# uart_fifo

### A small window of the routed layout, uart_fifo

Scale bar: 5 µm. Region (100, 100) to (120, 120) µm. Cells in grey, sequential cells in the stronger grey; small squares are vias.
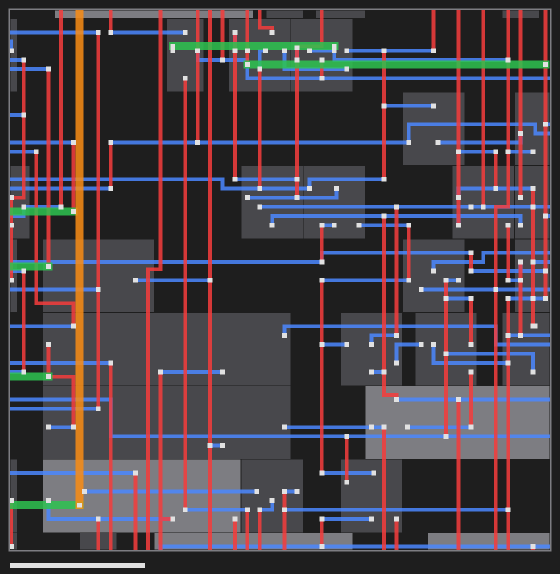
### Routed metal per tile, uart_fifo

29 x 29 tiles, from white (low) to dark blue (high), scaled to the fullest tile. Values are wire area over tile area, all layers added.
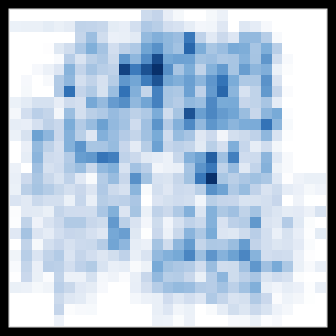
### Track usage over the die, uart_fifo

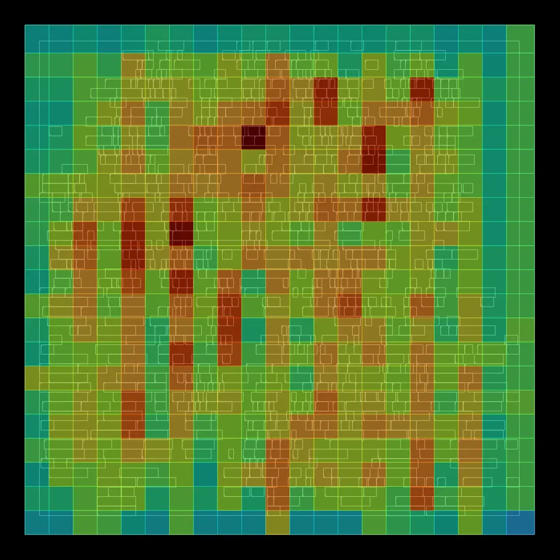
==> config.mk <==
export PLATFORM = sky130hd
export DESIGN_NAME = uart_fifo
export DESIGN_NICKNAME = d
export VERILOG_FILES = /design/src/rtl/uart_fifo.sv
export SDC_FILE = /design/constraint.sdc
export NUM_CORES = 1
export LEC_CHECK = 0
export CAP_MARGIN = 25
export CORE_MARGIN = 4
export CORE_UTILIZATION = 45
export DETAILED_ROUTE_END_ITERATION = 6
export HOLD_SLACK_MARGIN = 0.02
export SETUP_SLACK_MARGIN = 0.05
export SYNTH_ARGS = -nofsm -noshare
export SYNTH_HDL_FRONTEND = slang
export SYNTH_SLANG_ARGS = --single-unit
==> constraint.sdc <==
create_clock -name clock_i -period 12.2 [get_ports clock_i]
set_clock_uncertainty 0.2 [all_clocks]
set_input_delay 1.22 -clock clock_i [delete_from_list [all_inputs] [get_ports clock_i]]
set_output_delay 1.22 -clock clock_i [all_outputs]
set_load 0.1 [all_outputs]
==> src/rtl/uart_fifo.sv <==
// ---------------------------------------------------------------------------
// uart_fifo
// UART transceiver with independent TX and RX FIFOs and valid/ready
// streaming on the byte side. The TX and RX serial engines live in this one
// module. Received frames are checked for parity and stop-bit errors, which
// are recorded in sticky status flags.
//
// Ports
//   clock_i, reset_n_i      system clock, synchronous active-low reset
//   clock_divider_i         clock_i cycles per serial bit (>= 4)
//   two_stop_bits_i         TX sends two stop bits when high
//   parity_bit_i            frame carries a parity bit
//   parity_even_i           even parity when high, odd when low
//   serial_i / serial_o     RX pin (asynchronous) / TX pin
//   tx_data_i, tx_valid_i, tx_ready_o   TX byte stream in
//   rx_data_o, rx_valid_o, rx_ready_i   RX byte stream out
//   tx_idle_o               TX FIFO empty and TX engine idle
//   parity_error_o, frame_error_o, overrun_o   sticky receive status
//   clear_errors_i          clears the sticky flags
//
// Optional feature (macro UART_FIFO_LOOPBACK_EN)
//   Adds input loopback_i. When high, the RX synchronizer is fed from the
//   internal TX output and serial_o is held at 1.
// ---------------------------------------------------------------------------
module uart_fifo #(
    parameter int CLOCK_DIVIDER_WIDTH = 16,
    parameter int DATA_BITS           = 8,
    parameter int TX_DEPTH            = 4,
    parameter int RX_DEPTH            = 4
) (
    input  logic                           clock_i,
    input  logic                           reset_n_i,
    input  logic [CLOCK_DIVIDER_WIDTH-1:0] clock_divider_i,
    input  logic                           two_stop_bits_i,
    input  logic                           parity_bit_i,
    input  logic                           parity_even_i,
`ifdef UART_FIFO_LOOPBACK_EN
    input  logic                           loopback_i,
`endif
    input  logic                           serial_i,
    output logic                           serial_o,
    input  logic [DATA_BITS-1:0]           tx_data_i,
    input  logic                           tx_valid_i,
    output logic                           tx_ready_o,
    output logic [DATA_BITS-1:0]           rx_data_o,
    output logic                           rx_valid_o,
    input  logic                           rx_ready_i,
    output logic                           tx_idle_o,
    output logic                           parity_error_o,
    output logic                           frame_error_o,
    output logic                           overrun_o,
    input  logic                           clear_errors_i
);

    localparam int CW    = CLOCK_DIVIDER_WIDTH;
    localparam int TX_AW = $clog2(TX_DEPTH);
    localparam int RX_AW = $clog2(RX_DEPTH);

    localparam logic [CW-1:0]    CNT_ONE  = 1;
    localparam logic [TX_AW:0]   TX_ONE   = 1;
    localparam logic [RX_AW:0]   RX_ONE   = 1;
    localparam logic [3:0]       LAST_BIT = 4'(DATA_BITS - 1);

    typedef enum logic [2:0] {
        TX_IDLE, TX_START, TX_DATA, TX_PARITY, TX_STOP1, TX_STOP2
    } txState_t;

    typedef enum logic [2:0] {
        RX_IDLE, RX_START, RX_DATA, RX_PARITY, RX_STOP, RX_WAIT_HIGH
    } rxState_t;

    // Shared bit-timing compare values
    logic [CW-1:0] divMinus1;
    logic [CW-1:0] halfMinus1;
    assign divMinus1  = clock_divider_i - CNT_ONE;
    assign halfMinus1 = (clock_divider_i >> 1) - CNT_ONE;

    // -----------------------------------------------------------------------
    // TX FIFO
    // -----------------------------------------------------------------------
    logic [DATA_BITS-1:0] txMem_q [TX_DEPTH];
    logic [TX_AW:0]       txWptr_q, txRptr_q, txWptr_d, txRptr_d;
    logic                 txReady_q;
    logic                 txPush, txPop, txEmpty, txFull_d;
    logic [DATA_BITS-1:0] txHead;

    assign txEmpty  = (txWptr_q == txRptr_q);
    assign txPush   = tx_valid_i && txReady_q;
    assign txHead   = txMem_q[txRptr_q[TX_AW-1:0]];
    assign txWptr_d = txPush ? txWptr_q + TX_ONE : txWptr_q;
    assign txRptr_d = txPop  ? txRptr_q + TX_ONE : txRptr_q;
    // The extra pointer bit distinguishes full from empty when indices match
    assign txFull_d = (txWptr_d[TX_AW] != txRptr_d[TX_AW]) &&
                      (txWptr_d[TX_AW-1:0] == txRptr_d[TX_AW-1:0]);

    // TX FIFO storage and pointers; tx_ready_o is registered from next occupancy
    always_ff @(posedge clock_i) begin
        if (!reset_n_i) begin
            txWptr_q  <= '0;
            txRptr_q  <= '0;
            txReady_q <= 1'b1;
        end else begin
            if (txPush) begin
                txMem_q[txWptr_q[TX_AW-1:0]] <= tx_data_i;
            end
            txWptr_q  <= txWptr_d;
            txRptr_q  <= txRptr_d;
            txReady_q <= !txFull_d;
        end
    end

    // -----------------------------------------------------------------------
    // TX engine
    // -----------------------------------------------------------------------
    txState_t             txState_q;
    logic [CW-1:0]        txCnt_q;
    logic [DATA_BITS-1:0] txShift_q;
    logic [3:0]           txBitIdx_q;
    logic                 txSerial_q;
    logic                 txParity_q, txParityEn_q, txTwoStop_q;
    logic                 txBitEnd, txFrameEnd;

    assign txBitEnd   = (txCnt_q == divMinus1);
    assign txFrameEnd = txBitEnd &&
                        ((txState_q == TX_STOP1 && !txTwoStop_q) || txState_q == TX_STOP2);
    // Popping at the end of the last stop bit gives back-to-back frames
    assign txPop      = !txEmpty && (txState_q == TX_IDLE || txFrameEnd);

    // TX state machine: loads a byte and the frame format on each pop, then
    // walks the frame one bit period per state with a registered line output
    always_ff @(posedge clock_i) begin
        if (!reset_n_i) begin
            txState_q    <= TX_IDLE;
            txCnt_q      <= '0;
            txShift_q    <= '0;
            txBitIdx_q   <= '0;
            txSerial_q   <= 1'b1;
            txParity_q   <= 1'b0;
            txParityEn_q <= 1'b0;
            txTwoStop_q  <= 1'b0;
        end else if (txPop) begin
            txState_q    <= TX_START;
            txCnt_q      <= '0;
            txSerial_q   <= 1'b0;
            txShift_q    <= txHead;
            txParity_q   <= (^txHead) ^ ~parity_even_i;
            txParityEn_q <= parity_bit_i;
            txTwoStop_q  <= two_stop_bits_i;
        end else if (txState_q != TX_IDLE) begin
            if (!txBitEnd) begin
                txCnt_q <= txCnt_q + CNT_ONE;
            end else begin
                txCnt_q <= '0;
                case (txState_q)
                    TX_START: begin
                        txState_q  <= TX_DATA;
                        txSerial_q <= txShift_q[0];
                        txShift_q  <= txShift_q >> 1;
                        txBitIdx_q <= '0;
                    end
                    TX_DATA: begin
                        if (txBitIdx_q == LAST_BIT) begin
                            if (txParityEn_q) begin
                                txState_q  <= TX_PARITY;
                                txSerial_q <= txParity_q;
                            end else begin
                                txState_q  <= TX_STOP1;
                                txSerial_q <= 1'b1;
                            end
                        end else begin
                            txSerial_q <= txShift_q[0];
                            txShift_q  <= txShift_q >> 1;
                            txBitIdx_q <= txBitIdx_q + 4'd1;
                        end
                    end
                    TX_PARITY: begin
                        txState_q  <= TX_STOP1;
                        txSerial_q <= 1'b1;
                    end
                    TX_STOP1: begin
                        txState_q  <= txTwoStop_q ? TX_STOP2 : TX_IDLE;
                        txSerial_q <= 1'b1;
                    end
                    default: begin
                        txState_q  <= TX_IDLE;
                        txSerial_q <= 1'b1;
                    end
                endcase
            end
        end
    end

    assign tx_ready_o = txReady_q;
    assign tx_idle_o  = txEmpty && (txState_q == TX_IDLE);

    // Pin routing, optionally looping TX back into RX
    logic rxLineIn;
`ifdef UART_FIFO_LOOPBACK_EN
    assign serial_o = loopback_i ? 1'b1 : txSerial_q;
    assign rxLineIn = loopback_i ? txSerial_q : serial_i;
`else
    assign serial_o = txSerial_q;
    assign rxLineIn = serial_i;
`endif

    // -----------------------------------------------------------------------
    // RX synchronizer and engine
    // -----------------------------------------------------------------------
    logic rxSync1_q, rxSync2_q, rxPrev_q;

    // Two-flop synchronizer plus a delayed copy for falling-edge detection
    always_ff @(posedge clock_i) begin
        if (!reset_n_i) begin
            rxSync1_q <= 1'b1;
            rxSync2_q <= 1'b1;
            rxPrev_q  <= 1'b1;
        end else begin
            rxSync1_q <= rxLineIn;
            rxSync2_q <= rxSync1_q;
            rxPrev_q  <= rxSync2_q;
        end
    end

    rxState_t             rxState_q;
    logic [CW-1:0]        rxCnt_q;
    logic [DATA_BITS-1:0] rxShift_q;
    logic [3:0]           rxBitIdx_q;
    logic                 rxParityEn_q, rxParityEven_q, rxParBit_q;
    logic                 rxPushReq_q, rxParErrPend_q, rxFrameErrPend_q;
    logic                 rxBitEnd;

    assign rxBitEnd = (rxCnt_q == divMinus1);

    // RX state machine: half-bit wait from the falling edge, then one sample
    // per bit period at mid-bit. The stop sample raises a one-cycle push
    // request carrying the frame's error status.
    always_ff @(posedge clock_i) begin
        if (!reset_n_i) begin
            rxState_q        <= RX_IDLE;
            rxCnt_q          <= '0;
            rxShift_q        <= '0;
            rxBitIdx_q       <= '0;
            rxParityEn_q     <= 1'b0;
            rxParityEven_q   <= 1'b0;
            rxParBit_q       <= 1'b0;
            rxPushReq_q      <= 1'b0;
            rxParErrPend_q   <= 1'b0;
            rxFrameErrPend_q <= 1'b0;
        end else begin
            rxPushReq_q <= 1'b0;
            case (rxState_q)
                RX_IDLE: begin
                    if (rxPrev_q && !rxSync2_q) begin
                        rxState_q      <= RX_START;
                        rxCnt_q        <= '0;
                        rxParityEn_q   <= parity_bit_i;
                        rxParityEven_q <= parity_even_i;
                    end
                end
                RX_START: begin
                    if (rxCnt_q == halfMinus1) begin
                        rxCnt_q    <= '0;
                        rxBitIdx_q <= '0;
                        // A line back high at mid start bit was only a glitch
                        rxState_q  <= rxSync2_q ? RX_IDLE : RX_DATA;
                    end else begin
                        rxCnt_q <= rxCnt_q + CNT_ONE;
                    end
                end
                RX_DATA: begin
                    if (rxBitEnd) begin
                        rxCnt_q   <= '0;
                        rxShift_q <= {rxSync2_q, rxShift_q[DATA_BITS-1:1]};
                        if (rxBitIdx_q == LAST_BIT) begin
                            rxState_q <= rxParityEn_q ? RX_PARITY : RX_STOP;
                        end else begin
                            rxBitIdx_q <= rxBitIdx_q + 4'd1;
                        end
                    end else begin
                        rxCnt_q <= rxCnt_q + CNT_ONE;
                    end
                end
                RX_PARITY: begin
                    if (rxBitEnd) begin
                        rxCnt_q    <= '0;
                        rxParBit_q <= rxSync2_q;
                        rxState_q  <= RX_STOP;
                    end else begin
                        rxCnt_q <= rxCnt_q + CNT_ONE;
                    end
                end
                RX_STOP: begin
                    if (rxBitEnd) begin
                        rxCnt_q          <= '0;
                        rxPushReq_q      <= 1'b1;
                        rxParErrPend_q   <= rxParityEn_q &&
                                            ((^rxShift_q) ^ rxParBit_q ^ ~rxParityEven_q);
                        rxFrameErrPend_q <= !rxSync2_q;
                        // A low stop bit must clear before a new start edge counts
                        rxState_q        <= rxSync2_q ? RX_IDLE : RX_WAIT_HIGH;
                    end else begin
                        rxCnt_q <= rxCnt_q + CNT_ONE;
                    end
                end
                default: begin
                    if (rxSync2_q) begin
                        rxState_q <= RX_IDLE;
                    end
                end
            endcase
        end
    end

    // -----------------------------------------------------------------------
    // RX FIFO and sticky flags
    // -----------------------------------------------------------------------
    logic [DATA_BITS-1:0] rxMem_q [RX_DEPTH];
    logic [RX_AW:0]       rxWptr_q, rxRptr_q, rxWptr_d, rxRptr_d;
    logic                 rxValid_q;
    logic                 rxPush, rxPop, rxFull;
    logic                 parityError_q, frameError_q, overrun_q;

    assign rxPop    = rxValid_q && rx_ready_i;
    assign rxFull   = (rxWptr_q[RX_AW] != rxRptr_q[RX_AW]) &&
                      (rxWptr_q[RX_AW-1:0] == rxRptr_q[RX_AW-1:0]);
    // A pop in the same cycle frees the slot a full FIFO needs
    assign rxPush   = rxPushReq_q && (!rxFull || rxPop);
    assign rxWptr_d = rxPush ? rxWptr_q + RX_ONE : rxWptr_q;
    assign rxRptr_d = rxPop  ? rxRptr_q + RX_ONE : rxRptr_q;

    // RX FIFO storage and pointers; rx_valid_o is registered from next occupancy
    always_ff @(posedge clock_i) begin
        if (!reset_n_i) begin
            for (int i = 0; i < RX_DEPTH; i++) begin
                rxMem_q[i] <= '0;
            end
            rxWptr_q  <= '0;
            rxRptr_q  <= '0;
            rxValid_q <= 1'b0;
        end else begin
            if (rxPush) begin
                rxMem_q[rxWptr_q[RX_AW-1:0]] <= rxShift_q;
            end
            rxWptr_q  <= rxWptr_d;
            rxRptr_q  <= rxRptr_d;
            rxValid_q <= (rxWptr_d != rxRptr_d);
        end
    end

    // Sticky error flags; a set event takes priority over a clear request
    always_ff @(posedge clock_i) begin
        if (!reset_n_i) begin
            parityError_q <= 1'b0;
            frameError_q  <= 1'b0;
            overrun_q     <= 1'b0;
        end else begin
            if (rxPushReq_q && rxParErrPend_q) begin
                parityError_q <= 1'b1;
            end else if (clear_errors_i) begin
                parityError_q <= 1'b0;
            end
            if (rxPushReq_q && rxFrameErrPend_q) begin
                frameError_q <= 1'b1;
            end else if (clear_errors_i) begin
                frameError_q <= 1'b0;
            end
            if (rxPushReq_q && !rxPush) begin
                overrun_q <= 1'b1;
            end else if (clear_errors_i) begin
                overrun_q <= 1'b0;
            end
        end
    end

    assign rx_data_o      = rxMem_q[rxRptr_q[RX_AW-1:0]];
    assign rx_valid_o     = rxValid_q;
    assign parity_error_o = parityError_q;
    assign frame_error_o  = frameError_q;
    assign overrun_o      = overrun_q;

endmodule

==> notes.md <==
Results of an implementation run.

The number of nets in the layout is 933. In this run the post-CTS setup repair buffer count came out at 0. After synthesis, the share of cell area in mux cells is 0.0644.

For the worst reg-to-reg path, the startpoint reported by OpenROAD is txCnt_q[2]$_SDFFE_PP0P_. The power report puts the net switching power at around 500 µW. The share of the core filled by cells before placement is 0.458. The sequential cell count of the final layout is about 160. In this run the critical path is formed by clkdlybuf4s50_1 > inv_1 > ha_1 > or4b_4 > or3_1 > a311o_1 > or4_4 > or4_1 > or3_1 > or4_1 > a21oi_1. The maximum fanout along the worst path is 17. The tap cell count is approximately 230. By count the netlist is led by dfxtp_1 (92), nor2_1 (75), xnor2_1 (71). The number of buffers and inverters on the critical path is 2.

The most popular library cell in the synthesized design by count is dfxtp_1. The flow ran to the end, and the final reports show no timing, DRC or antenna violations. The number of enable flip-flop cells is between 60 and 70. The logic gate fraction of the total cell area is 0.459. The minimum clock period after layout is ~5.4 ns. The post-layout instance area is roughly 9800 µm².
About 'A small window of the routed layout' of uart_fifo:
| layer | colour |
|---|---|
| met1 | blue |
| met3 | green |
| met4 | orange |
| met2 | red |
cells with their middle in the window: 21
most frequent: a31oi_1 (6), and3_1 (4), or3_1 (4)
netlist names of flops here include: rxCnt_q (2)
sequential cells in the window: 2

About 'Routed metal per tile' of uart_fifo:
nearly empty tiles: 19%
densest ninth of the die: top middle
mean over tiles: 0.14
fullest tile: 0.62
emptiest ninth of the die: bottom left
tiles over half the peak: 9.9%

About 'Track usage over the die' of uart_fifo:
global route hottest layer: met2
met1 global-route usage: 0.257
met2 track demand over resource in global routing: 0.302

[sequential cells by signal, summed over array words and instances, names as in the netlist, 4 cells and up]
name        flops
txCnt_q        16
txMem_q        32
rxCnt_q        16
rxShift_q       8
rxBitIdx_q      4
txShift_q       8
rxMem_q        32
txBitIdx_q      4
[worst register-to-register path: stages, from the launching register on]
cell	delay, ns
dfxtp_1	0.44
xor3_1	0.47
a2111o_1	0.33
a311o_1	0.28
or4_4	0.43
or4_1	0.53
or3_1	0.55
or4_1	0.55
a21oi_1	0.16
[cell usage in the layout, fill, tap and decap left out, types with 25 or more instances in the layout]
| cell type | synthesis | routed |
|---|---|---|
| nand2_1 | 41 | 41 |
| inv_1 | 25 | 25 |
| and3_1 | 26 | 26 |
| o21ai_0 | 25 | 25 |
| clkdlybuf4s50_1 | 0 | 46 |
| xnor2_1 | 71 | 71 |
| nand3_1 | 27 | 27 |
| a21oi_1 | 38 | 38 |
| and2_1 | 29 | 29 |
| edfxtp_1 | 64 | 64 |
| nor2_1 | 75 | 75 |
| or3_1 | 25 | 25 |
| dfxtp_1 | 92 | 92 |
| xor2_1 | 40 | 40 |

# emif_feature_csr

### Wiring by layer, emif_feature_csr

Scale bar: 20 µm. Two of the layers only.
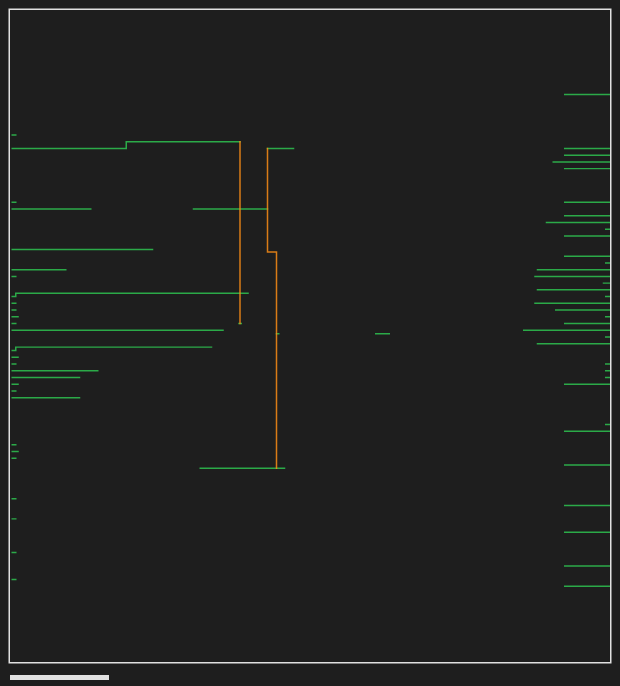
===== src/rtl/emif_csr_pkg.sv =====
// ============================================================================
// Module      : emif_csr_pkg
// Description : Shared types and constants for the EMIF feature CSR window.
// Revision    : 1.0 - initial release
// ============================================================================
`default_nettype none

package emif_csr_pkg;

    typedef struct packed {
        logic [3:0]  feat_type;
        logic [7:0]  rsvd_hi;
        logic [3:0]  minor;
        logic [6:0]  rsvd_lo;
        logic        eol;
        logic [23:0] nxt_off;
        logic [3:0]  major;
        logic [11:0] id;
    } t_dfh;

    typedef struct packed {
        logic [39:0] rsvd;
        logic [7:0]  fail_seen;
        logic [7:0]  fail;
        logic [7:0]  success;
    } t_emif_status;

    typedef struct packed {
        logic [51:0] rsvd;
        logic [3:0]  num_ch;
        logic [7:0]  ch_mask;
    } t_emif_capability;

    localparam logic [11:0] EMIF_DFH_FEAT_ID       = 12'h9;
    localparam logic [31:0] EMIF_DFH_OFFSET        = 32'h0;
    localparam logic [31:0] EMIF_STATUS_OFFSET     = 32'h8;
    localparam logic [31:0] EMIF_CAPABILITY_OFFSET = 32'h10;

    localparam t_dfh EMIF_DFH_DEFAULT = '{
        feat_type : 4'h3,
        rsvd_hi   : 8'h0,
        minor     : 4'h0,
        rsvd_lo   : 7'h0,
        eol       : 1'b0,
        nxt_off   : 24'h00B000,
        major     : 4'h1,
        id        : EMIF_DFH_FEAT_ID
    };

endpackage

`default_nettype wire


===== src/rtl/emif_csr_sync.sv =====
// ============================================================================
// Module      : emif_csr_sync
// Description : Parameterised-width two-flop synchroniser into the CSR clock.
// Revision    : 1.0 - initial release
// ============================================================================
`default_nettype none

module emif_csr_sync #(
    parameter int WIDTH = 8
) (
    input  logic             clk,
    input  logic             rst_n,
    input  logic [WIDTH-1:0] d,
    output logic [WIDTH-1:0] q
);

    logic [WIDTH-1:0] r_meta;
    logic [WIDTH-1:0] r_sync;

    always_ff @(posedge clk or negedge rst_n) begin
        if (!rst_n) begin
            r_meta <= '0;
            r_sync <= '0;
        end else begin
            r_meta <= d;
            r_sync <= r_meta;
        end
    end

    assign q = r_sync;

endmodule

`default_nettype wire


===== src/rtl/emif_feature_csr.sv =====
// ============================================================================
// Module      : emif_feature_csr
// Description : EMIF device-feature CSR responder (DFH, STATUS, CAPABILITY).
// Revision    : 1.0 - initial release
// ============================================================================
`default_nettype none

module emif_feature_csr
    import emif_csr_pkg::*;
#(
    parameter int          ADDR_W  = 12,
    parameter int          TAG_W   = 10,
    parameter int          NUM_CH  = 4,
    parameter logic [63:0] DFH_VAL = 64'h3_00000_00B000_1009
) (
    input  logic              clk,
    input  logic              rst_n,
    input  logic [NUM_CH-1:0] cal_success,
    input  logic [NUM_CH-1:0] cal_fail,
    input  logic              req_valid,
    output logic              req_ready,
    input  logic              req_write,
    input  logic [ADDR_W-1:0] req_addr,
    input  logic [63:0]       req_wdata,
    input  logic [TAG_W-1:0]  req_tag,
    output logic              rsp_valid,
    input  logic              rsp_ready,
    output logic [63:0]       rsp_data,
    output logic [TAG_W-1:0]  rsp_tag
);

    localparam logic [ADDR_W-4:0] c_dfh_word    = EMIF_DFH_OFFSET[ADDR_W-1:3];
    localparam logic [ADDR_W-4:0] c_status_word = EMIF_STATUS_OFFSET[ADDR_W-1:3];
    localparam logic [ADDR_W-4:0] c_cap_word    = EMIF_CAPABILITY_OFFSET[ADDR_W-1:3];
    localparam logic [8:0]        c_mask9       = (9'd1 << NUM_CH) - 9'd1;

    logic [NUM_CH-1:0]   w_success_sync;
    logic [NUM_CH-1:0]   w_fail_sync;
    logic [NUM_CH-1:0]   r_fail_seen;
    logic [NUM_CH-1:0]   w_w1c;
    logic                w_accept;
    logic                w_aligned;
    logic [ADDR_W-4:0]   w_word;
    logic                w_wr_status;
    logic [63:0]         w_rd_data;
    t_emif_status        w_status;
    t_emif_capability    w_cap;
    logic                r_rsp_valid;
    logic [63:0]         r_rsp_data;
    logic [TAG_W-1:0]    r_rsp_tag;
    logic                w_unused;

    // Success and fail flags share one synchroniser instance.
    emif_csr_sync #(
        .WIDTH (2 * NUM_CH)
    ) u_sync (
        .clk   (clk),
        .rst_n (rst_n),
        .d     ({cal_fail, cal_success}),
        .q     ({w_fail_sync, w_success_sync})
    );

    assign req_ready   = !r_rsp_valid || rsp_ready;
    assign w_accept    = req_valid && req_ready;
    assign w_aligned   = (req_addr[2:0] == 3'b000);
    assign w_word      = req_addr[ADDR_W-1:3];
    assign w_wr_status = w_accept && req_write && w_aligned && (w_word == c_status_word);
    assign w_w1c       = w_wr_status ? req_wdata[16 +: NUM_CH] : '0;
    assign w_unused    = ^req_wdata;

    always_comb begin
        w_status                    = '0;
        w_status.success[NUM_CH-1:0]   = w_success_sync;
        w_status.fail[NUM_CH-1:0]      = w_fail_sync;
        w_status.fail_seen[NUM_CH-1:0] = r_fail_seen;

        w_cap         = '0;
        w_cap.ch_mask = c_mask9[7:0];
        w_cap.num_ch  = 4'(NUM_CH);

        w_rd_data = '0;
        if (w_aligned) begin
            if (w_word == c_dfh_word) begin
                w_rd_data = DFH_VAL;
            end else if (w_word == c_status_word) begin
                w_rd_data = w_status;
            end else if (w_word == c_cap_word) begin
                w_rd_data = w_cap;
            end
        end
    end

    // A new failure in the same cycle as a W1C keeps the bit set.
    always_ff @(posedge clk or negedge rst_n) begin
        if (!rst_n) begin
            r_fail_seen <= '0;
        end else begin
            r_fail_seen <= (r_fail_seen & ~w_w1c) | w_fail_sync;
        end
    end

    always_ff @(posedge clk or negedge rst_n) begin
        if (!rst_n) begin
            r_rsp_valid <= 1'b0;
            r_rsp_data  <= '0;
            r_rsp_tag   <= '0;
        end else if (w_accept && !req_write) begin
            r_rsp_valid <= 1'b1;
            r_rsp_data  <= w_rd_data;
            r_rsp_tag   <= req_tag;
        end else if (rsp_ready) begin
            r_rsp_valid <= 1'b0;
        end
    end

    assign rsp_valid = r_rsp_valid;
    assign rsp_data  = r_rsp_data;
    assign rsp_tag   = r_rsp_tag;

endmodule

`default_nettype wire

===== config.mk =====
export PLATFORM = sky130hd
export DESIGN_NAME = emif_feature_csr
export DESIGN_NICKNAME = d
export VERILOG_FILES = /design/src/rtl/emif_csr_pkg.sv /design/src/rtl/emif_csr_sync.sv /design/src/rtl/emif_feature_csr.sv
export SDC_FILE = /design/constraint.sdc
export NUM_CORES = 1
export LEC_CHECK = 0
export CAP_MARGIN = 20
export CELL_PAD_IN_SITES_DETAIL_PLACEMENT = 1
export CELL_PAD_IN_SITES_GLOBAL_PLACEMENT = 2
export CORE_ASPECT_RATIO = 1.1
export CORE_MARGIN = 8
export CORE_UTILIZATION = 17
export CTS_CLUSTER_DIAMETER = 80
export DETAILED_ROUTE_END_ITERATION = 8
export PLACE_DENSITY_LB_ADDON = 0.25
export REMOVE_ABC_BUFFERS = 1
export SYNTH_ARGS = -nofsm -noshare
export SYNTH_HDL_FRONTEND = slang
export SYNTH_SLANG_ARGS = --single-unit

===== constraint.sdc =====
create_clock -name clk -period 1.5 [get_ports clk]
set_input_delay 0.375 -clock clk [delete_from_list [all_inputs] [get_ports clk]]
set_output_delay 0.375 -clock clk [all_outputs]
set_load 0.005 [all_outputs]

==> notes.md <==
Results of an implementation run.

Nets still carrying antenna violations after routing amount to 0. The number of DRC markers after the initial detailed-route iteration is 23. The non-clock inverter instance count of the final layout is 2. The logic gate fraction of the total cell area is 0.248. The multi-input combinational cell count is about 110. Of the total power, the clock network draws 0.432.

The AND-OR/OR-AND share of the synthesized area is 0.104. Pins over their slew limit in the final report were tallied at 0. Per the detailed-route log, wirelength across all metal layers totals 5760 µm.

The element type at the critical path end is a flip-flop. Relative to the synthesized area, the layout overhead comes to 49.6%. The maximum number of pins on one net before global-route repair is 37. The ratio of routed vias to standard cells is between 3 and 4. The most frequently placed logic cell in the final layout is conb_1.

The flow ran to the end, and the final reports show no timing, DRC or antenna violations. The tap cell count is around 150. In the global route stage, overall resource usage came out at 0.0725. The average instance in the mapped netlist occupies between 10 and 15 µm². The CTS log lists the clock sinks for this run as between 40 and 50.

The synth_stat.txt file lists the number of cells as around 160. The first detailed-routing pass ran for 4 iterations. The share of the core filled by cells before placement is 0.173.

Row generation in the floorplan step produced around 42 rows. The flow reports power dissipated in combinational cells as between 400 and 500 µW. In the final report, the number of hold violations comes to 0. Per report_power, the top consumer among the power groups is clock.
About 'Wiring by layer' of emif_feature_csr:
| layer | colour | wire length |
|---|---|---|
| met4 | orange | 103 µm |
| met3 | green | 610 µm |

-- metrics by stage --
step,area (µm²),instances,setup TNS (ns),setup slack (ns)
after floorplan,1820,154,-0.842,-0.0903
after global placement,2840,393,-9.66,-0.417
after detailed placement,2840,393,-10.24,-0.447
after CTS,3020,405,0,0.00149
after global routing,3090,407,-0.210,-0.0478
final,3090,407,0,0.00720
-- flip-flops by register name, summed over array words and instances, names as in the netlist --
name	cells
r_fail_seen	4
rsp_data	13
rsp_tag	10
rsp_valid	1
u_sync.q	8
u_sync.r_meta	8
-- path summary, 6_finish.rpt --
kind                                                  to  slack, ns
min in group asynchronous          u_sync.q[7]$_DFF_PN0_       0.48
worst min-delay path               u_sync.q[4]$_DFF_PN0_       0.34
worst max register to register    rsp_tag[1]$_DFFE_PN0P_       0.07
max in group asynchronous       rsp_data[60]$_DFFE_PN0P_       0.53
worst max-delay path             rsp_data[0]$_DFFE_PN0P_      0.007
worst min register to register     u_sync.q[4]$_DFF_PN0_       0.34
-- layer usage --
layer,vias up,share of wire,track usage
met3,6,0.11,0.0321
met5,-,0,0
met4,0,0.018,0.0329
met2,71,0.48,0.119
li1,643,-,-
met1,688,0.40,0.0781

# linreg_sequencer

### Track usage over the die, linreg_sequencer

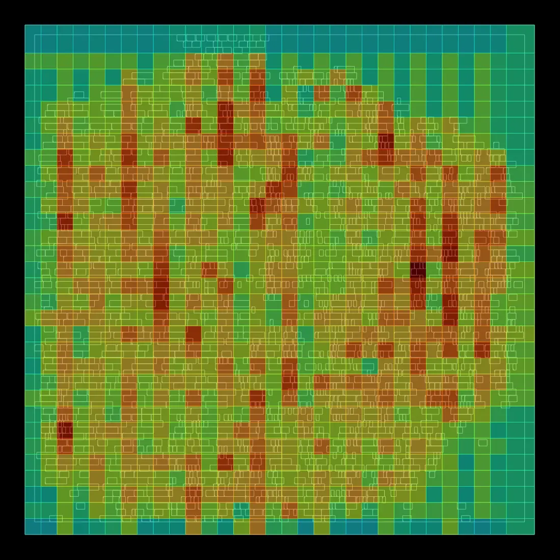
### A small window of the routed layout, linreg_sequencer

Scale bar: 5 µm. Region (154, 154) to (174, 174) µm. Cells in grey, sequential cells in the stronger grey; small squares are vias.
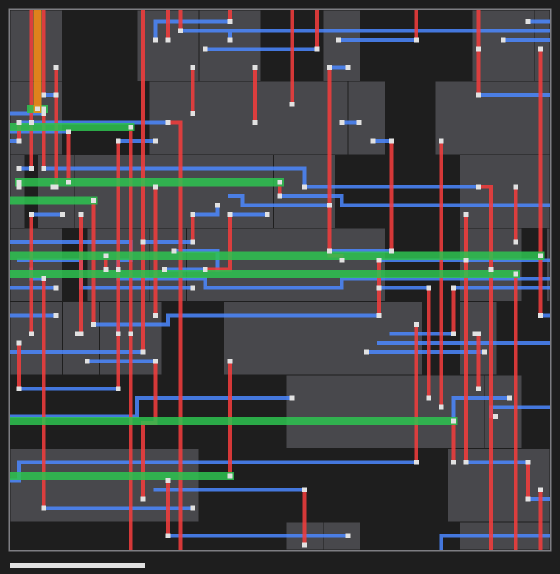
### M1 wires, linreg_sequencer

Scale bar: 50 µm.
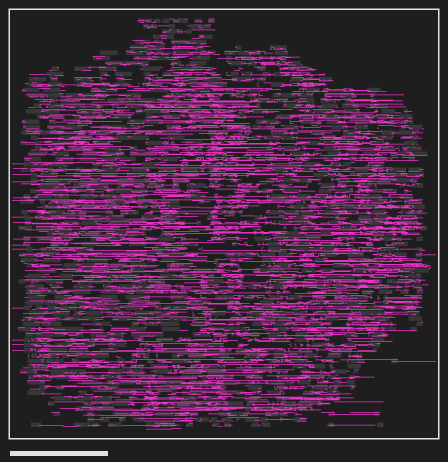
$ cat config.mk
export PLATFORM = sky130hd
export DESIGN_NAME = linreg_sequencer
export DESIGN_NICKNAME = d
export VERILOG_FILES = /design/src/rtl/linreg_sequencer.sv
export SDC_FILE = /design/constraint.sdc
export NUM_CORES = 1
export LEC_CHECK = 0
export ABC_CLOCK_PERIOD_IN_PS = 9200
export CAP_MARGIN = 40
export CORE_MARGIN = 4
export CORE_UTILIZATION = 45
export CTS_CLUSTER_SIZE = 14
export DETAILED_ROUTE_END_ITERATION = 16
export SYNTH_ARGS = -nofsm -noshare
export SYNTH_HDL_FRONTEND = slang
export SYNTH_SLANG_ARGS = --single-unit
$ cat constraint.sdc
create_clock -name clk -period 9.2 [get_ports clk]
set_clock_uncertainty 0.15 [all_clocks]
set_input_delay 1.38 -clock clk [delete_from_list [all_inputs] [get_ports clk]]
set_output_delay 1.38 -clock clk [all_outputs]
set_load 0.05 [all_outputs]
$ cat src/rtl/linreg_sequencer.sv
// rtl/linreg_sequencer.sv - sequential linear-regression predictor with one shared 16x16 multiplier
module linreg_sequencer (
    input  logic        clk,
    input  logic        r0,
    input  logic        cfg_we,
    input  logic [3:0]  cfg_addr,
    input  logic [31:0] cfg_data,
    input  logic        start,
    input  logic [7:0]  n_param,
    input  logic [15:0] features,
    input  logic        feat_valid,
    output logic        feat_ready,
    output logic [31:0] predict,
    output logic        r,
    input  logic        ack,
    output logic        busy,
    output logic        err
);

    typedef enum logic [1:0] {
        IDLE = 2'd0,
        MAC  = 2'd1,
        DONE = 2'd2
    } state_t;

    state_t      state_q, state_d;
    logic [31:0] acc_q, acc_d;
    logic [3:0]  idx_q, idx_d;
    logic [3:0]  cnt_q, cnt_d;
    logic [31:0] predict_q, predict_d;
    logic        err_q, err_d;
    logic [31:0] bias_q, bias_d;
    logic [15:0] w_q [8];
    logic [15:0] w_d [8];

    logic [31:0] prod;
    logic [31:0] acc_next;
    logic        accept;
    logic        last_feat;

    // Shared multiplier: current weight times incoming feature, summed mod 2^32
    always_comb begin
        prod      = {16'b0, w_q[idx_q[2:0]]} * {16'b0, features};
        acc_next  = acc_q + prod;
        accept    = (state_q == MAC) && feat_valid;
        last_feat = (idx_q + 4'd1) == cnt_q;
    end

    // State register
    always_ff @(posedge clk or negedge r0) begin
        if (!r0) begin
            state_q <= IDLE;
        end else begin
            state_q <= state_d;
        end
    end

    // Next-state logic
    always_comb begin
        state_d = state_q;
        case (state_q)
            IDLE: begin
                if (start) begin
                    if (n_param == 8'd0) begin
                        state_d = DONE;
                    end else if (n_param <= 8'd8) begin
                        state_d = MAC;
                    end
                end
            end
            MAC: begin
                if (accept && last_feat) begin
                    state_d = DONE;
                end
            end
            DONE: begin
                if (ack) begin
                    state_d = IDLE;
                end
            end
            default: state_d = IDLE;
        endcase
    end

    // Datapath and configuration next values; a same-cycle config write is
    // committed but the request still reads the pre-write registers
    always_comb begin
        acc_d     = acc_q;
        idx_d     = idx_q;
        cnt_d     = cnt_q;
        predict_d = predict_q;
        err_d     = 1'b0;
        bias_d    = bias_q;
        w_d       = w_q;
        if (state_q == IDLE) begin
            if (start) begin
                if (n_param == 8'd0) begin
                    predict_d = bias_q;
                end else if (n_param <= 8'd8) begin
                    acc_d = bias_q;
                    idx_d = 4'd0;
                    cnt_d = n_param[3:0];
                end else begin
                    err_d = 1'b1;
                end
            end
            if (cfg_we) begin
                if (cfg_addr == 4'd0) begin
                    bias_d = cfg_data;
                end else if (cfg_addr <= 4'd8) begin
                    w_d[cfg_addr[2:0] - 3'd1] = cfg_data[15:0];
                end
            end
        end
        if (accept) begin
            acc_d = acc_next;
            idx_d = idx_q + 4'd1;
            if (last_feat) begin
                predict_d = acc_next;
            end
        end
    end

    // Datapath and configuration registers; reset restores default coefficients
    always_ff @(posedge clk or negedge r0) begin
        if (!r0) begin
            acc_q     <= 32'd0;
            idx_q     <= 4'd0;
            cnt_q     <= 4'd0;
            predict_q <= 32'd0;
            err_q     <= 1'b0;
            bias_q    <= 32'd10000;
            w_q[0]    <= 16'd5000;
            for (int i = 1; i < 8; i++) begin
                w_q[i] <= 16'd0;
            end
        end else begin
            acc_q     <= acc_d;
            idx_q     <= idx_d;
            cnt_q     <= cnt_d;
            predict_q <= predict_d;
            err_q     <= err_d;
            bias_q    <= bias_d;
            w_q       <= w_d;
        end
    end

    // Outputs decoded from state and registered datapath
    always_comb begin
        feat_ready = (state_q == MAC);
        r          = (state_q == DONE);
        busy       = (state_q != IDLE);
        err        = err_q;
        predict    = predict_q;
    end

endmodule

==> notes.md <==
Results of an implementation run.

The run finished with clean final reports. The cell-mix breakdown from Yosys lists the adder-cell area share as 0.288. The final antenna diode tally reported by the flow is 0.

The ratio of routed vias to standard cells is 5.26. The layout report gives the register share of total cell area as 0.263. The dominant kind of combinational cell is adder cells. According to the floorplan report, the die width is 219 µm. The initial antenna violation count is 2. The global-route wire length before repair is about 81000 µm. In the detailed route, the total length drawn on met2 is approximately 24000 µm.

Yosys reported that registers with async set or reset make up 1.00. The total number of vias is 13400. According to the cell report, the number of logic gates is between 1000 and 1500. The timing report shows the most common cell along the critical path to be fa_1. The worst-path cell with the longest stage delay is dfrtp_2. The synthesized-area fraction occupied by xor and xnor cells is 0.0162. The core outline area is 44100 µm². Across all checked pins, the minimum headroom to the slew limit is 0.402. RePlAce ended its routability-driven mode at a weighted congestion of slightly below 0.9. Dividing the detail-routed wire length by the instance count gives between 15 and 20 µm. The buffers plus inverters on the worst setup path is 5. For reference, the most critical setup path is categorized as reg2reg.

The top layer reached by signal wires is met4.
Notes on 'Track usage over the die' of linreg_sequencer above:
met2 track demand over resource in global routing: 0.346
global route hottest layer: met2

Notes on 'A small window of the routed layout' of linreg_sequencer above:
| layer | colour |
|---|---|
| met1 | blue |
| met2 | red |
| met3 | green |
| met4 | orange |
sequential cells in the window: 0
cells with their middle in the window: 23
most frequent: and2_1 (8), fa_1 (8), inv_1 (7)

Notes on 'M1 wires' of linreg_sequencer above:
main direction: horizontal
share of all routed wire: 49%
nets with wire on the layer: 2175
longest straight run: 78.7 µm
wire length on this layer: 24.3 mm

==> state kept, by name, indices dropped and copies added (netlist names) <==
| name | cells |
|---|---|
| cnt_q | 4 |
| w_q | 128 |
| acc_q | 32 |
| err | 1 |
| predict | 32 |
| state_q | 2 |
| idx_q | 4 |
| bias_q | 32 |
==> worst paths after layout <==
| kind | startpoint | end | depth (start not counted) |
|---|---|---|---|
| setup / recovery | idx_q[0]$_DFFE_PN0P_ | predict[31]$_DFF_PN0_ | 22 |
| hold / removal | w_q[20]$_DFFE_PN0P_ | w_q[20]$_DFFE_PN0P_ | 1 |
| setup reg to reg | idx_q[0]$_DFFE_PN0P_ | predict[31]$_DFF_PN0_ | 22 |
| hold reg to reg | w_q[20]$_DFFE_PN0P_ | w_q[20]$_DFFE_PN0P_ | 1 |
| max in group asynchronous | r0 | acc_q[25]$_DFFE_PN0P_ | 2 |
| min in group asynchronous | r0 | bias_q[1]$_DFFE_PN0P_ | 1 |

# vq6_sort_seq

### Wiring by layer, vq6_sort_seq

Scale bar: 20 µm. Two of the layers only.
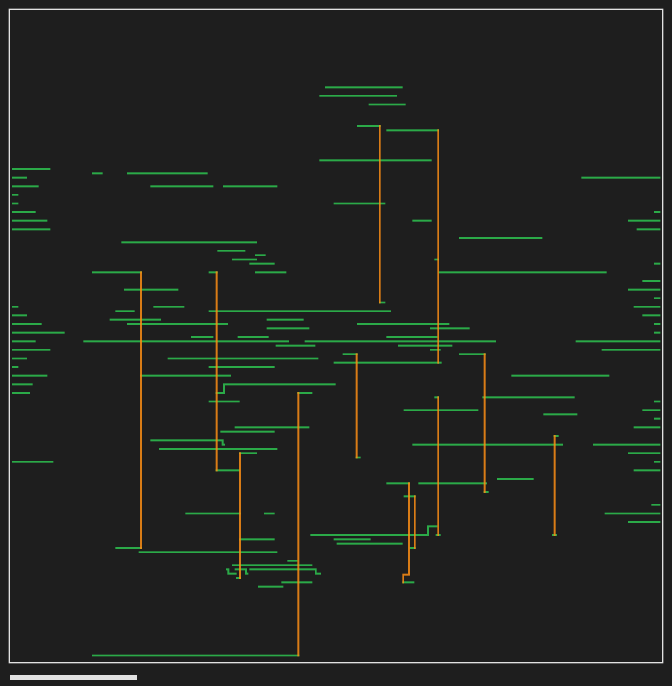
### Routed metal per tile, vq6_sort_seq

21 x 21 tiles, from white (low) to dark blue (high), scaled to the fullest tile. Values are wire area over tile area, all layers added.
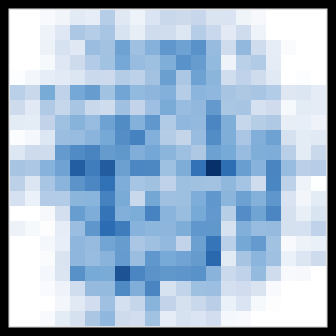
### A small window of the routed layout, vq6_sort_seq

Scale bar: 5 µm. Region (67, 67) to (87, 87) µm. Cells in grey, sequential cells in the stronger grey; small squares are vias.
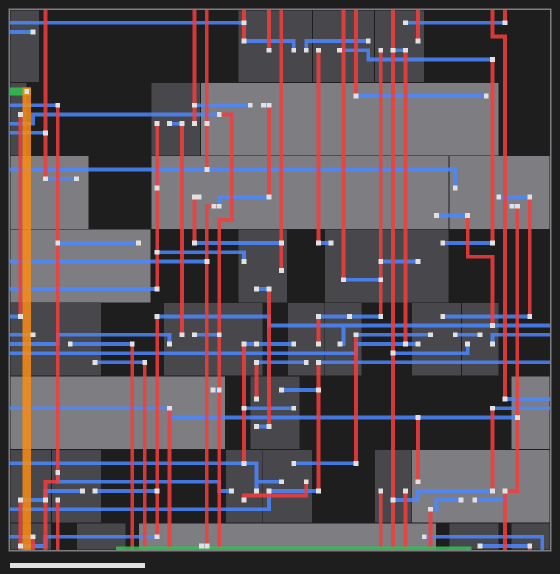
### src/rtl/vq6_pkg.sv
// Shared constants, controller states and element types for the VQ6 sorting sequencer.
package vq6_pkg;

    localparam int unsigned NE = 6;
    localparam int unsigned DW = 8;
    localparam int unsigned AW = 3;

    typedef enum logic [1:0] {
        StIdle = 2'd0,
        StSort = 2'd1,
        StDone = 2'd2
    } state_e;

    typedef logic signed [DW-1:0] score_t;
    typedef logic [AW-1:0]        addr_t;

endpackage

### src/rtl/vq6_cmp_pair.sv
// Combinational max/min cell; addresses travel with their scores, ties keep input A on top.
module vq6_cmp_pair #(
    parameter int unsigned DW = 8,
    parameter int unsigned AW = 3
) (
    input  logic signed [DW-1:0] a_score_i,
    input  logic        [AW-1:0] a_addr_i,
    input  logic signed [DW-1:0] b_score_i,
    input  logic        [AW-1:0] b_addr_i,
    output logic signed [DW-1:0] hi_score_o,
    output logic        [AW-1:0] hi_addr_o,
    output logic signed [DW-1:0] lo_score_o,
    output logic        [AW-1:0] lo_addr_o
);

    logic keep_order;

    // Non-strict compare: equal scores never swap, which keeps the whole sort stable.
    assign keep_order = (a_score_i >= b_score_i);

    assign hi_score_o = keep_order ? a_score_i : b_score_i;
    assign hi_addr_o  = keep_order ? a_addr_i  : b_addr_i;
    assign lo_score_o = keep_order ? b_score_i : a_score_i;
    assign lo_addr_o  = keep_order ? b_addr_i  : a_addr_i;

endmodule

### src/rtl/vq6_sort_seq.sv
// Six-entry descending sorter: odd-even transposition, one phase per cycle on three shared cells.
module vq6_sort_seq #(
    parameter int unsigned DW = 8,
    parameter int unsigned AW = 3,
    parameter int unsigned NE = 6
) (
    input  logic               clk,
    input  logic               rst_n,
    input  logic               in_valid,
    output logic               in_ready,
    input  logic [NE*DW-1:0]   in_data,
    output logic               out_valid,
    input  logic               out_ready,
    output logic [NE*DW-1:0]   out_data,
    output logic [NE*AW-1:0]   out_addr,
    output logic               busy
);

    import vq6_pkg::*;

    localparam int unsigned NP        = NE / 2;
    localparam logic [2:0]  LastPhase = 3'(NE - 1);

    state_e                state_q;
    logic [2:0]            phase_q;
    logic signed [DW-1:0]  score_q [NE];
    logic        [AW-1:0]  addr_q  [NE];

    logic signed [DW-1:0]  cmp_a_score  [NP];
    logic signed [DW-1:0]  cmp_b_score  [NP];
    logic        [AW-1:0]  cmp_a_addr   [NP];
    logic        [AW-1:0]  cmp_b_addr   [NP];
    logic signed [DW-1:0]  cmp_hi_score [NP];
    logic signed [DW-1:0]  cmp_lo_score [NP];
    logic        [AW-1:0]  cmp_hi_addr  [NP];
    logic        [AW-1:0]  cmp_lo_addr  [NP];

    logic signed [DW-1:0]  net_score [NE];
    logic        [AW-1:0]  net_addr  [NE];
    logic                  odd_phase;

    assign odd_phase = phase_q[0];

    for (genvar c = 0; c < NP; c++) begin : g_cmp
        localparam int unsigned EvenA = 2 * c;
        // The last cell has no odd-phase pair; its inputs are don't-care then.
        localparam int unsigned OddA  = (2 * c + 2 < NE) ? 2 * c + 1 : 2 * c;

        assign cmp_a_score[c] = odd_phase ? score_q[OddA]     : score_q[EvenA];
        assign cmp_b_score[c] = odd_phase ? score_q[OddA + 1] : score_q[EvenA + 1];
        assign cmp_a_addr[c]  = odd_phase ? addr_q[OddA]      : addr_q[EvenA];
        assign cmp_b_addr[c]  = odd_phase ? addr_q[OddA + 1]  : addr_q[EvenA + 1];

        vq6_cmp_pair #(
            .DW (DW),
            .AW (AW)
        ) u_cmp (
            .a_score_i  (cmp_a_score[c]),
            .a_addr_i   (cmp_a_addr[c]),
            .b_score_i  (cmp_b_score[c]),
            .b_addr_i   (cmp_b_addr[c]),
            .hi_score_o (cmp_hi_score[c]),
            .hi_addr_o  (cmp_hi_addr[c]),
            .lo_score_o (cmp_lo_score[c]),
            .lo_addr_o  (cmp_lo_addr[c])
        );
    end

    for (genvar k = 0; k < NE; k++) begin : g_slot
        localparam int unsigned EvenCell = k / 2;
        localparam int unsigned OddCell  = (k == 0) ? 0 : (k - 1) / 2;
        localparam bit          OddHold  = (k == 0) || (k == NE - 1);
        localparam bit          EvenSlot = (k % 2 == 0);

        // Even phase: even slots are pair tops. Odd phase: odd slots are pair tops.
        assign net_score[k] = !odd_phase ? (EvenSlot ? cmp_hi_score[EvenCell]
                                                     : cmp_lo_score[EvenCell])
                            : OddHold    ? score_q[k]
                            : EvenSlot   ? cmp_lo_score[OddCell] : cmp_hi_score[OddCell];
        assign net_addr[k]  = !odd_phase ? (EvenSlot ? cmp_hi_addr[EvenCell]
                                                     : cmp_lo_addr[EvenCell])
                            : OddHold    ? addr_q[k]
                            : EvenSlot   ? cmp_lo_addr[OddCell] : cmp_hi_addr[OddCell];

        assign out_data[k*DW +: DW] = score_q[k];
        assign out_addr[k*AW +: AW] = addr_q[k];
    end

    always_ff @(posedge clk) begin
        if (!rst_n) begin
            state_q <= StIdle;
            phase_q <= '0;
            for (int k = 0; k < NE; k++) begin
                score_q[k] <= '0;
                addr_q[k]  <= '0;
            end
        end else begin
            case (state_q)
                StIdle: begin
                    if (in_valid) begin
                        for (int k = 0; k < NE; k++) begin
                            score_q[k] <= in_data[k*DW +: DW];
                            addr_q[k]  <= AW'(k);
                        end
                        phase_q <= '0;
                        state_q <= StSort;
                    end
                end
                StSort: begin
                    for (int k = 0; k < NE; k++) begin
                        score_q[k] <= net_score[k];
                        addr_q[k]  <= net_addr[k];
                    end
                    if (phase_q == LastPhase) begin
                        phase_q <= '0;
                        state_q <= StDone;
                    end else begin
                        phase_q <= phase_q + 3'd1;
                    end
                end
                StDone: begin
                    if (out_ready) begin
                        state_q <= StIdle;
                    end
                end
                default: state_q <= StIdle;
            endcase
        end
    end

    assign in_ready  = (state_q == StIdle);
    assign busy      = (state_q == StSort);
    assign out_valid = (state_q == StDone);

endmodule

### config.mk
export PLATFORM = sky130hd
export DESIGN_NAME = vq6_sort_seq
export DESIGN_NICKNAME = d
export VERILOG_FILES = /design/src/rtl/vq6_pkg.sv /design/src/rtl/vq6_cmp_pair.sv /design/src/rtl/vq6_sort_seq.sv
export SDC_FILE = /design/constraint.sdc
export NUM_CORES = 1
export LEC_CHECK = 0
export CORE_MARGIN = 2
export CORE_UTILIZATION = 50
export DETAILED_ROUTE_END_ITERATION = 16
export PLACE_DENSITY = 0.81
export SLEW_MARGIN = 20
export SYNTH_ARGS = -nofsm -noshare
export SYNTH_HDL_FRONTEND = slang
export SYNTH_SLANG_ARGS = --single-unit
export TNS_END_PERCENT = 5
### constraint.sdc
create_clock -name clk -period 9.9 [get_ports clk]
set_clock_uncertainty 0.05 [all_clocks]
set_input_delay 1.485 -clock clk [delete_from_list [all_inputs] [get_ports clk]]
set_output_delay 1.485 -clock clk [all_outputs]
set_load 0.005 [all_outputs]
==> notes.md <==
Results of an implementation run.

The run finished with clean final reports. The startpoint kind of the worst setup timing path is a flip-flop. The primary flip-flop cell chosen by synthesis mapping is edfxtp_1. In the final report, the number of pins over their slew limit comes to 0. The initialized floorplan defines 36 standard-cell rows. TritonCTS built the clock tree. The AND-OR/OR-AND share of the synthesized area is 0.210. The synthesized instance count is 492.

Summed over all layers, the global routing overflow is 0. The yosys stat chip area is slightly below 5000 µm². Post-CTS timing repair inserted 0 buffers for setup.

According to the dpl log, the detail-placed design has an HPWL of between 9000 and 10000 µm. The wire length per cell after detailed routing is roughly 20 µm. In the global route stage, met1 resource usage came out at 0.363. The count of fill cells added during filler insertion is roughly 800.
About 'Wiring by layer' of vq6_sort_seq:
| layer | colour | wire length |
|---|---|---|
| met4 | orange | 301 µm |
| met3 | green | 951 µm |

About 'Routed metal per tile' of vq6_sort_seq:
fullest tile: 0.71
tiles over half the peak: 19%
mean over tiles: 0.22

About 'A small window of the routed layout' of vq6_sort_seq:
| layer | colour |
|---|---|
| met4 | orange |
| met1 | blue |
| met3 | green |
| met2 | red |
sequential cells in the window: 3
cells with their middle in the window: 20
netlist names of flops here include: score_q (3)
most frequent: o21ai_0 (3), edfxtp_1 (3)

[layout by cell type, fill, tap and decap left out, types with 5 or more instances in the layout]
cell	count
mux2i_1	43
nand3_1	11
a21oi_1	26
mux2_1	6
o21ai_0	43
a211oi_1	9
mux2_2	12
a22o_1	10
nand2_1	47
nor2_1	20
ha_1	24
nor4_1	5
a21o_1	7
nor2b_1	14
nor3_1	8
clkbuf_8	9
a22oi_1	9
buf_4	9
nand2b_1	5
o21ai_1	8
o221ai_1	5
inv_1	16
edfxtp_1	66
clkdlybuf4s50_1	120
[power by group]
part	switching (mW)	internal [mW]	total [mW]
clock network	0.116	0.167	0.283
logic	0.238	0.221	0.459
registers	0.0564	0.380	0.436
[routing by layer]
metal	part of all wire	vias up	wire (µm)
li1	-	2069	-
met1	0.42	2172	5990
met2	0.49	208	6900
met3	0.067	29	950
met4	0.021	0	300
met5	0	-	0
[flip-flops by register name, indices dropped and copies added, names as in the netlist]
register,cells
phase_q,3
score_q,48
addr_q,18
state_q,2
[area by class of cell]
class	instances	share of cell area
Inverter	16	0.00945
Tap cell	133	0.0262
Multi-Input combinational cell	362	0.400
Sequential cell	71	0.328
Clock buffer	10	0.0201
Clock inverter	6	0.0169
Timing Repair Buffer	129	0.200

# fsm_controller

### Routed metal per tile, fsm_controller

13 x 13 tiles, from white (low) to dark blue (high), scaled to the fullest tile. Values are wire area over tile area, all layers added.
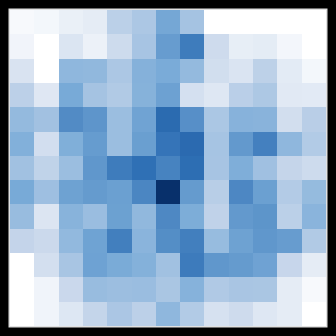
### Track usage over the die, fsm_controller

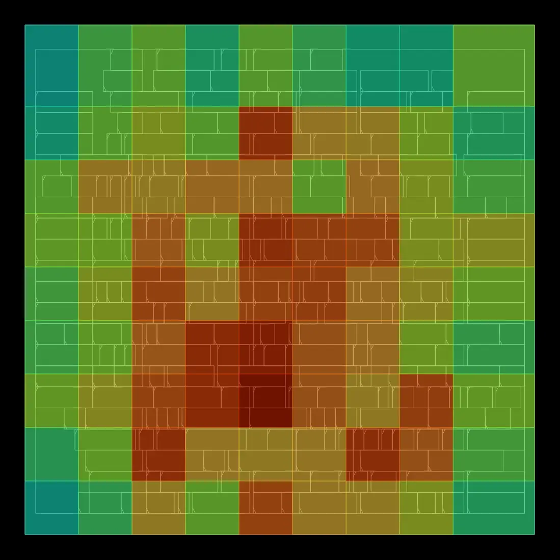
## config.mk

```make
export PLATFORM = sky130hd
export DESIGN_NAME = fsm_controller
export DESIGN_NICKNAME = d
export VERILOG_FILES = /design/src/rtl/fsm_controller.sv
export SDC_FILE = /design/constraint.sdc
export NUM_CORES = 1
export LEC_CHECK = 0
export CAP_MARGIN = 20
export CORE_UTILIZATION = 31
export CTS_CLUSTER_DIAMETER = 80
export DETAILED_ROUTE_END_ITERATION = 8
export GPL_TIMING_DRIVEN = 1
export PLACE_DENSITY_LB_ADDON = 0.3
export SLEW_MARGIN = 20
export SYNTH_ARGS = -nofsm -noshare
export SYNTH_HDL_FRONTEND = slang
export SYNTH_SLANG_ARGS = --single-unit
```

## constraint.sdc

```tcl
create_clock -name clk -period 1.7 [get_ports clk]
set_input_delay 0.34 -clock clk [delete_from_list [all_inputs] [get_ports clk]]
set_output_delay 0.34 -clock clk [all_outputs]
set_load 0.1 [all_outputs]
```

## src/rtl/fsm_controller.sv

```systemverilog
// fsm_controller
// Fetch/decode/execute sequencer feeding the program counter. Each instruction
// is fetched from synchronous memory, latched into the instruction register,
// decoded, and executed. The final cycle of every instruction carries exactly
// one PC command: pc_add, pc_branch or pc_jump.
//
// Ports
//   clk, reset    system clock; synchronous active-high reset
//   run           1 = sequence; 0 = park in S_FETCH (only honoured there)
//   mem_rdata     memory read data, valid one cycle after the address
//   flags         {N,Z,F,L,C} from the flag register
//   ir            instruction register
//   mem_addr_sel  0 = PC addresses memory, 1 = reg[rsrc]
//   mem_we        store strobe
//   rf_we         register-file write enable
//   wb_sel        write-back source: 00 ALU, 01 mem_rdata, 10 link (PC+1)
//   rdest, rsrc   ir[11:8], ir[3:0]
//   alu_op        {ir[15:12], ir[7:4]}
//   imm_sel       ALU B operand is the immediate
//   imm           sign-extended ir[7:0]
//   flag_we       flag register update enable
//   flag_op       condition code handed to the PC
//   pc_add, pc_branch, pc_jump  PC commands, one-hot-or-zero
//   state         current FSM state, for debug
//
// state        | code | meaning
// S_FETCH      | 0    | PC addresses memory; wait for run
// S_DECODE     | 1    | instruction word arrives; latch into ir
// S_EXEC       | 2    | perform instruction, issue PC command (except LOAD)
// S_MEM        | 3    | LOAD write-back of memory data, then pc_add

module fsm_controller #(
  parameter int WIDTH   = 16,
  parameter int PC_BASE = 0
) (
  input  logic             clk,
  input  logic             reset,
  input  logic             run,
  input  logic [WIDTH-1:0] mem_rdata,
  input  logic [4:0]       flags,
  output logic [WIDTH-1:0] ir,
  output logic             mem_addr_sel,
  output logic             mem_we,
  output logic             rf_we,
  output logic [1:0]       wb_sel,
  output logic [3:0]       rdest,
  output logic [3:0]       rsrc,
  output logic [7:0]       alu_op,
  output logic             imm_sel,
  output logic [WIDTH-1:0] imm,
  output logic             flag_we,
  output logic [3:0]       flag_op,
  output logic             pc_add,
  output logic             pc_branch,
  output logic             pc_jump,
  output logic [2:0]       state
);

  // PC_BASE only documents where the PC starts; reject values the PC cannot hold.
  if (PC_BASE < 0 || PC_BASE >= (1 << WIDTH)) begin : gPcBaseRange
    $error("fsm_controller: PC_BASE does not fit in WIDTH bits");
  end

  typedef enum logic [2:0] {
    S_FETCH  = 3'd0,
    S_DECODE = 3'd1,
    S_EXEC   = 3'd2,
    S_MEM    = 3'd3
  } state_t;

  typedef enum logic [2:0] {
    C_BCOND,
    C_JCOND,
    C_JAL,
    C_LOAD,
    C_STOR,
    C_ALU_REG,
    C_ALU_IMM,
    C_NOP
  } instrClass_t;

  state_t      curState;
  instrClass_t instrClass;
  logic [3:0]  cond;
  logic        condTrue;
  logic        flagN, flagZ, flagF, flagL, flagC;

  assign {flagN, flagZ, flagF, flagL, flagC} = flags;
  assign cond = ir[11:8];

  assign rdest  = ir[11:8];
  assign rsrc   = ir[3:0];
  assign alu_op = {ir[15:12], ir[7:4]};
  assign imm    = {{(WIDTH-8){ir[7]}}, ir[7:0]};
  assign state  = curState;

  // Decode priority: Bcond, then the 4'h4 extension group, then ALU forms.
  always_comb begin
    instrClass = C_ALU_IMM;
    if (ir[15:12] == 4'hC) begin
      instrClass = C_BCOND;
    end else if (ir[15:12] == 4'h4) begin
      case (ir[7:4])
        4'hC:    instrClass = C_JCOND;
        4'h8:    instrClass = C_JAL;
        4'h0:    instrClass = C_LOAD;
        4'h4:    instrClass = C_STOR;
        default: instrClass = C_NOP;
      endcase
    end else if (ir[15:12] == 4'h0) begin
      instrClass = C_ALU_REG;
    end
  end

  always_comb begin
    condTrue = 1'b0;
    case (cond)
      4'h0: condTrue = flagZ;
      4'h1: condTrue = !flagZ;
      4'h2: condTrue = flagC;
      4'h3: condTrue = !flagC;
      4'h4: condTrue = flagL;
      4'h5: condTrue = !flagL;
      4'h6: condTrue = flagN;
      4'h7: condTrue = !flagN;
      4'h8: condTrue = flagF;
      4'h9: condTrue = !flagF;
      4'hA: condTrue = !flagL && !flagZ;
      4'hB: condTrue = flagL || flagZ;
      4'hC: condTrue = !flagN && !flagZ;
      4'hD: condTrue = flagN || flagZ;
      4'hE: condTrue = 1'b1;
      default: condTrue = 1'b0;
    endcase
  end

  always_ff @(posedge clk) begin
    if (reset) begin
      curState <= S_FETCH;
      ir       <= '0;
    end else begin
      case (curState)
        S_FETCH: begin
          if (run) curState <= S_DECODE;
        end
        S_DECODE: begin
          ir       <= mem_rdata;
          curState <= S_EXEC;
        end
        S_EXEC: begin
          curState <= (instrClass == C_LOAD) ? S_MEM : S_FETCH;
        end
        default: begin
          curState <= S_FETCH;
        end
      endcase
    end
  end

  // Strobes are gated by reset so an aborted instruction never writes.
  always_comb begin
    mem_addr_sel = 1'b0;
    mem_we       = 1'b0;
    rf_we        = 1'b0;
    wb_sel       = 2'b00;
    imm_sel      = 1'b0;
    flag_we      = 1'b0;
    flag_op      = 4'h0;
    pc_add       = 1'b0;
    pc_branch    = 1'b0;
    pc_jump      = 1'b0;
    if (!reset) begin
      case (curState)
        S_EXEC: begin
          case (instrClass)
            C_BCOND: begin
              if (condTrue) begin
                pc_branch = 1'b1;
                flag_op   = cond;
              end else begin
                pc_add = 1'b1;
              end
            end
            C_JCOND: begin
              pc_jump = 1'b1;
              flag_op = cond;
            end
            C_JAL: begin
              rf_we   = 1'b1;
              wb_sel  = 2'b10;
              pc_jump = 1'b1;
              flag_op = 4'hF;
            end
            C_LOAD: begin
              mem_addr_sel = 1'b1;
            end
            C_STOR: begin
              mem_addr_sel = 1'b1;
              mem_we       = 1'b1;
              pc_add       = 1'b1;
            end
            C_ALU_REG, C_ALU_IMM: begin
              rf_we   = 1'b1;
              flag_we = 1'b1;
              imm_sel = (instrClass == C_ALU_IMM);
              pc_add  = 1'b1;
            end
            default: begin
              pc_add = 1'b1;
            end
          endcase
        end
        S_MEM: begin
          rf_we        = 1'b1;
          wb_sel       = 2'b01;
          mem_addr_sel = 1'b1;
          pc_add       = 1'b1;
        end
        default: ;
      endcase
    end
  end

endmodule
```

==> notes.md <==
Results of an implementation run.

The final reports fail on setup timing. The number of iterations in the first detailed-routing pass is 4. The routed design uses 255 µm of met3 wire. Switching power as a fraction of the total was reported as 0.453.

The number of buffer cells added on primary ports is around 87. The via count of the first global-routing pass is roughly 1500. In the layout the commonest cells are buf_12 (64), nand2_1 (35), buf_4 (32), clkdlybuf4s50_1 (17), a21oi_1 (16). Per the post-place timing report, worst setup slack is -0.891 ns. The area taken by sequential standard cells is reported as a little over 400 µm². The final number of setup-violating endpoints is 15.

The total routed wirelength is 5230 µm. The buffer cell driving the clock tree root is clkbuf_8. The count of plain and timing-repair buffers in the layout is 127. In the synthesized netlist, the cells that appear most often are nand2_1 (36), buf_4 (34), a21oi_1 (19).

Setup slack on the critical path of the routed design comes to -0.604 ns. The maximum number of pins on one net before global-route repair is 18. Per the synthesis report, the dominant area consumer among library cells is dfxtp_1. The flow ran to the end, but the final reports show violations. The initial antenna violation count is 0.

After floorplanning, the core was sized to cover approximately 3800 µm². In this run, synthesis produced a sequential element count of 18. The portion of synthesized cell area occupied by the leading cell type is 0.287. The biggest cell category by area in the final layout is buffers.
Notes on 'Routed metal per tile' of fsm_controller above:
densest ninth of the die: middle
fullest tile: 0.53
nearly empty tiles: 7.1%
tiles over half the peak: 27%
emptiest ninth of the die: top right

Notes on 'Track usage over the die' of fsm_controller above:
met1 global-route usage: 0.272
met2 track demand over resource in global routing: 0.441
average routed wire per standard cell: 17.1 µm
global route hottest layer: met2
final cell utilization of the core: 0.856

-- path summary, 6_finish.rpt --
check                            from                     to  slack [ns]  depth (start not counted)
setup reg to reg  ir[13]$_SDFFE_PP0N_  state[0]$_SDFFE_PP0P_       -0.02                          7
hold / removal                  reset  state[0]$_SDFFE_PP0P_        0.51                          2
hold reg to reg    ir[3]$_SDFFE_PP0N_     ir[3]$_SDFFE_PP0N_        0.54                          2
setup / recovery   ir[9]$_SDFFE_PP0N_             flag_op[3]       -0.60                          7
-- state kept, by name, indices dropped and copies added, names as in the netlist --
name	flops
state	2
ir	16
-- worst reg2reg max path, delay by kind of cell, from the launching register on --
kind	cells	cell delay, ns
AND/OR/NAND/NOR	4	0.98
buffers and inverters	2	0.22
AND-OR/OR-AND	1	0.10
flip-flops	1	0.35
-- per-stage QoR --
step / area, µm² / std cells
6_report: 3230 / 306
5_1_grt: 3230 / 306
4_1_cts: 3160 / 302
3_5_place_dp: 2990 / 295
3_3_place_gp: 2990 / 295
2_1_floorplan: 1470 / 169

# fifo_rd_stream

--- config.mk ---
export PLATFORM = sky130hd
export DESIGN_NAME = fifo_rd_stream
export DESIGN_NICKNAME = d
export VERILOG_FILES = /design/src/rtl/fifo_pkg.sv /design/src/rtl/rd_out_buf.sv /design/src/rtl/fifo_rd_stream.sv
export SDC_FILE = /design/constraint.sdc
export NUM_CORES = 1
export LEC_CHECK = 0
export ABC_CLOCK_PERIOD_IN_PS = 3300
export CORE_AREA = 2 2 58 73
export DETAILED_ROUTE_END_ITERATION = 10
export DIE_AREA = 0 0 60 75
export PLACE_DENSITY = 0.92
export SYNTH_ARGS = -nofsm -noshare
export SYNTH_HDL_FRONTEND = slang
export SYNTH_SLANG_ARGS = --single-unit
export TNS_END_PERCENT = 10
--- constraint.sdc ---
create_clock -name rd_clk -period 3.3 [get_ports rd_clk]
set_input_delay 0.495 -clock rd_clk [delete_from_list [all_inputs] [get_ports rd_clk]]
set_output_delay 0.495 -clock rd_clk [all_outputs]
set_load 0.02 [all_outputs]
--- src/rtl/fifo_pkg.sv ---
// Shared constants and ring-pointer helper for the FIFO read-side stream adapter.
package fifo_pkg;

   localparam int RD_BUF_DEPTH = 3;
   localparam int WORD_CNT_W   = 16;

   typedef logic [1:0] ring_ptr_t;

   // Advance a ring pointer over a 3-entry ring (2 wraps to 0).
   function automatic ring_ptr_t ptr_inc(input ring_ptr_t p);
      ring_ptr_t n_s;
      if (p == 2'd2) begin
         n_s = 2'd0;
      end else begin
         n_s = p + 2'd1;
      end
      return n_s;
   endfunction

endpackage

--- src/rtl/rd_out_buf.sv ---
// Three-entry ring buffer holding words returned by the FIFO until the
// downstream stream accepts them. Clear has priority over push/pop.
module rd_out_buf
   import fifo_pkg::*;
#(
   parameter int WIDTH = 8
) (
   input  logic             clk,
   input  logic             rst_n,
   input  logic             clear,
   input  logic             push,
   input  logic [WIDTH-1:0] push_data,
   input  logic             pop,
   output logic [1:0]       count,
   output logic [WIDTH-1:0] head_data
);

   logic [WIDTH-1:0] mem_r [RD_BUF_DEPTH];
   ring_ptr_t        head_r;
   ring_ptr_t        tail_r;
   logic [1:0]       cnt_r;

   // Word storage; contents are don't-care once dropped, so no reset.
   always_ff @(posedge clk) begin
      if (push && !clear) begin
         mem_r[tail_r] <= push_data;
      end
   end

   // Pointer and occupancy bookkeeping; simultaneous push+pop keeps the count.
   always_ff @(posedge clk or negedge rst_n) begin
      if (!rst_n) begin
         head_r <= 2'd0;
         tail_r <= 2'd0;
         cnt_r  <= 2'd0;
      end else if (clear) begin
         head_r <= 2'd0;
         tail_r <= 2'd0;
         cnt_r  <= 2'd0;
      end else begin
         if (push) begin
            tail_r <= ptr_inc(tail_r);
         end
         if (pop) begin
            head_r <= ptr_inc(head_r);
         end
         case ({push, pop})
            2'b10:   cnt_r <= cnt_r + 2'd1;
            2'b01:   cnt_r <= cnt_r - 2'd1;
            default: cnt_r <= cnt_r;
         endcase
      end
   end

   assign count     = cnt_r;
   assign head_data = mem_r[head_r];

endmodule

--- src/rtl/fifo_rd_stream.sv ---
// Converts a FIFO read port with one-cycle read latency into a valid/ready
// stream. Reads are issued on credit (buffered + in-flight words below the
// buffer depth) so the buffer never overflows and m_ready never reaches
// fifo_rd_en combinationally.
module fifo_rd_stream
   import fifo_pkg::*;
#(
   parameter int WIDTH     = 8,
   parameter int BUF_DEPTH = 3
) (
   input  logic                  rd_clk,
   input  logic                  rst_n,
   input  logic                  fifo_empty,
   input  logic [WIDTH-1:0]      fifo_rdata,
   output logic                  fifo_rd_en,
   output logic                  m_valid,
   input  logic                  m_ready,
   output logic [WIDTH-1:0]      m_data,
   input  logic                  flush,
   output logic [WORD_CNT_W-1:0] word_cnt
);

   localparam logic [2:0] CREDIT_LIM = 3'(BUF_DEPTH);

   logic                  inflight_r;
   logic [WORD_CNT_W-1:0] word_cnt_r;
   logic [1:0]            buf_cnt_s;
   logic [WIDTH-1:0]      head_data_s;
   logic [2:0]            credit_sum_s;
   logic                  rd_en_s;
   logic                  push_s;
   logic                  pop_s;
   logic                  m_valid_s;

   assign m_valid_s = (buf_cnt_s != 2'd0);
   assign push_s    = inflight_r && !flush;
   assign pop_s     = m_valid_s && m_ready;

   rd_out_buf #(
      .WIDTH (WIDTH)
   ) u_out_buf (
      .clk       (rd_clk),
      .rst_n     (rst_n),
      .clear     (flush),
      .push      (push_s),
      .push_data (fifo_rdata),
      .pop       (pop_s),
      .count     (buf_cnt_s),
      .head_data (head_data_s)
   );

   // Read credit: only registered state plus FIFO flags; held off in reset.
   always_comb begin
      credit_sum_s = {1'b0, buf_cnt_s} + {2'b00, inflight_r};
      if (rst_n && !fifo_empty && !flush && (credit_sum_s < CREDIT_LIM)) begin
         rd_en_s = 1'b1;
      end else begin
         rd_en_s = 1'b0;
      end
   end

   // Track the read issued last cycle; its data arrives on this edge.
   always_ff @(posedge rd_clk or negedge rst_n) begin
      if (!rst_n) begin
         inflight_r <= 1'b0;
      end else begin
         inflight_r <= rd_en_s;
      end
   end

   // Delivered-word counter; wraps naturally and survives flush.
   always_ff @(posedge rd_clk or negedge rst_n) begin
      if (!rst_n) begin
         word_cnt_r <= {WORD_CNT_W{1'b0}};
      end else if (pop_s) begin
         word_cnt_r <= word_cnt_r + WORD_CNT_W'(1);
      end else begin
         word_cnt_r <= word_cnt_r;
      end
   end

   assign fifo_rd_en = rd_en_s;
   assign m_valid    = m_valid_s;
   assign m_data     = head_data_s;
   assign word_cnt   = word_cnt_r;

endmodule

==> notes.md <==
Results of an implementation run.

Of the total synthesized cell area, the portion taken by XOR and XNOR cells is 0.0742. The number of buffers on the longest clock path is 2. The global-route congestion overflow total is 0. At the pin with the least slew margin, the transition time is around 0.64 ns.

The number of hold violations in the final report is 0. The post-route fraction of the period consumed by the critical path is 0.877. The width of the chip is around 60 µm. Hold analysis shows the worst path with a depth of 1. By area the synthesized netlist is led by edfxtp_1 (36%), dfrtp_1 (29%), xnor2_1 (5.7%). met3 track demand over resource after global routing is 0.0584. The initial antenna violation count is 0. In this run, the synthesized area fraction spent on adder and majority cells is recorded as 0.0187.

The overall die size recorded for this design is approximately 4500 µm². The number of maximum-capacitance constraint violations is 0. For this run, global-route usage on met2 was measured as 0.322.

The flow ran to the end, and the final reports show no timing, DRC or antenna violations. For the worst reg-to-reg path, the startpoint reported by OpenROAD is inflight_r$_DFF_PN0_. Summed over all layers, the routed wires come to between 3000 and 4000 µm. Yosys mapped the design onto 31 distinct sky130hd cell types.
## power by group through the flow
stage | combinational, mW | clock [mW] | sequential [mW]
global route | 0.219 | 0.456 | 0.696
detailed placement | 0.203 | 0 | 0.702
finish | 0.202 | 0.425 | 0.691
global placement | 0.196 | 0 | 0.701
CTS | 0.203 | 0.434 | 0.691
floorplan | 0.0773 | 0 | 0.718
## layer usage
layer	vias to the layer above	wire, µm
met5	-	0
met4	0	80
met3	7	235
met2	42	1940
met1	629	1460
li1	627	-
## state kept, by name (all words and copies together), names as in the netlist
signal / cells
u_out_buf.mem_r: 24
u_out_buf.head_r: 2
u_out_buf.tail_r: 2
inflight_r: 1
word_cnt: 16
u_out_buf.count: 2
## critical path, stage by stage, from the launching register on
cell and delay, ns:
dfrtp_1 0.45, ha_1 0.23, ha_1 0.16, or4b_1 0.45, a21oi_1 0.17, clkdlybuf4s50_1 0.64
## stage by stage
stage               hold slack, ns  instance area, µm²  setup slack [ns]  cells
floorplan                    0.199                2010              1.19    151
global placement             0.474                2460             0.457    243
detailed placement           0.467                2460             0.428    243
CTS                          0.488                2570             0.397    251
global route                 0.531                2570             0.258    251
finish                       0.487                2570             0.406    251
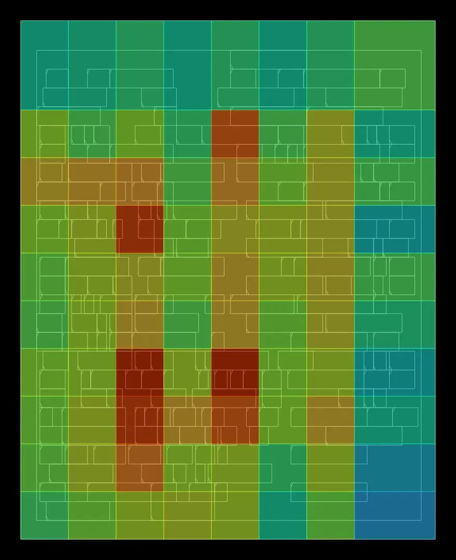
*Track usage over the die, fifo_rd_stream*
Total GRT Usage: 0.186
final cell utilization of the core: 0.680
met1 global-route usage: 0.212
global route hottest layer: met2

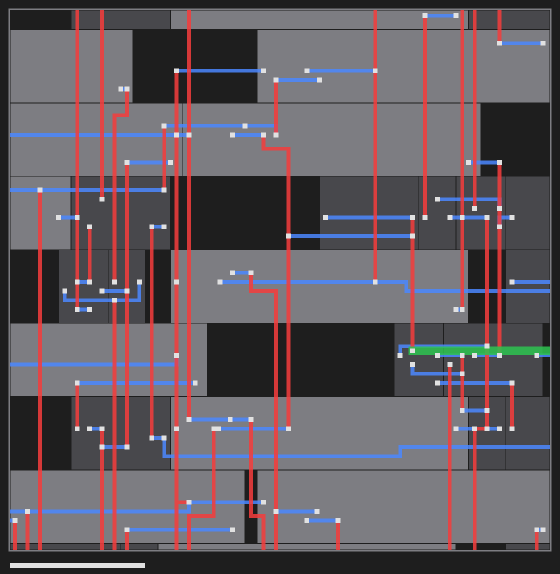
*A small window of the routed layout, fifo_rd_stream*
Scale bar: 5 µm. Region (35, 46) to (55, 66) µm. Cells in grey, sequential cells in the stronger grey; small squares are vias.
| layer | colour |
|---|---|
| met2 | red |
| met3 | green |
| met1 | blue |
sequential cells in the window: 8
cells with their middle in the window: 18
most frequent: edfxtp_1 (8)
netlist names of flops here include: u_out_buf.mem_r (8)

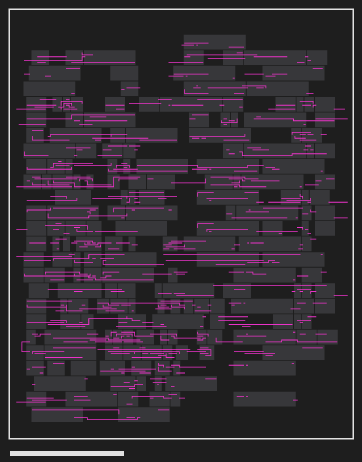
*M1 wires, fifo_rd_stream*
Scale bar: 20 µm.
nets with wire on the layer: 188
share of all routed wire: 39%
wire length on this layer: 1460 µm


# overworld_pokemon_sprite

## config.mk

```make
export PLATFORM = sky130hd
export DESIGN_NAME = overworld_pokemon_sprite
export DESIGN_NICKNAME = d
export VERILOG_FILES = /design/src/rtl/overworld_pokemon_sprite.sv
export SDC_FILE = /design/constraint.sdc
export NUM_CORES = 1
export LEC_CHECK = 0
export ABC_CLOCK_PERIOD_IN_PS = 3500
export CAP_MARGIN = 0
export CORE_MARGIN = 3
export CORE_UTILIZATION = 30
export DETAILED_ROUTE_END_ITERATION = 10
export PLACE_DENSITY = 0.6
export SLEW_MARGIN = 5
export SYNTH_ARGS = -nofsm -noshare
export SYNTH_HDL_FRONTEND = slang
export SYNTH_SLANG_ARGS = --single-unit
```

## constraint.sdc

```tcl
create_clock -name Clk -period 3.5 [get_ports Clk]
set_input_delay 0.525 -clock Clk [delete_from_list [all_inputs] [get_ports Clk]]
set_output_delay 0.525 -clock Clk [all_outputs]
set_load 0.02 [all_outputs]
```

## src/rtl/overworld_pokemon_sprite.sv

```systemverilog
// overworld_pokemon_sprite: frame-latched sprite hit test, 3-stage sprite ROM lookup with per-species transparency and frame-count animation
module overworld_pokemon_sprite #(
  parameter int SPRITE_DIM = 32,
  parameter int ANIM_DIV = 30
) (
  input  logic       Clk,
  input  logic       Reset,
  input  logic       frame_start,
  input  logic       pixel_req,
  input  logic [9:0] DrawX,
  input  logic [9:0] DrawY,
  input  logic [9:0] sprite_x,
  input  logic [9:0] sprite_y,
  input  logic [2:0] pokemon_sel,
  input  logic       enable,
  output logic [13:0] rom_addr,
  input  logic [2:0] rom_data,
  output logic [2:0] index,
  output logic [2:0] pal_sel,
  output logic       pixel_valid,
  output logic       anim_frame
);
  localparam int CW = ANIM_DIV > 1 ? $clog2(ANIM_DIV) : 1;
  logic [9:0] sx, sy;
  logic [2:0] ssel, sel1, sel2;
  logic sen, hit, hit1, hit2, key, vis;
  logic [CW-1:0] cnt;
  logic [10:0] dx, dy;
  logic [13:0] addr;
  always_comb begin
    dx = {1'b0, DrawX} - {1'b0, sx};
    dy = {1'b0, DrawY} - {1'b0, sy};
    hit = pixel_req & sen & (ssel <= 3'd4) & (DrawX >= sx) & (dx < 11'(SPRITE_DIM))
        & (DrawY >= sy) & (dy < 11'(SPRITE_DIM));
    addr = {ssel, anim_frame, 10'd0} + 14'(dy) * 14'(SPRITE_DIM) + 14'(dx);
    key = (sel2 == 3'd0 || sel2 == 3'd3) ? rom_data == 3'd1 :
          sel2 == 3'd4 ? (rom_data == 3'd0 || rom_data == 3'd5) : rom_data == 3'd0;
    vis = hit2 & ~key;
  end
  always_ff @(posedge Clk) begin
    if (Reset) begin
      sx <= '0;
      sy <= '0;
      ssel <= '0;
      sen <= 1'b0;
      cnt <= '0;
      anim_frame <= 1'b0;
      rom_addr <= '0;
      hit1 <= 1'b0;
      hit2 <= 1'b0;
      sel1 <= '0;
      sel2 <= '0;
      index <= '0;
      pal_sel <= '0;
      pixel_valid <= 1'b0;
    end else begin
      if (frame_start) begin
        sx <= sprite_x;
        sy <= sprite_y;
        ssel <= pokemon_sel;
        sen <= enable;
        if (pokemon_sel != ssel || !enable) begin
          cnt <= '0;
          anim_frame <= 1'b0;
        end else if (cnt == CW'(ANIM_DIV - 1)) begin
          cnt <= '0;
          anim_frame <= ~anim_frame;
        end else begin
          cnt <= cnt + 1'b1;
        end
      end
      rom_addr <= hit ? addr : '0;
      hit1 <= hit;
      sel1 <= ssel;
      hit2 <= hit1;
      sel2 <= sel1;
      pixel_valid <= vis;
      index <= vis ? rom_data : '0;
      pal_sel <= vis ? sel2 : '0;
    end
  end
endmodule

```

==> notes.md <==
Results of an implementation run.

Per the CTS log, the maximum H-tree level is 3. Power spread over the standard cell area amounts to roughly 480 nW/µm². At floorplan, the net count of the design was reported as about 460. The number of antenna diodes is 0. The instance area after placement is ~4500 µm². The count of fill cells added during filler insertion is roughly 1000. The non-clock inverter instance count of the final layout is 33. The die outline area is between 10000 and 15000 µm². The width of the chip is roughly 110 µm.

The number of standard cells in the final layout excluding fillers is around 640. The final weighted congestion in routability-driven placement is around 0.84. Summing all flip-flop and latch instances after layout gives 1180 µm². Ranked by total area, the top cell class in this layout is multi-input combinational cells. The overall power after layout is approximately 2.5 mW. The analysis reports a worst IR drop on VDD of 0.189 mV. In the final run the clock tree shows a worst skew of around 0.0063 ns. The tap cell count is roughly 140. The part of the total power dissipated in combinational logic is 0.327. The share of synthesized registers carrying an async set or reset is 0. The met2 routed wirelength is around 4200 µm. The global-route wire length before repair is 14400 µm. The flow ran to the end, and the final reports show no timing, DRC or antenna violations.

The met2 track utilization from global routing is 0.238. The cell type with the largest total area is dfxtp_1. Clock latency on the worst-skew pair, taken at its later pin, is 0.34 ns. Per the final report, the share of cell area in clock cells is 0.0630. Non-clock buffers in the final layout number approximately 120. The number of buffers added for setup after CTS is 8.
[registers in the layout, summed over array words and instances, names as in the netlist]
signal	flops
rom_addr	14
sx	10
sy	10
cnt	5
index	3
pal_sel	3
sel1	3
sel2	3
ssel	3
anim_frame	1
hit1	1
hit2	1
pixel_valid	1
sen	1
[cell families (layout without fill, tap and decap cells)]
| group | Yosys count | after routing | synth area share |
|---|---|---|---|
| muxes | 26 | 26 | 0.0771 |
| AOI/OAI and AO/OA | 66 | 66 | 0.131 |
| xor gates and xnor gates | 26 | 26 | 0.0668 |
| buffers and inverters | 42 | 168 | 0.0485 |
| and+or+nand+nor | 116 | 116 | 0.180 |
| DFF | 59 | 59 | 0.347 |
| adders and majority gates | 39 | 39 | 0.150 |
[cells in the final DEF (no fill, tap or decap), types with 5 or more instances in the layout]
master           count
ha_4                11
and2_1              16
ha_1                24
xnor2_1             15
nand2b_1             5
a21o_1               8
xor2_1              10
nor2b_1             12
o21ai_0              9
dfxtp_1             58
a21oi_2              8
mux2i_1             24
nor2_1              47
inv_1               32
buf_4               47
clkbuf_16            9
nand4_1              5
clkdlybuf4s50_1     68
nand2_1              7
a21oi_1             14
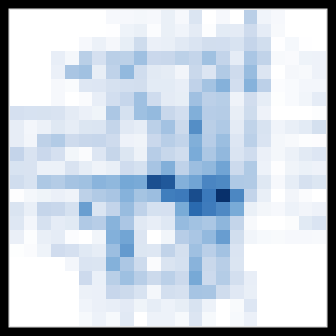
*Routed metal per tile, overworld_pokemon_sprite*
23 x 23 tiles, from white (low) to dark blue (high), scaled to the fullest tile. Values are wire area over tile area, all layers added.
nearly empty tiles: 24%
mean over tiles: 0.11
tiles over half the peak: 4.2%
fullest tile: 0.68
densest ninth of the die: middle

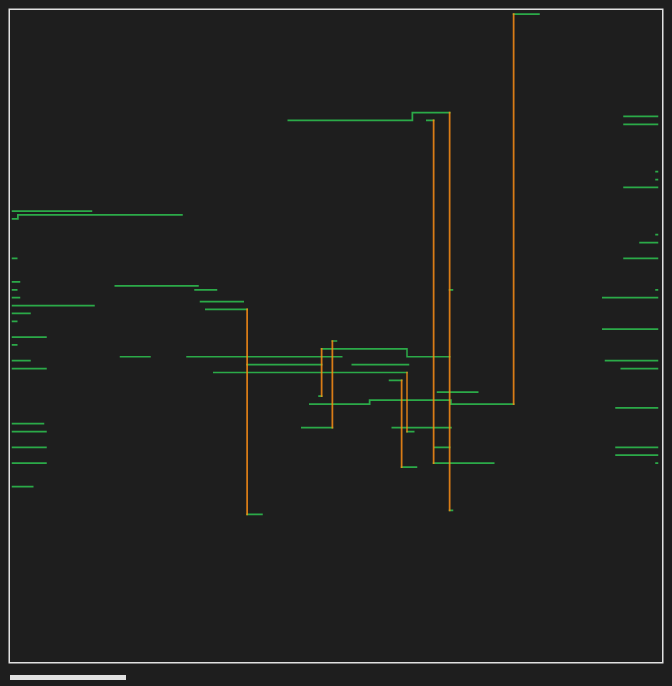
*Wiring by layer, overworld_pokemon_sprite*
Scale bar: 20 µm. Two of the layers only.
| layer | colour | wire length |
|---|---|---|
| met4 | orange | 279 µm |
| met3 | green | 448 µm |

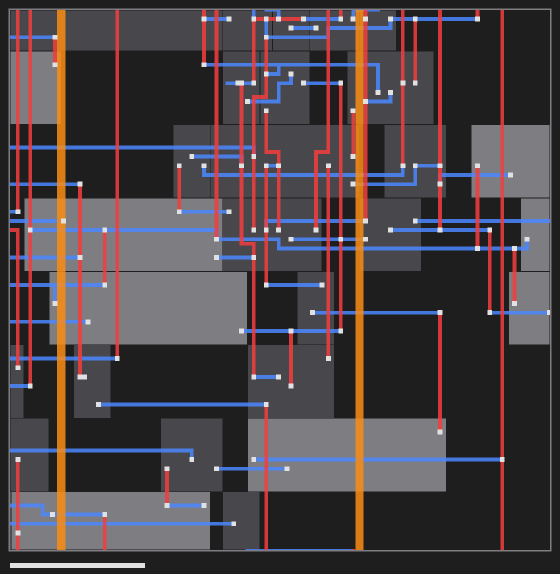
*A small window of the routed layout, overworld_pokemon_sprite*
Scale bar: 5 µm. Region (74, 74) to (94, 94) µm. Cells in grey, sequential cells in the stronger grey; small squares are vias.
| layer | colour |
|---|---|
| met4 | orange |
| met1 | blue |
| met2 | red |
netlist names of flops here include: sel2 (2)
cells with their middle in the window: 23
sequential cells in the window: 4
most frequent: inv_1 (4), dfxtp_1 (4), nor2_1 (3)


# draw_engine_bursted_flat

### A small window of the routed layout, draw_engine_bursted_flat

Scale bar: 5 µm. Region (69, 69) to (89, 89) µm. Cells in grey, sequential cells in the stronger grey; small squares are vias.
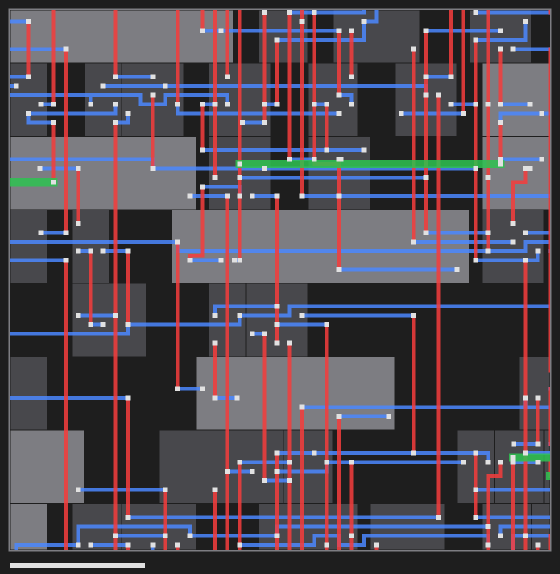
### M1 wires, draw_engine_bursted_flat

Scale bar: 20 µm.
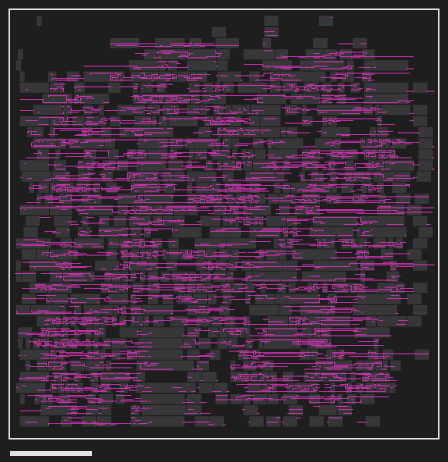
### Wiring by layer, draw_engine_bursted_flat

Scale bar: 20 µm. Two of the layers only.
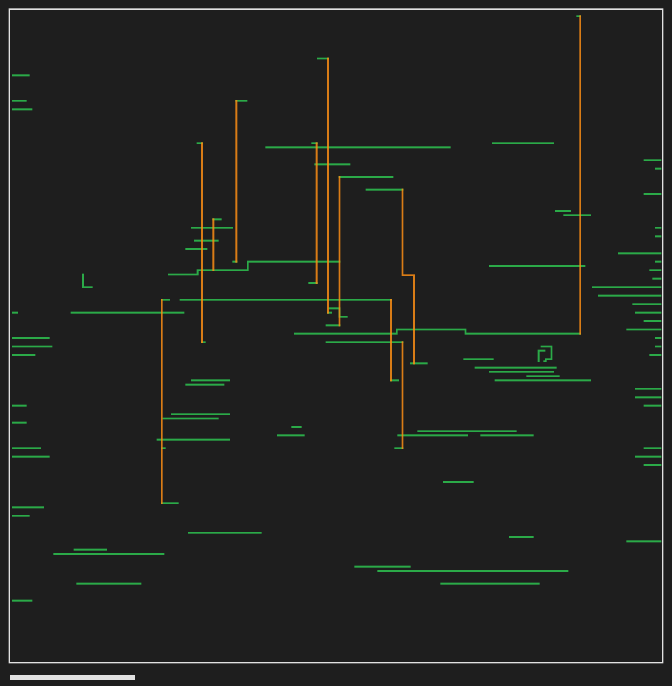
`src/rtl/draw_pkg.sv`:
```
// Shared definitions for the bursted draw engine.
//   CMD_*          command codes carried on cmd_id
//   state_t        engine state encoding (idle, brush stamp, canvas clear)
//   step_coord     one-pixel cursor step with wrap or clamp at the canvas edge
//   sat_coord      saturate an absolute coordinate to the last pixel
package draw_pkg;

    localparam logic [3:0] CMD_NOP        = 4'd0;
    localparam logic [3:0] CMD_UP         = 4'd1;
    localparam logic [3:0] CMD_DOWN       = 4'd2;
    localparam logic [3:0] CMD_LEFT       = 4'd3;
    localparam logic [3:0] CMD_RIGHT      = 4'd4;
    localparam logic [3:0] CMD_SET_XY     = 4'd5;
    localparam logic [3:0] CMD_TOGGLE     = 4'd6;
    localparam logic [3:0] CMD_COLOR_NEXT = 4'd7;
    localparam logic [3:0] CMD_COLOR_PREV = 4'd8;
    localparam logic [3:0] CMD_PAINT      = 4'd9;
    localparam logic [3:0] CMD_BRUSH_INC  = 4'd10;
    localparam logic [3:0] CMD_BRUSH_DEC  = 4'd11;
    localparam logic [3:0] CMD_CLEAR      = 4'd12;

    typedef enum logic [1:0] {
        ST_IDLE  = 2'd0,
        ST_STAMP = 2'd1,
        ST_CLEAR = 2'd2
    } state_t;

    // inc=1 steps up, inc=0 steps down; max_v is the last valid coordinate.
    function automatic int unsigned step_coord(input int unsigned v, input logic inc,
                                               input int unsigned max_v, input logic wrap);
        if (inc) begin
            if (v >= max_v) return wrap ? 32'd0 : max_v;
            return v + 32'd1;
        end
        if (v == 32'd0) return wrap ? max_v : 32'd0;
        return v - 32'd1;
    endfunction

    function automatic int unsigned sat_coord(input int unsigned v, input int unsigned max_v);
        return (v > max_v) ? max_v : v;
    endfunction

endpackage

```
`src/rtl/draw_engine_bursted_if.sv`:
```
// Command and pixel-write bundle of the draw engine.
//   cmd_valid/cmd_id/x_in/y_in   command from the keyboard decoder
//   cmd_ready/cmd_drop           engine idle / busy-drop pulse
//   wr_valid/wr_x/wr_y/wr_color  pixel write toward the framebuffer
//   wr_ready                     framebuffer acceptance
// master: the engine side. slave: the decoder/framebuffer side.
interface draw_engine_bursted_if #(
    parameter int XW      = 6,
    parameter int YW      = 6,
    parameter int COLOR_W = 8
);
    logic               cmd_valid;
    logic [3:0]         cmd_id;
    logic [XW-1:0]      x_in;
    logic [YW-1:0]      y_in;
    logic               cmd_ready;
    logic               cmd_drop;
    logic               wr_valid;
    logic [XW-1:0]      wr_x;
    logic [YW-1:0]      wr_y;
    logic [COLOR_W-1:0] wr_color;
    logic               wr_ready;

    modport master (
        input  cmd_valid, cmd_id, x_in, y_in, wr_ready,
        output cmd_ready, cmd_drop, wr_valid, wr_x, wr_y, wr_color
    );

    modport slave (
        output cmd_valid, cmd_id, x_in, y_in, wr_ready,
        input  cmd_ready, cmd_drop, wr_valid, wr_x, wr_y, wr_color
    );
endinterface

```
`src/rtl/raster_gen.sv`:
```
// Row-major raster walker over a rectangle of extent_w x extent_h pixels
// anchored at (origin_x, origin_y). Used for brush stamps and canvas clears.
//   start       load origin/extent, present the first pixel next cycle
//   adv         move to the next pixel; on the last pixel the walk ends
//   x, y        current pixel (registered)
//   in_bounds   walk active and current pixel inside the canvas (registered)
//   last        current pixel is the final one of the rectangle (registered)
module raster_gen #(
    parameter int XW       = 6,
    parameter int YW       = 6,
    parameter int CANVAS_W = 64,
    parameter int CANVAS_H = 64
) (
    input  logic          clk,
    input  logic          reset,
    input  logic          start,
    input  logic [XW-1:0] origin_x,
    input  logic [YW-1:0] origin_y,
    input  logic [XW:0]   extent_w,
    input  logic [YW:0]   extent_h,
    input  logic          adv,
    output logic [XW-1:0] x,
    output logic [YW-1:0] y,
    output logic          in_bounds,
    output logic          last
);
    localparam int XE = XW + 1;
    localparam int YE = YW + 1;
    localparam logic [XW:0] ONE_X = XE'(1);
    localparam logic [YW:0] ONE_Y = YE'(1);
    localparam logic [XW:0] W_LIM = XE'(CANVAS_W);
    localparam logic [YW:0] H_LIM = YE'(CANVAS_H);

    // One extra bit on the coordinates lets pixels past the canvas edge be
    // represented, so they can be recognised and skipped rather than wrapped.
    logic        run, nxt_run;
    logic [XW:0] cur_x, org_x, lim_x, off_x;
    logic [XW:0] nxt_cur_x, nxt_org_x, nxt_lim_x, nxt_off_x;
    logic [YW:0] cur_y, lim_y, off_y;
    logic [YW:0] nxt_cur_y, nxt_lim_y, nxt_off_y;

    always_comb begin
        nxt_run   = run;
        nxt_cur_x = cur_x;
        nxt_org_x = org_x;
        nxt_lim_x = lim_x;
        nxt_off_x = off_x;
        nxt_cur_y = cur_y;
        nxt_lim_y = lim_y;
        nxt_off_y = off_y;
        if (start) begin
            nxt_run   = 1'b1;
            nxt_cur_x = {1'b0, origin_x};
            nxt_org_x = {1'b0, origin_x};
            nxt_lim_x = extent_w - ONE_X;
            nxt_off_x = '0;
            nxt_cur_y = {1'b0, origin_y};
            nxt_lim_y = extent_h - ONE_Y;
            nxt_off_y = '0;
        end else if (adv && run) begin
            if (last) begin
                nxt_run = 1'b0;
            end else if (off_x == lim_x) begin
                nxt_off_x = '0;
                nxt_cur_x = org_x;
                nxt_off_y = off_y + ONE_Y;
                nxt_cur_y = cur_y + ONE_Y;
            end else begin
                nxt_off_x = off_x + ONE_X;
                nxt_cur_x = cur_x + ONE_X;
            end
        end
    end

    // Flags are computed from the next position so every output is a flop.
    always_ff @(posedge clk) begin
        if (reset) begin
            run       <= 1'b0;
            in_bounds <= 1'b0;
            last      <= 1'b0;
        end else begin
            run       <= nxt_run;
            in_bounds <= nxt_run && (nxt_cur_x < W_LIM) && (nxt_cur_y < H_LIM);
            last      <= nxt_run && (nxt_off_x == nxt_lim_x) && (nxt_off_y == nxt_lim_y);
        end
    end

    always_ff @(posedge clk) begin
        cur_x <= nxt_cur_x;
        org_x <= nxt_org_x;
        lim_x <= nxt_lim_x;
        off_x <= nxt_off_x;
        cur_y <= nxt_cur_y;
        lim_y <= nxt_lim_y;
        off_y <= nxt_off_y;
    end

    assign x = cur_x[XW-1:0];
    assign y = cur_y[YW-1:0];

endmodule

```
`src/rtl/draw_engine_bursted.sv`:
```
// Keyboard-driven draw engine with burst pixel writes.
// Decodes cursor, mode, colour and brush commands; a paint (or a move in
// draw mode) emits an NxN brush stamp at the cursor, CLEAR writes colour 0
// over the whole canvas. Both bursts go out on a ready/valid write port.
//   clk, reset         clock, synchronous active-high reset
//   bus                command + pixel-write bundle (master side)
//   mode               0 = move, 1 = draw
//   cursor_x/y         cursor position; tile_x/y = cursor / TILE
//   brush              brush side, 1..BRUSH_MAX
//   color_sel          selected colour index, 0..NUM_COLORS-1
module draw_engine_bursted
    import draw_pkg::*;
#(
    parameter  int CANVAS_W   = 64,
    parameter  int CANVAS_H   = 64,
    parameter  int TILE       = 16,
    parameter  int COLOR_W    = 8,
    parameter  int NUM_COLORS = 8,
    parameter  int BRUSH_MAX  = 4,
    parameter  int WRAP       = 1,
    localparam int XW         = $clog2(CANVAS_W),
    localparam int YW         = $clog2(CANVAS_H),
    localparam int BW         = $clog2(BRUSH_MAX + 1)
) (
    input  logic               clk,
    input  logic               reset,
    draw_engine_bursted_if.master bus,
    output logic               mode,
    output logic [XW-1:0]      cursor_x,
    output logic [YW-1:0]      cursor_y,
    output logic [XW-1:0]      tile_x,
    output logic [YW-1:0]      tile_y,
    output logic [BW-1:0]      brush,
    output logic [COLOR_W-1:0] color_sel
);
    localparam int XE = XW + 1;
    localparam int YE = YW + 1;

    state_t               state;
    logic                 ready_r, drop_r;
    logic                 accept, step;
    logic                 go_stamp, go_clear;
    logic [XW-1:0]        nx;
    logic [YW-1:0]        ny;
    logic                 n_mode;
    logic [BW-1:0]        n_brush;
    logic [COLOR_W-1:0]   n_color;
    logic [COLOR_W-1:0]   wr_color_r;
    logic [XW-1:0]        rg_x;
    logic [YW-1:0]        rg_y;
    logic                 rg_in_bounds, rg_last;
    logic [XW-1:0]        rg_org_x;
    logic [YW-1:0]        rg_org_y;
    logic [XW:0]          rg_ext_w;
    logic [YW:0]          rg_ext_h;

    assign accept = bus.cmd_valid && ready_r;
    // A clipped pixel has wr_valid=0 and is stepped over without waiting.
    assign step   = (state != ST_IDLE) && (!rg_in_bounds || bus.wr_ready);

    always_comb begin
        nx       = cursor_x;
        ny       = cursor_y;
        n_mode   = mode;
        n_brush  = brush;
        n_color  = color_sel;
        go_stamp = 1'b0;
        go_clear = 1'b0;
        if (accept) begin
            case (bus.cmd_id)
                CMD_UP: begin
                    ny = YW'(step_coord(32'(cursor_y), 1'b0, CANVAS_H - 1, WRAP != 0));
                    go_stamp = mode;
                end
                CMD_DOWN: begin
                    ny = YW'(step_coord(32'(cursor_y), 1'b1, CANVAS_H - 1, WRAP != 0));
                    go_stamp = mode;
                end
                CMD_LEFT: begin
                    nx = XW'(step_coord(32'(cursor_x), 1'b0, CANVAS_W - 1, WRAP != 0));
                    go_stamp = mode;
                end
                CMD_RIGHT: begin
                    nx = XW'(step_coord(32'(cursor_x), 1'b1, CANVAS_W - 1, WRAP != 0));
                    go_stamp = mode;
                end
                CMD_SET_XY: begin
                    nx = XW'(sat_coord(32'(bus.x_in), CANVAS_W - 1));
                    ny = YW'(sat_coord(32'(bus.y_in), CANVAS_H - 1));
                    go_stamp = mode;
                end
                CMD_TOGGLE: n_mode = !mode;
                CMD_COLOR_NEXT:
                    n_color = (color_sel >= COLOR_W'(NUM_COLORS - 1)) ? '0
                                                                     : color_sel + COLOR_W'(1);
                CMD_COLOR_PREV:
                    n_color = (color_sel == '0) ? COLOR_W'(NUM_COLORS - 1)
                                                : color_sel - COLOR_W'(1);
                CMD_PAINT: go_stamp = 1'b1;
                CMD_BRUSH_INC:
                    if (brush < BW'(BRUSH_MAX)) n_brush = brush + BW'(1);
                CMD_BRUSH_DEC:
                    if (brush > BW'(1)) n_brush = brush - BW'(1);
                CMD_CLEAR: go_clear = 1'b1;
                default: ;
            endcase
        end
    end

    // Stamps use the post-move cursor; clears walk the whole canvas.
    always_comb begin
        rg_org_x = go_clear ? '0 : nx;
        rg_org_y = go_clear ? '0 : ny;
        rg_ext_w = go_clear ? XE'(CANVAS_W) : XE'(brush);
        rg_ext_h = go_clear ? YE'(CANVAS_H) : YE'(brush);
    end

    raster_gen #(
        .XW       (XW),
        .YW       (YW),
        .CANVAS_W (CANVAS_W),
        .CANVAS_H (CANVAS_H)
    ) u_raster (
        .clk       (clk),
        .reset     (reset),
        .start     (go_stamp || go_clear),
        .origin_x  (rg_org_x),
        .origin_y  (rg_org_y),
        .extent_w  (rg_ext_w),
        .extent_h  (rg_ext_h),
        .adv       (step),
        .x         (rg_x),
        .y         (rg_y),
        .in_bounds (rg_in_bounds),
        .last      (rg_last)
    );

    always_ff @(posedge clk) begin
        if (reset) begin
            state     <= ST_IDLE;
            ready_r   <= 1'b1;
            drop_r    <= 1'b0;
            mode      <= 1'b0;
            cursor_x  <= '0;
            cursor_y  <= '0;
            tile_x    <= '0;
            tile_y    <= '0;
            brush     <= BW'(1);
            color_sel <= COLOR_W'(1);
        end else begin
            drop_r    <= bus.cmd_valid && !ready_r;
            mode      <= n_mode;
            cursor_x  <= nx;
            cursor_y  <= ny;
            tile_x    <= XW'(32'(nx) / TILE);
            tile_y    <= YW'(32'(ny) / TILE);
            brush     <= n_brush;
            color_sel <= n_color;
            case (state)
                ST_IDLE: begin
                    if (go_stamp) begin
                        state   <= ST_STAMP;
                        ready_r <= 1'b0;
                    end else if (go_clear) begin
                        state   <= ST_CLEAR;
                        ready_r <= 1'b0;
                    end
                end
                ST_STAMP, ST_CLEAR: begin
                    if (step && rg_last) begin
                        state   <= ST_IDLE;
                        ready_r <= 1'b1;
                    end
                end
                default: begin
                    state   <= ST_IDLE;
                    ready_r <= 1'b1;
                end
            endcase
        end
    end

    // Burst colour is latched at entry so colour commands cannot disturb it.
    always_ff @(posedge clk) begin
        if (go_stamp)      wr_color_r <= color_sel;
        else if (go_clear) wr_color_r <= '0;
    end

    assign bus.cmd_ready = ready_r;
    assign bus.cmd_drop  = drop_r;
    assign bus.wr_valid  = rg_in_bounds;
    assign bus.wr_x      = rg_x;
    assign bus.wr_y      = rg_y;
    assign bus.wr_color  = wr_color_r;

endmodule
```
`src/flat_wrapper.sv`:
```
// flat-port wrapper written by rule: the top's interface ports become plain ports
module draw_engine_bursted_flat import draw_pkg::*;
#(
    parameter  int CANVAS_W   = 64,
    parameter  int CANVAS_H   = 64,
    parameter  int TILE       = 16,
    parameter  int COLOR_W    = 8,
    parameter  int NUM_COLORS = 8,
    parameter  int BRUSH_MAX  = 4,
    parameter  int WRAP       = 1,
    localparam int XW         = $clog2(CANVAS_W),
    localparam int YW         = $clog2(CANVAS_H),
    localparam int BW         = $clog2(BRUSH_MAX + 1)
)
  (clk, reset, mode, cursor_x, cursor_y, tile_x, tile_y, brush, color_sel, bus_cmd_valid, bus_cmd_id, bus_x_in, bus_y_in, bus_wr_ready, bus_cmd_ready, bus_cmd_drop, bus_wr_valid, bus_wr_x, bus_wr_y, bus_wr_color);
  draw_engine_bursted_if #(.COLOR_W(COLOR_W)) bus_i ();
  input  logic clk;
  input  logic reset;
  output logic mode;
  output logic [XW-1:0] cursor_x;
  output logic [YW-1:0] cursor_y;
  output logic [XW-1:0] tile_x;
  output logic [YW-1:0] tile_y;
  output logic [BW-1:0] brush;
  output logic [COLOR_W-1:0] color_sel;
  input wire logic [$bits(bus_i.cmd_valid)-1:0] bus_cmd_valid;
  input wire logic [$bits(bus_i.cmd_id)-1:0] bus_cmd_id;
  input wire logic [$bits(bus_i.x_in)-1:0] bus_x_in;
  input wire logic [$bits(bus_i.y_in)-1:0] bus_y_in;
  input wire logic [$bits(bus_i.wr_ready)-1:0] bus_wr_ready;
  output wire logic [$bits(bus_i.cmd_ready)-1:0] bus_cmd_ready;
  output wire logic [$bits(bus_i.cmd_drop)-1:0] bus_cmd_drop;
  output wire logic [$bits(bus_i.wr_valid)-1:0] bus_wr_valid;
  output wire logic [$bits(bus_i.wr_x)-1:0] bus_wr_x;
  output wire logic [$bits(bus_i.wr_y)-1:0] bus_wr_y;
  output wire logic [$bits(bus_i.wr_color)-1:0] bus_wr_color;
  assign bus_i.cmd_valid = bus_cmd_valid;
  assign bus_i.cmd_id = bus_cmd_id;
  assign bus_i.x_in = bus_x_in;
  assign bus_i.y_in = bus_y_in;
  assign bus_i.wr_ready = bus_wr_ready;
  assign bus_cmd_ready = bus_i.cmd_ready;
  assign bus_cmd_drop = bus_i.cmd_drop;
  assign bus_wr_valid = bus_i.wr_valid;
  assign bus_wr_x = bus_i.wr_x;
  assign bus_wr_y = bus_i.wr_y;
  assign bus_wr_color = bus_i.wr_color;
  draw_engine_bursted #(.CANVAS_W(CANVAS_W), .CANVAS_H(CANVAS_H), .TILE(TILE), .COLOR_W(COLOR_W), .NUM_COLORS(NUM_COLORS), .BRUSH_MAX(BRUSH_MAX), .WRAP(WRAP)) u_core (.clk(clk), .reset(reset), .bus(bus_i), .mode(mode), .cursor_x(cursor_x), .cursor_y(cursor_y), .tile_x(tile_x), .tile_y(tile_y), .brush(brush), .color_sel(color_sel));
endmodule
```
`config.mk`:
```
export PLATFORM = sky130hd
export DESIGN_NAME = draw_engine_bursted_flat
export DESIGN_NICKNAME = d
export VERILOG_FILES = /design/src/rtl/draw_pkg.sv /design/src/rtl/draw_engine_bursted_if.sv /design/src/rtl/raster_gen.sv /design/src/rtl/draw_engine_bursted.sv /design/src/flat_wrapper.sv
export SDC_FILE = /design/constraint.sdc
export NUM_CORES = 1
export LEC_CHECK = 0
export CAP_MARGIN = 20
export CORE_UTILIZATION = 49
export CTS_CLUSTER_DIAMETER = 50
export DETAILED_ROUTE_END_ITERATION = 8
export PLACE_DENSITY = 0.76
export SKIP_LAST_GASP = 1
export SLEW_MARGIN = 5
export SYNTH_ARGS = -nofsm -noshare
export SYNTH_HDL_FRONTEND = slang
export SYNTH_SLANG_ARGS = --single-unit
export TNS_END_PERCENT = 50
```
`constraint.sdc`:
```
create_clock -name clk -period 2.5 [get_ports clk]
set_clock_uncertainty 0.1 [all_clocks]
set_input_delay 0.25 -clock clk [delete_from_list [all_inputs] [get_ports clk]]
set_output_delay 0.25 -clock clk [all_outputs]
set_load 0.05 [all_outputs]
```
==> notes.md <==
Results of an implementation run.

The run finished with clean final reports. For the finished layout, the period the worst path requires is roughly 2.5 ns. For this block, the initial DRC count from the detailed router was around 230. The initial antenna violation count is 0. Setup total negative slack on the finished layout was measured at 0 ns.

The count of final max-slew check failures is 0. In the detailed route, the total length drawn on met2 is ~6400 µm. The met3 capacity usage during global routing is 0.0306. The routed design has around 13000 µm of wire.

Counting flops and latches in the post-synthesis netlist gives approximately 87. Of the total synthesized cell area, the portion taken by XOR and XNOR cells is 0.0780. The type of the setup path with the least slack is reg2reg. The maximum achievable frequency is 406 MHz.

For this floorplan the total number of well-tap instances is ~140. The area taken by flip-flops and latches is ~2000 µm². Yosys printed 0 warnings. The final layout report lists a non-clock inverter count of 20. The registers of the reported paths see a clock transition of 0.09 ns. Dividing total power by cell area gives a power density of ~480 nW/µm². The most popular library cell in the synthesized design by count is nor2_1.

The startpoint kind of the worst setup timing path is a flip-flop. The post-route met1 wirelength is approximately 6100 µm. The average cell area after synthesis is 8.41 µm². The number of warnings reported in the stage logs is 35.

The post-layout instance area is 6640 µm². The launch point of the critical path was reported as u_core.state[0]$_SDFFE_PP0P_. The met2 track utilization from global routing is 0.420.

In this run the count of I/O pins placed on the die edge is 79. Counting the buffers created by CTS gives 9.
About 'A small window of the routed layout' of draw_engine_bursted_flat:
| layer | colour |
|---|---|
| met1 | blue |
| met2 | red |
| met3 | green |
most frequent: o22ai_1 (6)
netlist names of flops here include: u_core.cursor_y (2), u_core.u_raster.cur_y (2)
sequential cells in the window: 4
cells with their middle in the window: 31

About 'M1 wires' of draw_engine_bursted_flat:
share of all routed wire: 45%
longest straight run: 32.2 µm
nets with wire on the layer: 695

About 'Wiring by layer' of draw_engine_bursted_flat:
| layer | colour | wire length |
|---|---|---|
| met4 | orange | 296 µm |
| met3 | green | 635 µm |

-- power breakdown --
part	leakage, nW	total (mW)	internal, mW	switching, mW
logic	1.81	0.660	0.278	0.382
registers	0.735	1.59	1.52	0.0644
clock network	0.0909	0.912	0.398	0.514
total	2.63	3.16	2.20	0.961
-- worst min path at each step --
stage / from / to / slack [ns] / depth (start not counted)
after floorplan: bus_cmd_valid / u_core.bus.cmd_drop$_SDFF_PP0_ / 0.32 / 1
after global placement: u_core.u_raster.lim_y[4]$_DFF_P_ / u_core.u_raster.lim_y[4]$_DFF_P_ / 0.35 / 2
after detailed placement: u_core.u_raster.lim_y[4]$_DFF_P_ / u_core.u_raster.lim_y[4]$_DFF_P_ / 0.35 / 2
after CTS: u_core.u_raster.lim_y[4]$_DFF_P_ / u_core.u_raster.lim_y[4]$_DFF_P_ / 0.36 / 2
after global routing: bus_cmd_valid / u_core.bus.cmd_drop$_SDFF_PP0_ / 0.38 / 3
final: u_core.u_raster.lim_y[4]$_DFF_P_ / u_core.u_raster.lim_y[4]$_DFF_P_ / 0.36 / 2

# snake_tick_gen

File: src/rtl/snake_tick_gen_pkg.sv
// Purpose : shared constants for the snake tick generator.
//           Channel indices name the role of each tick channel; the DEF_*
//           values are the default parameters of snake_tick_gen.
package snake_tick_gen_pkg;

  localparam int CH_GAME = 0;  // game step, divisor scaled by speed level
  localparam int CH_SCAN = 1;  // seven-segment digit scan
  localparam int CH_DEB  = 2;  // debounce sample

  localparam int          DEF_NUM_CH     = 3;
  localparam int          DEF_CNT_W      = 27;
  localparam int          DEF_LVL_W      = 3;
  localparam int          DEF_MAX_LVL    = 7;
  localparam logic [2:0]  DEF_PAUSE_MASK = 3'b101;

  localparam int          SCAN_W         = 2;

endpackage

File: src/rtl/snake_tick_chan.sv
// Purpose : one tick channel. The counter runs 0 .. E-1 and emits a
//           one-cycle registered strobe on the wrap, where E = div_i >> lvl_i
//           (E of 0 or 1 behaves as 1). When PAUSABLE is set and pause_i is
//           high, the count holds and the strobe is suppressed.
// Ports   : clk_i   - clock, rising edge
//           rst_i   - asynchronous active-high reset
//           div_i   - base divisor
//           lvl_i   - right-shift applied to div_i (tie to 0 for no scaling)
//           pause_i - level-sensitive freeze request
//           tick_o  - registered one-cycle strobe
module snake_tick_chan
  import snake_tick_gen_pkg::*;
#(
  parameter int CNT_W    = DEF_CNT_W,
  parameter int LVL_W    = DEF_LVL_W,
  parameter bit PAUSABLE = 1'b0
) (
  input  logic             clk_i,
  input  logic             rst_i,
  input  logic [CNT_W-1:0] div_i,
  input  logic [LVL_W-1:0] lvl_i,
  input  logic             pause_i,
  output logic             tick_o
);

  logic [CNT_W-1:0] eff_div;
  logic [CNT_W-1:0] limit;
  logic [CNT_W-1:0] cnt_q, cnt_d;
  logic             tick_q, tick_d;
  logic             run;

  always_comb begin
    eff_div = div_i >> lvl_i;
    // Divisors 0 and 1 both collapse to a limit of 0: tick every active cycle.
    limit   = (eff_div <= CNT_W'(1)) ? '0 : eff_div - CNT_W'(1);
    run     = !(PAUSABLE && pause_i);
    cnt_d   = cnt_q;
    tick_d  = 1'b0;
    if (run) begin
      // >= (not ==) so a divisor shrinking below the current count wraps
      // immediately instead of running past the limit.
      if (cnt_q >= limit) begin
        cnt_d  = '0;
        tick_d = 1'b1;
      end else begin
        cnt_d  = cnt_q + CNT_W'(1);
      end
    end
  end

  always_ff @(posedge clk_i or posedge rst_i) begin
    if (rst_i) begin
      cnt_q  <= '0;
      tick_q <= 1'b0;
    end else begin
      cnt_q  <= cnt_d;
      tick_q <= tick_d;
    end
  end

  assign tick_o = tick_q;

endmodule

File: src/rtl/snake_tick_gen.sv
// Purpose : multi-channel tick generator for the snake game board.
//           Channel CH_GAME is sped up by the registered speed level;
//           scan_sel advances once per CH_SCAN tick.
// Ports   : board_clk - clock, rising edge
//           reset     - asynchronous active-high reset
//           div_val   - per-channel base divisor, channel i at [i*CNT_W +: CNT_W]
//           pause     - freezes channels whose PAUSE_MASK bit is set
//           speed_up  - one-cycle request: level + 1, saturating at MAX_LVL
//           level_clr - one-cycle request: level = 0 (wins over speed_up)
//           tick      - registered one-cycle strobes, one per channel
//           level     - current speed level
//           scan_sel  - seven-segment digit select
module snake_tick_gen
  import snake_tick_gen_pkg::*;
#(
  parameter int                NUM_CH     = DEF_NUM_CH,
  parameter int                CNT_W      = DEF_CNT_W,
  parameter int                LVL_W      = DEF_LVL_W,
  parameter int                MAX_LVL    = DEF_MAX_LVL,
  parameter logic [NUM_CH-1:0] PAUSE_MASK = DEF_PAUSE_MASK
) (
  input  logic                    board_clk,
  input  logic                    reset,
  input  logic [NUM_CH*CNT_W-1:0] div_val,
  input  logic                    pause,
  input  logic                    speed_up,
  input  logic                    level_clr,
  output logic [NUM_CH-1:0]       tick,
  output logic [LVL_W-1:0]        level,
  output logic [SCAN_W-1:0]       scan_sel
);

  logic [LVL_W-1:0]  level_q, level_d;
  logic [SCAN_W-1:0] scan_q, scan_d;
  logic [NUM_CH-1:0] tick_w;
  logic              scan_adv;

  for (genvar i = 0; i < NUM_CH; i++) begin : g_chan
    logic [LVL_W-1:0] ch_lvl;
    // Only the game channel is scaled by the speed level.
    assign ch_lvl = (i == CH_GAME) ? level_q : '0;

    snake_tick_chan #(
      .CNT_W    (CNT_W),
      .LVL_W    (LVL_W),
      .PAUSABLE (PAUSE_MASK[i])
    ) u_chan (
      .clk_i   (board_clk),
      .rst_i   (reset),
      .div_i   (div_val[i*CNT_W +: CNT_W]),
      .lvl_i   (ch_lvl),
      .pause_i (pause),
      .tick_o  (tick_w[i])
    );
  end

  if (NUM_CH > CH_SCAN) begin : g_scan
    assign scan_adv = tick_w[CH_SCAN];
  end else begin : g_no_scan
    assign scan_adv = 1'b0;
  end

  always_comb begin
    level_d = level_q;
    if (level_clr) begin
      level_d = '0;
    end else if (speed_up && (level_q < LVL_W'(MAX_LVL))) begin
      level_d = level_q + LVL_W'(1);
    end
    // Wraps naturally modulo 4 in SCAN_W bits.
    scan_d = scan_q + {{(SCAN_W-1){1'b0}}, scan_adv};
  end

  always_ff @(posedge board_clk or posedge reset) begin
    if (reset) begin
      level_q <= '0;
      scan_q  <= '0;
    end else begin
      level_q <= level_d;
      scan_q  <= scan_d;
    end
  end

  assign tick     = tick_w;
  assign level    = level_q;
  assign scan_sel = scan_q;

endmodule

File: config.mk
export PLATFORM = sky130hd
export DESIGN_NAME = snake_tick_gen
export DESIGN_NICKNAME = d
export VERILOG_FILES = /design/src/rtl/snake_tick_gen_pkg.sv /design/src/rtl/snake_tick_chan.sv /design/src/rtl/snake_tick_gen.sv
export SDC_FILE = /design/constraint.sdc
export NUM_CORES = 1
export LEC_CHECK = 0
export CAP_MARGIN = 0
export CORE_MARGIN = 2
export CORE_UTILIZATION = 45
export CTS_CLUSTER_DIAMETER = 50
export CTS_CLUSTER_SIZE = 14
export DETAILED_ROUTE_END_ITERATION = 12
export MAX_ROUTING_LAYER = met4
export PLACE_DENSITY = 0.65
export SYNTH_ARGS = -nofsm -noshare
export SYNTH_HDL_FRONTEND = slang
export SYNTH_SLANG_ARGS = --single-unit
File: constraint.sdc
create_clock -name board_clk -period 7.4 [get_ports board_clk]
set_input_delay 1.48 -clock board_clk [delete_from_list [all_inputs] [get_ports board_clk]]
set_output_delay 1.48 -clock board_clk [all_outputs]
set_load 0.01 [all_outputs]
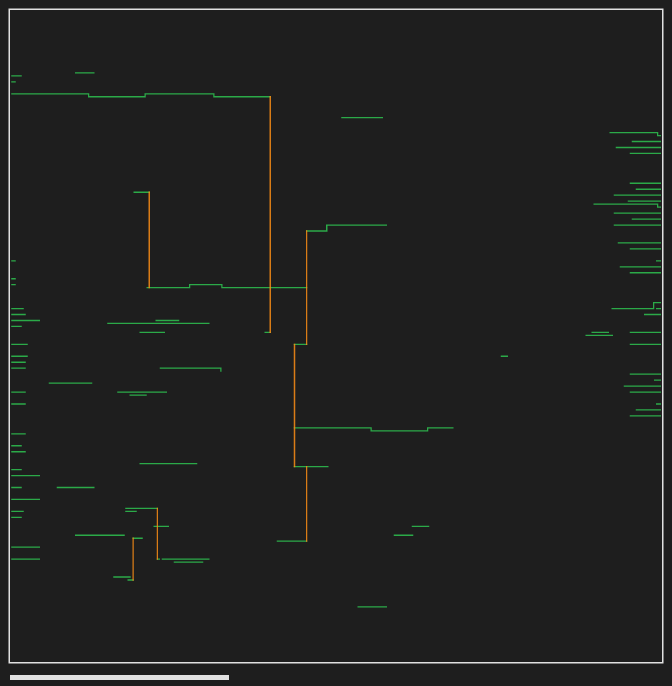
*Wiring by layer, snake_tick_gen*
Scale bar: 50 µm. Two of the layers only.
| layer | colour | wire length |
|---|---|---|
| met4 | orange | 167 µm |
| met3 | green | 644 µm |

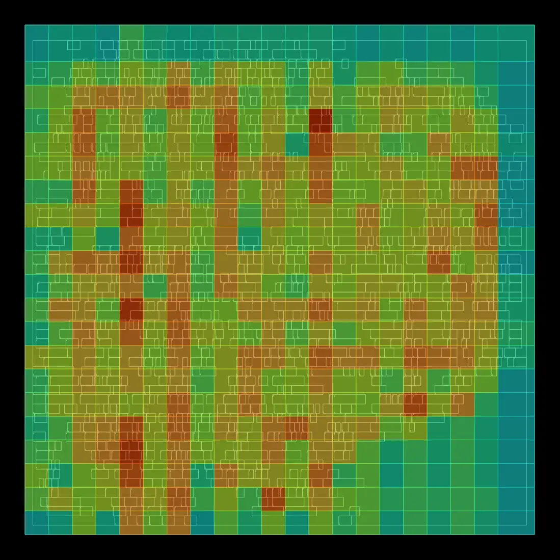
*Track usage over the die, snake_tick_gen*
Total GRT Usage: 0.199
average routed wire per standard cell: 14.0 µm
final cell utilization of the core: 0.531

==> notes.md <==
Results of an implementation run.

TritonRoute reported its final design rule violation total as 0. The worst hold path terminates at scan_sel[1]$_DFF_PP0_. Logged for this run, the post-placement worst setup slack is roughly 0.48 ns. The number of clock sinks seen by CTS is slightly below 90. By area the synthesized netlist is led by dfrtp_1 (24%), ha_1 (12%), xor2_1 (6.1%).

The latest clock arrival within the worst-skew pair is ~0.35 ns. The power per cell area is roughly 170 nW/µm². The most critical setup path has its startpoint at div_val[8]. Setup slack on the worst reg-to-reg path comes out at between 1 and 1.5 ns.

The buffers plus inverters on the worst setup path is 3. The run finished with clean final reports. The library cell used most frequently in the layout, excluding fill and tap cells, is nor2_1.

In this run, distinct cell masters in the synthesized netlist total approximately 75. The cell type group with the largest total delay on the critical path is simple AND/OR/NAND/NOR gates. After layout, the setup clock skew is reported as around 0.012 ns. The minimum clock period after layout is between 6 and 7 ns. dfrtp_1 takes more of the synthesized area than any other cell. Between the synthesized netlist and the finished layout, the area growth was recorded as 14.9%. On met2, the global router reports a usage of 0.307. Routed signal wires occupy layers up through met4.

The final-layout setup total negative slack is 0 ns. The worst hold margin is around 0.47 ns. The mapped netlist covers around 9400 µm².
-- report_power, final --
part / switching (mW) / internal [mW] / total (mW)
combinational: 0.323 / 0.336 / 0.659
clock: 0.204 / 0.265 / 0.469
sequential: 0.134 / 0.575 / 0.709
total: 0.661 / 1.18 / 1.84
-- cell usage after synthesis, drive strengths merged, types with 16 or more instances --
cell and n:
and3 16, o21ai 28, dfrtp 89, nand2 153, nand3 56, nand4 36
mux2i 51, inv 24, a21oi 43, ha 92, nor2 146, xor2 66
buf 19, a21o 29, clkbuf 21, nor3 32, xnor2 60, mux2 17
-- per-stage QoR --
step	util	power (mW)	cell area, µm²
after CTS	0.531	1.86	10800
after floorplan	-	1.17	9420
after detailed placement	0.516	1.38	10500
after global routing	0.531	1.99	10800
after global placement	0.516	1.36	10500
final	0.531	1.84	10800
-- final cells by class --
cell class / instances / area, µm² / share of cell area
timing repair buffer: 103 / 1010 / 0.0930
clock buffer: 9 / 225 / 0.0208
sequential: 89 / 2230 / 0.206
clock inverter: 7 / 78.8 / 0.00728
multi-input combinational: 978 / 6850 / 0.633
tap: 270 / 338 / 0.0312
inverter: 25 / 95.1 / 0.00879

# univ_shift_reg

### A small window of the routed layout, univ_shift_reg

Scale bar: 5 µm. Region (24, 25) to (44, 45) µm. Cells in grey, sequential cells in the stronger grey; small squares are vias.
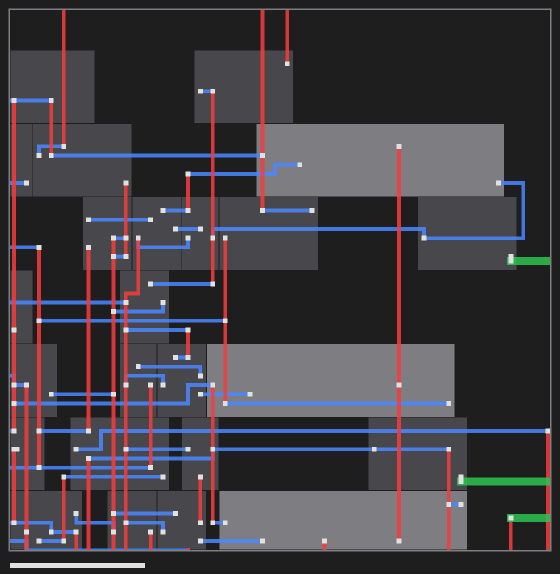
### M1 wires, univ_shift_reg

Scale bar: 10 µm.
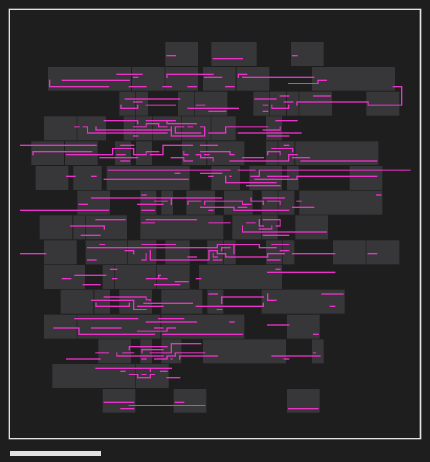
### Track usage over the die, univ_shift_reg

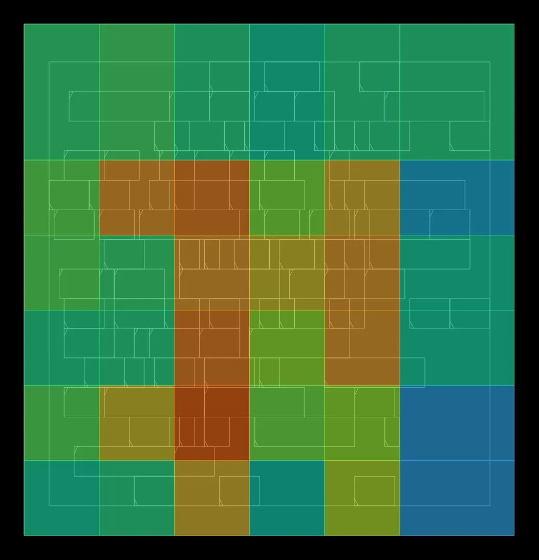
[src/rtl/univ_shift_reg.sv]
// Universal shift register: hold / shift right / shift left / parallel load,
// with a frame counter that pulses done once every WIDTH shifts.
module univ_shift_reg #(
   parameter  int WIDTH = 8,
   localparam int CW    = $clog2(WIDTH)
) (
   input  logic             clk,
   input  logic             rst,
   input  logic             en,
   input  logic [1:0]       mode,
   input  logic             serInL,
   input  logic             serInR,
   input  logic [WIDTH-1:0] PI,
   output logic [WIDTH-1:0] PO,
   output logic             serOutR,
   output logic             serOutL,
   output logic [CW-1:0]    cnt,
   output logic             done
);

   localparam logic [1:0] MODE_HOLD  = 2'b00;
   localparam logic [1:0] MODE_RIGHT = 2'b01;
   localparam logic [1:0] MODE_LEFT  = 2'b10;
   localparam logic [1:0] MODE_LOAD  = 2'b11;

   localparam logic [CW-1:0] CNT_LAST = CW'(WIDTH - 1);

   logic shift_any;

   assign shift_any = en && ((mode == MODE_RIGHT) || (mode == MODE_LEFT));

   assign serOutR = PO[0];
   assign serOutL = PO[WIDTH-1];

   always_ff @(posedge clk or posedge rst) begin
      if (rst) begin
         PO <= '0;
      end else if (en) begin
         case (mode)
            MODE_RIGHT: PO <= {serInL, PO[WIDTH-1:1]};
            MODE_LEFT:  PO <= {PO[WIDTH-2:0], serInR};
            MODE_LOAD:  PO <= PI;
            default:    PO <= PO;
         endcase
      end
   end

   // Shifts in either direction advance the frame; a load aborts it.
   always_ff @(posedge clk or posedge rst) begin
      if (rst) begin
         cnt  <= '0;
         done <= 1'b0;
      end else begin
         done <= 1'b0;
         if (shift_any) begin
            if (cnt == CNT_LAST) begin
               cnt  <= '0;
               done <= 1'b1;
            end else begin
               cnt <= cnt + CW'(1);
            end
         end else if (en && (mode == MODE_LOAD)) begin
            cnt <= '0;
         end
      end
   end

endmodule
[config.mk]
export PLATFORM = sky130hd
export DESIGN_NAME = univ_shift_reg
export DESIGN_NICKNAME = d
export VERILOG_FILES = /design/src/rtl/univ_shift_reg.sv
export SDC_FILE = /design/constraint.sdc
export NUM_CORES = 1
export LEC_CHECK = 0
export CAP_MARGIN = 30
export CORE_AREA = 2 2 43 45
export DETAILED_ROUTE_END_ITERATION = 8
export DIE_AREA = 0 0 45 47
export PLACE_DENSITY = 0.76
export SLEW_MARGIN = 20
export SYNTH_ARGS = -nofsm -noshare
export SYNTH_HDL_FRONTEND = slang
export SYNTH_SLANG_ARGS = --single-unit
[constraint.sdc]
create_clock -name clk -period 3.1 [get_ports clk]
set_input_delay 0.62 -clock clk [delete_from_list [all_inputs] [get_ports clk]]
set_output_delay 0.62 -clock clk [all_outputs]
set_load 0.05 [all_outputs]
==> notes.md <==
Results of an implementation run.

The number of clock sinks seen by CTS is 12. The multi-input combinational cell count is approximately 45. The portion of synthesized cell area occupied by the leading cell type is 0.454.

Synthesis produced a netlist whose cell count is around 65. In this run, the number of DRC markers left after iteration 0 of detailed routing was 6. The most popular library cell in the synthesized design by count is dfrtp_1. Warnings raised by the tools during the run amount to 28. Of all the cell area in the finished design, non-clock buffers hold 0.293. The worst-path cell with the longest stage delay is clkdlybuf4s50_1.

For this run, the register share of the synthesized area comes to 0.454. The utilization of the core after routing is 0.580. The run finished with clean final reports. The worst stage delay on the critical path is roughly 0.83 ns.

The startpoint kind of the worst setup timing path is a flip-flop. The class occupying the most area after layout is reported as multi-input combinational cells.
About 'A small window of the routed layout' of univ_shift_reg:
| layer | colour |
|---|---|
| met2 | red |
| met3 | green |
| met1 | blue |
sequential cells in the window: 3
cells with their middle in the window: 20
most frequent: clkdlybuf4s50_1 (6)
netlist names of flops here include: PO (3)

About 'M1 wires' of univ_shift_reg:
main direction: horizontal
share of all routed wire: 46%

About 'Track usage over the die' of univ_shift_reg:
global route hottest layer: met2
met1 global-route usage: 0.205
met2 track demand over resource in global routing: 0.231
Total GRT Usage: 0.150
global-route met3 utilization: 0.0385

## how the worst min path moves through the flow
| stage | start | endpoint |
|---|---|---|
| 3_3_place_gp | cnt[1]$_DFFE_PP0P_ | cnt[1]$_DFFE_PP0P_ |
| 5_1_grt | cnt[2]$_DFFE_PP0P_ | cnt[2]$_DFFE_PP0P_ |
| 3_5_place_dp | cnt[1]$_DFFE_PP0P_ | cnt[1]$_DFFE_PP0P_ |
| 4_1_cts | cnt[1]$_DFFE_PP0P_ | cnt[1]$_DFFE_PP0P_ |
| 2_1_floorplan | rst | PO[0]$_DFFE_PP0P_ |
| 6_report | cnt[1]$_DFFE_PP0P_ | cnt[1]$_DFFE_PP0P_ |
## cell families (layout without fill, tap and decap cells)
family                     after synthesis  after routing  synth area share
AOI/OAI and AO/OA                       28             28             0.280
adders and majority gates                5              5            0.0945
DFF                                     12             12             0.454
and+or+nand+nor                         12             12            0.0907
buffers and inverters                    8             35            0.0813
## report_power, final
group          internal (mW)  switching [mW]  leakage [nW]
combinational          0.119           0.198         0.251
sequential             0.191          0.0350         0.155
clock                 0.0713          0.0550        0.0210
## flip-flops by register name, summed over array words and instances (netlist names)
register  cells
cnt           3
PO            8
done          1

# prog_freq_div

### A small window of the routed layout, prog_freq_div

Scale bar: 5 µm. Region (65, 94) to (85, 114) µm. Cells in grey, sequential cells in the stronger grey; small squares are vias.
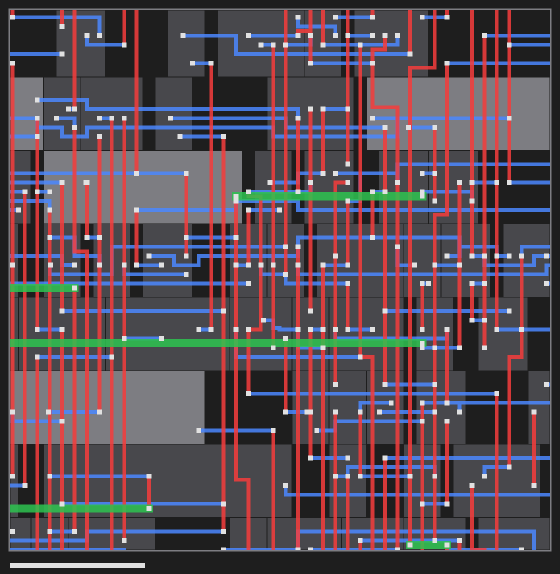
### M1 wires, prog_freq_div

Scale bar: 20 µm.
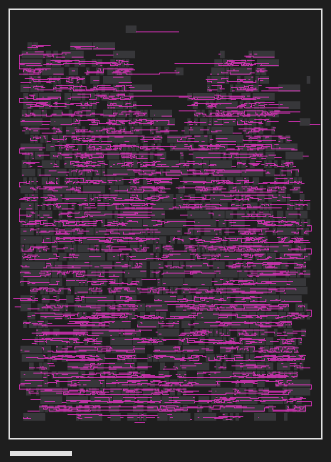
### Wiring by layer, prog_freq_div

Scale bar: 20 µm. Two of the layers only.
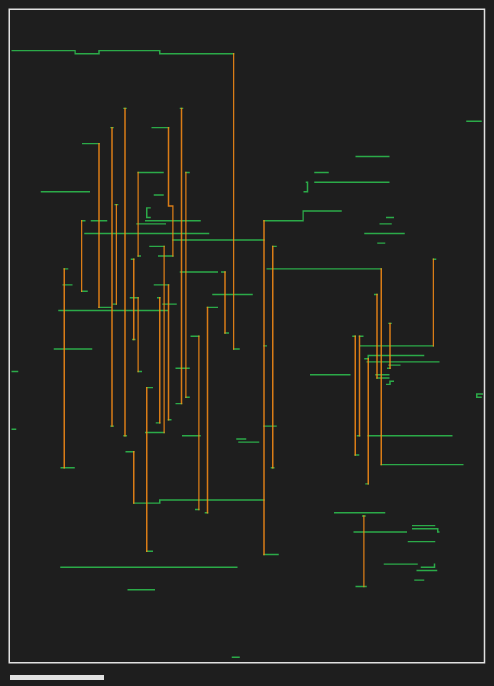
$ cat src/rtl/prog_freq_div.sv
// Programmable multi-channel clock divider with glitch-free divisor updates at period boundaries.
// Optional per-channel period-start tick outputs are enabled by defining PROG_FREQ_DIV_TICK_EN.
module prog_freq_div #(
  parameter int NUM_CH      = 2,
  parameter int DIV_W       = 16,
  parameter int DEFAULT_DIV = 4
) (
  input  logic              clk,
  input  logic              rst,
  input  logic              en,
  input  logic              load,
  input  logic [3:0]        load_ch,
  input  logic [DIV_W-1:0]  load_div,
  output logic [NUM_CH-1:0] out,
  output logic [NUM_CH-1:0] tick,
  output logic [NUM_CH-1:0] pend
);

  localparam logic [DIV_W-1:0] ONE      = DIV_W'(1);
  localparam logic [DIV_W-1:0] TWO      = DIV_W'(2);
  localparam logic [DIV_W-1:0] RST_DIV  = DIV_W'(DEFAULT_DIV);
  localparam logic [4:0]       CH_LIMIT = 5'(NUM_CH);

  // Divisors of 0 and 1 are clamped to 2 so every channel always toggles.
  function automatic logic [DIV_W-1:0] eff_div(input logic [DIV_W-1:0] d);
    return (d < TWO) ? TWO : d;
  endfunction

  logic load_ok;
  assign load_ok = load && ({1'b0, load_ch} < CH_LIMIT);

  for (genvar i = 0; i < NUM_CH; i++) begin : g_ch
    logic [DIV_W-1:0] div_q;
    logic [DIV_W-1:0] pdiv_q;
    logic [DIV_W-1:0] cnt_q;
    logic [DIV_W-1:0] e_cur;
    logic [DIV_W-1:0] e_nxt;
    logic [DIV_W-1:0] cnt_nxt;
    logic             pend_q;
    logic             out_q;
    logic             wrap;
    logic             sel;

    assign sel     = load_ok && (load_ch == 4'(i));
    assign e_cur   = eff_div(div_q);
    assign wrap    = en && (cnt_q == e_cur - ONE);
    // At a wrap with a pending divisor the new period starts at cnt = 0 under the new divisor.
    assign e_nxt   = (wrap && pend_q) ? eff_div(pdiv_q) : e_cur;
    assign cnt_nxt = wrap ? '0 : cnt_q + ONE;

    always_ff @(posedge clk) begin
      if (rst) begin
        cnt_q  <= '0;
        div_q  <= RST_DIV;
        pdiv_q <= '0;
        pend_q <= 1'b0;
        out_q  <= 1'b0;
      end else begin
        if (en) begin
          cnt_q <= cnt_nxt;
          out_q <= (cnt_nxt >= (e_nxt >> 1));
        end
        if (wrap && pend_q) begin
          div_q  <= pdiv_q;
          pend_q <= 1'b0;
        end
        // A load on the wrap edge stays pending for the following wrap.
        if (sel) begin
          pdiv_q <= load_div;
          pend_q <= 1'b1;
        end
      end
    end

    assign out[i]  = out_q;
    assign pend[i] = pend_q;

`ifdef PROG_FREQ_DIV_TICK_EN
    logic tick_q;
    always_ff @(posedge clk) begin
      if (rst) tick_q <= 1'b0;
      else     tick_q <= wrap;
    end
    assign tick[i] = tick_q;
`else
    assign tick[i] = 1'b0;
`endif
  end

endmodule

$ cat config.mk
export PLATFORM = sky130hd
export DESIGN_NAME = prog_freq_div
export DESIGN_NICKNAME = d
export VERILOG_FILES = /design/src/rtl/prog_freq_div.sv
export SDC_FILE = /design/constraint.sdc
export NUM_CORES = 1
export LEC_CHECK = 0
export ABC_AREA = 1
export CAP_MARGIN = 25
export CORE_ASPECT_RATIO = 1.4
export CORE_MARGIN = 3
export CORE_UTILIZATION = 56
export DETAILED_ROUTE_END_ITERATION = 10
export PLACE_DENSITY = 0.77
export SYNTH_ARGS = -nofsm -noshare
export SYNTH_HDL_FRONTEND = slang
export SYNTH_SLANG_ARGS = --single-unit
$ cat constraint.sdc
create_clock -name clk -period 3.9 [get_ports clk]
set_input_delay 0.78 -clock clk [delete_from_list [all_inputs] [get_ports clk]]
set_output_delay 0.78 -clock clk [all_outputs]
set_load 0.03 [all_outputs]
==> notes.md <==
Results of an implementation run.

The flow ran to the end, and the final reports show no timing, DRC or antenna violations. The final critical-path setup slack is between 0.05 and 0.06 ns. The finished design was reported to have a net count of between 1000 and 1500.

Per STA, the endpoint of the critical path is g_ch[0].out_q$_SDFFE_PP0P_. In the finished layout, the clock tree contains a buffer count of 9. The area taken by flip-flops and latches is approximately 2000 µm². The post-CTS resize count is 10.

The count of plain and timing-repair buffers in the layout is ~110. The power report attributes to the combinational group a share of 0.163. The type of the setup path with the least slack is reg2reg.

The latest clock arrival within the worst-skew pair is 0.35 ns. Measured on the final layout, the clock distribution area share stands at 0.0330. Of the post-synthesis cell area, the dominant cell type holds 0.287. Entering global routing, the biggest net connects 69 pins. According to the I/O placement log, the pin count is 30. The aggregate global-route resource usage is 0.275. The flop share of the area is 0.237. The cell repeated most along the worst path is nand2_1.
About 'A small window of the routed layout' of prog_freq_div:
| layer | colour |
|---|---|
| met2 | red |
| met3 | green |
| met1 | blue |
sequential cells in the window: 3
cells with their middle in the window: 42
most frequent: inv_1 (8), nand2_1 (7)

About 'M1 wires' of prog_freq_div:
longest straight run: 33.1 µm
wire length on this layer: 7330 µm

About 'Wiring by layer' of prog_freq_div:
| layer | colour | wire length |
|---|---|---|
| met4 | orange | 1020 µm |
| met3 | green | 573 µm |

## layer usage
metal | GRT usage | vias to the layer above | wire (µm)
met5 | 0 | - | 0
met4 | 0.140 | 0 | 1020
met3 | 0.0307 | 68 | 573
met2 | 0.513 | 162 | 10600
met1 | 0.296 | 3155 | 7330
li1 | - | 3519 | -
## layout by cell type (no fill, tap or decap), types with 3 or more instances in the layout
cell type / n
nand2_1: 195
inv_1: 171
dfxtp_1: 94
a21oi_1: 90
buf_4: 84
o21ai_0: 70
nor2_1: 64
nand4_1: 48
nand3_1: 42
ha_1: 32
xor2_1: 31
clkdlybuf4s50_1: 26
nand2_2: 25
nor2_2: 23
nor2_4: 16
nor3_1: 15
xnor2_1: 15
clkbuf_16: 9
nand3_2: 7
o21ai_2: 7
nand3b_1: 6
dfxtp_2: 6
nand2_4: 5
xor2_2: 5
nand3_4: 4
and2_1: 3
inv_6: 3
buf_6: 3
## cells by family after synthesis
kind of cell | share of synthesized area
compound gates | 0.134
other cells | 0.000537
flops | 0.287
buf+inv | 0.123
simple gates | 0.325
fa+ha+maj | 0.0609
xor+xnor | 0.0699

# mod_multi

### A small window of the routed layout, mod_multi

Scale bar: 5 µm. Region (68, 68) to (88, 88) µm. Cells in grey, sequential cells in the stronger grey; small squares are vias.
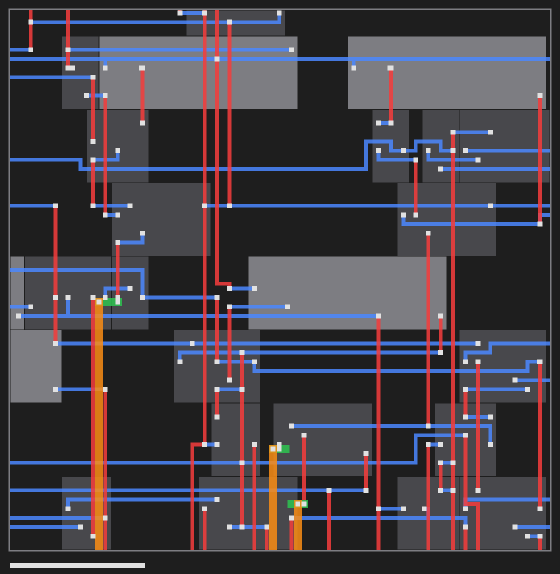
## config.mk

```make
export PLATFORM = sky130hd
export DESIGN_NAME = mod_multi
export DESIGN_NICKNAME = d
export VERILOG_FILES = /design/src/rtl/mod_multi.sv
export SDC_FILE = /design/constraint.sdc
export NUM_CORES = 1
export LEC_CHECK = 0
export CAP_MARGIN = 20
export CORE_MARGIN = 5
export CORE_UTILIZATION = 40
export DETAILED_ROUTE_END_ITERATION = 7
export PLACE_DENSITY = 0.58
export SLEW_MARGIN = 0
export SYNTH_ARGS = -nofsm -noshare
export SYNTH_HDL_FRONTEND = slang
export SYNTH_SLANG_ARGS = --single-unit
```

## constraint.sdc

```tcl
create_clock -name clk -period 7.1 [get_ports clk]
set_input_delay 1.42 -clock clk [delete_from_list [all_inputs] [get_ports clk]]
set_output_delay 1.42 -clock clk [all_outputs]
set_load 0.03 [all_outputs]
```

## src/rtl/mod_multi.sv

```systemverilog
// Sequential modular multiplier: R = (A * B) mod N.
// MSB-first interleaved shift-add-reduce. The running partial result P stays
// below N after every step, so one conditional subtract per step is enough
// and no double-width product register is needed.
module mod_multi #(
  parameter int WIDTH = 8,
  localparam int CNT_W = $clog2(WIDTH) + 1
) (
  input  logic             clk,
  input  logic             rst,
  input  logic             start,
  input  logic [WIDTH-1:0] A,
  input  logic [WIDTH-1:0] B,
  input  logic [WIDTH-1:0] N,
  output logic             busy,
  output logic             done,
  output logic             err,
  output logic [WIDTH-1:0] R
);

  typedef enum logic [1:0] {IDLE, DBL, ADD} state_t;

  state_t           state, state_nxt;
  logic [WIDTH-1:0] a_reg, a_nxt;
  logic [WIDTH-1:0] b_sh, b_nxt;
  logic [WIDTH-1:0] n_reg, n_nxt;
  logic [WIDTH-1:0] p, p_nxt;
  logic [CNT_W-1:0] idx, idx_nxt;
  logic [WIDTH-1:0] r_reg, r_nxt;
  logic             done_reg, done_nxt;
  logic             err_reg, err_nxt;
  logic [WIDTH:0]   t;
  logic [WIDTH:0]   addend;

  // Reduce a WIDTH+1 bit intermediate modulo n, given it is below 2n.
  function automatic logic [WIDTH-1:0] cond_sub(input logic [WIDTH:0] v,
                                                input logic [WIDTH-1:0] n);
    logic [WIDTH:0] d;
    d = v - {1'b0, n};
    if (v >= {1'b0, n})
      return d[WIDTH-1:0];
    else
      return v[WIDTH-1:0];
  endfunction

  // Next-state and datapath: accept/validate, double step, conditional add step.
  always_comb begin
    state_nxt = state;
    a_nxt     = a_reg;
    b_nxt     = b_sh;
    n_nxt     = n_reg;
    p_nxt     = p;
    idx_nxt   = idx;
    r_nxt     = r_reg;
    done_nxt  = 1'b0;
    err_nxt   = err_reg;
    t         = '0;
    addend    = '0;
    case (state)
      IDLE: begin
        if (start) begin
          a_nxt = A;
          b_nxt = B;
          n_nxt = N;
          if ((N == '0) || (A >= N)) begin
            done_nxt = 1'b1;
            err_nxt  = 1'b1;
            r_nxt    = '0;
          end else begin
            p_nxt     = '0;
            idx_nxt   = CNT_W'(WIDTH - 1);
            err_nxt   = 1'b0;
            state_nxt = DBL;
          end
        end
      end
      DBL: begin
        t         = {p, 1'b0};
        p_nxt     = cond_sub(t, n_reg);
        state_nxt = ADD;
      end
      ADD: begin
        // b_sh is shifted left each ADD, so its MSB is the current bit B[i].
        if (b_sh[WIDTH-1])
          addend = {1'b0, a_reg};
        t     = {1'b0, p} + addend;
        p_nxt = cond_sub(t, n_reg);
        b_nxt = {b_sh[WIDTH-2:0], 1'b0};
        if (idx == '0) begin
          r_nxt     = p_nxt;
          done_nxt  = 1'b1;
          state_nxt = IDLE;
        end else begin
          idx_nxt   = idx - CNT_W'(1);
          state_nxt = DBL;
        end
      end
      default: state_nxt = IDLE;
    endcase
  end

  // State and datapath registers; reset aborts any operation in flight.
  always_ff @(posedge clk) begin
    if (rst) begin
      state    <= IDLE;
      a_reg    <= '0;
      b_sh     <= '0;
      n_reg    <= '0;
      p        <= '0;
      idx      <= '0;
      r_reg    <= '0;
      done_reg <= 1'b0;
      err_reg  <= 1'b0;
    end else begin
      state    <= state_nxt;
      a_reg    <= a_nxt;
      b_sh     <= b_nxt;
      n_reg    <= n_nxt;
      p        <= p_nxt;
      idx      <= idx_nxt;
      r_reg    <= r_nxt;
      done_reg <= done_nxt;
      err_reg  <= err_nxt;
    end
  end

  assign busy = (state != IDLE);
  assign done = done_reg;
  assign err  = err_reg;
  assign R    = r_reg;

endmodule

```

==> notes.md <==
Results of an implementation run.

Once placement finished, the instance area stood at around 4000 µm². Ranked by instance count, the synthesized netlist is headed by nand2_1 (50), dfxtp_1 (48), a21oi_1 (39). The yosys stat cell total is 440.

Per the final layout report, the fraction of cells sized above drive strength 1 comes to 0.0443. Setup repair after global routing left no endpoint under its margin. Hold-check failures listed in the final report amount to 0. The post-synthesis cell count is about 440. The primary flip-flop cell chosen by synthesis mapping is dfxtp_1. Of the total power, the share spent switching nets is 0.422. No sink is reached through more buffers than the 2 on the longest clock path.

The part of the total power dissipated in combinational logic is 0.519. Per the post-route antenna check, the number of violating nets is 0. For this design, the slowest cell found on the critical path is o311ai_0.

The element type at the critical path end is a flip-flop. The power per cell area is about 250 nW/µm². The longest incremental delay of any stage on the critical path is reported as 0.52 ns. Dividing the detail-routed via count by the number of cells gives 5.62. The synthesis report lists the Yosys warning total as 0. The fraction of the yosys area taken by sequential cells is 0.268.

The flow ran to the end, and the final reports show no timing, DRC or antenna violations.
About 'A small window of the routed layout' of mod_multi:
| layer | colour |
|---|---|
| met1 | blue |
| met4 | orange |
| met2 | red |
| met3 | green |
netlist names of flops here include: R (2), p (1)
sequential cells in the window: 3
cells with their middle in the window: 21
most frequent: mux2i_1 (5)

-- worst max-delay path by stage --
stage,depth (start not counted),startpoint,end
global placement,9,N[7],p[5]$_SDFFE_PP0P_
floorplan,15,b_sh[7]$_SDFFE_PP0P_,p[2]$_SDFFE_PP0P_
finish,15,b_sh[7]$_SDFFE_PP0P_,p[2]$_SDFFE_PP0P_
CTS,15,b_sh[7]$_SDFFE_PP0P_,p[2]$_SDFFE_PP0P_
detailed placement,9,N[7],p[5]$_SDFFE_PP0P_
global route,15,b_sh[7]$_SDFFE_PP0P_,p[0]$_SDFFE_PP0P_
-- final cells by class --
type	instances	area share
tap	108	0.0326
timing repair buffer	40	0.0947
clock inverter	2	0.00332
inverter	38	0.0344
multi-input combinational	340	0.584
sequential	48	0.232
clock buffer	6	0.0199
-- kinds of logic after synthesis --
logic type | count (synthesis)
multiplexers | 22
adder cells (fa/ha/maj) | 40
XOR/XNOR | 9
AND/OR/NAND/NOR | 133
flip-flops | 48
AND-OR/OR-AND | 136
buffers and inverters | 52
-- per-layer routing --
layer | track usage | vias to the layer above
met5 | 0 | -
met4 | 0.0694 | 0
met3 | 0.0277 | 25
met2 | 0.277 | 82
met1 | 0.240 | 1498
li1 | - | 1668

# bf16_dot_seq

--- config.mk ---
export PLATFORM = sky130hd
export DESIGN_NAME = bf16_dot_seq
export DESIGN_NICKNAME = d
export VERILOG_FILES = /design/src/rtl/bf16_dot_seq.sv
export SDC_FILE = /design/constraint.sdc
export NUM_CORES = 1
export LEC_CHECK = 0
export CAP_MARGIN = 20
export CORE_MARGIN = 2
export CORE_UTILIZATION = 28
export DETAILED_ROUTE_END_ITERATION = 10
export PLACE_DENSITY_LB_ADDON = 0.05
export SLEW_MARGIN = 0
export SYNTH_ARGS = -nofsm -noshare
export SYNTH_HDL_FRONTEND = slang
export SYNTH_SLANG_ARGS = --single-unit
export TNS_END_PERCENT = 1
--- constraint.sdc ---
create_clock -name clk -period 2.2 [get_ports clk]
set_input_delay 0.44 -clock clk [delete_from_list [all_inputs] [get_ports clk]]
set_output_delay 0.44 -clock clk [all_outputs]
set_load 0.03 [all_outputs]
--- src/rtl/bf16_dot_seq.sv ---
// Dot-product sequencer: streams operand pairs through one external combinational
// BF16 FMA, accumulating into acc and OR-ing the FMA status flags into sticky bits.
module bf16_dot_seq #(
  parameter int LEN_W = 8
) (
  input  logic             clk,
  input  logic             rst_n,
  input  logic             start,
  input  logic [LEN_W-1:0] len,
  input  logic             abort,
  output logic             busy,
  input  logic             in_valid,
  output logic             in_ready,
  input  logic [15:0]      in_a,
  input  logic [15:0]      in_b,
  output logic [15:0]      fma_a,
  output logic [15:0]      fma_b,
  output logic [15:0]      fma_c,
  input  logic [15:0]      fma_result,
  input  logic [6:0]       fma_flags,
  output logic             out_valid,
  input  logic             out_ready,
  output logic [15:0]      result,
  output logic [6:0]       flags,
  output logic [LEN_W-1:0] elem_cnt
);

  typedef enum logic [1:0] {
    S_IDLE,
    S_RUN,
    S_DONE
  } state_t;

  localparam logic [6:0] FLAG_ZERO = 7'b1000000;

  state_t           state_reg, state_next;
  logic [15:0]      acc_reg, acc_next;
  logic [6:0]       flags_reg, flags_next;
  logic [LEN_W-1:0] cnt_reg, cnt_next;
  logic [LEN_W-1:0] rem_reg, rem_next;
  logic [6:0]       fma_flags_clean;

  // The FMA leaves some flag bits undriven; only a solid 1 may reach the sticky register.
  genvar gi;
  generate
    for (gi = 0; gi < 7; gi++) begin : g_flag_clean
      assign fma_flags_clean[gi] = (fma_flags[gi] === 1'b1);
    end
  endgenerate

  assign fma_a     = in_a;
  assign fma_b     = in_b;
  assign fma_c     = acc_reg;
  assign result    = acc_reg;
  assign flags     = flags_reg;
  assign elem_cnt  = cnt_reg;
  assign busy      = (state_reg != S_IDLE);
  assign in_ready  = (state_reg == S_RUN);
  assign out_valid = (state_reg == S_DONE);

  always_ff @(posedge clk) begin
    if (!rst_n) begin
      state_reg <= S_IDLE;
      acc_reg   <= 16'h0000;
      flags_reg <= '0;
      cnt_reg   <= '0;
      rem_reg   <= '0;
    end else begin
      state_reg <= state_next;
      acc_reg   <= acc_next;
      flags_reg <= flags_next;
      cnt_reg   <= cnt_next;
      rem_reg   <= rem_next;
    end
  end

  always_comb begin
    state_next = state_reg;
    acc_next   = acc_reg;
    flags_next = flags_reg;
    cnt_next   = cnt_reg;
    rem_next   = rem_reg;
    case (state_reg)
      S_IDLE: begin
        if (start) begin
          acc_next = 16'h0000;
          cnt_next = '0;
          rem_next = len;
          if (len == '0) begin
            flags_next = FLAG_ZERO;
            state_next = S_DONE;
          end else begin
            flags_next = '0;
            state_next = S_RUN;
          end
        end
      end
      S_RUN: begin
        // abort wins over a simultaneous accept
        if (abort) begin
          state_next = S_IDLE;
        end else if (in_valid) begin
          acc_next   = fma_result;
          flags_next = flags_reg | fma_flags_clean;
          cnt_next   = cnt_reg + LEN_W'(1);
          rem_next   = rem_reg - LEN_W'(1);
          if (rem_reg == LEN_W'(1)) state_next = S_DONE;
        end
      end
      S_DONE: begin
        if (abort || out_ready) state_next = S_IDLE;
      end
      default: state_next = S_IDLE;
    endcase
  end

endmodule

==> notes.md <==
Results of an implementation run.

The flow ran to the end, and the final reports show no timing, DRC or antenna violations. The signal on the critical path passes through buf_4 > nor2b_1 > clkdlybuf4s50_1. The report lists the number of cells resized after CTS as 0. The analysis attributes to cell leakage a power of ~1.1 nW.

The total overflow left after global routing is 0. For reference, the top cells by area after synthesis are dfxtp_1 (36%), buf_4 (16%), a21oi_1 (5.7%). The maximum number of pins on one net before global-route repair is 26. The share of power burned in registers is 0.438. At the floorplan stage, the core utilization is reported as 0.293. On met3, the global router reports a usage of 0.0343. The worst setup path is launched from a flip-flop. The placed cell count is a little over 400.

In this design, the largest share of critical-path delay is due to buffers and inverters. The logs give a warning total of 27. The cell-mix breakdown from Yosys lists the XOR/XNOR area share as 0.0115. The die is about 94 µm wide. The final number of setup-violating endpoints is 0. The synthesized-area fraction occupied by adder cells is 0.0164. The part of the power in the clock network is 0.289.

The number of clock sinks seen by CTS is ~41. In this run the critical register-to-register path is launched from rem_reg[0]$_SDFFE_PN0P_. For reference, the top logic cell family by area is buffers and inverters.

The longest clock path from root to sink contains 2 buffers. Per the synth stats, the proportion of register bits with asynchronous set or reset is 0. Per the log, the first TritonRoute iteration ended with a DRC count of 133. The flip-flop count of the largest register after layout is 16. Max-cap violations in this run came to 0.

The cell sitting at the root of the clock tree is a clkbuf_8.
power by group through the flow:
stage | Combinational, mW | Sequential (mW) | Clock (mW)
after floorplan | 0.393 | 0.869 | 0
after CTS | 0.516 | 0.821 | 0.563
final | 0.510 | 0.821 | 0.542
after global placement | 0.517 | 0.839 | 0
after global routing | 0.559 | 0.827 | 0.601
after detailed placement | 0.513 | 0.839 | 0
layout make-up:
cell class                      count  share of cell area
Tap cell                          102              0.0425
Timing Repair Buffer               97               0.315
Clock inverter                      2             0.00459
Inverter                            7             0.00875
Sequential cell                    41               0.273
Clock buffer                        6              0.0275
Multi-Input combinational cell    168               0.328
how the worst max path moves through the flow:
stage	to	slack (ns)	cells past startpoint
after CTS	in_ready	0.002	3
after floorplan	rem_reg[6]$_SDFFE_PN0P_	0.58	6
after global routing	out_valid	0.02	3
after global placement	rem_reg[7]$_SDFFE_PN0P_	0.14	6
final	out_valid	0.08	3
after detailed placement	rem_reg[6]$_SDFFE_PN0P_	0.09	6
metal layers:
metal | vias to the layer above | wire (µm)
met4 | 0 | 80
li1 | 1007 | -
met3 | 13 | 394
met1 | 948 | 2820
met2 | 75 | 2870
met5 | - | 0
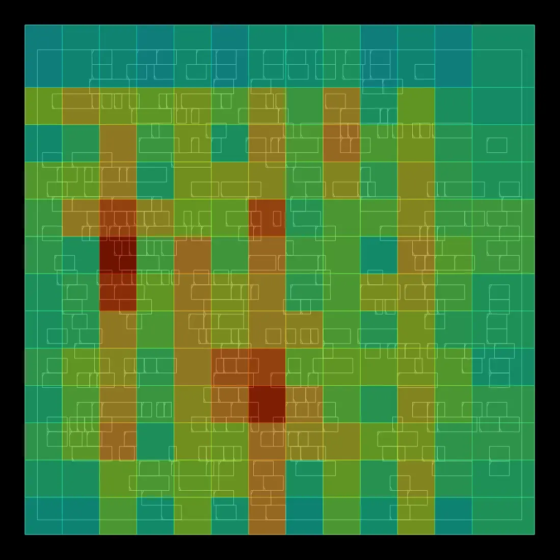
*Track usage over the die, bf16_dot_seq*
average routed wire per standard cell: 14.6 µm
met1 global-route usage: 0.187
met2 track demand over resource in global routing: 0.216

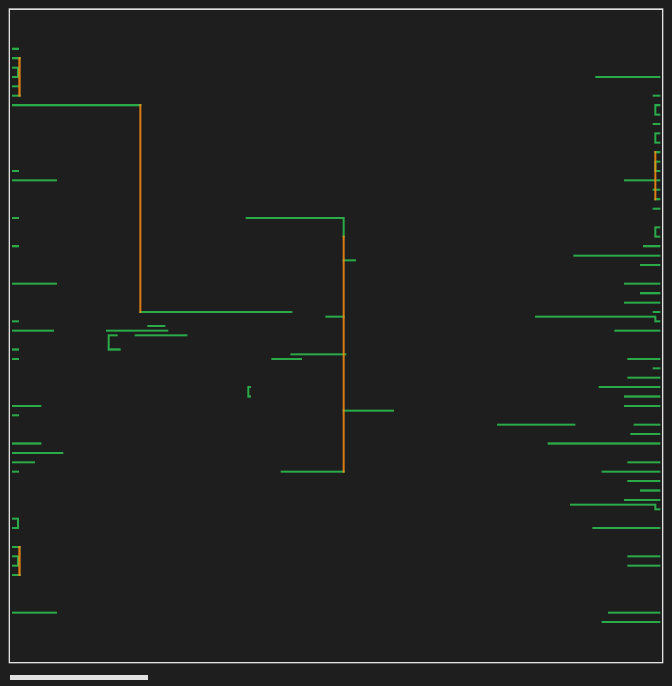
*Wiring by layer, bf16_dot_seq*
Scale bar: 20 µm. Two of the layers only.
| layer | colour | wire length |
|---|---|---|
| met3 | green | 394 µm |
| met4 | orange | 80.2 µm |

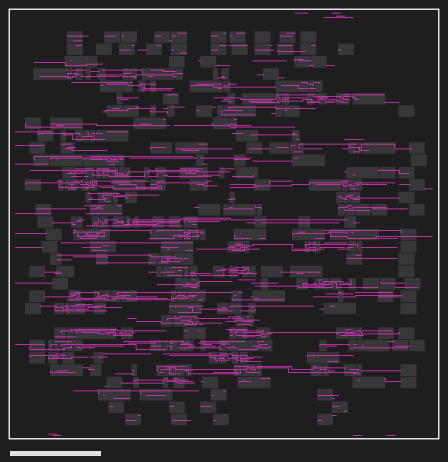
*M1 wires, bf16_dot_seq*
Scale bar: 20 µm.
share of all routed wire: 46%
main direction: horizontal
longest straight run: 29.0 µm
wire length on this layer: 2820 µm
nets with wire on the layer: 314


# fetch_unit

### M1 wires, fetch_unit

Scale bar: 20 µm.
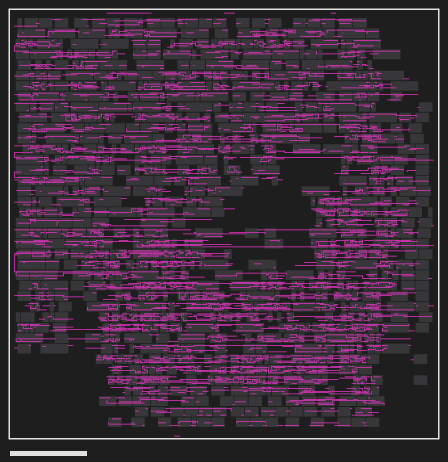
### Track usage over the die, fetch_unit

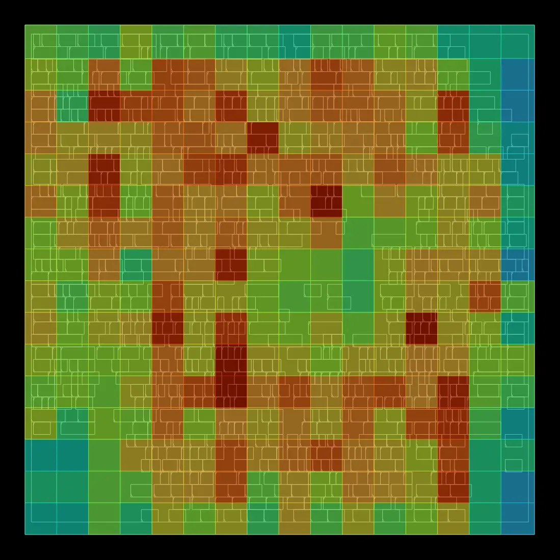
`src/rtl/fetch_unit.sv`:
```
// Instruction fetch stage: owns the PC, issues single-outstanding reads to a
// variable-latency instruction memory and hands the word to the control unit.
`timescale 1ns/1ps
module fetch_unit #(
   parameter int                         ADDRESS_WIDTH = 32,
   parameter int                         DATA_WIDTH    = 32,
   parameter logic [ADDRESS_WIDTH-1:0]   RESET_PC      = '0,
   parameter int                         TIMEOUT       = 16
) (
   input  logic                     clk,
   input  logic                     rst,
   output logic                     imem_req,
   output logic [ADDRESS_WIDTH-1:0] imem_addr,
   input  logic [DATA_WIDTH-1:0]    imem_rdata,
   input  logic                     imem_valid,
   input  logic                     stall,
   input  logic                     PCsrc,
   input  logic [ADDRESS_WIDTH-1:0] ImmOp,
   output logic [DATA_WIDTH-1:0]    instr,
   output logic                     instr_valid,
   output logic [ADDRESS_WIDTH-1:0] PC,
   output logic [31:0]              retired
);

   localparam int CW = (TIMEOUT > 2) ? $clog2(TIMEOUT) : 1;

   typedef enum logic [1:0] {
      S_REQ  = 2'd0,
      S_WAIT = 2'd1,
      S_HOLD = 2'd2
   } state_t;

   state_t                   state_reg, state_next;
   logic [CW-1:0]            cnt_reg, cnt_next;
   logic [ADDRESS_WIDTH-1:0] pc_reg, pc_next;
   logic [DATA_WIDTH-1:0]    instr_reg, instr_next;
   logic                     instr_valid_reg, instr_valid_next;
   logic [31:0]              retired_reg, retired_next;
   logic [ADDRESS_WIDTH-1:0] branch_sum;

   assign branch_sum = pc_reg + ImmOp;

   always_ff @(posedge clk) begin
      if (rst) begin
         state_reg       <= S_REQ;
         cnt_reg         <= '0;
         pc_reg          <= RESET_PC;
         instr_reg       <= '0;
         instr_valid_reg <= 1'b0;
         retired_reg     <= '0;
      end else begin
         state_reg       <= state_next;
         cnt_reg         <= cnt_next;
         pc_reg          <= pc_next;
         instr_reg       <= instr_next;
         instr_valid_reg <= instr_valid_next;
         retired_reg     <= retired_next;
      end
   end

   always_comb begin
      state_next       = state_reg;
      cnt_next         = cnt_reg;
      pc_next          = pc_reg;
      instr_next       = instr_reg;
      instr_valid_next = instr_valid_reg;
      retired_next     = retired_reg;
      case (state_reg)
         S_REQ: begin
            cnt_next   = '0;
            state_next = S_WAIT;
         end
         S_WAIT: begin
            if (imem_valid) begin
               instr_next       = imem_rdata;
               instr_valid_next = 1'b1;
               state_next       = S_HOLD;
            end else begin
               // The counter lands on TIMEOUT-1 at the re-issue edge, giving a
               // request period of exactly TIMEOUT cycles.
               cnt_next = cnt_reg + CW'(1);
               if (cnt_reg == CW'(TIMEOUT - 2))
                  state_next = S_REQ;
            end
         end
         S_HOLD: begin
            if (!stall) begin
               pc_next          = PCsrc ? {branch_sum[ADDRESS_WIDTH-1:2], 2'b00}
                                        : pc_reg + ADDRESS_WIDTH'(4);
               retired_next     = retired_reg + 32'd1;
               instr_valid_next = 1'b0;
               state_next       = S_REQ;
            end
         end
         default: state_next = S_REQ;
      endcase
   end

   assign imem_req    = (state_reg == S_REQ) && !rst;
   assign imem_addr   = pc_reg;
   assign instr       = instr_reg;
   assign instr_valid = instr_valid_reg;
   assign PC          = pc_reg;
   assign retired     = retired_reg;

endmodule
```
`config.mk`:
```
export PLATFORM = sky130hd
export DESIGN_NAME = fetch_unit
export DESIGN_NICKNAME = d
export VERILOG_FILES = /design/src/rtl/fetch_unit.sv
export SDC_FILE = /design/constraint.sdc
export NUM_CORES = 1
export LEC_CHECK = 0
export CAP_MARGIN = 25
export CORE_UTILIZATION = 52
export CTS_BUF_LIST = sky130_fd_sc_hd__clkbuf_4 sky130_fd_sc_hd__clkbuf_8
export DETAILED_ROUTE_END_ITERATION = 7
export PLACE_DENSITY = 0.93
export SLEW_MARGIN = 20
export SYNTH_ARGS = -nofsm -noshare
export SYNTH_HDL_FRONTEND = slang
export SYNTH_SLANG_ARGS = --single-unit
```
`constraint.sdc`:
```
create_clock -name clk -period 5.1 [get_ports clk]
set_input_delay 1.02 -clock clk [delete_from_list [all_inputs] [get_ports clk]]
set_output_delay 1.02 -clock clk [all_outputs]
set_load 0.005 [all_outputs]
```
==> notes.md <==
Results of an implementation run.

The final antenna diode tally reported by the flow is 0. In the final timing run, aggregate negative setup slack is 0 ns. The power report attributes to the sequential group a share of 0.515.

The number of distinct standard cells referenced by the synthesized netlist is 74. The transition at the pin with the smallest max-transition slack is between 0.6 and 0.7 ns. The fraction of the yosys area taken by sequential cells is 0.329. The post-synthesis cell count is 796. The flow ran to the end, and the final reports show no timing, DRC or antenna violations. The post-detailed-placement half-perimeter wirelength is 11900 µm.

The I/O pin count is between 150 and 200. The report puts the hold buffer count at CTS at 0. Ranking logic cells in the layout by count gives the top entries clkdlybuf4s50_1 (190), nand2_1 (104), dfxtp_1 (101), a21oi_1 (96), nor2_1 (83). The arrival time of the worst setup path is around 4.1 ns. The launch point of the worst path is ImmOp[3].

The switching component of the power is between 400 and 500 µW. The startpoint of the worst hold path is instr[8]$_SDFFE_PP0P_. The instance area after placement is between 7000 and 8000 µm². The relative slew slack is 0.548. The AND-OR/OR-AND share of the synthesized area is 0.213. The maximum number of pins on one net before global-route repair is between 60 and 70.

The end point of the worst hold path is instr[8]$_SDFFE_PP0P_. At the end of routability-driven placement, the weighted congestion stood at a little over 0.9. In the post-route report, total wirelength is listed as between 15000 and 20000 µm. The worst reg-to-reg setup slack is around 1.9 ns. The cell row count is 39.

In the log, the iteration count for the first detailed-route pass is 7.
About 'M1 wires' of fetch_unit:
wire length on this layer: 6940 µm
longest straight run: 43.2 µm

About 'Track usage over the die' of fetch_unit:
Total GRT Usage: 0.265
met2 track demand over resource in global routing: 0.447
average routed wire per standard cell: 15.4 µm

[power by group through the flow]
| stage | registers [mW] | logic (mW) | clock network, mW |
|---|---|---|---|
| after CTS | 0.823 | 0.234 | 0.550 |
| after global routing | 0.827 | 0.258 | 0.576 |
| after global placement | 0.840 | 0.227 | 0 |
| after floorplan | 0.838 | 0.125 | 0 |
| after detailed placement | 0.841 | 0.232 | 0 |
| final | 0.823 | 0.237 | 0.538 |
[metrics by stage]
stage	utilization	setup slack [ns]	hold WS [ns]	power [mW]
2_1_floorplan	-	1.85	0.453	0.963
3_3_place_gp	0.686	1.01	0.440	1.07
3_5_place_dp	0.687	0.987	0.446	1.07
4_1_cts	0.705	1.35	0.460	1.61
5_1_grt	0.707	1.12	0.477	1.66
6_report	0.707	1.30	0.458	1.60
[cell type report]
class | instances | area, µm² | area share
clock buffer | 11 | 151 | 0.0187
clock inverter | 5 | 56.3 | 0.00694
inverter | 15 | 56.3 | 0.00694
multi-input combinational | 609 | 3670 | 0.453
sequential | 101 | 2020 | 0.249
tap | 143 | 179 | 0.0221
timing repair buffer | 197 | 1970 | 0.243

# adj_tick_timer_flat

### A small window of the routed layout, adj_tick_timer_flat

Scale bar: 5 µm. Region (38, 38) to (58, 58) µm. Cells in grey, sequential cells in the stronger grey; small squares are vias.
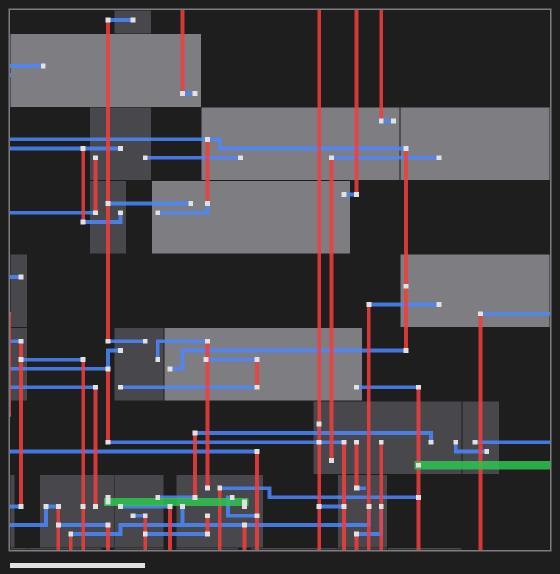
### M1 wires, adj_tick_timer_flat

Scale bar: 20 µm.
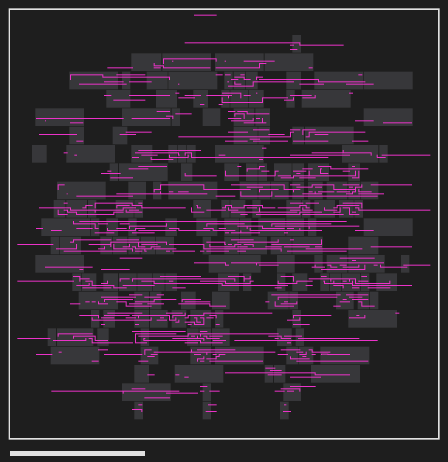
<file path="src/rtl/adj_tick_timer_if.sv">
// Signal bundle between a controller and adj_tick_timer: slow clock level,
// timer control strobes and the tick/count/status outputs.
interface adj_tick_timer_if #(
  parameter int COUNT_WIDTH = 16
);
  logic                   SlowClkInput;
  logic                   LoadInput;
  logic [COUNT_WIDTH-1:0] LoadValueInput;
  logic                   StartInput;
  logic                   StopInput;
  logic                   TickOutput;
  logic [COUNT_WIDTH-1:0] CountOutput;
  logic                   RunningOutput;
  logic                   ExpiredOutput;
  logic                   DoneOutput;

  modport master (
    output SlowClkInput, LoadInput, LoadValueInput, StartInput, StopInput,
    input  TickOutput, CountOutput, RunningOutput, ExpiredOutput, DoneOutput
  );

  modport slave (
    input  SlowClkInput, LoadInput, LoadValueInput, StartInput, StopInput,
    output TickOutput, CountOutput, RunningOutput, ExpiredOutput, DoneOutput
  );
endinterface

</file>
<file path="src/rtl/adj_tick_timer.sv">
// Slow-clock edge ticker driving a loadable countdown timer on ClkInput.
// Define LIB_STYCZYNSKI_ADJ_TICK_TIMER_AUTORELOAD_EN to reload on expiry instead of stopping.
module adj_tick_timer #(
  parameter int COUNT_WIDTH = 16,
  parameter bit BOTH_EDGES  = 1'b0
) (
  input  logic             ClkInput,
  input  logic             ResetInput,
  adj_tick_timer_if.slave  bus
);

  typedef enum logic [1:0] {IDLE, RUNNING, PAUSED, EXPIRED} state_t;

  state_t                 state_q, state_n;
  logic                   sync1_q, sync2_q, prev_q;
  logic [1:0]             arm_q;
  logic                   tick_q;
  logic [COUNT_WIDTH-1:0] count_q, count_n;
  logic                   running_q, expired_q;
  logic                   done_q, done_n;
  logic                   edge_det;
  logic                   armed;
`ifdef LIB_STYCZYNSKI_ADJ_TICK_TIMER_AUTORELOAD_EN
  logic [COUNT_WIDTH-1:0] reload_q, reload_n;
`endif

  assign edge_det = BOTH_EDGES ? (sync2_q ^ prev_q) : (sync2_q & ~prev_q);
  // prev starts at 0, so a level already high at reset would look like an edge on the third posedge
  assign armed    = (arm_q == 2'd3);

  always_comb begin
    state_n = state_q;
    count_n = count_q;
    done_n  = 1'b0;
`ifdef LIB_STYCZYNSKI_ADJ_TICK_TIMER_AUTORELOAD_EN
    reload_n = reload_q;
`endif
    if (bus.LoadInput) begin
      count_n = bus.LoadValueInput;
      state_n = IDLE;
`ifdef LIB_STYCZYNSKI_ADJ_TICK_TIMER_AUTORELOAD_EN
      reload_n = bus.LoadValueInput;
`endif
    end else if (bus.StopInput && state_q == RUNNING) begin
      state_n = PAUSED;
    end else if (bus.StartInput && (state_q == IDLE || state_q == PAUSED)) begin
      if (count_q != '0) state_n = RUNNING;
    end else if (tick_q && state_q == RUNNING && count_q != '0) begin
      if (count_q == COUNT_WIDTH'(1)) begin
        done_n = 1'b1;
`ifdef LIB_STYCZYNSKI_ADJ_TICK_TIMER_AUTORELOAD_EN
        count_n = reload_q;
`else
        count_n = '0;
        state_n = EXPIRED;
`endif
      end else begin
        count_n = count_q - COUNT_WIDTH'(1);
      end
    end
  end

  always_ff @(posedge ClkInput) begin
    if (ResetInput) begin
      sync1_q   <= 1'b0;
      sync2_q   <= 1'b0;
      prev_q    <= 1'b0;
      arm_q     <= 2'd0;
      tick_q    <= 1'b0;
      state_q   <= IDLE;
      count_q   <= '0;
      running_q <= 1'b0;
      expired_q <= 1'b0;
      done_q    <= 1'b0;
`ifdef LIB_STYCZYNSKI_ADJ_TICK_TIMER_AUTORELOAD_EN
      reload_q  <= '0;
`endif
    end else begin
      sync1_q   <= bus.SlowClkInput;
      sync2_q   <= sync1_q;
      prev_q    <= sync2_q;
      if (!armed) arm_q <= arm_q + 2'd1;
      tick_q    <= armed & edge_det;
      state_q   <= state_n;
      count_q   <= count_n;
      running_q <= (state_n == RUNNING);
      expired_q <= (state_n == EXPIRED);
      done_q    <= done_n;
`ifdef LIB_STYCZYNSKI_ADJ_TICK_TIMER_AUTORELOAD_EN
      reload_q  <= reload_n;
`endif
    end
  end

  assign bus.TickOutput    = tick_q;
  assign bus.CountOutput   = count_q;
  assign bus.RunningOutput = running_q;
  assign bus.ExpiredOutput = expired_q;
  assign bus.DoneOutput    = done_q;

endmodule

</file>
<file path="src/flat_wrapper.sv">
// flat-port wrapper written by rule: the top's interface ports become plain ports
module adj_tick_timer_flat 
#(
  parameter int COUNT_WIDTH = 16,
  parameter bit BOTH_EDGES  = 1'b0
)
  (ClkInput, ResetInput, bus_SlowClkInput, bus_LoadInput, bus_LoadValueInput, bus_StartInput, bus_StopInput, bus_TickOutput, bus_CountOutput, bus_RunningOutput, bus_ExpiredOutput, bus_DoneOutput);
  adj_tick_timer_if #(.COUNT_WIDTH(COUNT_WIDTH)) bus_i ();
  input  logic ClkInput;
  input  logic ResetInput;
  input wire logic [$bits(bus_i.SlowClkInput)-1:0] bus_SlowClkInput;
  input wire logic [$bits(bus_i.LoadInput)-1:0] bus_LoadInput;
  input wire logic [$bits(bus_i.LoadValueInput)-1:0] bus_LoadValueInput;
  input wire logic [$bits(bus_i.StartInput)-1:0] bus_StartInput;
  input wire logic [$bits(bus_i.StopInput)-1:0] bus_StopInput;
  output wire logic [$bits(bus_i.TickOutput)-1:0] bus_TickOutput;
  output wire logic [$bits(bus_i.CountOutput)-1:0] bus_CountOutput;
  output wire logic [$bits(bus_i.RunningOutput)-1:0] bus_RunningOutput;
  output wire logic [$bits(bus_i.ExpiredOutput)-1:0] bus_ExpiredOutput;
  output wire logic [$bits(bus_i.DoneOutput)-1:0] bus_DoneOutput;
  assign bus_i.SlowClkInput = bus_SlowClkInput;
  assign bus_i.LoadInput = bus_LoadInput;
  assign bus_i.LoadValueInput = bus_LoadValueInput;
  assign bus_i.StartInput = bus_StartInput;
  assign bus_i.StopInput = bus_StopInput;
  assign bus_TickOutput = bus_i.TickOutput;
  assign bus_CountOutput = bus_i.CountOutput;
  assign bus_RunningOutput = bus_i.RunningOutput;
  assign bus_ExpiredOutput = bus_i.ExpiredOutput;
  assign bus_DoneOutput = bus_i.DoneOutput;
  adj_tick_timer #(.COUNT_WIDTH(COUNT_WIDTH), .BOTH_EDGES(BOTH_EDGES)) u_core (.ClkInput(ClkInput), .ResetInput(ResetInput), .bus(bus_i));
endmodule
</file>
<file path="config.mk">
export PLATFORM = sky130hd
export DESIGN_NAME = adj_tick_timer_flat
export DESIGN_NICKNAME = d
export VERILOG_FILES = /design/src/rtl/adj_tick_timer_if.sv /design/src/rtl/adj_tick_timer.sv /design/src/flat_wrapper.sv
export SDC_FILE = /design/constraint.sdc
export NUM_CORES = 1
export LEC_CHECK = 0
export CORE_MARGIN = 2
export CORE_UTILIZATION = 42
export DETAILED_ROUTE_END_ITERATION = 7
export DONT_BUFFER_PORTS = 1
export PLACE_DENSITY = 0.58
export SYNTH_ARGS = -nofsm -noshare
export SYNTH_HDL_FRONTEND = slang
export SYNTH_SLANG_ARGS = --single-unit
</file>
<file path="constraint.sdc">
create_clock -name ClkInput -period 3.1 [get_ports ClkInput]
set_input_delay 0.775 -clock ClkInput [delete_from_list [all_inputs] [get_ports ClkInput]]
set_output_delay 0.775 -clock ClkInput [all_outputs]
set_load 0.01 [all_outputs]
</file>
==> notes.md <==
Results of an implementation run.

The dominant power group in this design is registers. The met3 wirelength from detailed routing is roughly 240 µm. In the layout the tool counted multi-input logic cells amounting to about 130.

In the layout the commonest cells are dfxtp_1 (27), nor2_1 (21), inv_1 (13), nor3_1 (11), nand2_1 (10). The die height is 63.5 µm. The global route stage reports its total congestion overflow as 0. In the finished layout, the clock tree contains a buffer count of 3. TritonCTS built the clock tree.

The layout has 375 filler cells. The cell-mix breakdown from Yosys lists the XOR/XNOR area share as 0.0118. The clock slew at the register clock pins of the worst setup and hold paths is roughly 0.15 ns. The final timing summary puts the cycle share of the worst path at 0.801. As reported, the later end of the worst-skew pair has a clock insertion delay of between 0.3 and 0.4 ns. The internal cell power is between 400 and 500 µW.

The final weighted congestion in routability-driven placement is approximately 0.87. The via count of the first global-routing pass is ~1200. The non-clock inverter instance count of the final layout is 13. The final critical-path setup slack is about 0.62 ns.

In the per-layer breakdown of the detailed-route log, met1 shows roughly 1700 µm. The share of total power dissipated in the clock network is 0.240. The power in combinational cells is 115 µW.

The run finished with clean final reports. Once layout is complete, the utilization of the core stands at 0.456. The commonest cells after synthesis are dfxtp_1 (27), nor2_1 (21), inv_1 (13). Per the timing report, the most critical flop-to-flop path originates at u_core.bus.CountOutput[0]$_SDFFE_PP0P_.

The number of nets in the layout is 201. Post-CTS repair ended up resizing 0 cells. The script parses the final routing iteration and logs DRC violations as 0. The die outline area is 4030 µm².
Notes on 'A small window of the routed layout' of adj_tick_timer_flat above:
| layer | colour |
|---|---|
| met1 | blue |
| met3 | green |
| met2 | red |
cells with their middle in the window: 15
netlist names of flops here include: u_core.bus.CountOutput (3)
most frequent: dfxtp_1 (6), a21oi_1 (2)
sequential cells in the window: 6

Notes on 'M1 wires' of adj_tick_timer_flat above:
share of all routed wire: 45%
nets with wire on the layer: 188
longest straight run: 39.6 µm
main direction: horizontal
wire length on this layer: 1660 µm

## worst max path at each step
stage / startpoint / end / depth (start not counted)
final: u_core.bus.CountOutput[0]$_SDFFE_PP0P_ / u_core.bus.CountOutput[10]$_SDFFE_PP0P_ / 8
after global routing: u_core.bus.CountOutput[0]$_SDFFE_PP0P_ / u_core.bus.CountOutput[10]$_SDFFE_PP0P_ / 8
after CTS: u_core.bus.CountOutput[0]$_SDFFE_PP0P_ / u_core.bus.CountOutput[11]$_SDFFE_PP0P_ / 7
after detailed placement: u_core.bus.CountOutput[0]$_SDFFE_PP0P_ / u_core.bus.CountOutput[11]$_SDFFE_PP0P_ / 7
after global placement: u_core.bus.CountOutput[0]$_SDFFE_PP0P_ / u_core.bus.CountOutput[10]$_SDFFE_PP0P_ / 8
after floorplan: u_core.bus.CountOutput[0]$_SDFFE_PP0P_ / u_core.bus.CountOutput[14]$_SDFFE_PP0P_ / 8
## routing by layer
| layer | track usage | up-vias |
|---|---|---|
| met1 | 0.248 | 628 |
| li1 | - | 649 |
| met4 | 0.0571 | 0 |
| met5 | 0 | - |
| met2 | 0.305 | 44 |
| met3 | 0.0375 | 5 |

# snake_engine

### M1 wires, snake_engine

Scale bar: 50 µm.
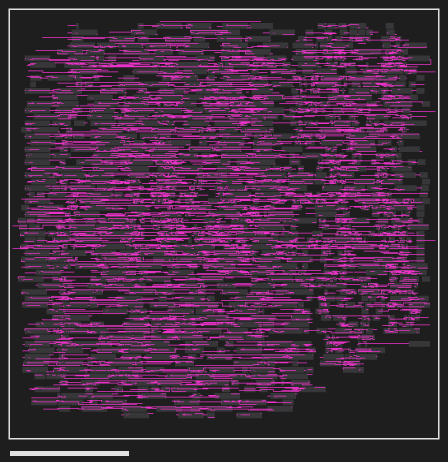
### Track usage over the die, snake_engine

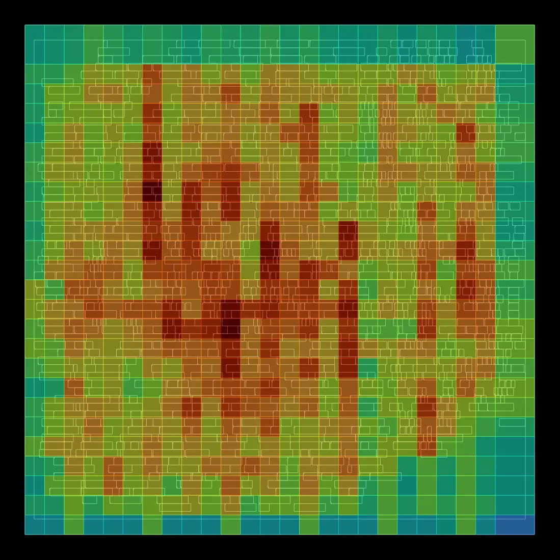
<file path="config.mk">
export PLATFORM = sky130hd
export DESIGN_NAME = snake_engine
export DESIGN_NICKNAME = d
export VERILOG_FILES = /design/src/rtl/snake_pkg.sv /design/src/rtl/snake_body_ram.sv /design/src/rtl/snake_engine.sv
export SDC_FILE = /design/constraint.sdc
export NUM_CORES = 1
export LEC_CHECK = 0
export CAP_MARGIN = 15
export CORE_MARGIN = 3
export CORE_UTILIZATION = 55
export CTS_BUF_LIST = sky130_fd_sc_hd__clkbuf_4 sky130_fd_sc_hd__clkbuf_8
export DETAILED_ROUTE_END_ITERATION = 12
export PLACE_DENSITY = 0.71
export SKIP_LAST_GASP = 1
export SYNTH_ARGS = -nofsm -noshare
export SYNTH_HDL_FRONTEND = slang
export SYNTH_HIERARCHICAL = 1
export SYNTH_SLANG_ARGS = --single-unit
</file>
<file path="constraint.sdc">
create_clock -name clk -period 8.1 [get_ports clk]
set_input_delay 1.62 -clock clk [delete_from_list [all_inputs] [get_ports clk]]
set_output_delay 1.62 -clock clk [all_outputs]
set_load 0.05 [all_outputs]
</file>
<file path="src/rtl/snake_pkg.sv">
// Shared types and helpers for the snake engine: direction and state encodings,
// the reverse-direction test and the per-direction unit step.
package snake_pkg;

    typedef enum logic [1:0] {UP, DOWN, LEFT, RIGHT} dir_t;

    typedef enum logic [2:0] {INIT, IDLE, SCAN, COMMIT, DEAD} state_t;

    typedef struct packed {
        logic signed [1:0] dx;
        logic signed [1:0] dy;
    } delta_t;

    function automatic logic is_reverse(input dir_t a, input dir_t b);
        case (a)
            UP:      return b == DOWN;
            DOWN:    return b == UP;
            LEFT:    return b == RIGHT;
            default: return b == LEFT;
        endcase
    endfunction

    // y grows downward, so UP is a negative y step
    function automatic delta_t step(input dir_t d);
        delta_t r;
        r = '0;
        case (d)
            UP:      r.dy = -2'sd1;
            DOWN:    r.dy = 2'sd1;
            LEFT:    r.dx = -2'sd1;
            default: r.dx = 2'sd1;
        endcase
        return r;
    endfunction

endpackage

</file>
<file path="src/rtl/snake_body_ram.sv">
// Body segment store: one write port plus two independent registered read ports,
// one for the collision scan and one for the renderer.
module snake_body_ram #(
    parameter int DEPTH = 32,
    parameter int WIDTH = 8,
    parameter int AW    = $clog2(DEPTH)
) (
    input  logic             clk,
    input  logic             reset,
    input  logic             wrEn,
    input  logic [AW-1:0]    wrAddr,
    input  logic [WIDTH-1:0] wrData,
    input  logic [AW-1:0]    scanAddr,
    output logic [WIDTH-1:0] scanData,
    input  logic             rdEn,
    input  logic [AW-1:0]    rdAddr,
    output logic [WIDTH-1:0] rdData
);

    logic [WIDTH-1:0] mem [DEPTH];

    always_ff @(posedge clk) begin
        if (wrEn) mem[wrAddr] <= wrData;
    end

    // Renderer port holds its last value when not enabled
    always_ff @(posedge clk or posedge reset) begin
        if (reset) begin
            scanData <= '0;
            rdData   <= '0;
        end else begin
            scanData <= mem[scanAddr];
            if (rdEn) rdData <= mem[rdAddr];
        end
    end

endmodule

</file>
<file path="src/rtl/snake_engine.sv">
// Snake game core: head/direction tracking, circular body buffer, food and
// collision detection, one step per accepted tick.
module snake_engine
    import snake_pkg::*;
#(
    parameter int X_BITS   = 4,
    parameter int Y_BITS   = 4,
    parameter int MAX_LEN  = 32,
    parameter int INIT_LEN = 3,
    parameter int WRAP     = 1
) (
    input  logic                         clk,
    input  logic                         reset,
    input  logic                         btnUp,
    input  logic                         btnDown,
    input  logic                         btnLeft,
    input  logic                         btnRight,
    input  logic                         tick,
    input  logic                         start,
    input  logic [X_BITS-1:0]            foodX,
    input  logic [Y_BITS-1:0]            foodY,
    output logic [X_BITS-1:0]            headX,
    output logic [Y_BITS-1:0]            headY,
    output logic [$clog2(MAX_LEN+1)-1:0] length,
    output logic                         ate,
    output logic                         game_over,
    output logic                         busy,
    output logic                         tick_miss,
    input  logic [$clog2(MAX_LEN)-1:0]   rd_idx,
    output logic [X_BITS+Y_BITS-1:0]     rd_pos,
    output logic                         rd_valid
);

    localparam int PW = $clog2(MAX_LEN);
    localparam int LW = $clog2(MAX_LEN + 1);
    localparam int CW = X_BITS + Y_BITS;
    localparam logic [X_BITS-1:0] X_MID = X_BITS'(2 ** (X_BITS - 1));
    localparam logic [Y_BITS-1:0] Y_MID = Y_BITS'(2 ** (Y_BITS - 1));

    state_t state, stateNext;
    dir_t   dir, pending, reqDir;
    logic   reqValid;

    logic [PW-1:0] headPtr, tailPtr;
    logic [LW-1:0] initCnt, scanCnt;
    logic [X_BITS-1:0] nextX, candX;
    logic [Y_BITS-1:0] nextY, candY;
    logic grow, foodHit, hit, offGrid;
    delta_t delta;

    logic          wrEn, rdEn;
    logic [PW-1:0] wrAddr, scanAddr, rdAddr, curAddr, lastAddr;
    logic [CW-1:0] wrData, scanData;

    always_comb begin
        reqValid = 1'b1;
        reqDir   = RIGHT;
        if (btnUp)         reqDir = UP;
        else if (btnDown)  reqDir = DOWN;
        else if (btnLeft)  reqDir = LEFT;
        else if (btnRight) reqDir = RIGHT;
        else               reqValid = 1'b0;
    end

    // Candidate head from the pending direction; the X_BITS/Y_BITS adders wrap naturally
    always_comb begin
        delta   = step(pending);
        candX   = headX + X_BITS'(signed'(delta.dx));
        candY   = headY + Y_BITS'(signed'(delta.dy));
        hit     = ({candX, candY} == {foodX, foodY});
        offGrid = (WRAP == 0) &&
                  ((pending == LEFT  && headX == '0) || (pending == RIGHT && headX == '1) ||
                   (pending == UP    && headY == '0) || (pending == DOWN  && headY == '1));
    end

    assign curAddr  = headPtr - PW'(scanCnt);
    assign lastAddr = grow ? tailPtr : tailPtr + PW'(1);

    always_ff @(posedge clk or posedge reset) begin
        if (reset) state <= INIT;
        else       state <= stateNext;
    end

    always_comb begin
        stateNext = state;
        case (state)
            INIT:   if (initCnt == LW'(INIT_LEN - 1)) stateNext = IDLE;
            IDLE:   if (tick) stateNext = offGrid ? DEAD : SCAN;
            SCAN: begin
                if (scanData == {nextX, nextY}) stateNext = DEAD;
                else if (curAddr == lastAddr)   stateNext = COMMIT;
            end
            COMMIT: stateNext = IDLE;
            DEAD:   if (start) stateNext = INIT;
            default: stateNext = INIT;
        endcase
    end

    // The scan port is read one index ahead so each SCAN cycle sees its own segment
    always_comb begin
        wrEn     = 1'b0;
        wrAddr   = headPtr + PW'(1);
        wrData   = {nextX, nextY};
        scanAddr = (state == SCAN) ? headPtr - PW'(scanCnt + LW'(1)) : headPtr;
        rdEn     = LW'(rd_idx) < length;
        rdAddr   = headPtr - rd_idx;
        if (state == INIT) begin
            wrEn   = 1'b1;
            wrAddr = PW'(initCnt);
            wrData = {headX - X_BITS'(INIT_LEN - 1) + X_BITS'(initCnt), headY};
        end else if (state == COMMIT) begin
            wrEn = 1'b1;
        end
    end

    always_ff @(posedge clk or posedge reset) begin
        if (reset) begin
            dir       <= RIGHT;
            pending   <= RIGHT;
            headX     <= X_MID;
            headY     <= Y_MID;
            length    <= '0;
            headPtr   <= '0;
            tailPtr   <= '0;
            initCnt   <= '0;
            scanCnt   <= '0;
            nextX     <= '0;
            nextY     <= '0;
            grow      <= 1'b0;
            foodHit   <= 1'b0;
            ate       <= 1'b0;
            tick_miss <= 1'b0;
            busy      <= 1'b0;
            game_over <= 1'b0;
            rd_valid  <= 1'b0;
        end else begin
            ate       <= 1'b0;
            tick_miss <= tick && (state == INIT || state == SCAN || state == COMMIT);
            busy      <= !(stateNext == IDLE || stateNext == DEAD);
            game_over <= (stateNext == DEAD);
            rd_valid  <= rdEn;
            if (state != INIT && reqValid && !is_reverse(reqDir, dir)) pending <= reqDir;
            case (state)
                INIT: begin
                    initCnt <= initCnt + LW'(1);
                    if (initCnt == LW'(INIT_LEN - 1)) begin
                        length  <= LW'(INIT_LEN);
                        headPtr <= PW'(INIT_LEN - 1);
                        tailPtr <= '0;
                    end
                end
                IDLE: if (tick) begin
                    dir     <= pending;
                    nextX   <= candX;
                    nextY   <= candY;
                    foodHit <= hit;
                    grow    <= hit && (length < LW'(MAX_LEN));
                    scanCnt <= '0;
                end
                SCAN: scanCnt <= scanCnt + LW'(1);
                COMMIT: begin
                    headPtr <= headPtr + PW'(1);
                    headX   <= nextX;
                    headY   <= nextY;
                    ate     <= foodHit;
                    if (grow) length  <= length + LW'(1);
                    else      tailPtr <= tailPtr + PW'(1);
                end
                DEAD: if (start) begin
                    dir     <= RIGHT;
                    pending <= RIGHT;
                    headX   <= X_MID;
                    headY   <= Y_MID;
                    length  <= '0;
                    headPtr <= '0;
                    tailPtr <= '0;
                    initCnt <= '0;
                end
                default: ;
            endcase
        end
    end

    snake_body_ram #(.DEPTH(MAX_LEN), .WIDTH(CW), .AW(PW)) bodyRam (
        .clk      (clk),
        .reset    (reset),
        .wrEn     (wrEn),
        .wrAddr   (wrAddr),
        .wrData   (wrData),
        .scanAddr (scanAddr),
        .scanData (scanData),
        .rdEn     (rdEn),
        .rdAddr   (rdAddr),
        .rdData   (rd_pos)
    );

endmodule

</file>
==> notes.md <==
Results of an implementation run.

The min-delay analysis places its worst path in the category reg2reg. The post-cts hold-fix buffer tally is 0. The count of fill cells added during filler insertion is ~2200.

The synthesis report lists the Yosys warning total as 6. The most frequently placed logic cell in the final layout is edfxtp_1.

The die is between 150 and 200 µm wide. The register bank with the most flops is bodyRam/mem. The end point of the worst hold path is tailPtr[4]$_DFFE_PP0P_.

The run finished with clean final reports. 0 antenna diodes ended up in the layout. The required time reported for the critical path endpoint is about 8.6 ns.

The die outline area is around 32000 µm². The area growth from synthesis to layout is 11.7%. The post-detailed-placement half-perimeter wirelength is roughly 28000 µm.

Per the synthesis report, the AND-OR/OR-AND share of the synthesized area is 0.0735. TritonCTS built the clock tree. The clock arrives with roughly 0.04 ns of skew.
About 'M1 wires' of snake_engine:
share of all routed wire: 40%
longest straight run: 63.9 µm
nets with wire on the layer: 1189

About 'Track usage over the die' of snake_engine:
global-route met3 utilization: 0.0421
average routed wire per standard cell: 25.7 µm
final cell utilization of the core: 0.633
met1 global-route usage: 0.373
global route hottest layer: met2

-- through the flow --
stage,utilization,cell area [µm²],hold slack [ns]
2_1_floorplan,-,16500,0.457
3_3_place_gp,0.593,17300,0.483
3_5_place_dp,0.593,17300,0.492
4_1_cts,0.628,18300,0.502
5_1_grt,0.633,18500,0.542
6_report,0.633,18500,0.504
-- logic make-up after synthesis --
| family | Yosys count |
|---|---|
| XOR/XNOR | 55 |
| AND-OR/OR-AND | 192 |
| buffers and inverters | 106 |
| AND/OR/NAND/NOR | 200 |
| multiplexers | 230 |
| adder cells (fa/ha/maj) | 38 |
| flip-flops | 329 |
-- layer usage --
layer / GRT usage / vias to the layer above / wire length, µm
met1: 0.373 / 5224 / 16800
met5: 0 / - / 13
met3: 0.0421 / 98 / 3450
li1: - / 4569 / -
met2: 0.428 / 500 / 19900
met4: 0.0857 / 2 / 1460
-- cell type report --
class,count,area (µm²),share of cell area
Clock buffer,74,918,0.0497
Clock inverter,20,120,0.00650
Inverter,34,133,0.00718
Multi-Input combinational cell,715,6570,0.356
Sequential cell,329,9520,0.515
Tap cell,384,480,0.0260
Timing Repair Buffer,69,731,0.0396

# load_store_unit

### Routed metal per tile, load_store_unit

24 x 24 tiles, from white (low) to dark blue (high), scaled to the fullest tile. Values are wire area over tile area, all layers added.
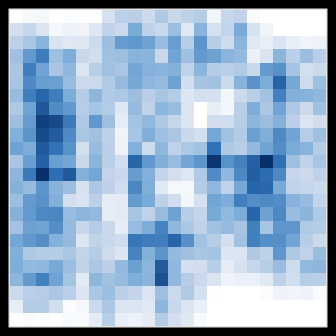
### A small window of the routed layout, load_store_unit

Scale bar: 5 µm. Region (81, 81) to (101, 101) µm. Cells in grey, sequential cells in the stronger grey; small squares are vias.
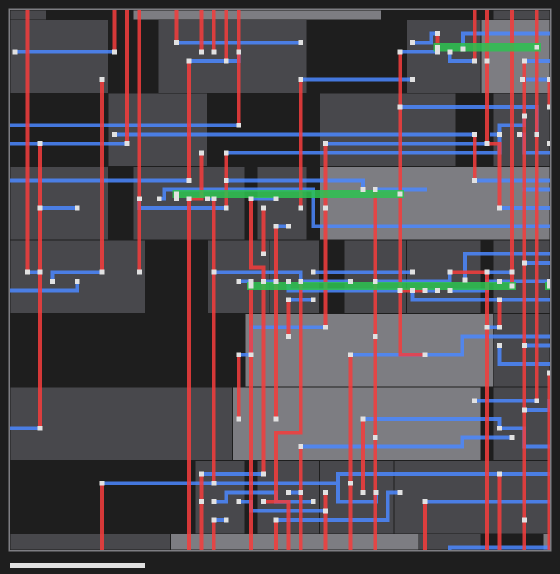
<file path="config.mk">
export PLATFORM = sky130hd
export DESIGN_NAME = load_store_unit
export DESIGN_NICKNAME = d
export VERILOG_FILES = /design/src/rtl/lsu_decode.sv /design/src/rtl/load_extend.sv /design/src/rtl/load_store_unit.sv
export SDC_FILE = /design/constraint.sdc
export NUM_CORES = 1
export LEC_CHECK = 0
export CAP_MARGIN = 20
export CORE_MARGIN = 1.5
export CORE_UTILIZATION = 40
export CTS_BUF_LIST = sky130_fd_sc_hd__clkbuf_8
export DETAILED_ROUTE_END_ITERATION = 7
export PLACE_DENSITY = 0.77
export SLEW_MARGIN = 20
export SYNTH_ARGS = -nofsm -noshare
export SYNTH_HDL_FRONTEND = slang
export SYNTH_SLANG_ARGS = --single-unit
</file>
<file path="constraint.sdc">
create_clock -name i_clk -period 2 [get_ports i_clk]
set_clock_uncertainty 0.2 [all_clocks]
set_input_delay 0.5 -clock i_clk [delete_from_list [all_inputs] [get_ports i_clk]]
set_output_delay 0.5 -clock i_clk [all_outputs]
set_load 0.01 [all_outputs]
</file>
<file path="src/rtl/lsu_decode.sv">
// Shared decode definitions for the load/store unit: access widths, FSM states
// and the alignment / byte-enable / write-data helpers.
package lsu_decode;

    typedef enum logic [2:0] {
        LB  = 3'b000,
        LH  = 3'b001,
        LW  = 3'b010,
        LBU = 3'b100,
        LHU = 3'b101
    } MemFunct;

    localparam logic [2:0] SB = 3'b000;
    localparam logic [2:0] SH = 3'b001;
    localparam logic [2:0] SW = 3'b010;

    typedef enum logic [1:0] {
        IDLE = 2'd0,
        BUSY = 2'd1,
        RESP = 2'd2
    } LsuState;

    function automatic logic f3_legal(input logic [2:0] f3, input logic is_store);
        if (is_store) return (f3 <= SW);
        return !(f3 == 3'b011 || f3 == 3'b110 || f3 == 3'b111);
    endfunction

    // f3[1:0] encodes the access size for both loads and stores.
    function automatic logic f3_aligned(input logic [2:0] f3, input logic [1:0] lo);
        case (f3[1:0])
            2'b01:   return !lo[0];
            2'b10:   return (lo == 2'b00);
            default: return 1'b1;
        endcase
    endfunction

    function automatic logic [3:0] f3_be(input logic [2:0] f3, input logic [1:0] lo);
        case (f3[1:0])
            2'b00:   return 4'b0001 << lo;
            2'b01:   return 4'b0011 << lo;
            default: return 4'b1111;
        endcase
    endfunction

    function automatic logic [31:0] f3_wdata(input logic [2:0] f3, input logic [31:0] d);
        case (f3[1:0])
            2'b00:   return {4{d[7:0]}};
            2'b01:   return {2{d[15:0]}};
            default: return d;
        endcase
    endfunction

endpackage

</file>
<file path="src/rtl/load_extend.sv">
// Picks the addressed byte/half out of a read word and sign/zero extends it.
module load_extend
    import lsu_decode::*;
(
    input  logic [2:0]  funct3_i,
    input  logic [1:0]  addr_lo_i,
    input  logic [31:0] rdata_i,
    output logic [31:0] result_o
);

    logic [7:0]  byte_sel;
    logic [15:0] half_sel;

    always_comb begin
        byte_sel = rdata_i[{addr_lo_i, 3'b000} +: 8];
        half_sel = addr_lo_i[1] ? rdata_i[31:16] : rdata_i[15:0];
        case (funct3_i)
            LB:      result_o = {{24{byte_sel[7]}}, byte_sel};
            LBU:     result_o = {24'h0, byte_sel};
            LH:      result_o = {{16{half_sel[15]}}, half_sel};
            LHU:     result_o = {16'h0, half_sel};
            default: result_o = rdata_i;
        endcase
    end

endmodule

</file>
<file path="src/rtl/load_store_unit.sv">
// Single-outstanding load/store unit: IDLE -> BUSY (memory request) -> RESP,
// with fault requests short-circuiting IDLE -> RESP and a bus timeout in BUSY.
module load_store_unit
    import lsu_decode::*;
#(
    parameter int TIMEOUT_CYCLES = 255
) (
    input  logic        i_clk,
    input  logic        i_rst_n,
    input  logic        i_valid,
    input  logic        i_is_load,
    input  logic        i_is_store,
    input  logic [2:0]  i_funct3,
    input  logic [31:0] i_addr,
    input  logic [31:0] i_store_data,
    output logic        o_ready,
    output logic        o_done,
    output logic [31:0] o_load_data,
    output logic        o_misaligned,
    output logic        o_bus_err,
    output logic        o_mem_req,
    output logic        o_mem_we,
    output logic [31:0] o_mem_addr,
    output logic [31:0] o_mem_wdata,
    output logic [3:0]  o_mem_be,
    input  logic        i_mem_ack,
    input  logic [31:0] i_mem_rdata
);

    localparam int CW = $clog2(TIMEOUT_CYCLES + 1);

    LsuState      state_q, state_d;
    logic [CW-1:0] cnt_q, cnt_d;
    logic [31:0]  addr_q, addr_d, wdata_q, wdata_d, ldata_q, ldata_d;
    logic [3:0]   be_q, be_d;
    logic [2:0]   f3_q, f3_d;
    logic [1:0]   lo_q, lo_d;
    logic         we_q, we_d, mis_q, mis_d, berr_q, berr_d;
    logic         fault;
    logic [31:0]  ext;

    load_extend u_ext (
        .funct3_i  (f3_q),
        .addr_lo_i (lo_q),
        .rdata_i   (i_mem_rdata),
        .result_o  (ext)
    );

    // Ambiguous op select and illegal encodings share the misaligned fault path.
    assign fault = (i_is_load == i_is_store) || !f3_legal(i_funct3, i_is_store)
                || !f3_aligned(i_funct3, i_addr[1:0]);

    always_comb begin
        state_d = state_q;
        cnt_d   = cnt_q;
        addr_d  = addr_q;
        wdata_d = wdata_q;
        ldata_d = ldata_q;
        be_d    = be_q;
        f3_d    = f3_q;
        lo_d    = lo_q;
        we_d    = we_q;
        mis_d   = mis_q;
        berr_d  = berr_q;
        case (state_q)
            IDLE: if (i_valid) begin
                mis_d   = fault;
                berr_d  = 1'b0;
                ldata_d = '0;
                cnt_d   = '0;
                if (fault) begin
                    state_d = RESP;
                end else begin
                    state_d = BUSY;
                    addr_d  = {i_addr[31:2], 2'b00};
                    lo_d    = i_addr[1:0];
                    f3_d    = i_funct3;
                    we_d    = i_is_store;
                    be_d    = f3_be(i_funct3, i_addr[1:0]);
                    wdata_d = f3_wdata(i_funct3, i_store_data);
                end
            end
            BUSY: if (i_mem_ack) begin
                state_d = RESP;
                ldata_d = we_q ? 32'h0 : ext;
            end else if (cnt_q == CW'(TIMEOUT_CYCLES - 1)) begin
                state_d = RESP;
                berr_d  = 1'b1;
            end else begin
                cnt_d = cnt_q + 1'b1;
            end
            RESP:    state_d = IDLE;
            default: state_d = IDLE;
        endcase
    end

    always_ff @(posedge i_clk or negedge i_rst_n) begin
        if (!i_rst_n) begin
            state_q <= IDLE;
            cnt_q   <= '0;
            addr_q  <= '0;
            wdata_q <= '0;
            ldata_q <= '0;
            be_q    <= '0;
            f3_q    <= '0;
            lo_q    <= '0;
            we_q    <= 1'b0;
            mis_q   <= 1'b0;
            berr_q  <= 1'b0;
        end else begin
            state_q <= state_d;
            cnt_q   <= cnt_d;
            addr_q  <= addr_d;
            wdata_q <= wdata_d;
            ldata_q <= ldata_d;
            be_q    <= be_d;
            f3_q    <= f3_d;
            lo_q    <= lo_d;
            we_q    <= we_d;
            mis_q   <= mis_d;
            berr_q  <= berr_d;
        end
    end

    assign o_ready      = (state_q == IDLE);
    assign o_done       = (state_q == RESP);
    assign o_mem_req    = (state_q == BUSY);
    assign o_mem_we     = we_q;
    assign o_mem_addr   = addr_q;
    assign o_mem_wdata  = wdata_q;
    assign o_mem_be     = be_q;
    assign o_load_data  = ldata_q;
    assign o_misaligned = mis_q;
    assign o_bus_err    = berr_q;

endmodule

</file>
==> notes.md <==
Results of an implementation run.

Of the synthesized area, sequential elements account for 0.523. The skew report gives the latency at the later pin of the worst-skew pair as ~0.44 ns. Per the finish-stage timing summary, setup violations number between 70 and 80. In the log, the iteration count for the first detailed-route pass is 5. The non-clock inverter instance count of the final layout is 12. The critical path in the final layout is reported with a setup slack of -0.251 ns. The multi-input combinational cells in the finished layout cover a total of slightly below 3000 µm². The antenna violation net count after detailed routing is 0.

The flow ran to the end, but the final reports show violations. The portion of the layout cell area used by clock cells is 0.0443. The final reports fail on setup timing.

After detailed placement, the design holds a cell count of about 880. The number of DRC markers after the initial detailed-route iteration is 391. In the Yosys stats the netlist draws on about 50 distinct library cells.

The synthesis stat section lists a flop and latch total of approximately 120.
Notes on 'Routed metal per tile' of load_store_unit above:
emptiest ninth of the die: bottom right
tiles over half the peak: 22%
nearly empty tiles: 7.1%
mean over tiles: 0.21

Notes on 'A small window of the routed layout' of load_store_unit above:
| layer | colour |
|---|---|
| met3 | green |
| met2 | red |
| met1 | blue |
cells with their middle in the window: 25
sequential cells in the window: 3
netlist names of flops here include: o_load_data (3)

-- critical path, cell delays in order --
cell and delay [ns]:
dlygate4sd2_1 0.26, inv_2 0.06, a2111o_1 0.41, a211oi_4 0.27, buf_6 0.15, buf_12 0.10, buf_12 0.11, buf_12 0.11
buf_16 0.12, mux2_4 0.30
-- timing repair --
action / in CTS / in global routing
hold buffers: 1 / 0
buffers inserted: 24 / 12
cloned: 10 / 2
pin swaps: 11 / 11
resized: 229 / 51
endpoints found under the hold margin: 116 / 0
endpoints found under the setup margin: 195 / 96
-- placed cells by master, fill, tap and decap left out, types with 4 or more instances in the layout --
master / instances
buf_4: 48
a21oi_1: 10
or3_1: 4
mux2_4: 69
mux2_2: 13
buf_6: 20
dfrtp_1: 115
a22oi_1: 12
o22ai_1: 5
clkbuf_8: 20
mux2i_1: 7
buf_12: 17
and2_1: 8
a22o_1: 9
o21a_1: 4
o21ai_0: 33
inv_1: 8
nor2_1: 12
a221o_2: 16
ha_4: 4
buf_16: 9
nand2_1: 35
dlygate4sd2_1: 104
clkdlybuf4s50_1: 94

# pipeline_hazard_ctrl

### M1 wires, pipeline_hazard_ctrl

Scale bar: 20 µm.
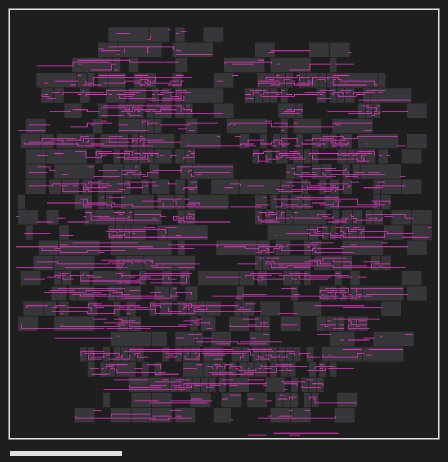
### A small window of the routed layout, pipeline_hazard_ctrl

Scale bar: 5 µm. Region (47, 47) to (67, 67) µm. Cells in grey, sequential cells in the stronger grey; small squares are vias.
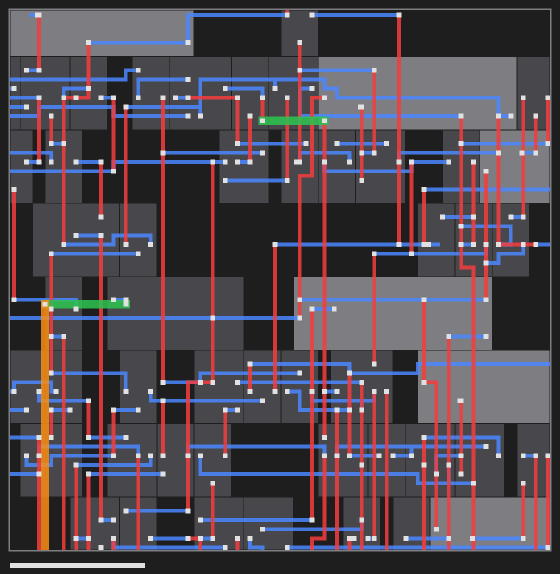
--- config.mk ---
export PLATFORM = sky130hd
export DESIGN_NAME = pipeline_hazard_ctrl
export DESIGN_NICKNAME = d
export VERILOG_FILES = /design/src/rtl/riscv_pipe_pkg.sv /design/src/rtl/pipeline_hazard_ctrl_load_use_detect.sv /design/src/rtl/pipeline_hazard_ctrl.sv
export SDC_FILE = /design/constraint.sdc
export NUM_CORES = 1
export LEC_CHECK = 0
export ABC_AREA = 1
export CORE_UTILIZATION = 40
export DETAILED_ROUTE_END_ITERATION = 6
export PLACE_DENSITY = 0.7
export RECOVER_POWER = 100
export REMOVE_ABC_BUFFERS = 1
export SYNTH_ARGS = -nofsm -noshare
export SYNTH_HDL_FRONTEND = slang
export SYNTH_SLANG_ARGS = --single-unit
export TNS_END_PERCENT = 20
--- constraint.sdc ---
create_clock -name clk -period 3.05 [get_ports clk]
set_input_delay 0.61 -clock clk [delete_from_list [all_inputs] [get_ports clk]]
set_output_delay 0.61 -clock clk [all_outputs]
set_load 0.02 [all_outputs]
--- src/rtl/riscv_pipe_pkg.sv ---
// Shared definitions for the five-stage pipeline control blocks: FSM encoding,
// register-address width, flush NOP constant and a source-match helper.
package riscv_pipe_pkg;

  localparam int REG_ADDR_W = 5;

  typedef enum logic [1:0] {
    ST_RUN    = 2'b00,
    ST_REFILL = 2'b01,
    ST_REPLAY = 2'b10
  } hz_state_e;

  // Canonical RISC-V NOP (addi x0, x0, 0) loaded by flushed stage registers.
  localparam logic [31:0] NOP_INSTR = 32'h0000_0013;

  function automatic logic src_match(input logic                  uses,
                                     input logic [REG_ADDR_W-1:0] rs,
                                     input logic [REG_ADDR_W-1:0] rd);
    return uses & (rs == rd);
  endfunction

endpackage

--- src/rtl/pipeline_hazard_ctrl_load_use_detect.sv ---
// Combinational load-use comparator: a load in EX whose non-x0 destination is
// read by the instruction in ID.
module load_use_detect (
  input  logic       ex_mem_read,
  input  logic [4:0] ex_rd,
  input  logic [4:0] id_rs1,
  input  logic [4:0] id_rs2,
  input  logic       id_uses_rs1,
  input  logic       id_uses_rs2,
  output logic       load_use
);
  import riscv_pipe_pkg::*;

  assign load_use = ex_mem_read & (ex_rd != 5'd0) &
                    (src_match(id_uses_rs1, id_rs1, ex_rd) |
                     src_match(id_uses_rs2, id_rs2, ex_rd));

endmodule

--- src/rtl/pipeline_hazard_ctrl.sv ---
// Pipeline stall/flush controller: load-use bubbles, branch squashes and a
// dcache-miss refill sequence, with saturating stall/miss counters.
module pipeline_hazard_ctrl #(
  parameter int CNT_W = 16
) (
  input  logic             clk,
  input  logic             rst,
  input  logic [4:0]       id_rs1,
  input  logic [4:0]       id_rs2,
  input  logic             id_uses_rs1,
  input  logic             id_uses_rs2,
  input  logic [4:0]       ex_rd,
  input  logic             ex_mem_read,
  input  logic             ex_branch_taken,
  input  logic             mem_access,
  input  logic             dcache_hit,
  input  logic             refill_ack,
  output logic             pc_en,
  output logic             if_id_en,
  output logic             id_ex_en,
  output logic             ex_mem_en,
  output logic             mem_wb_en,
  output logic             if_id_flush,
  output logic             id_ex_flush,
  output logic             refill_req,
  output logic [CNT_W-1:0] stall_cnt,
  output logic [CNT_W-1:0] miss_cnt
);
  import riscv_pipe_pkg::*;

  localparam logic [CNT_W-1:0] CNT_ONE = {{(CNT_W-1){1'b0}}, 1'b1};

  hz_state_e        state_q, state_d;
  logic [CNT_W-1:0] stall_q, stall_d;
  logic [CNT_W-1:0] miss_q, miss_d;
  logic             load_use;
  logic             miss;
  logic             miss_event;

  load_use_detect u_lud (
    .ex_mem_read (ex_mem_read),
    .ex_rd       (ex_rd),
    .id_rs1      (id_rs1),
    .id_rs2      (id_rs2),
    .id_uses_rs1 (id_uses_rs1),
    .id_uses_rs2 (id_uses_rs2),
    .load_use    (load_use)
  );

  assign miss = mem_access & ~dcache_hit;

  // Next-state and enable/flush decode; reset overrides everything.
  always_comb begin
    state_d     = state_q;
    pc_en       = 1'b0;
    if_id_en    = 1'b0;
    id_ex_en    = 1'b0;
    ex_mem_en   = 1'b0;
    mem_wb_en   = 1'b0;
    if_id_flush = 1'b0;
    id_ex_flush = 1'b0;
    refill_req  = 1'b0;
    miss_event  = 1'b0;
    case (state_q)
      ST_RUN: begin
        if (miss) begin
          state_d    = ST_REFILL;
          miss_event = 1'b1;
        end else if (ex_branch_taken) begin
          {pc_en, if_id_en, id_ex_en, ex_mem_en, mem_wb_en} = 5'b11111;
          if_id_flush = 1'b1;
          id_ex_flush = 1'b1;
        end else if (load_use) begin
          {pc_en, if_id_en, id_ex_en, ex_mem_en, mem_wb_en} = 5'b00111;
          id_ex_flush = 1'b1;
        end else begin
          {pc_en, if_id_en, id_ex_en, ex_mem_en, mem_wb_en} = 5'b11111;
        end
      end
      ST_REFILL: begin
        refill_req = 1'b1;
        if (refill_ack) begin
          state_d = ST_REPLAY;
        end else begin
          state_d = ST_REFILL;
        end
      end
      ST_REPLAY: begin
        state_d = ST_RUN;
      end
      default: begin
        state_d = ST_RUN;
      end
    endcase
    if (rst) begin
      {pc_en, if_id_en, id_ex_en, ex_mem_en, mem_wb_en} = 5'b00000;
      if_id_flush = 1'b1;
      id_ex_flush = 1'b1;
      refill_req  = 1'b0;
      miss_event  = 1'b0;
      state_d     = ST_RUN;
    end else begin
      state_d = state_d;
    end
  end

  // Saturating performance counters.
  always_comb begin
    stall_d = stall_q;
    miss_d  = miss_q;
    if (!pc_en && !(&stall_q)) begin
      stall_d = stall_q + CNT_ONE;
    end else begin
      stall_d = stall_q;
    end
    if (miss_event && !(&miss_q)) begin
      miss_d = miss_q + CNT_ONE;
    end else begin
      miss_d = miss_q;
    end
  end

  // State and counter registers with synchronous reset.
  always_ff @(posedge clk) begin
    if (rst) begin
      state_q <= ST_RUN;
      stall_q <= '0;
      miss_q  <= '0;
    end else begin
      state_q <= state_d;
      stall_q <= stall_d;
      miss_q  <= miss_d;
    end
  end

  assign stall_cnt = stall_q;
  assign miss_cnt  = miss_q;

endmodule

==> notes.md <==
Results of an implementation run.

The flow ran to the end, and the final reports show no timing, DRC or antenna violations. The count of final max-slew check failures is 0. The sequential cell count of the final layout is 34. The yosys stat cell total is 332.

The startpoint kind of the worst setup timing path is an input pin. Port buffering added 63 buffers. In this run the worst setup path begins at rst. The final layout report lists a non-clock inverter count of ~44. The worst reg-to-reg setup slack is 0.68 ns. The number of DRC markers after the initial detailed-route iteration is between 90 and 100.

The worst path needs 2.92 ns of the cycle, external delays included. Summing every instance area after synthesis gives ~2200 µm². Summed over all failing endpoints, the final setup total negative slack is 0 ns. The most numerous cell type found on the critical path is dlygate4sd3_1. The biggest cell category by area in the final layout is multi-input combinational cells. The power per cell area is between 300 and 400 nW/µm². The startpoint identified for the worst hold timing path is state_q[0]$_SDFFE_PP0P_. The type of the setup path with the least slack is in2out. The critical path endpoint has a required time of 2.44 ns. The met2 track utilization from global routing is 0.355. The floorplan report lists the tap cell count as approximately 70.

The maximum number of pins on one net before global-route repair is 20.
Notes on 'M1 wires' of pipeline_hazard_ctrl above:
main direction: horizontal
wire length on this layer: 2570 µm

Notes on 'A small window of the routed layout' of pipeline_hazard_ctrl above:
| layer | colour |
|---|---|
| met4 | orange |
| met2 | red |
| met3 | green |
| met1 | blue |
netlist names of flops here include: miss_cnt (5)
cells with their middle in the window: 49
sequential cells in the window: 5
most frequent: nand2_1 (12), nor2_1 (7), inv_1 (6)

-- synth_stat cells (3+ instances only) --
master	number	area, µm²
nand2_1	75	282
inv_1	40	150
dfxtp_1	34	681
nand3_1	33	165
nor2_1	33	124
a21oi_1	18	90.1
o21ai_0	13	65.1
nand2_2	12	75.1
xor2_1	11	96.3
a21oi_2	10	87.6
nor3_1	10	50.1
nand4_1	6	37.5
buf_4	5	37.5
xnor2_1	5	43.8
inv_2	4	15.0
clkbuf_1	3	11.3
nor4_1	3	18.8
-- report_power, final --
group          total (mW)  switching (mW)  internal [mW]
combinational       0.147          0.0818         0.0648
clock               0.425           0.164          0.261
sequential          0.459         0.00916          0.450
total                1.03           0.255          0.776
-- per-stage QoR --
stage,utilization,power (mW),std cells,setup slack [ns]
finish,0.563,1.03,466,0.135
floorplan,-,0.539,321,0.0752
detailed placement,0.552,0.626,459,0.00567
global placement,0.552,0.625,459,0.0282
CTS,0.573,1.05,466,0.0637
global route,0.563,1.08,466,0.0748
-- flip-flops by register name, indices dropped and copies added (netlist names) --
register / cells
state_q: 2
miss_cnt: 16
stall_cnt: 16

# sound_mixer

File: src/rtl/sound_mixer_pkg.sv
// Shared types, constants and the output saturation helper for the sound mixer.
package sound_mixer_pkg;

  typedef enum logic [1:0] {
    IDLE  = 2'd0,
    ACCUM = 2'd1,
    SCALE = 2'd2
  } state_e;

  localparam int          SAMPLE_WIDTH = 16;
  localparam logic [15:0] OFFSET       = 16'h8000;

  // Clamp a scaled mix to the signed 16-bit range.
  // Returns {clip, sample}; clip is set when the value had to be clamped.
  function automatic logic [16:0] sat16(input logic signed [63:0] acc);
    logic [16:0] r;
    if (acc > 64'sd32767) begin
      r = {1'b1, 16'h7FFF};
    end else if (acc < -64'sd32768) begin
      r = {1'b1, 16'h8000};
    end else begin
      r = {1'b0, acc[15:0]};
    end
    return r;
  endfunction

endpackage

File: src/rtl/sound_mixer_mac.sv
// Registered signed-sample x unsigned-gain multiply-accumulate.
// A synchronous clear has priority over the accumulate enable.
module mixer_mac
  import sound_mixer_pkg::*;
#(
  parameter int GAIN_W = 8,
  parameter int ACC_W  = 27
) (
  input  logic                           clk,
  input  logic                           rst_n,
  input  logic                           clr_i,
  input  logic                           en_i,
  input  logic signed [SAMPLE_WIDTH-1:0] sample_i,
  input  logic        [GAIN_W-1:0]       gain_i,
  output logic signed [ACC_W-1:0]        acc_o
);

  // Product of a 16-bit signed sample and a zero-extended gain needs 17+GAIN_W bits.
  localparam int PROD_W = SAMPLE_WIDTH + 1 + GAIN_W;

  logic signed [PROD_W-1:0] sample_ext;
  logic signed [PROD_W-1:0] gain_ext;
  logic signed [PROD_W-1:0] prod;
  logic signed [ACC_W-1:0]  acc_q;
  logic signed [ACC_W-1:0]  acc_d;

  assign sample_ext = {{(PROD_W-SAMPLE_WIDTH){sample_i[SAMPLE_WIDTH-1]}}, sample_i};
  assign gain_ext   = {{(PROD_W-GAIN_W){1'b0}}, gain_i};
  assign prod       = sample_ext * gain_ext;

  // Next accumulator value: clear wins, then accumulate, else hold.
  always_comb begin
    acc_d = acc_q;
    if (clr_i) begin
      acc_d = '0;
    end else if (en_i) begin
      acc_d = acc_q + {{(ACC_W-PROD_W){prod[PROD_W-1]}}, prod};
    end
  end

  // Accumulator register.
  always_ff @(posedge clk or negedge rst_n) begin
    if (!rst_n) begin
      acc_q <= '0;
    end else begin
      acc_q <= acc_d;
    end
  end

  assign acc_o = acc_q;

endmodule

File: src/rtl/sound_mixer.sv
// Time-multiplexed audio mixer: snapshots all channels on the sample strobe,
// accumulates gain-weighted samples one channel per clock through a shared MAC,
// then scales, saturates and presents the result as signed and offset-binary.
module sound_mixer
  import sound_mixer_pkg::*;
#(
  parameter int NUM_CHANNELS = 4,
  parameter int GAIN_WIDTH   = 8
) (
  input  logic                                 clk,
  input  logic                                 I_RSTn,
  input  logic                                 audio_clk_en,
  input  logic [NUM_CHANNELS*SAMPLE_WIDTH-1:0] in_samples,
  input  logic [NUM_CHANNELS*GAIN_WIDTH-1:0]   gains,
  output logic signed [SAMPLE_WIDTH-1:0]       out,
  output logic [SAMPLE_WIDTH-1:0]              O_SOUND_DAT,
  output logic                                 out_valid,
  output logic                                 clip,
  output logic                                 overrun
);

  localparam int IDX_W = (NUM_CHANNELS > 1) ? $clog2(NUM_CHANNELS) : 1;
  // Wide enough that NUM_CHANNELS full-scale products can never overflow.
  localparam int ACC_W = SAMPLE_WIDTH + 1 + GAIN_WIDTH + $clog2(NUM_CHANNELS);
  localparam logic [IDX_W-1:0] LAST_IDX = IDX_W'(NUM_CHANNELS - 1);

  state_e                          state_q, state_d;
  logic [IDX_W-1:0]                idx_q, idx_d;
  logic signed [SAMPLE_WIDTH-1:0]  samp_q [NUM_CHANNELS];
  logic [GAIN_WIDTH-1:0]           gain_q [NUM_CHANNELS];

  logic                            snap_en;
  logic                            mac_clr;
  logic                            mac_en;
  logic                            out_ld;

  logic signed [ACC_W-1:0]         acc;
  logic signed [ACC_W-1:0]         scaled;
  logic [16:0]                     sat_res;

  logic signed [SAMPLE_WIDTH-1:0]  out_q, out_d;
  logic                            out_valid_q;
  logic                            clip_q;
  logic                            overrun_q;

  // Next-state and per-state control strobes.
  always_comb begin
    state_d = state_q;
    idx_d   = idx_q;
    snap_en = 1'b0;
    mac_clr = 1'b0;
    mac_en  = 1'b0;
    out_ld  = 1'b0;
    unique case (state_q)
      IDLE: begin
        if (audio_clk_en) begin
          snap_en = 1'b1;
          mac_clr = 1'b1;
          idx_d   = '0;
          state_d = ACCUM;
        end
      end
      ACCUM: begin
        mac_en = 1'b1;
        if (idx_q == LAST_IDX) begin
          idx_d   = '0;
          state_d = SCALE;
        end else begin
          idx_d = idx_q + IDX_W'(1);
        end
      end
      SCALE: begin
        out_ld  = 1'b1;
        state_d = IDLE;
      end
      default: begin
        state_d = IDLE;
      end
    endcase
  end

  // FSM state and channel index registers.
  always_ff @(posedge clk or negedge I_RSTn) begin
    if (!I_RSTn) begin
      state_q <= IDLE;
      idx_q   <= '0;
    end else begin
      state_q <= state_d;
      idx_q   <= idx_d;
    end
  end

  // Snapshot of every channel's sample and gain, taken on the accepted strobe.
  always_ff @(posedge clk or negedge I_RSTn) begin
    if (!I_RSTn) begin
      for (int k = 0; k < NUM_CHANNELS; k++) begin
        samp_q[k] <= '0;
        gain_q[k] <= '0;
      end
    end else if (snap_en) begin
      for (int k = 0; k < NUM_CHANNELS; k++) begin
        samp_q[k] <= in_samples[SAMPLE_WIDTH*k +: SAMPLE_WIDTH];
        gain_q[k] <= gains[GAIN_WIDTH*k +: GAIN_WIDTH];
      end
    end
  end

  mixer_mac #(
    .GAIN_W (GAIN_WIDTH),
    .ACC_W  (ACC_W)
  ) u_mac (
    .clk      (clk),
    .rst_n    (I_RSTn),
    .clr_i    (mac_clr),
    .en_i     (mac_en),
    .sample_i (samp_q[idx_q]),
    .gain_i   (gain_q[idx_q]),
    .acc_o    (acc)
  );

  // Divide out unity gain; the arithmetic shift floors toward minus infinity.
  assign scaled  = acc >>> (GAIN_WIDTH - 1);
  assign sat_res = sat16({{(64-ACC_W){scaled[ACC_W-1]}}, scaled});
  assign out_d   = sat_res[15:0];

  // Output sample register: loads once per mix, holds otherwise.
  always_ff @(posedge clk or negedge I_RSTn) begin
    if (!I_RSTn) begin
      out_q <= '0;
    end else if (out_ld) begin
      out_q <= out_d;
    end
  end

  // Single-cycle status pulses; a strobe seen while busy is dropped and flagged.
  always_ff @(posedge clk or negedge I_RSTn) begin
    if (!I_RSTn) begin
      out_valid_q <= 1'b0;
      clip_q      <= 1'b0;
      overrun_q   <= 1'b0;
    end else begin
      out_valid_q <= out_ld;
      clip_q      <= out_ld & sat_res[16];
      overrun_q   <= audio_clk_en & (state_q != IDLE);
    end
  end

  assign out         = out_q;
  assign O_SOUND_DAT = out_q ^ OFFSET;
  assign out_valid   = out_valid_q;
  assign clip        = clip_q;
  assign overrun     = overrun_q;

endmodule

File: config.mk
export PLATFORM = sky130hd
export DESIGN_NAME = sound_mixer
export DESIGN_NICKNAME = d
export VERILOG_FILES = /design/src/rtl/sound_mixer_pkg.sv /design/src/rtl/sound_mixer_mac.sv /design/src/rtl/sound_mixer.sv
export SDC_FILE = /design/constraint.sdc
export NUM_CORES = 1
export LEC_CHECK = 0
export CORE_MARGIN = 2
export CORE_UTILIZATION = 56
export CTS_BUF_LIST = sky130_fd_sc_hd__clkbuf_16
export DETAILED_ROUTE_END_ITERATION = 7
export PLACE_DENSITY_LB_ADDON = 0.1
export SLEW_MARGIN = 30
export SYNTH_ARGS = -nofsm -noshare
export SYNTH_HDL_FRONTEND = slang
export SYNTH_SLANG_ARGS = --single-unit
File: constraint.sdc
create_clock -name clk -period 14.79 [get_ports clk]
set_input_delay 4.437 -clock clk [delete_from_list [all_inputs] [get_ports clk]]
set_output_delay 4.437 -clock clk [all_outputs]
set_load 0.005 [all_outputs]
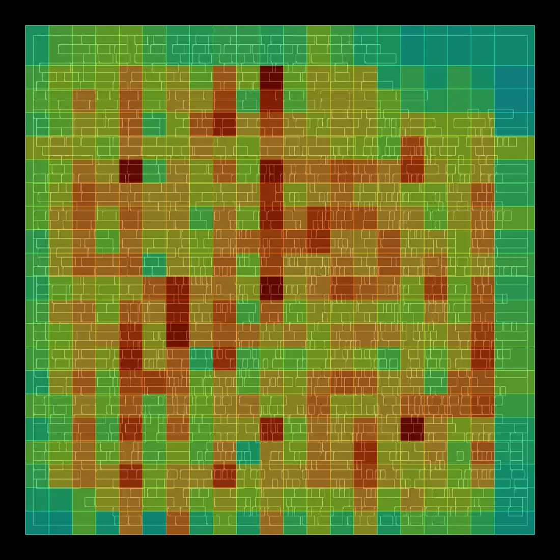
*Track usage over the die, sound_mixer*
final cell utilization of the core: 0.668
average routed wire per standard cell: 16.9 µm
met1 global-route usage: 0.336
global route hottest layer: met2

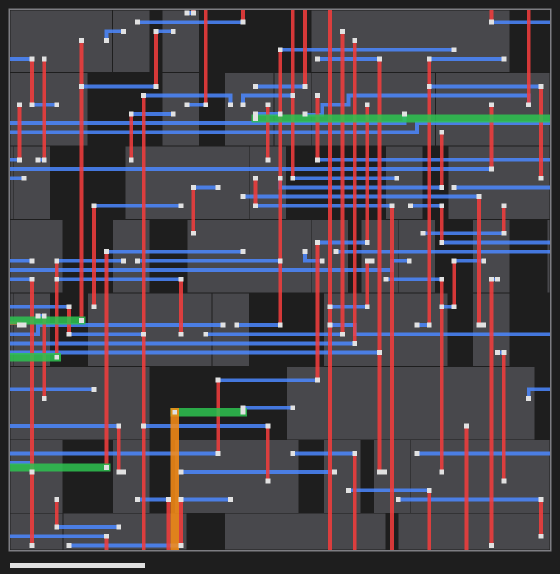
*A small window of the routed layout, sound_mixer*
Scale bar: 5 µm. Region (102, 102) to (122, 122) µm. Cells in grey, sequential cells in the stronger grey; small squares are vias.
| layer | colour |
|---|---|
| met1 | blue |
| met4 | orange |
| met2 | red |
| met3 | green |
most frequent: inv_1 (16), ha_1 (11), fa_1 (4)
cells with their middle in the window: 38
sequential cells in the window: 0

==> notes.md <==
Results of an implementation run.

Routability-driven placement finished with a final weighted congestion of between 0.8 and 0.9. The run finished with clean final reports. The final max-slew violation count recorded for this run is 0. The placed cell count is around 1500.

The flip-flop and latch count after synthesis is between 100 and 150. Setup repair after global routing left no endpoint under its margin. Recorded from the global router log, the overflow total was 0. The total tool warning count is 29. Along the critical path, the tally of buffer and inverter instances is 2. The element type at the critical path end is a flip-flop.

Dividing the synthesized area by the synthesized cell count gives 10.4 µm². The type of the setup path with the least slack is reg2reg. The type of the worst min-delay path is reg2reg. Counting flops per register, the top entry is samp_q. Per the synthesis report, the AND-OR/OR-AND share of the synthesized area is 0.0819. The yosys stat cell total is 1141. Per the layout area report, the combinational fraction of cell area is 0.525. The worst stage delay on the critical path is 0.77 ns. Counting stages on the worst path, the most repeated cell is fa_1.
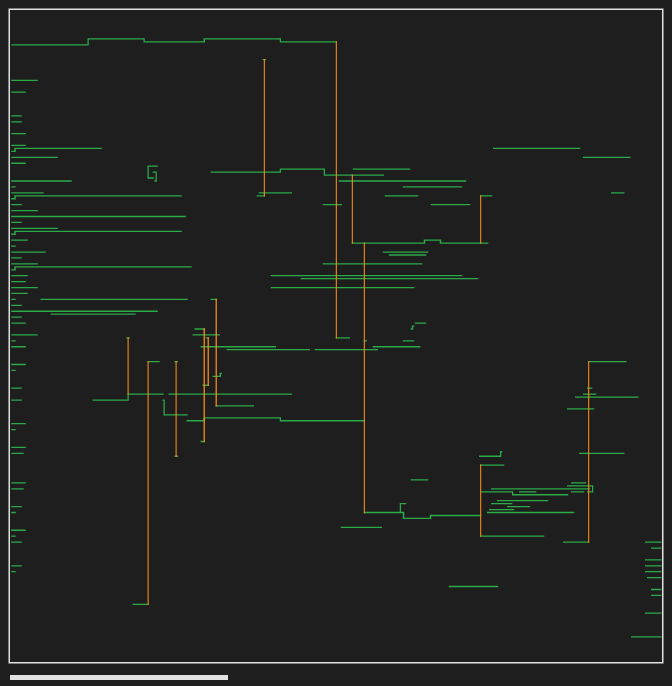
*Wiring by layer, sound_mixer*
Scale bar: 50 µm. Two of the layers only.
| layer | colour | wire length |
|---|---|---|
| met3 | green | 1330 µm |
| met4 | orange | 397 µm |

-- worst paths after layout --
| kind | startpoint | endpoint | slack, ns | cells past startpoint |
|---|---|---|---|---|
| worst max register to register | idx_q[0]$_DFFE_PN0P_ | u_mac.acc_o[26]$_DFFE_PN0P_ | 6.94 | 27 |
| max in group asynchronous | I_RSTn | idx_q[0]$_DFFE_PN0P_ | 9.39 | 2 |
| worst min register to register | out[2]$_DFFE_PN0P_ | out[2]$_DFFE_PN0P_ | 0.49 | 2 |
| min in group asynchronous | I_RSTn | out_valid$_DFF_PN0_ | 4.02 | 1 |
| worst max-delay path | idx_q[0]$_DFFE_PN0P_ | u_mac.acc_o[26]$_DFFE_PN0P_ | 6.94 | 27 |
| worst min-delay path | out[2]$_DFFE_PN0P_ | out[2]$_DFFE_PN0P_ | 0.49 | 2 |
-- layout by cell type, fill, tap and decap left out, types with 29 or more instances in the layout --
| cell | count |
|---|---|
| mux2_2 | 96 |
| dfrtp_1 | 145 |
| fa_1 | 103 |
| clkdlybuf4s50_1 | 132 |
| o21ai_0 | 29 |
| inv_1 | 175 |
| a21oi_1 | 38 |
| nand2_1 | 141 |
| and2_1 | 65 |
| ha_1 | 79 |

# vd_frame_ctrl

### M1 wires, vd_frame_ctrl

Scale bar: 20 µm.
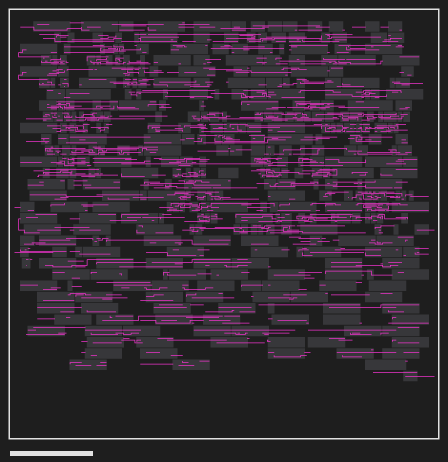
### Track usage over the die, vd_frame_ctrl

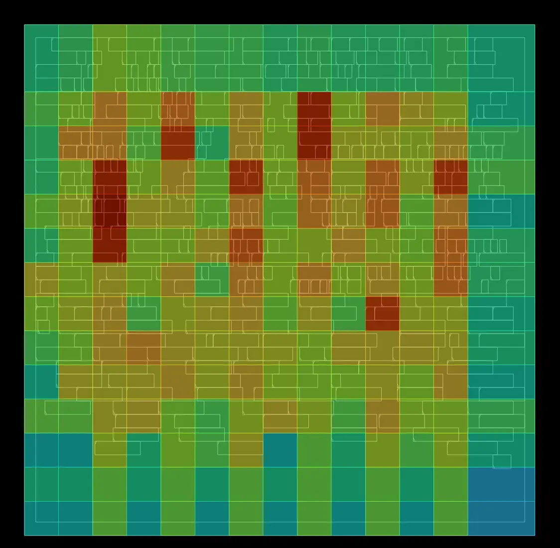
===== src/rtl/vd_frame_ctrl_pkg.sv =====
// Shared constants for the Viterbi-decoder frame controller: code symbol width,
// FSM state encoding and counter sizing helper.
package vd_frame_ctrl_pkg;

  localparam int unsigned WD_CODE = 2;

  typedef enum logic [2:0] {
    ST_IDLE  = 3'd0,
    ST_RUN   = 3'd1,
    ST_FLUSH = 3'd2,
    ST_DRAIN = 3'd3,
    ST_DONE  = 3'd4
  } state_t;

  // Bits needed to hold the value max_val.
  function automatic int unsigned cnt_width(input int unsigned max_val);
    return (max_val < 2) ? 1 : $clog2(max_val + 1);
  endfunction

endpackage


===== src/rtl/vd_valid_delay.sv =====
// Valid-alignment shift register; pre is the stage just before q, so a
// consumer can load data on the same edge that q rises.
module vd_valid_delay #(
  parameter int unsigned DEPTH = 65
) (
  input  logic clk,
  input  logic rst_n,
  input  logic d,
  output logic pre,
  output logic q
);

  logic [DEPTH-1:0] sr;

  always_ff @(posedge clk or negedge rst_n) begin
    if (!rst_n) begin
      sr <= '0;
    end else begin
      sr <= {sr[DEPTH-2:0], d};
    end
  end

  assign pre = sr[DEPTH-2];
  assign q   = sr[DEPTH-1];

endmodule


===== src/rtl/vd_frame_ctrl.sv =====
// Frame controller feeding a Viterbi decoder: presents one symbol per cycle,
// optionally flushes TAIL_LEN zero symbols (macro VD_FLUSH_EN), drains the
// decoder pipeline and aligns out_valid with the decoded information bits.
module vd_frame_ctrl
  import vd_frame_ctrl_pkg::*;
#(
  parameter int unsigned FRAME_W     = 16,
  parameter int unsigned TAIL_LEN    = 8,
  parameter int unsigned DEC_LATENCY = 64
) (
  input  logic               CLOCK,
  input  logic               Reset,
  input  logic               start,
  input  logic [FRAME_W-1:0] frame_len,
  input  logic               in_valid,
  input  logic [WD_CODE-1:0] in_code,
  output logic               in_ready,
  output logic               dec_active,
  output logic [WD_CODE-1:0] dec_code,
  input  logic               dec_out,
  output logic               out_valid,
  output logic               out_bit,
  output logic               busy,
  output logic               done,
  output logic               err_underrun
);

  localparam int unsigned CNT_MAX = (DEC_LATENCY > TAIL_LEN) ? DEC_LATENCY : TAIL_LEN;
  localparam int unsigned CW      = cnt_width(CNT_MAX);
  // Drain spans the presentation cycle of the last symbol plus DEC_LATENCY.
  localparam logic [CW-1:0] DRAIN_LAST = CW'(DEC_LATENCY);
`ifdef VD_FLUSH_EN
  localparam logic [CW-1:0] TAIL_LAST  = CW'(TAIL_LEN - 1);
`endif

  state_t             state;
  logic [FRAME_W-1:0] len_q;
  logic [FRAME_W-1:0] sym_cnt;
  logic [CW-1:0]      ph_cnt;
  logic               info_pres;
  logic               bit_load;

  always_ff @(posedge CLOCK or negedge Reset) begin
    if (!Reset) begin
      state        <= ST_IDLE;
      len_q        <= '0;
      sym_cnt      <= '0;
      ph_cnt       <= '0;
      info_pres    <= 1'b0;
      in_ready     <= 1'b0;
      dec_active   <= 1'b0;
      dec_code     <= '0;
      busy         <= 1'b0;
      done         <= 1'b0;
      err_underrun <= 1'b0;
    end else begin
      done      <= 1'b0;
      info_pres <= 1'b0;
      dec_code  <= '0;
      case (state)
        ST_IDLE: begin
          if (start) begin
            err_underrun <= 1'b0;
            len_q        <= frame_len;
            sym_cnt      <= '0;
            busy         <= 1'b1;
            if (frame_len == '0) begin
              state <= ST_DONE;
              done  <= 1'b1;
            end else begin
              state    <= ST_RUN;
              in_ready <= 1'b1;
            end
          end
        end
        ST_RUN: begin
          // Underrun cycles still consume a slot in the frame as a zero symbol.
          dec_code   <= in_valid ? in_code : '0;
          dec_active <= 1'b1;
          info_pres  <= 1'b1;
          if (!in_valid) err_underrun <= 1'b1;
          sym_cnt <= sym_cnt + FRAME_W'(1);
          if (sym_cnt == len_q - FRAME_W'(1)) begin
            in_ready <= 1'b0;
            ph_cnt   <= '0;
`ifdef VD_FLUSH_EN
            state    <= ST_FLUSH;
`else
            state    <= ST_DRAIN;
`endif
          end
        end
`ifdef VD_FLUSH_EN
        ST_FLUSH: begin
          ph_cnt <= ph_cnt + CW'(1);
          if (ph_cnt == TAIL_LAST) begin
            ph_cnt <= '0;
            state  <= ST_DRAIN;
          end
        end
`endif
        ST_DRAIN: begin
          ph_cnt <= ph_cnt + CW'(1);
          if (ph_cnt == DRAIN_LAST) begin
            state      <= ST_DONE;
            dec_active <= 1'b0;
            done       <= 1'b1;
          end
        end
        ST_DONE: begin
          state <= ST_IDLE;
          busy  <= 1'b0;
        end
        default: begin
          state      <= ST_IDLE;
          in_ready   <= 1'b0;
          dec_active <= 1'b0;
          busy       <= 1'b0;
        end
      endcase
    end
  end

  vd_valid_delay #(
    .DEPTH(DEC_LATENCY + 1)
  ) u_valid_delay (
    .clk  (CLOCK),
    .rst_n(Reset),
    .d    (info_pres),
    .pre  (bit_load),
    .q    (out_valid)
  );

  // Capture the decoder bit on the edge where out_valid rises for it.
  always_ff @(posedge CLOCK or negedge Reset) begin
    if (!Reset) begin
      out_bit <= 1'b0;
    end else if (bit_load) begin
      out_bit <= dec_out;
    end
  end

endmodule


===== config.mk =====
export PLATFORM = sky130hd
export DESIGN_NAME = vd_frame_ctrl
export DESIGN_NICKNAME = d
export VERILOG_FILES = /design/src/rtl/vd_frame_ctrl_pkg.sv /design/src/rtl/vd_valid_delay.sv /design/src/rtl/vd_frame_ctrl.sv
export SDC_FILE = /design/constraint.sdc
export NUM_CORES = 1
export LEC_CHECK = 0
export CORE_MARGIN = 2
export CORE_UTILIZATION = 45
export CTS_CLUSTER_SIZE = 30
export DETAILED_ROUTE_END_ITERATION = 8
export DONT_BUFFER_PORTS = 1
export GPL_TIMING_DRIVEN = 0
export MAX_ROUTING_LAYER = met4
export PLACE_DENSITY_LB_ADDON = 0.2
export SYNTH_ARGS = -nofsm -noshare
export SYNTH_HDL_FRONTEND = slang
export SYNTH_HIERARCHICAL = 1
export SYNTH_SLANG_ARGS = --single-unit

===== constraint.sdc =====
create_clock -name CLOCK -period 4 [get_ports CLOCK]
set_clock_uncertainty 0.15 [all_clocks]
set_input_delay 0.4 -clock CLOCK [delete_from_list [all_inputs] [get_ports CLOCK]]
set_output_delay 0.4 -clock CLOCK [all_outputs]
set_load 0.01 [all_outputs]

==> notes.md <==
Results of an implementation run.

The switching component of the power is roughly 730 µW. The relative area of non-clock buffer cells in the final design is 0.0524. Between the synthesized netlist and the finished layout, the area growth was recorded as 22.2%. The average cell area after synthesis is around 12 µm². At the worst endpoint, the arrival time is approximately 3.6 ns. The number of cells reported by Yosys stat comes to around 360. The number of enable flip-flop cells is 0. The flow ran to the end, and the final reports show no timing, DRC or antenna violations. The tool warning count for the run is 29. The multi-input combinational cell count is roughly 220. The internal portion of the total power is around 2.3 mW.

The worst voltage drop across the vdd grid is about 0.35 mV. The floorplan net count is between 300 and 400. The number of design rule violations left after detail routing is 0.

As reported, the later end of the worst-skew pair has a clock insertion delay of a little over 0.5 ns. The post-detailed-placement half-perimeter wirelength is 4910 µm.
## Picture notes: 'M1 wires' of vd_frame_ctrl
nets with wire on the layer: 399
longest straight run: 36.3 µm

## Picture notes: 'Track usage over the die' of vd_frame_ctrl
Total GRT Usage: 0.176
average routed wire per standard cell: 15.2 µm

## registers in the layout (all words and copies together) (netlist names)
register and count:
sym_cnt 16, out_bit 1, state 3, len_q 16
in_ready 1, dec_code 2, err_underrun 1, dec_active 1
ph_cnt 7, busy 1, info_pres 1, done 1
u_valid_delay/sr 65
## metrics by stage
stage | total power [mW] | setup WS (ns)
floorplan | 1.54 | 0.968
global placement | 1.59 | 0.591
detailed placement | 1.61 | 0.551
CTS | 3.12 | 0.562
global route | 3.22 | 0.259
finish | 3.08 | 0.575
## worst max-delay path, cell delays in order, from the launching register on
cell,delay (ns)
dfrtp_1,0.42
inv_1,0.07
ha_1,0.21
or4b_1,0.44
clkbuf_2,0.18
or4b_1,0.50
and3_1,0.19
o31ai_2,0.22
o311ai_1,0.17
a2111oi_4,0.58
a21oi_1,0.15
## kinds of logic after synthesis
group                      after synthesis  synth area share
adders and majority gates                4            0.0113
and+or+nand+nor                        109             0.127
muxes                                   23            0.0570
xor gates and xnor gates                22            0.0435
buffers and inverters                   20            0.0175
DFF                                    116             0.655
AOI/OAI and AO/OA                       62            0.0892

# seq_shift_add_mult8

### A small window of the routed layout, seq_shift_add_mult8

Scale bar: 5 µm. Region (58, 58) to (78, 78) µm. Cells in grey, sequential cells in the stronger grey; small squares are vias.
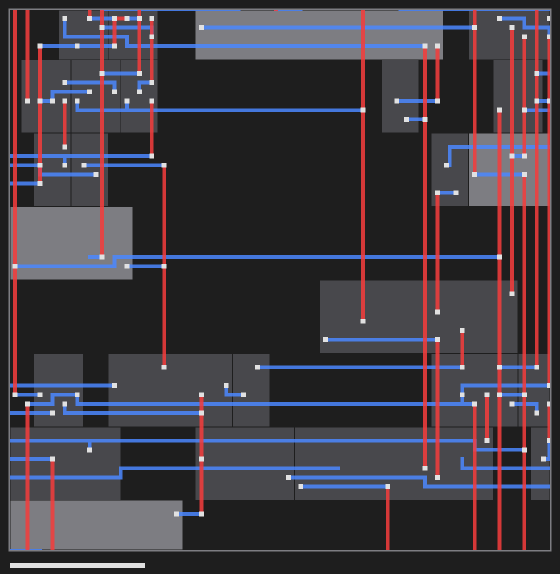
### M1 wires, seq_shift_add_mult8

Scale bar: 20 µm.
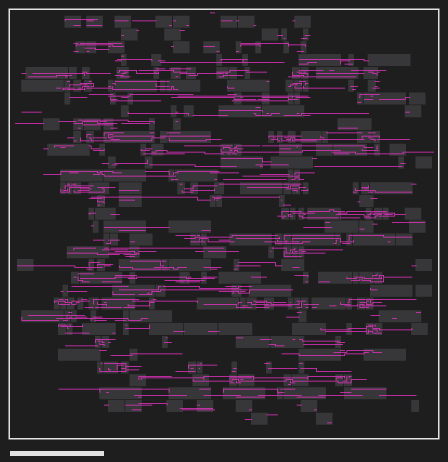
<file path="src/rtl/mult_pkg.sv">
// rtl/mult_pkg.sv - shared types and constants for the sequential 8x8 multiplier
package mult_pkg;

  typedef enum logic [1:0] {
    IDLE = 2'b00,
    RUN  = 2'b01,
    DONE = 2'b10
  } mult_state_t;

  localparam int MULT_ITER = 8;
  localparam int PROD_W    = 16;

endpackage

</file>
<file path="src/rtl/sixteen_bit_FA.sv">
// rtl/sixteen_bit_FA.sv - 16-bit combinational ripple-carry adder
// Ports: A, B (16-bit addends), Cin (carry in), S (16-bit sum), Cout (carry out)
module sixteen_bit_FA (
  input  logic [15:0] A,
  input  logic [15:0] B,
  input  logic        Cin,
  output logic [15:0] S,
  output logic        Cout
);

  logic [16:0] c;

  assign c[0] = Cin;

  for (genvar i = 0; i < 16; i++) begin : g_bit
    assign S[i]   = A[i] ^ B[i] ^ c[i];
    assign c[i+1] = (A[i] & B[i]) | (c[i] & (A[i] ^ B[i]));
  end

  assign Cout = c[16];

endmodule

</file>
<file path="src/rtl/seq_shift_add_mult8.sv">
// rtl/seq_shift_add_mult8.sv - sequential 8x8 unsigned shift-and-add multiplier
// Ports: clk, rst_n (async, active low); in_valid/in_ready with a, b (operands);
//        out_valid/out_ready with product (16-bit a*b)
module seq_shift_add_mult8
  import mult_pkg::*;
#(
  parameter int WIDTH = 8
) (
  input  logic              clk,
  input  logic              rst_n,
  input  logic              in_valid,
  output logic              in_ready,
  input  logic [WIDTH-1:0]  a,
  input  logic [WIDTH-1:0]  b,
  output logic              out_valid,
  input  logic              out_ready,
  output logic [PROD_W-1:0] product
);

  // The accumulator is the fixed 16-bit adder, so only 8-bit operands fit.
  if (WIDTH != 8) begin : g_width_check
    $error("seq_shift_add_mult8: WIDTH must be 8");
  end

  mult_state_t       state_q;
  logic [PROD_W-1:0] acc;
  logic [PROD_W-1:0] mcand;
  logic [WIDTH-1:0]  mplr;
  logic [2:0]        cnt;
  logic [PROD_W-1:0] sum;
  // Product never exceeds 65025, so this carry is always zero; kept visible for checking.
  logic              cout_unused;

  sixteen_bit_FA u_acc_add (
    .A    (acc),
    .B    (mcand),
    .Cin  (1'b0),
    .S    (sum),
    .Cout (cout_unused)
  );

  assign in_ready  = (state_q == IDLE);
  assign out_valid = (state_q == DONE);
  assign product   = acc;

  always_ff @(posedge clk or negedge rst_n) begin
    if (!rst_n) begin
      state_q <= IDLE;
      acc     <= '0;
      mcand   <= '0;
      mplr    <= '0;
      cnt     <= '0;
    end else begin
      case (state_q)
        IDLE: begin
          if (in_valid) begin
            mcand   <= {{(PROD_W-WIDTH){1'b0}}, a};
            mplr    <= b;
            acc     <= '0;
            cnt     <= '0;
            state_q <= RUN;
          end
        end
        RUN: begin
          if (mplr[0]) begin
            acc <= sum;
          end
          mcand <= mcand << 1;
          mplr  <= mplr >> 1;
          cnt   <= cnt + 3'd1;
          // Fixed iteration count keeps latency independent of the operands.
          if (cnt == 3'(MULT_ITER - 1)) begin
            state_q <= DONE;
          end
        end
        DONE: begin
          if (out_ready) begin
            state_q <= IDLE;
          end
        end
        default: state_q <= IDLE;
      endcase
    end
  end

endmodule

</file>
<file path="config.mk">
export PLATFORM = sky130hd
export DESIGN_NAME = seq_shift_add_mult8
export DESIGN_NICKNAME = d
export VERILOG_FILES = /design/src/rtl/mult_pkg.sv /design/src/rtl/sixteen_bit_FA.sv /design/src/rtl/seq_shift_add_mult8.sv
export SDC_FILE = /design/constraint.sdc
export NUM_CORES = 1
export LEC_CHECK = 0
export ABC_AREA = 1
export CAP_MARGIN = 10
export CORE_MARGIN = 1
export CORE_UTILIZATION = 30
export CTS_CLUSTER_DIAMETER = 80
export CTS_CLUSTER_SIZE = 40
export DETAILED_ROUTE_END_ITERATION = 8
export GPL_ROUTABILITY_DRIVEN = 0
export PLACE_DENSITY_LB_ADDON = 0.05
export SYNTH_ARGS = -nofsm -noshare
export SYNTH_HDL_FRONTEND = slang
export SYNTH_SLANG_ARGS = --single-unit
</file>
<file path="constraint.sdc">
create_clock -name clk -period 8.15 [get_ports clk]
set_input_delay 2.0375 -clock clk [delete_from_list [all_inputs] [get_ports clk]]
set_output_delay 2.0375 -clock clk [all_outputs]
set_load 0.005 [all_outputs]
</file>
==> notes.md <==
Results of an implementation run.

The layout-stage area growth over the synthesis result is 21.1%. The relative slew slack is 0.310. Per the synthesis report, the adder-cell share of the synthesized area is 0.134.

The number of DRC markers after the initial detailed-route iteration is 88. The total routed wirelength is slightly above 5000 µm. The worst voltage drop across the vdd grid is between 0.1 and 0.15 mV. Endpoints failing hold in the final report were tallied at 0. The flow ran to the end, and the final reports show no timing, DRC or antenna violations. Entering global routing, the biggest net connects around 46 pins. The switching portion of total power is 0.411. Per STA, the library cell used most along the worst path is fa_1.

The worst clock skew is 0.00789 ns. The synthesis warning total is 0. Tracing the worst setup path back leads to its startpoint at product[0]$_DFFE_PN0P_. Looking at the reg2reg group, the worst path starts from product[0]$_DFFE_PN0P_. The wire length per cell after detailed routing is approximately 13 µm. Hold analysis shows the worst path with a depth of 1.
## Picture notes: 'A small window of the routed layout' of seq_shift_add_mult8
| layer | colour |
|---|---|
| met2 | red |
| met1 | blue |
cells with their middle in the window: 23
netlist names of flops here include: mcand (1), product (1)
most frequent: inv_1 (5), nand3_1 (5)
sequential cells in the window: 2

## Picture notes: 'M1 wires' of seq_shift_add_mult8
main direction: horizontal
nets with wire on the layer: 278
share of all routed wire: 49%
wire length on this layer: 2500 µm
longest straight run: 27.6 µm

[routing by layer]
metal,vias up,GRT usage,wire length (µm)
li1,854,-,-
met1,807,0.199,2500
met2,22,0.211,2410
met3,4,0.0286,140
met4,0,0.0476,55
met5,-,0,0
[cell usage after synthesis]
cell and instances:
a21oi_1 1, buf_2 6, buf_4 4, buf_6 2, clkbuf_1 1, dfrtp_1 45
fa_1 14, ha_1 3, inv_1 44, inv_2 1, nand2_1 37, nand2_2 2
nand3_1 38, nand3_2 4, nand4_1 7, nor2_1 4, nor2_8 1, o211ai_1 2
o21ai_0 4, o21ai_1 12, o21ai_2 6, o22ai_1 8, o31ai_1 1
[per-stage QoR]
stage / util / hold slack, ns / cells / power (mW)
final: 0.373 / 0.482 / 381 / 1.03
after detailed placement: 0.362 / 0.478 / 374 / 0.907
after global routing: 0.373 / 0.518 / 381 / 1.15
after CTS: 0.373 / 0.489 / 381 / 1.06
after global placement: 0.362 / 0.471 / 374 / 0.903
after floorplan: - / 0.450 / 247 / 0.744
[area by class of cell]
type | instances | area, µm²
multi-input cells | 144 | 988
clock buffers | 7 | 86.3
fillers | 823 | 4820
well taps | 102 | 128
repair buffers | 38 | 373
inverters | 45 | 169
flip-flops and latches | 45 | 1130

# fp_issue_hazard_ctrl

### Routed metal per tile, fp_issue_hazard_ctrl

15 x 15 tiles, from white (low) to dark blue (high), scaled to the fullest tile. Values are wire area over tile area, all layers added.
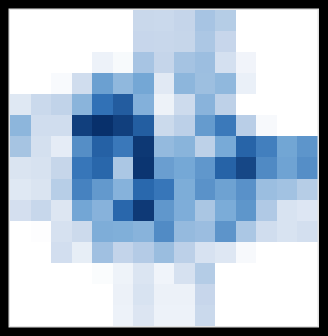
### Wiring by layer, fp_issue_hazard_ctrl

Scale bar: 20 µm. Two of the layers only.
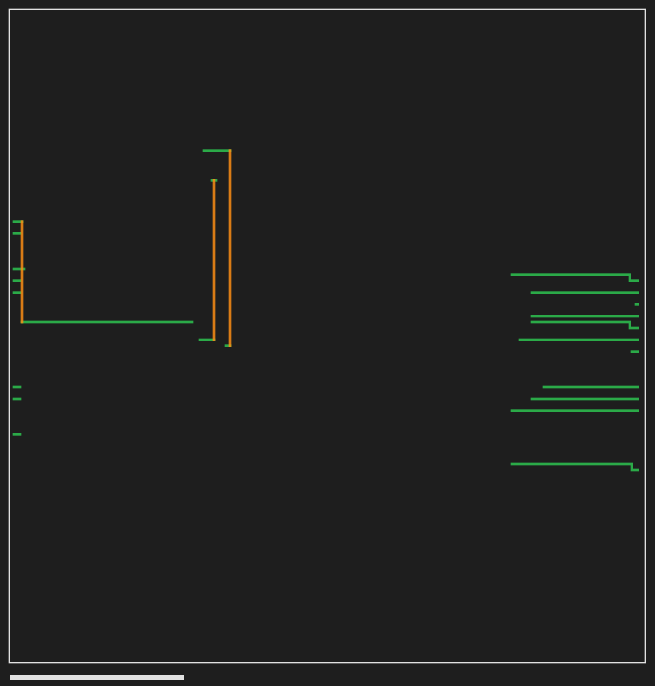
### M1 wires, fp_issue_hazard_ctrl

Scale bar: 20 µm.
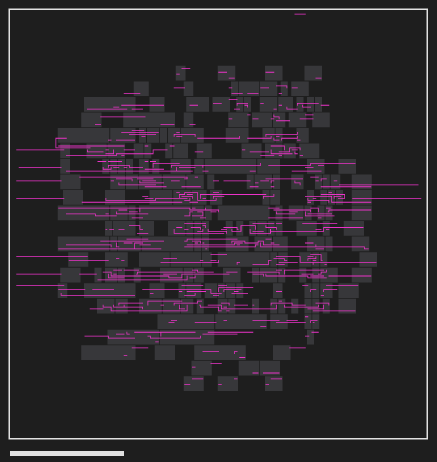
File: src/rtl/fp_issue_hazard_ctrl.sv
// Decode-stage FPU issue and hazard stall control. fpu_start/stall are combinational;
// the FPU result appears LAT+1 cycles after issue, and stall holds ID until every hazard clears.
module fp_issue_hazard_ctrl #(
  parameter int ADDF_LAT = 2,
  parameter int MULF_LAT = 4
) (
  input  logic        clk,
  input  logic        reset_n,
  input  logic [19:0] id_opcode,
  input  logic [3:0]  id_src1,
  input  logic [3:0]  id_src2,
  input  logic [3:0]  id_dst,
  input  logic [19:0] ex_opcode,
  input  logic [3:0]  ex_dst,
  output logic        stall,
  output logic        fpu_start,
  output logic        fpu_mul,
  output logic        fpu_busy,
  output logic        fpu_wb_en,
  output logic [3:0]  fpu_wb_dst
);

  typedef enum logic [1:0] {IDLE, BUSY, WB} state_t;

  localparam logic [2:0] ADDF_CNT = 3'(ADDF_LAT - 1);
  localparam logic [2:0] MULF_CNT = 3'(MULF_LAT - 1);

  state_t     state, state_nxt;
  logic [2:0] cnt;
  logic [3:0] pending_dst;
  logic       reads1, reads2, is_fp, is_mul;
  logic       load_use, fp_haz, issue;
  logic       unused_opcode_bits;

  assign unused_opcode_bits = ^{id_opcode[17], id_opcode[15:13], id_opcode[11],
                                ex_opcode[19:3], ex_opcode[1:0]};

  assign reads1 = (|id_opcode[10:0]) | id_opcode[12] | id_opcode[18] | id_opcode[19];
  assign reads2 = id_opcode[0] | id_opcode[1] | id_opcode[3] | id_opcode[4] |
                  id_opcode[5] | id_opcode[6] | id_opcode[18] | id_opcode[19];
  assign is_fp  = id_opcode[18] | id_opcode[19];
  // MULF wins when both FP bits are set
  assign is_mul = id_opcode[19];

  assign load_use = ex_opcode[2] & ((reads1 & (ex_dst == id_src1)) |
                                    (reads2 & (ex_dst == id_src2)));

  assign fp_haz = (state != IDLE) &
                  ((reads1 & (pending_dst == id_src1)) |
                   (reads2 & (pending_dst == id_src2)) |
                   (id_opcode[16] & (pending_dst == id_dst)) |
                   is_fp);

  assign issue = (state == IDLE) & is_fp & ~load_use;

  always_ff @(posedge clk or negedge reset_n) begin
    if (!reset_n) begin
      state <= IDLE;
    end else begin
      state <= state_nxt;
    end
  end

  always_comb begin
    state_nxt = state;
    case (state)
      IDLE:    if (issue) state_nxt = BUSY;
      BUSY:    if (cnt == 3'd0) state_nxt = WB;
      WB:      state_nxt = IDLE;
      default: state_nxt = IDLE;
    endcase
  end

  // Counter loads LAT-1 on issue so BUSY spans exactly LAT cycles
  always_ff @(posedge clk or negedge reset_n) begin
    if (!reset_n) begin
      cnt         <= 3'd0;
      pending_dst <= 4'd0;
    end else if (issue) begin
      cnt         <= is_mul ? MULF_CNT : ADDF_CNT;
      pending_dst <= id_dst;
    end else if ((state == BUSY) && (cnt != 3'd0)) begin
      cnt <= cnt - 3'd1;
    end
  end

  always_ff @(posedge clk or negedge reset_n) begin
    if (!reset_n) begin
      fpu_busy   <= 1'b0;
      fpu_wb_en  <= 1'b0;
      fpu_wb_dst <= 4'd0;
    end else begin
      fpu_busy   <= (state_nxt != IDLE);
      fpu_wb_en  <= (state_nxt == WB);
      fpu_wb_dst <= (state_nxt == WB) ? pending_dst : 4'd0;
    end
  end

  // Combinational outputs are forced low while reset is asserted
  always_comb begin
    stall     = reset_n & (load_use | fp_haz | (state == WB));
    fpu_start = reset_n & issue;
    fpu_mul   = reset_n & issue & is_mul;
  end

endmodule

File: config.mk
export PLATFORM = sky130hd
export DESIGN_NAME = fp_issue_hazard_ctrl
export DESIGN_NICKNAME = d
export VERILOG_FILES = /design/src/rtl/fp_issue_hazard_ctrl.sv
export SDC_FILE = /design/constraint.sdc
export NUM_CORES = 1
export LEC_CHECK = 0
export ABC_AREA = 1
export CORE_AREA = 8 8 65 67
export CTS_BUF_LIST = sky130_fd_sc_hd__clkbuf_4
export CTS_CLUSTER_DIAMETER = 200
export DETAILED_ROUTE_END_ITERATION = 7
export DIE_AREA = 0 0 73 75
export GPL_TIMING_DRIVEN = 0
export HOLD_SLACK_MARGIN = 0.06
export PLACE_DENSITY = 0.77
export SYNTH_ARGS = -nofsm -noshare
export SYNTH_HDL_FRONTEND = slang
export SYNTH_SLANG_ARGS = --single-unit
File: constraint.sdc
create_clock -name clk -period 1.1 [get_ports clk]
set_input_delay 0.165 -clock clk [delete_from_list [all_inputs] [get_ports clk]]
set_output_delay 0.165 -clock clk [all_outputs]
set_load 0.01 [all_outputs]
==> notes.md <==
Results of an implementation run.

The buffer cell driving the clock tree root is clkbuf_4. The post-detailed-placement half-perimeter wirelength is about 2200 µm. The initial antenna violation count is 0. The post-synthesis simple-gate area fraction is 0.358. The checks that failed: setup timing. Total power normalized to cell area comes to around 2000 nW/µm². The run finished, with violations left. The cell-mix breakdown from Yosys lists the compound-gate area share as 0.0764. For the worst setup path, the data arrival time is roughly 1.6 ns. The met2 track utilization from global routing is 0.210. The layout-stage area growth over the synthesis result is 69.0%. IR analysis of the VDD net gives a maximum drop of 1.21 mV. Per the synthesis report, the number of distinct cell types is 20. Per the OpenROAD floorplan log, the area of the die is between 5000 and 6000 µm².

Wire segments on met3 add up to ~150 µm in the final route. Per the timing report, the most critical flop-to-flop path originates at state[0]$_DFF_PN0_. The worst clock skew is 0.00309 ns. The core outline area is ~3200 µm².

The number of clock sinks seen by CTS is 15. In the per-layer summary, the met1 wirelength comes to between 1000 and 1500 µm. The report gives the cell count of the worst hold path as 6. TritonCTS built the clock tree.

In the post-route report, total wirelength is listed as 3040 µm. The number of antenna diodes is 0. The final number of setup-violating endpoints is 12. The final critical-path setup slack is -0.674 ns. The clock passes through at most 2 buffers.

For this run, the chip area from Yosys synthesis comes to 1050 µm². The met2 routed wirelength is roughly 1600 µm. The number of DRC markers after the initial detailed-route iteration is 22.
Notes on 'Routed metal per tile' of fp_issue_hazard_ctrl above:
densest ninth of the die: middle
tiles over half the peak: 20%
mean over tiles: 0.088
nearly empty tiles: 33%
fullest tile: 0.34

Notes on 'Wiring by layer' of fp_issue_hazard_ctrl above:
| layer | colour | wire length |
|---|---|---|
| met4 | orange | 52.4 µm |
| met3 | green | 150 µm |

Notes on 'M1 wires' of fp_issue_hazard_ctrl above:
longest straight run: 23.0 µm
main direction: horizontal
wire length on this layer: 1270 µm

## cells in the mapped netlist (all sizes together)
library cell | instances | area share
dfrtp | 15 | 0.36
inv | 25 | 0.089
o21ai | 7 | 0.048
o21bai | 1 | 0.0072
xnor2 | 2 | 0.017
a21oi | 3 | 0.014
o21a | 1 | 0.0072
nor2 | 27 | 0.11
xor2 | 8 | 0.067
nand3 | 11 | 0.057
ha | 2 | 0.024
or2 | 1 | 0.0084
buf | 1 | 0.011
nand2 | 48 | 0.19
## metrics by stage
stage	setup slack [ns]	TNS [ns]	hold WS [ns]	power, mW	instances
floorplan	-0.148	-0.878	-0.131	1.97	152
global placement	-1.25	-10.00	0.503	2.46	240
detailed placement	-1.25	-10.54	0.514	2.49	240
CTS	-0.633	-3.85	0.0365	3.28	255
global route	-0.785	-3.88	0.344	3.74	257
finish	-0.674	-3.23	0.322	3.49	257
## report_power, final
part           internal (mW)  switching [mW]  total [mW]
clock                  0.135           0.203       0.339
sequential             0.768           0.189       0.957
combinational           1.08            1.12        2.19
## critical path: stages, from the launching register on
cell and delay (ns):
dfrtp_2 0.48, o21ai_0 0.22, nor2_1 0.08, nand3_1 0.09
nand2_1 0.05, o21bai_1 0.17, a21oi_1 0.08, buf_2 0.14


==> notes/layouts.md <==
Pictures saved along the way, in no particular order.

M1 wires.
image #1
Scale bar: 20 µm.
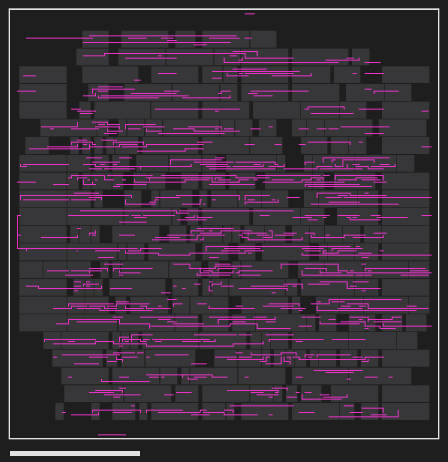
image #2
Scale bar: 50 µm.
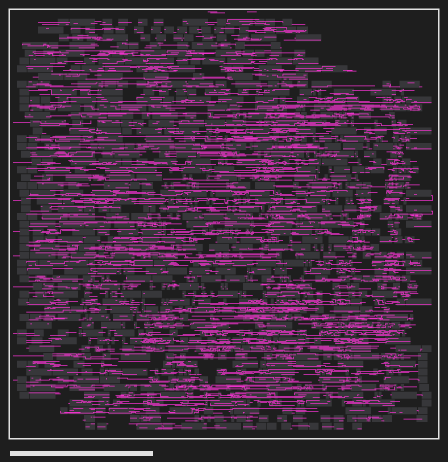
image #3
Scale bar: 50 µm.
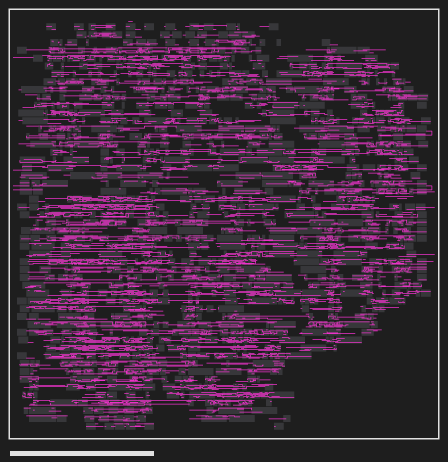
image #4
Scale bar: 20 µm.
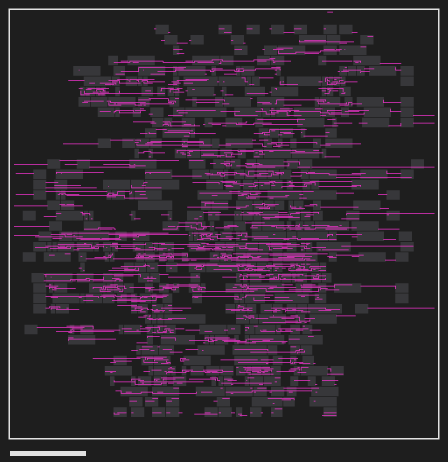
image #5
Scale bar: 20 µm.
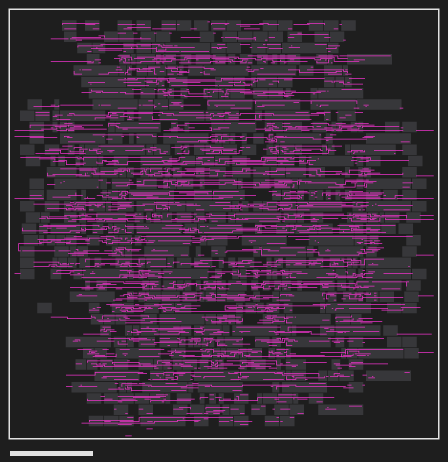
image #6
Scale bar: 50 µm.
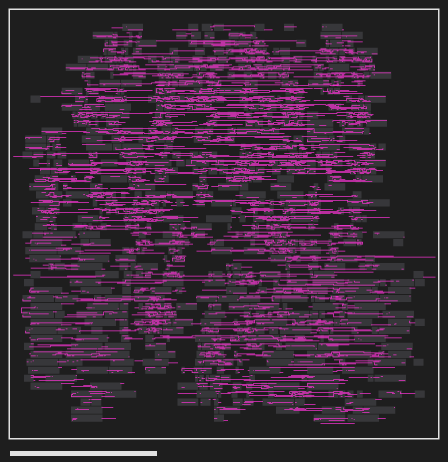
- image #4 = overworld_pokemon_sprite
- image #2 = sound_mixer
- image #5 = vq6_sort_seq
- image #1 = fsm_controller
- image #3 = snake_tick_gen
- image #6 = uart_fifo
The one with the smallest die is image #1.

Key to image #2:
share of all routed wire: 44%
main direction: horizontal
wire length on this layer: 11500 µm
longest straight run: 46.0 µm
nets with wire on the layer: 1372


==> screenshots <==
A small window of the routed layout.
picture 1
Scale bar: 5 µm. Region (61, 61) to (81, 81) µm. Cells in grey, sequential cells in the stronger grey; small squares are vias.
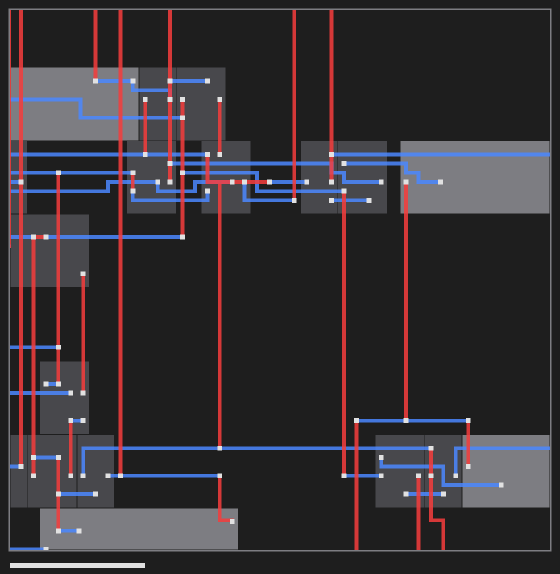
picture 2
Scale bar: 5 µm. Region (125, 125) to (145, 145) µm. Cells in grey, sequential cells in the stronger grey; small squares are vias.
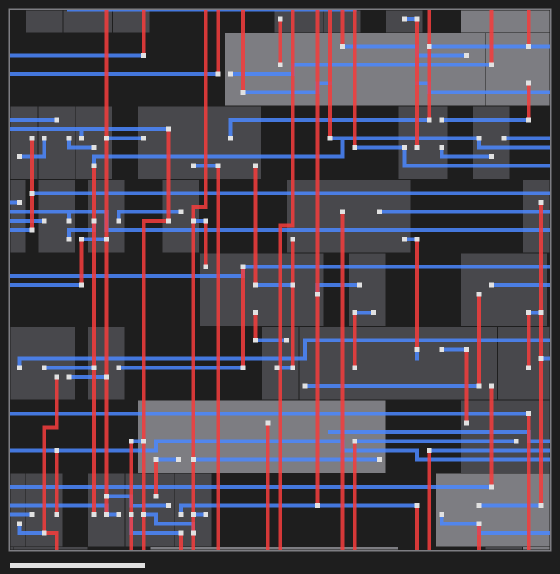
picture 3
Scale bar: 5 µm. Region (67, 67) to (87, 87) µm. Cells in grey, sequential cells in the stronger grey; small squares are vias.
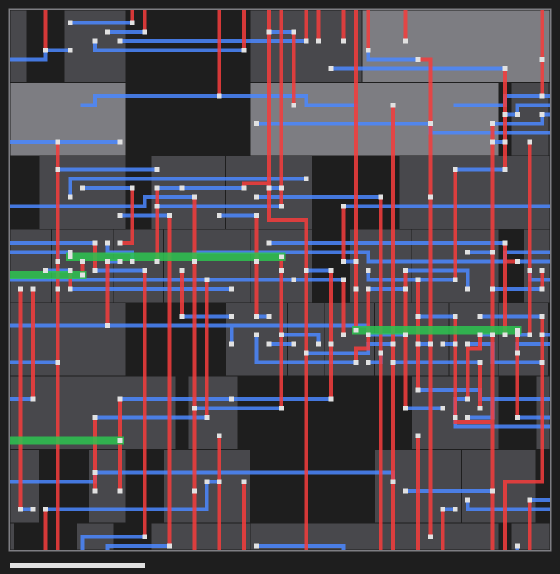
picture 4
Scale bar: 5 µm. Region (45, 46) to (65, 66) µm. Cells in grey, sequential cells in the stronger grey; small squares are vias.
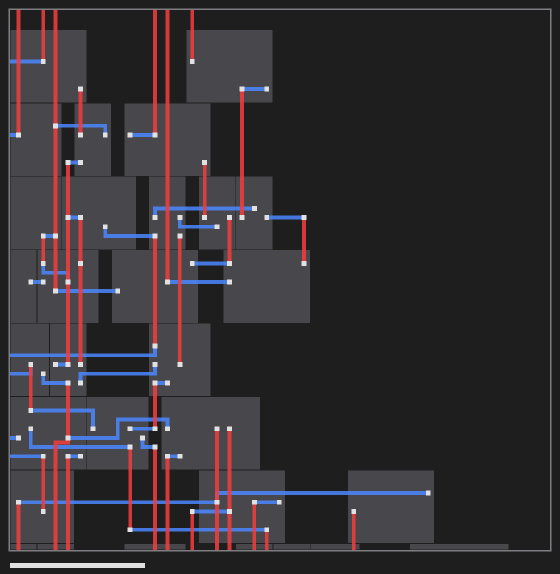
picture 5
Scale bar: 5 µm. Region (39, 39) to (59, 59) µm. Cells in grey, sequential cells in the stronger grey; small squares are vias.
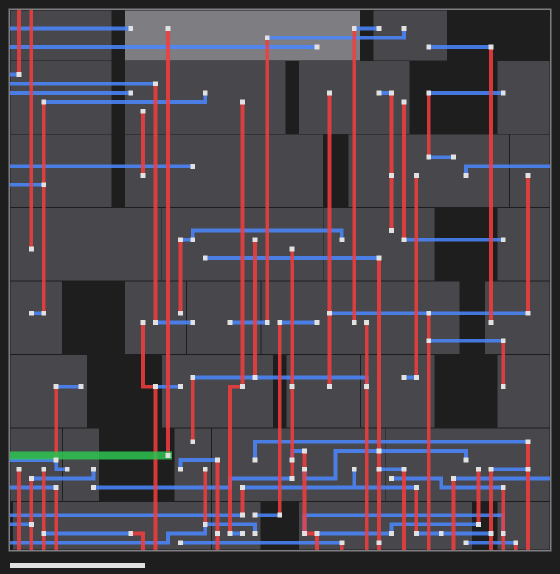
picture 6
Scale bar: 5 µm. Region (101, 101) to (121, 121) µm. Cells in grey, sequential cells in the stronger grey; small squares are vias.
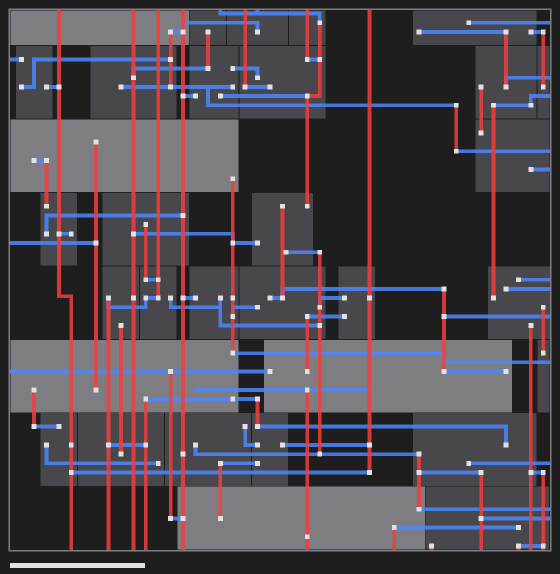
Picture 5 is fsm_controller.
Picture 6 is snake_tick_gen.
Picture 3 is vd_frame_ctrl.
Picture 2 is snake_engine.
Picture 4 is fp_issue_hazard_ctrl.
Picture 1 is bf16_dot_seq.

Power is estimated from default activity; no workload was simulated.
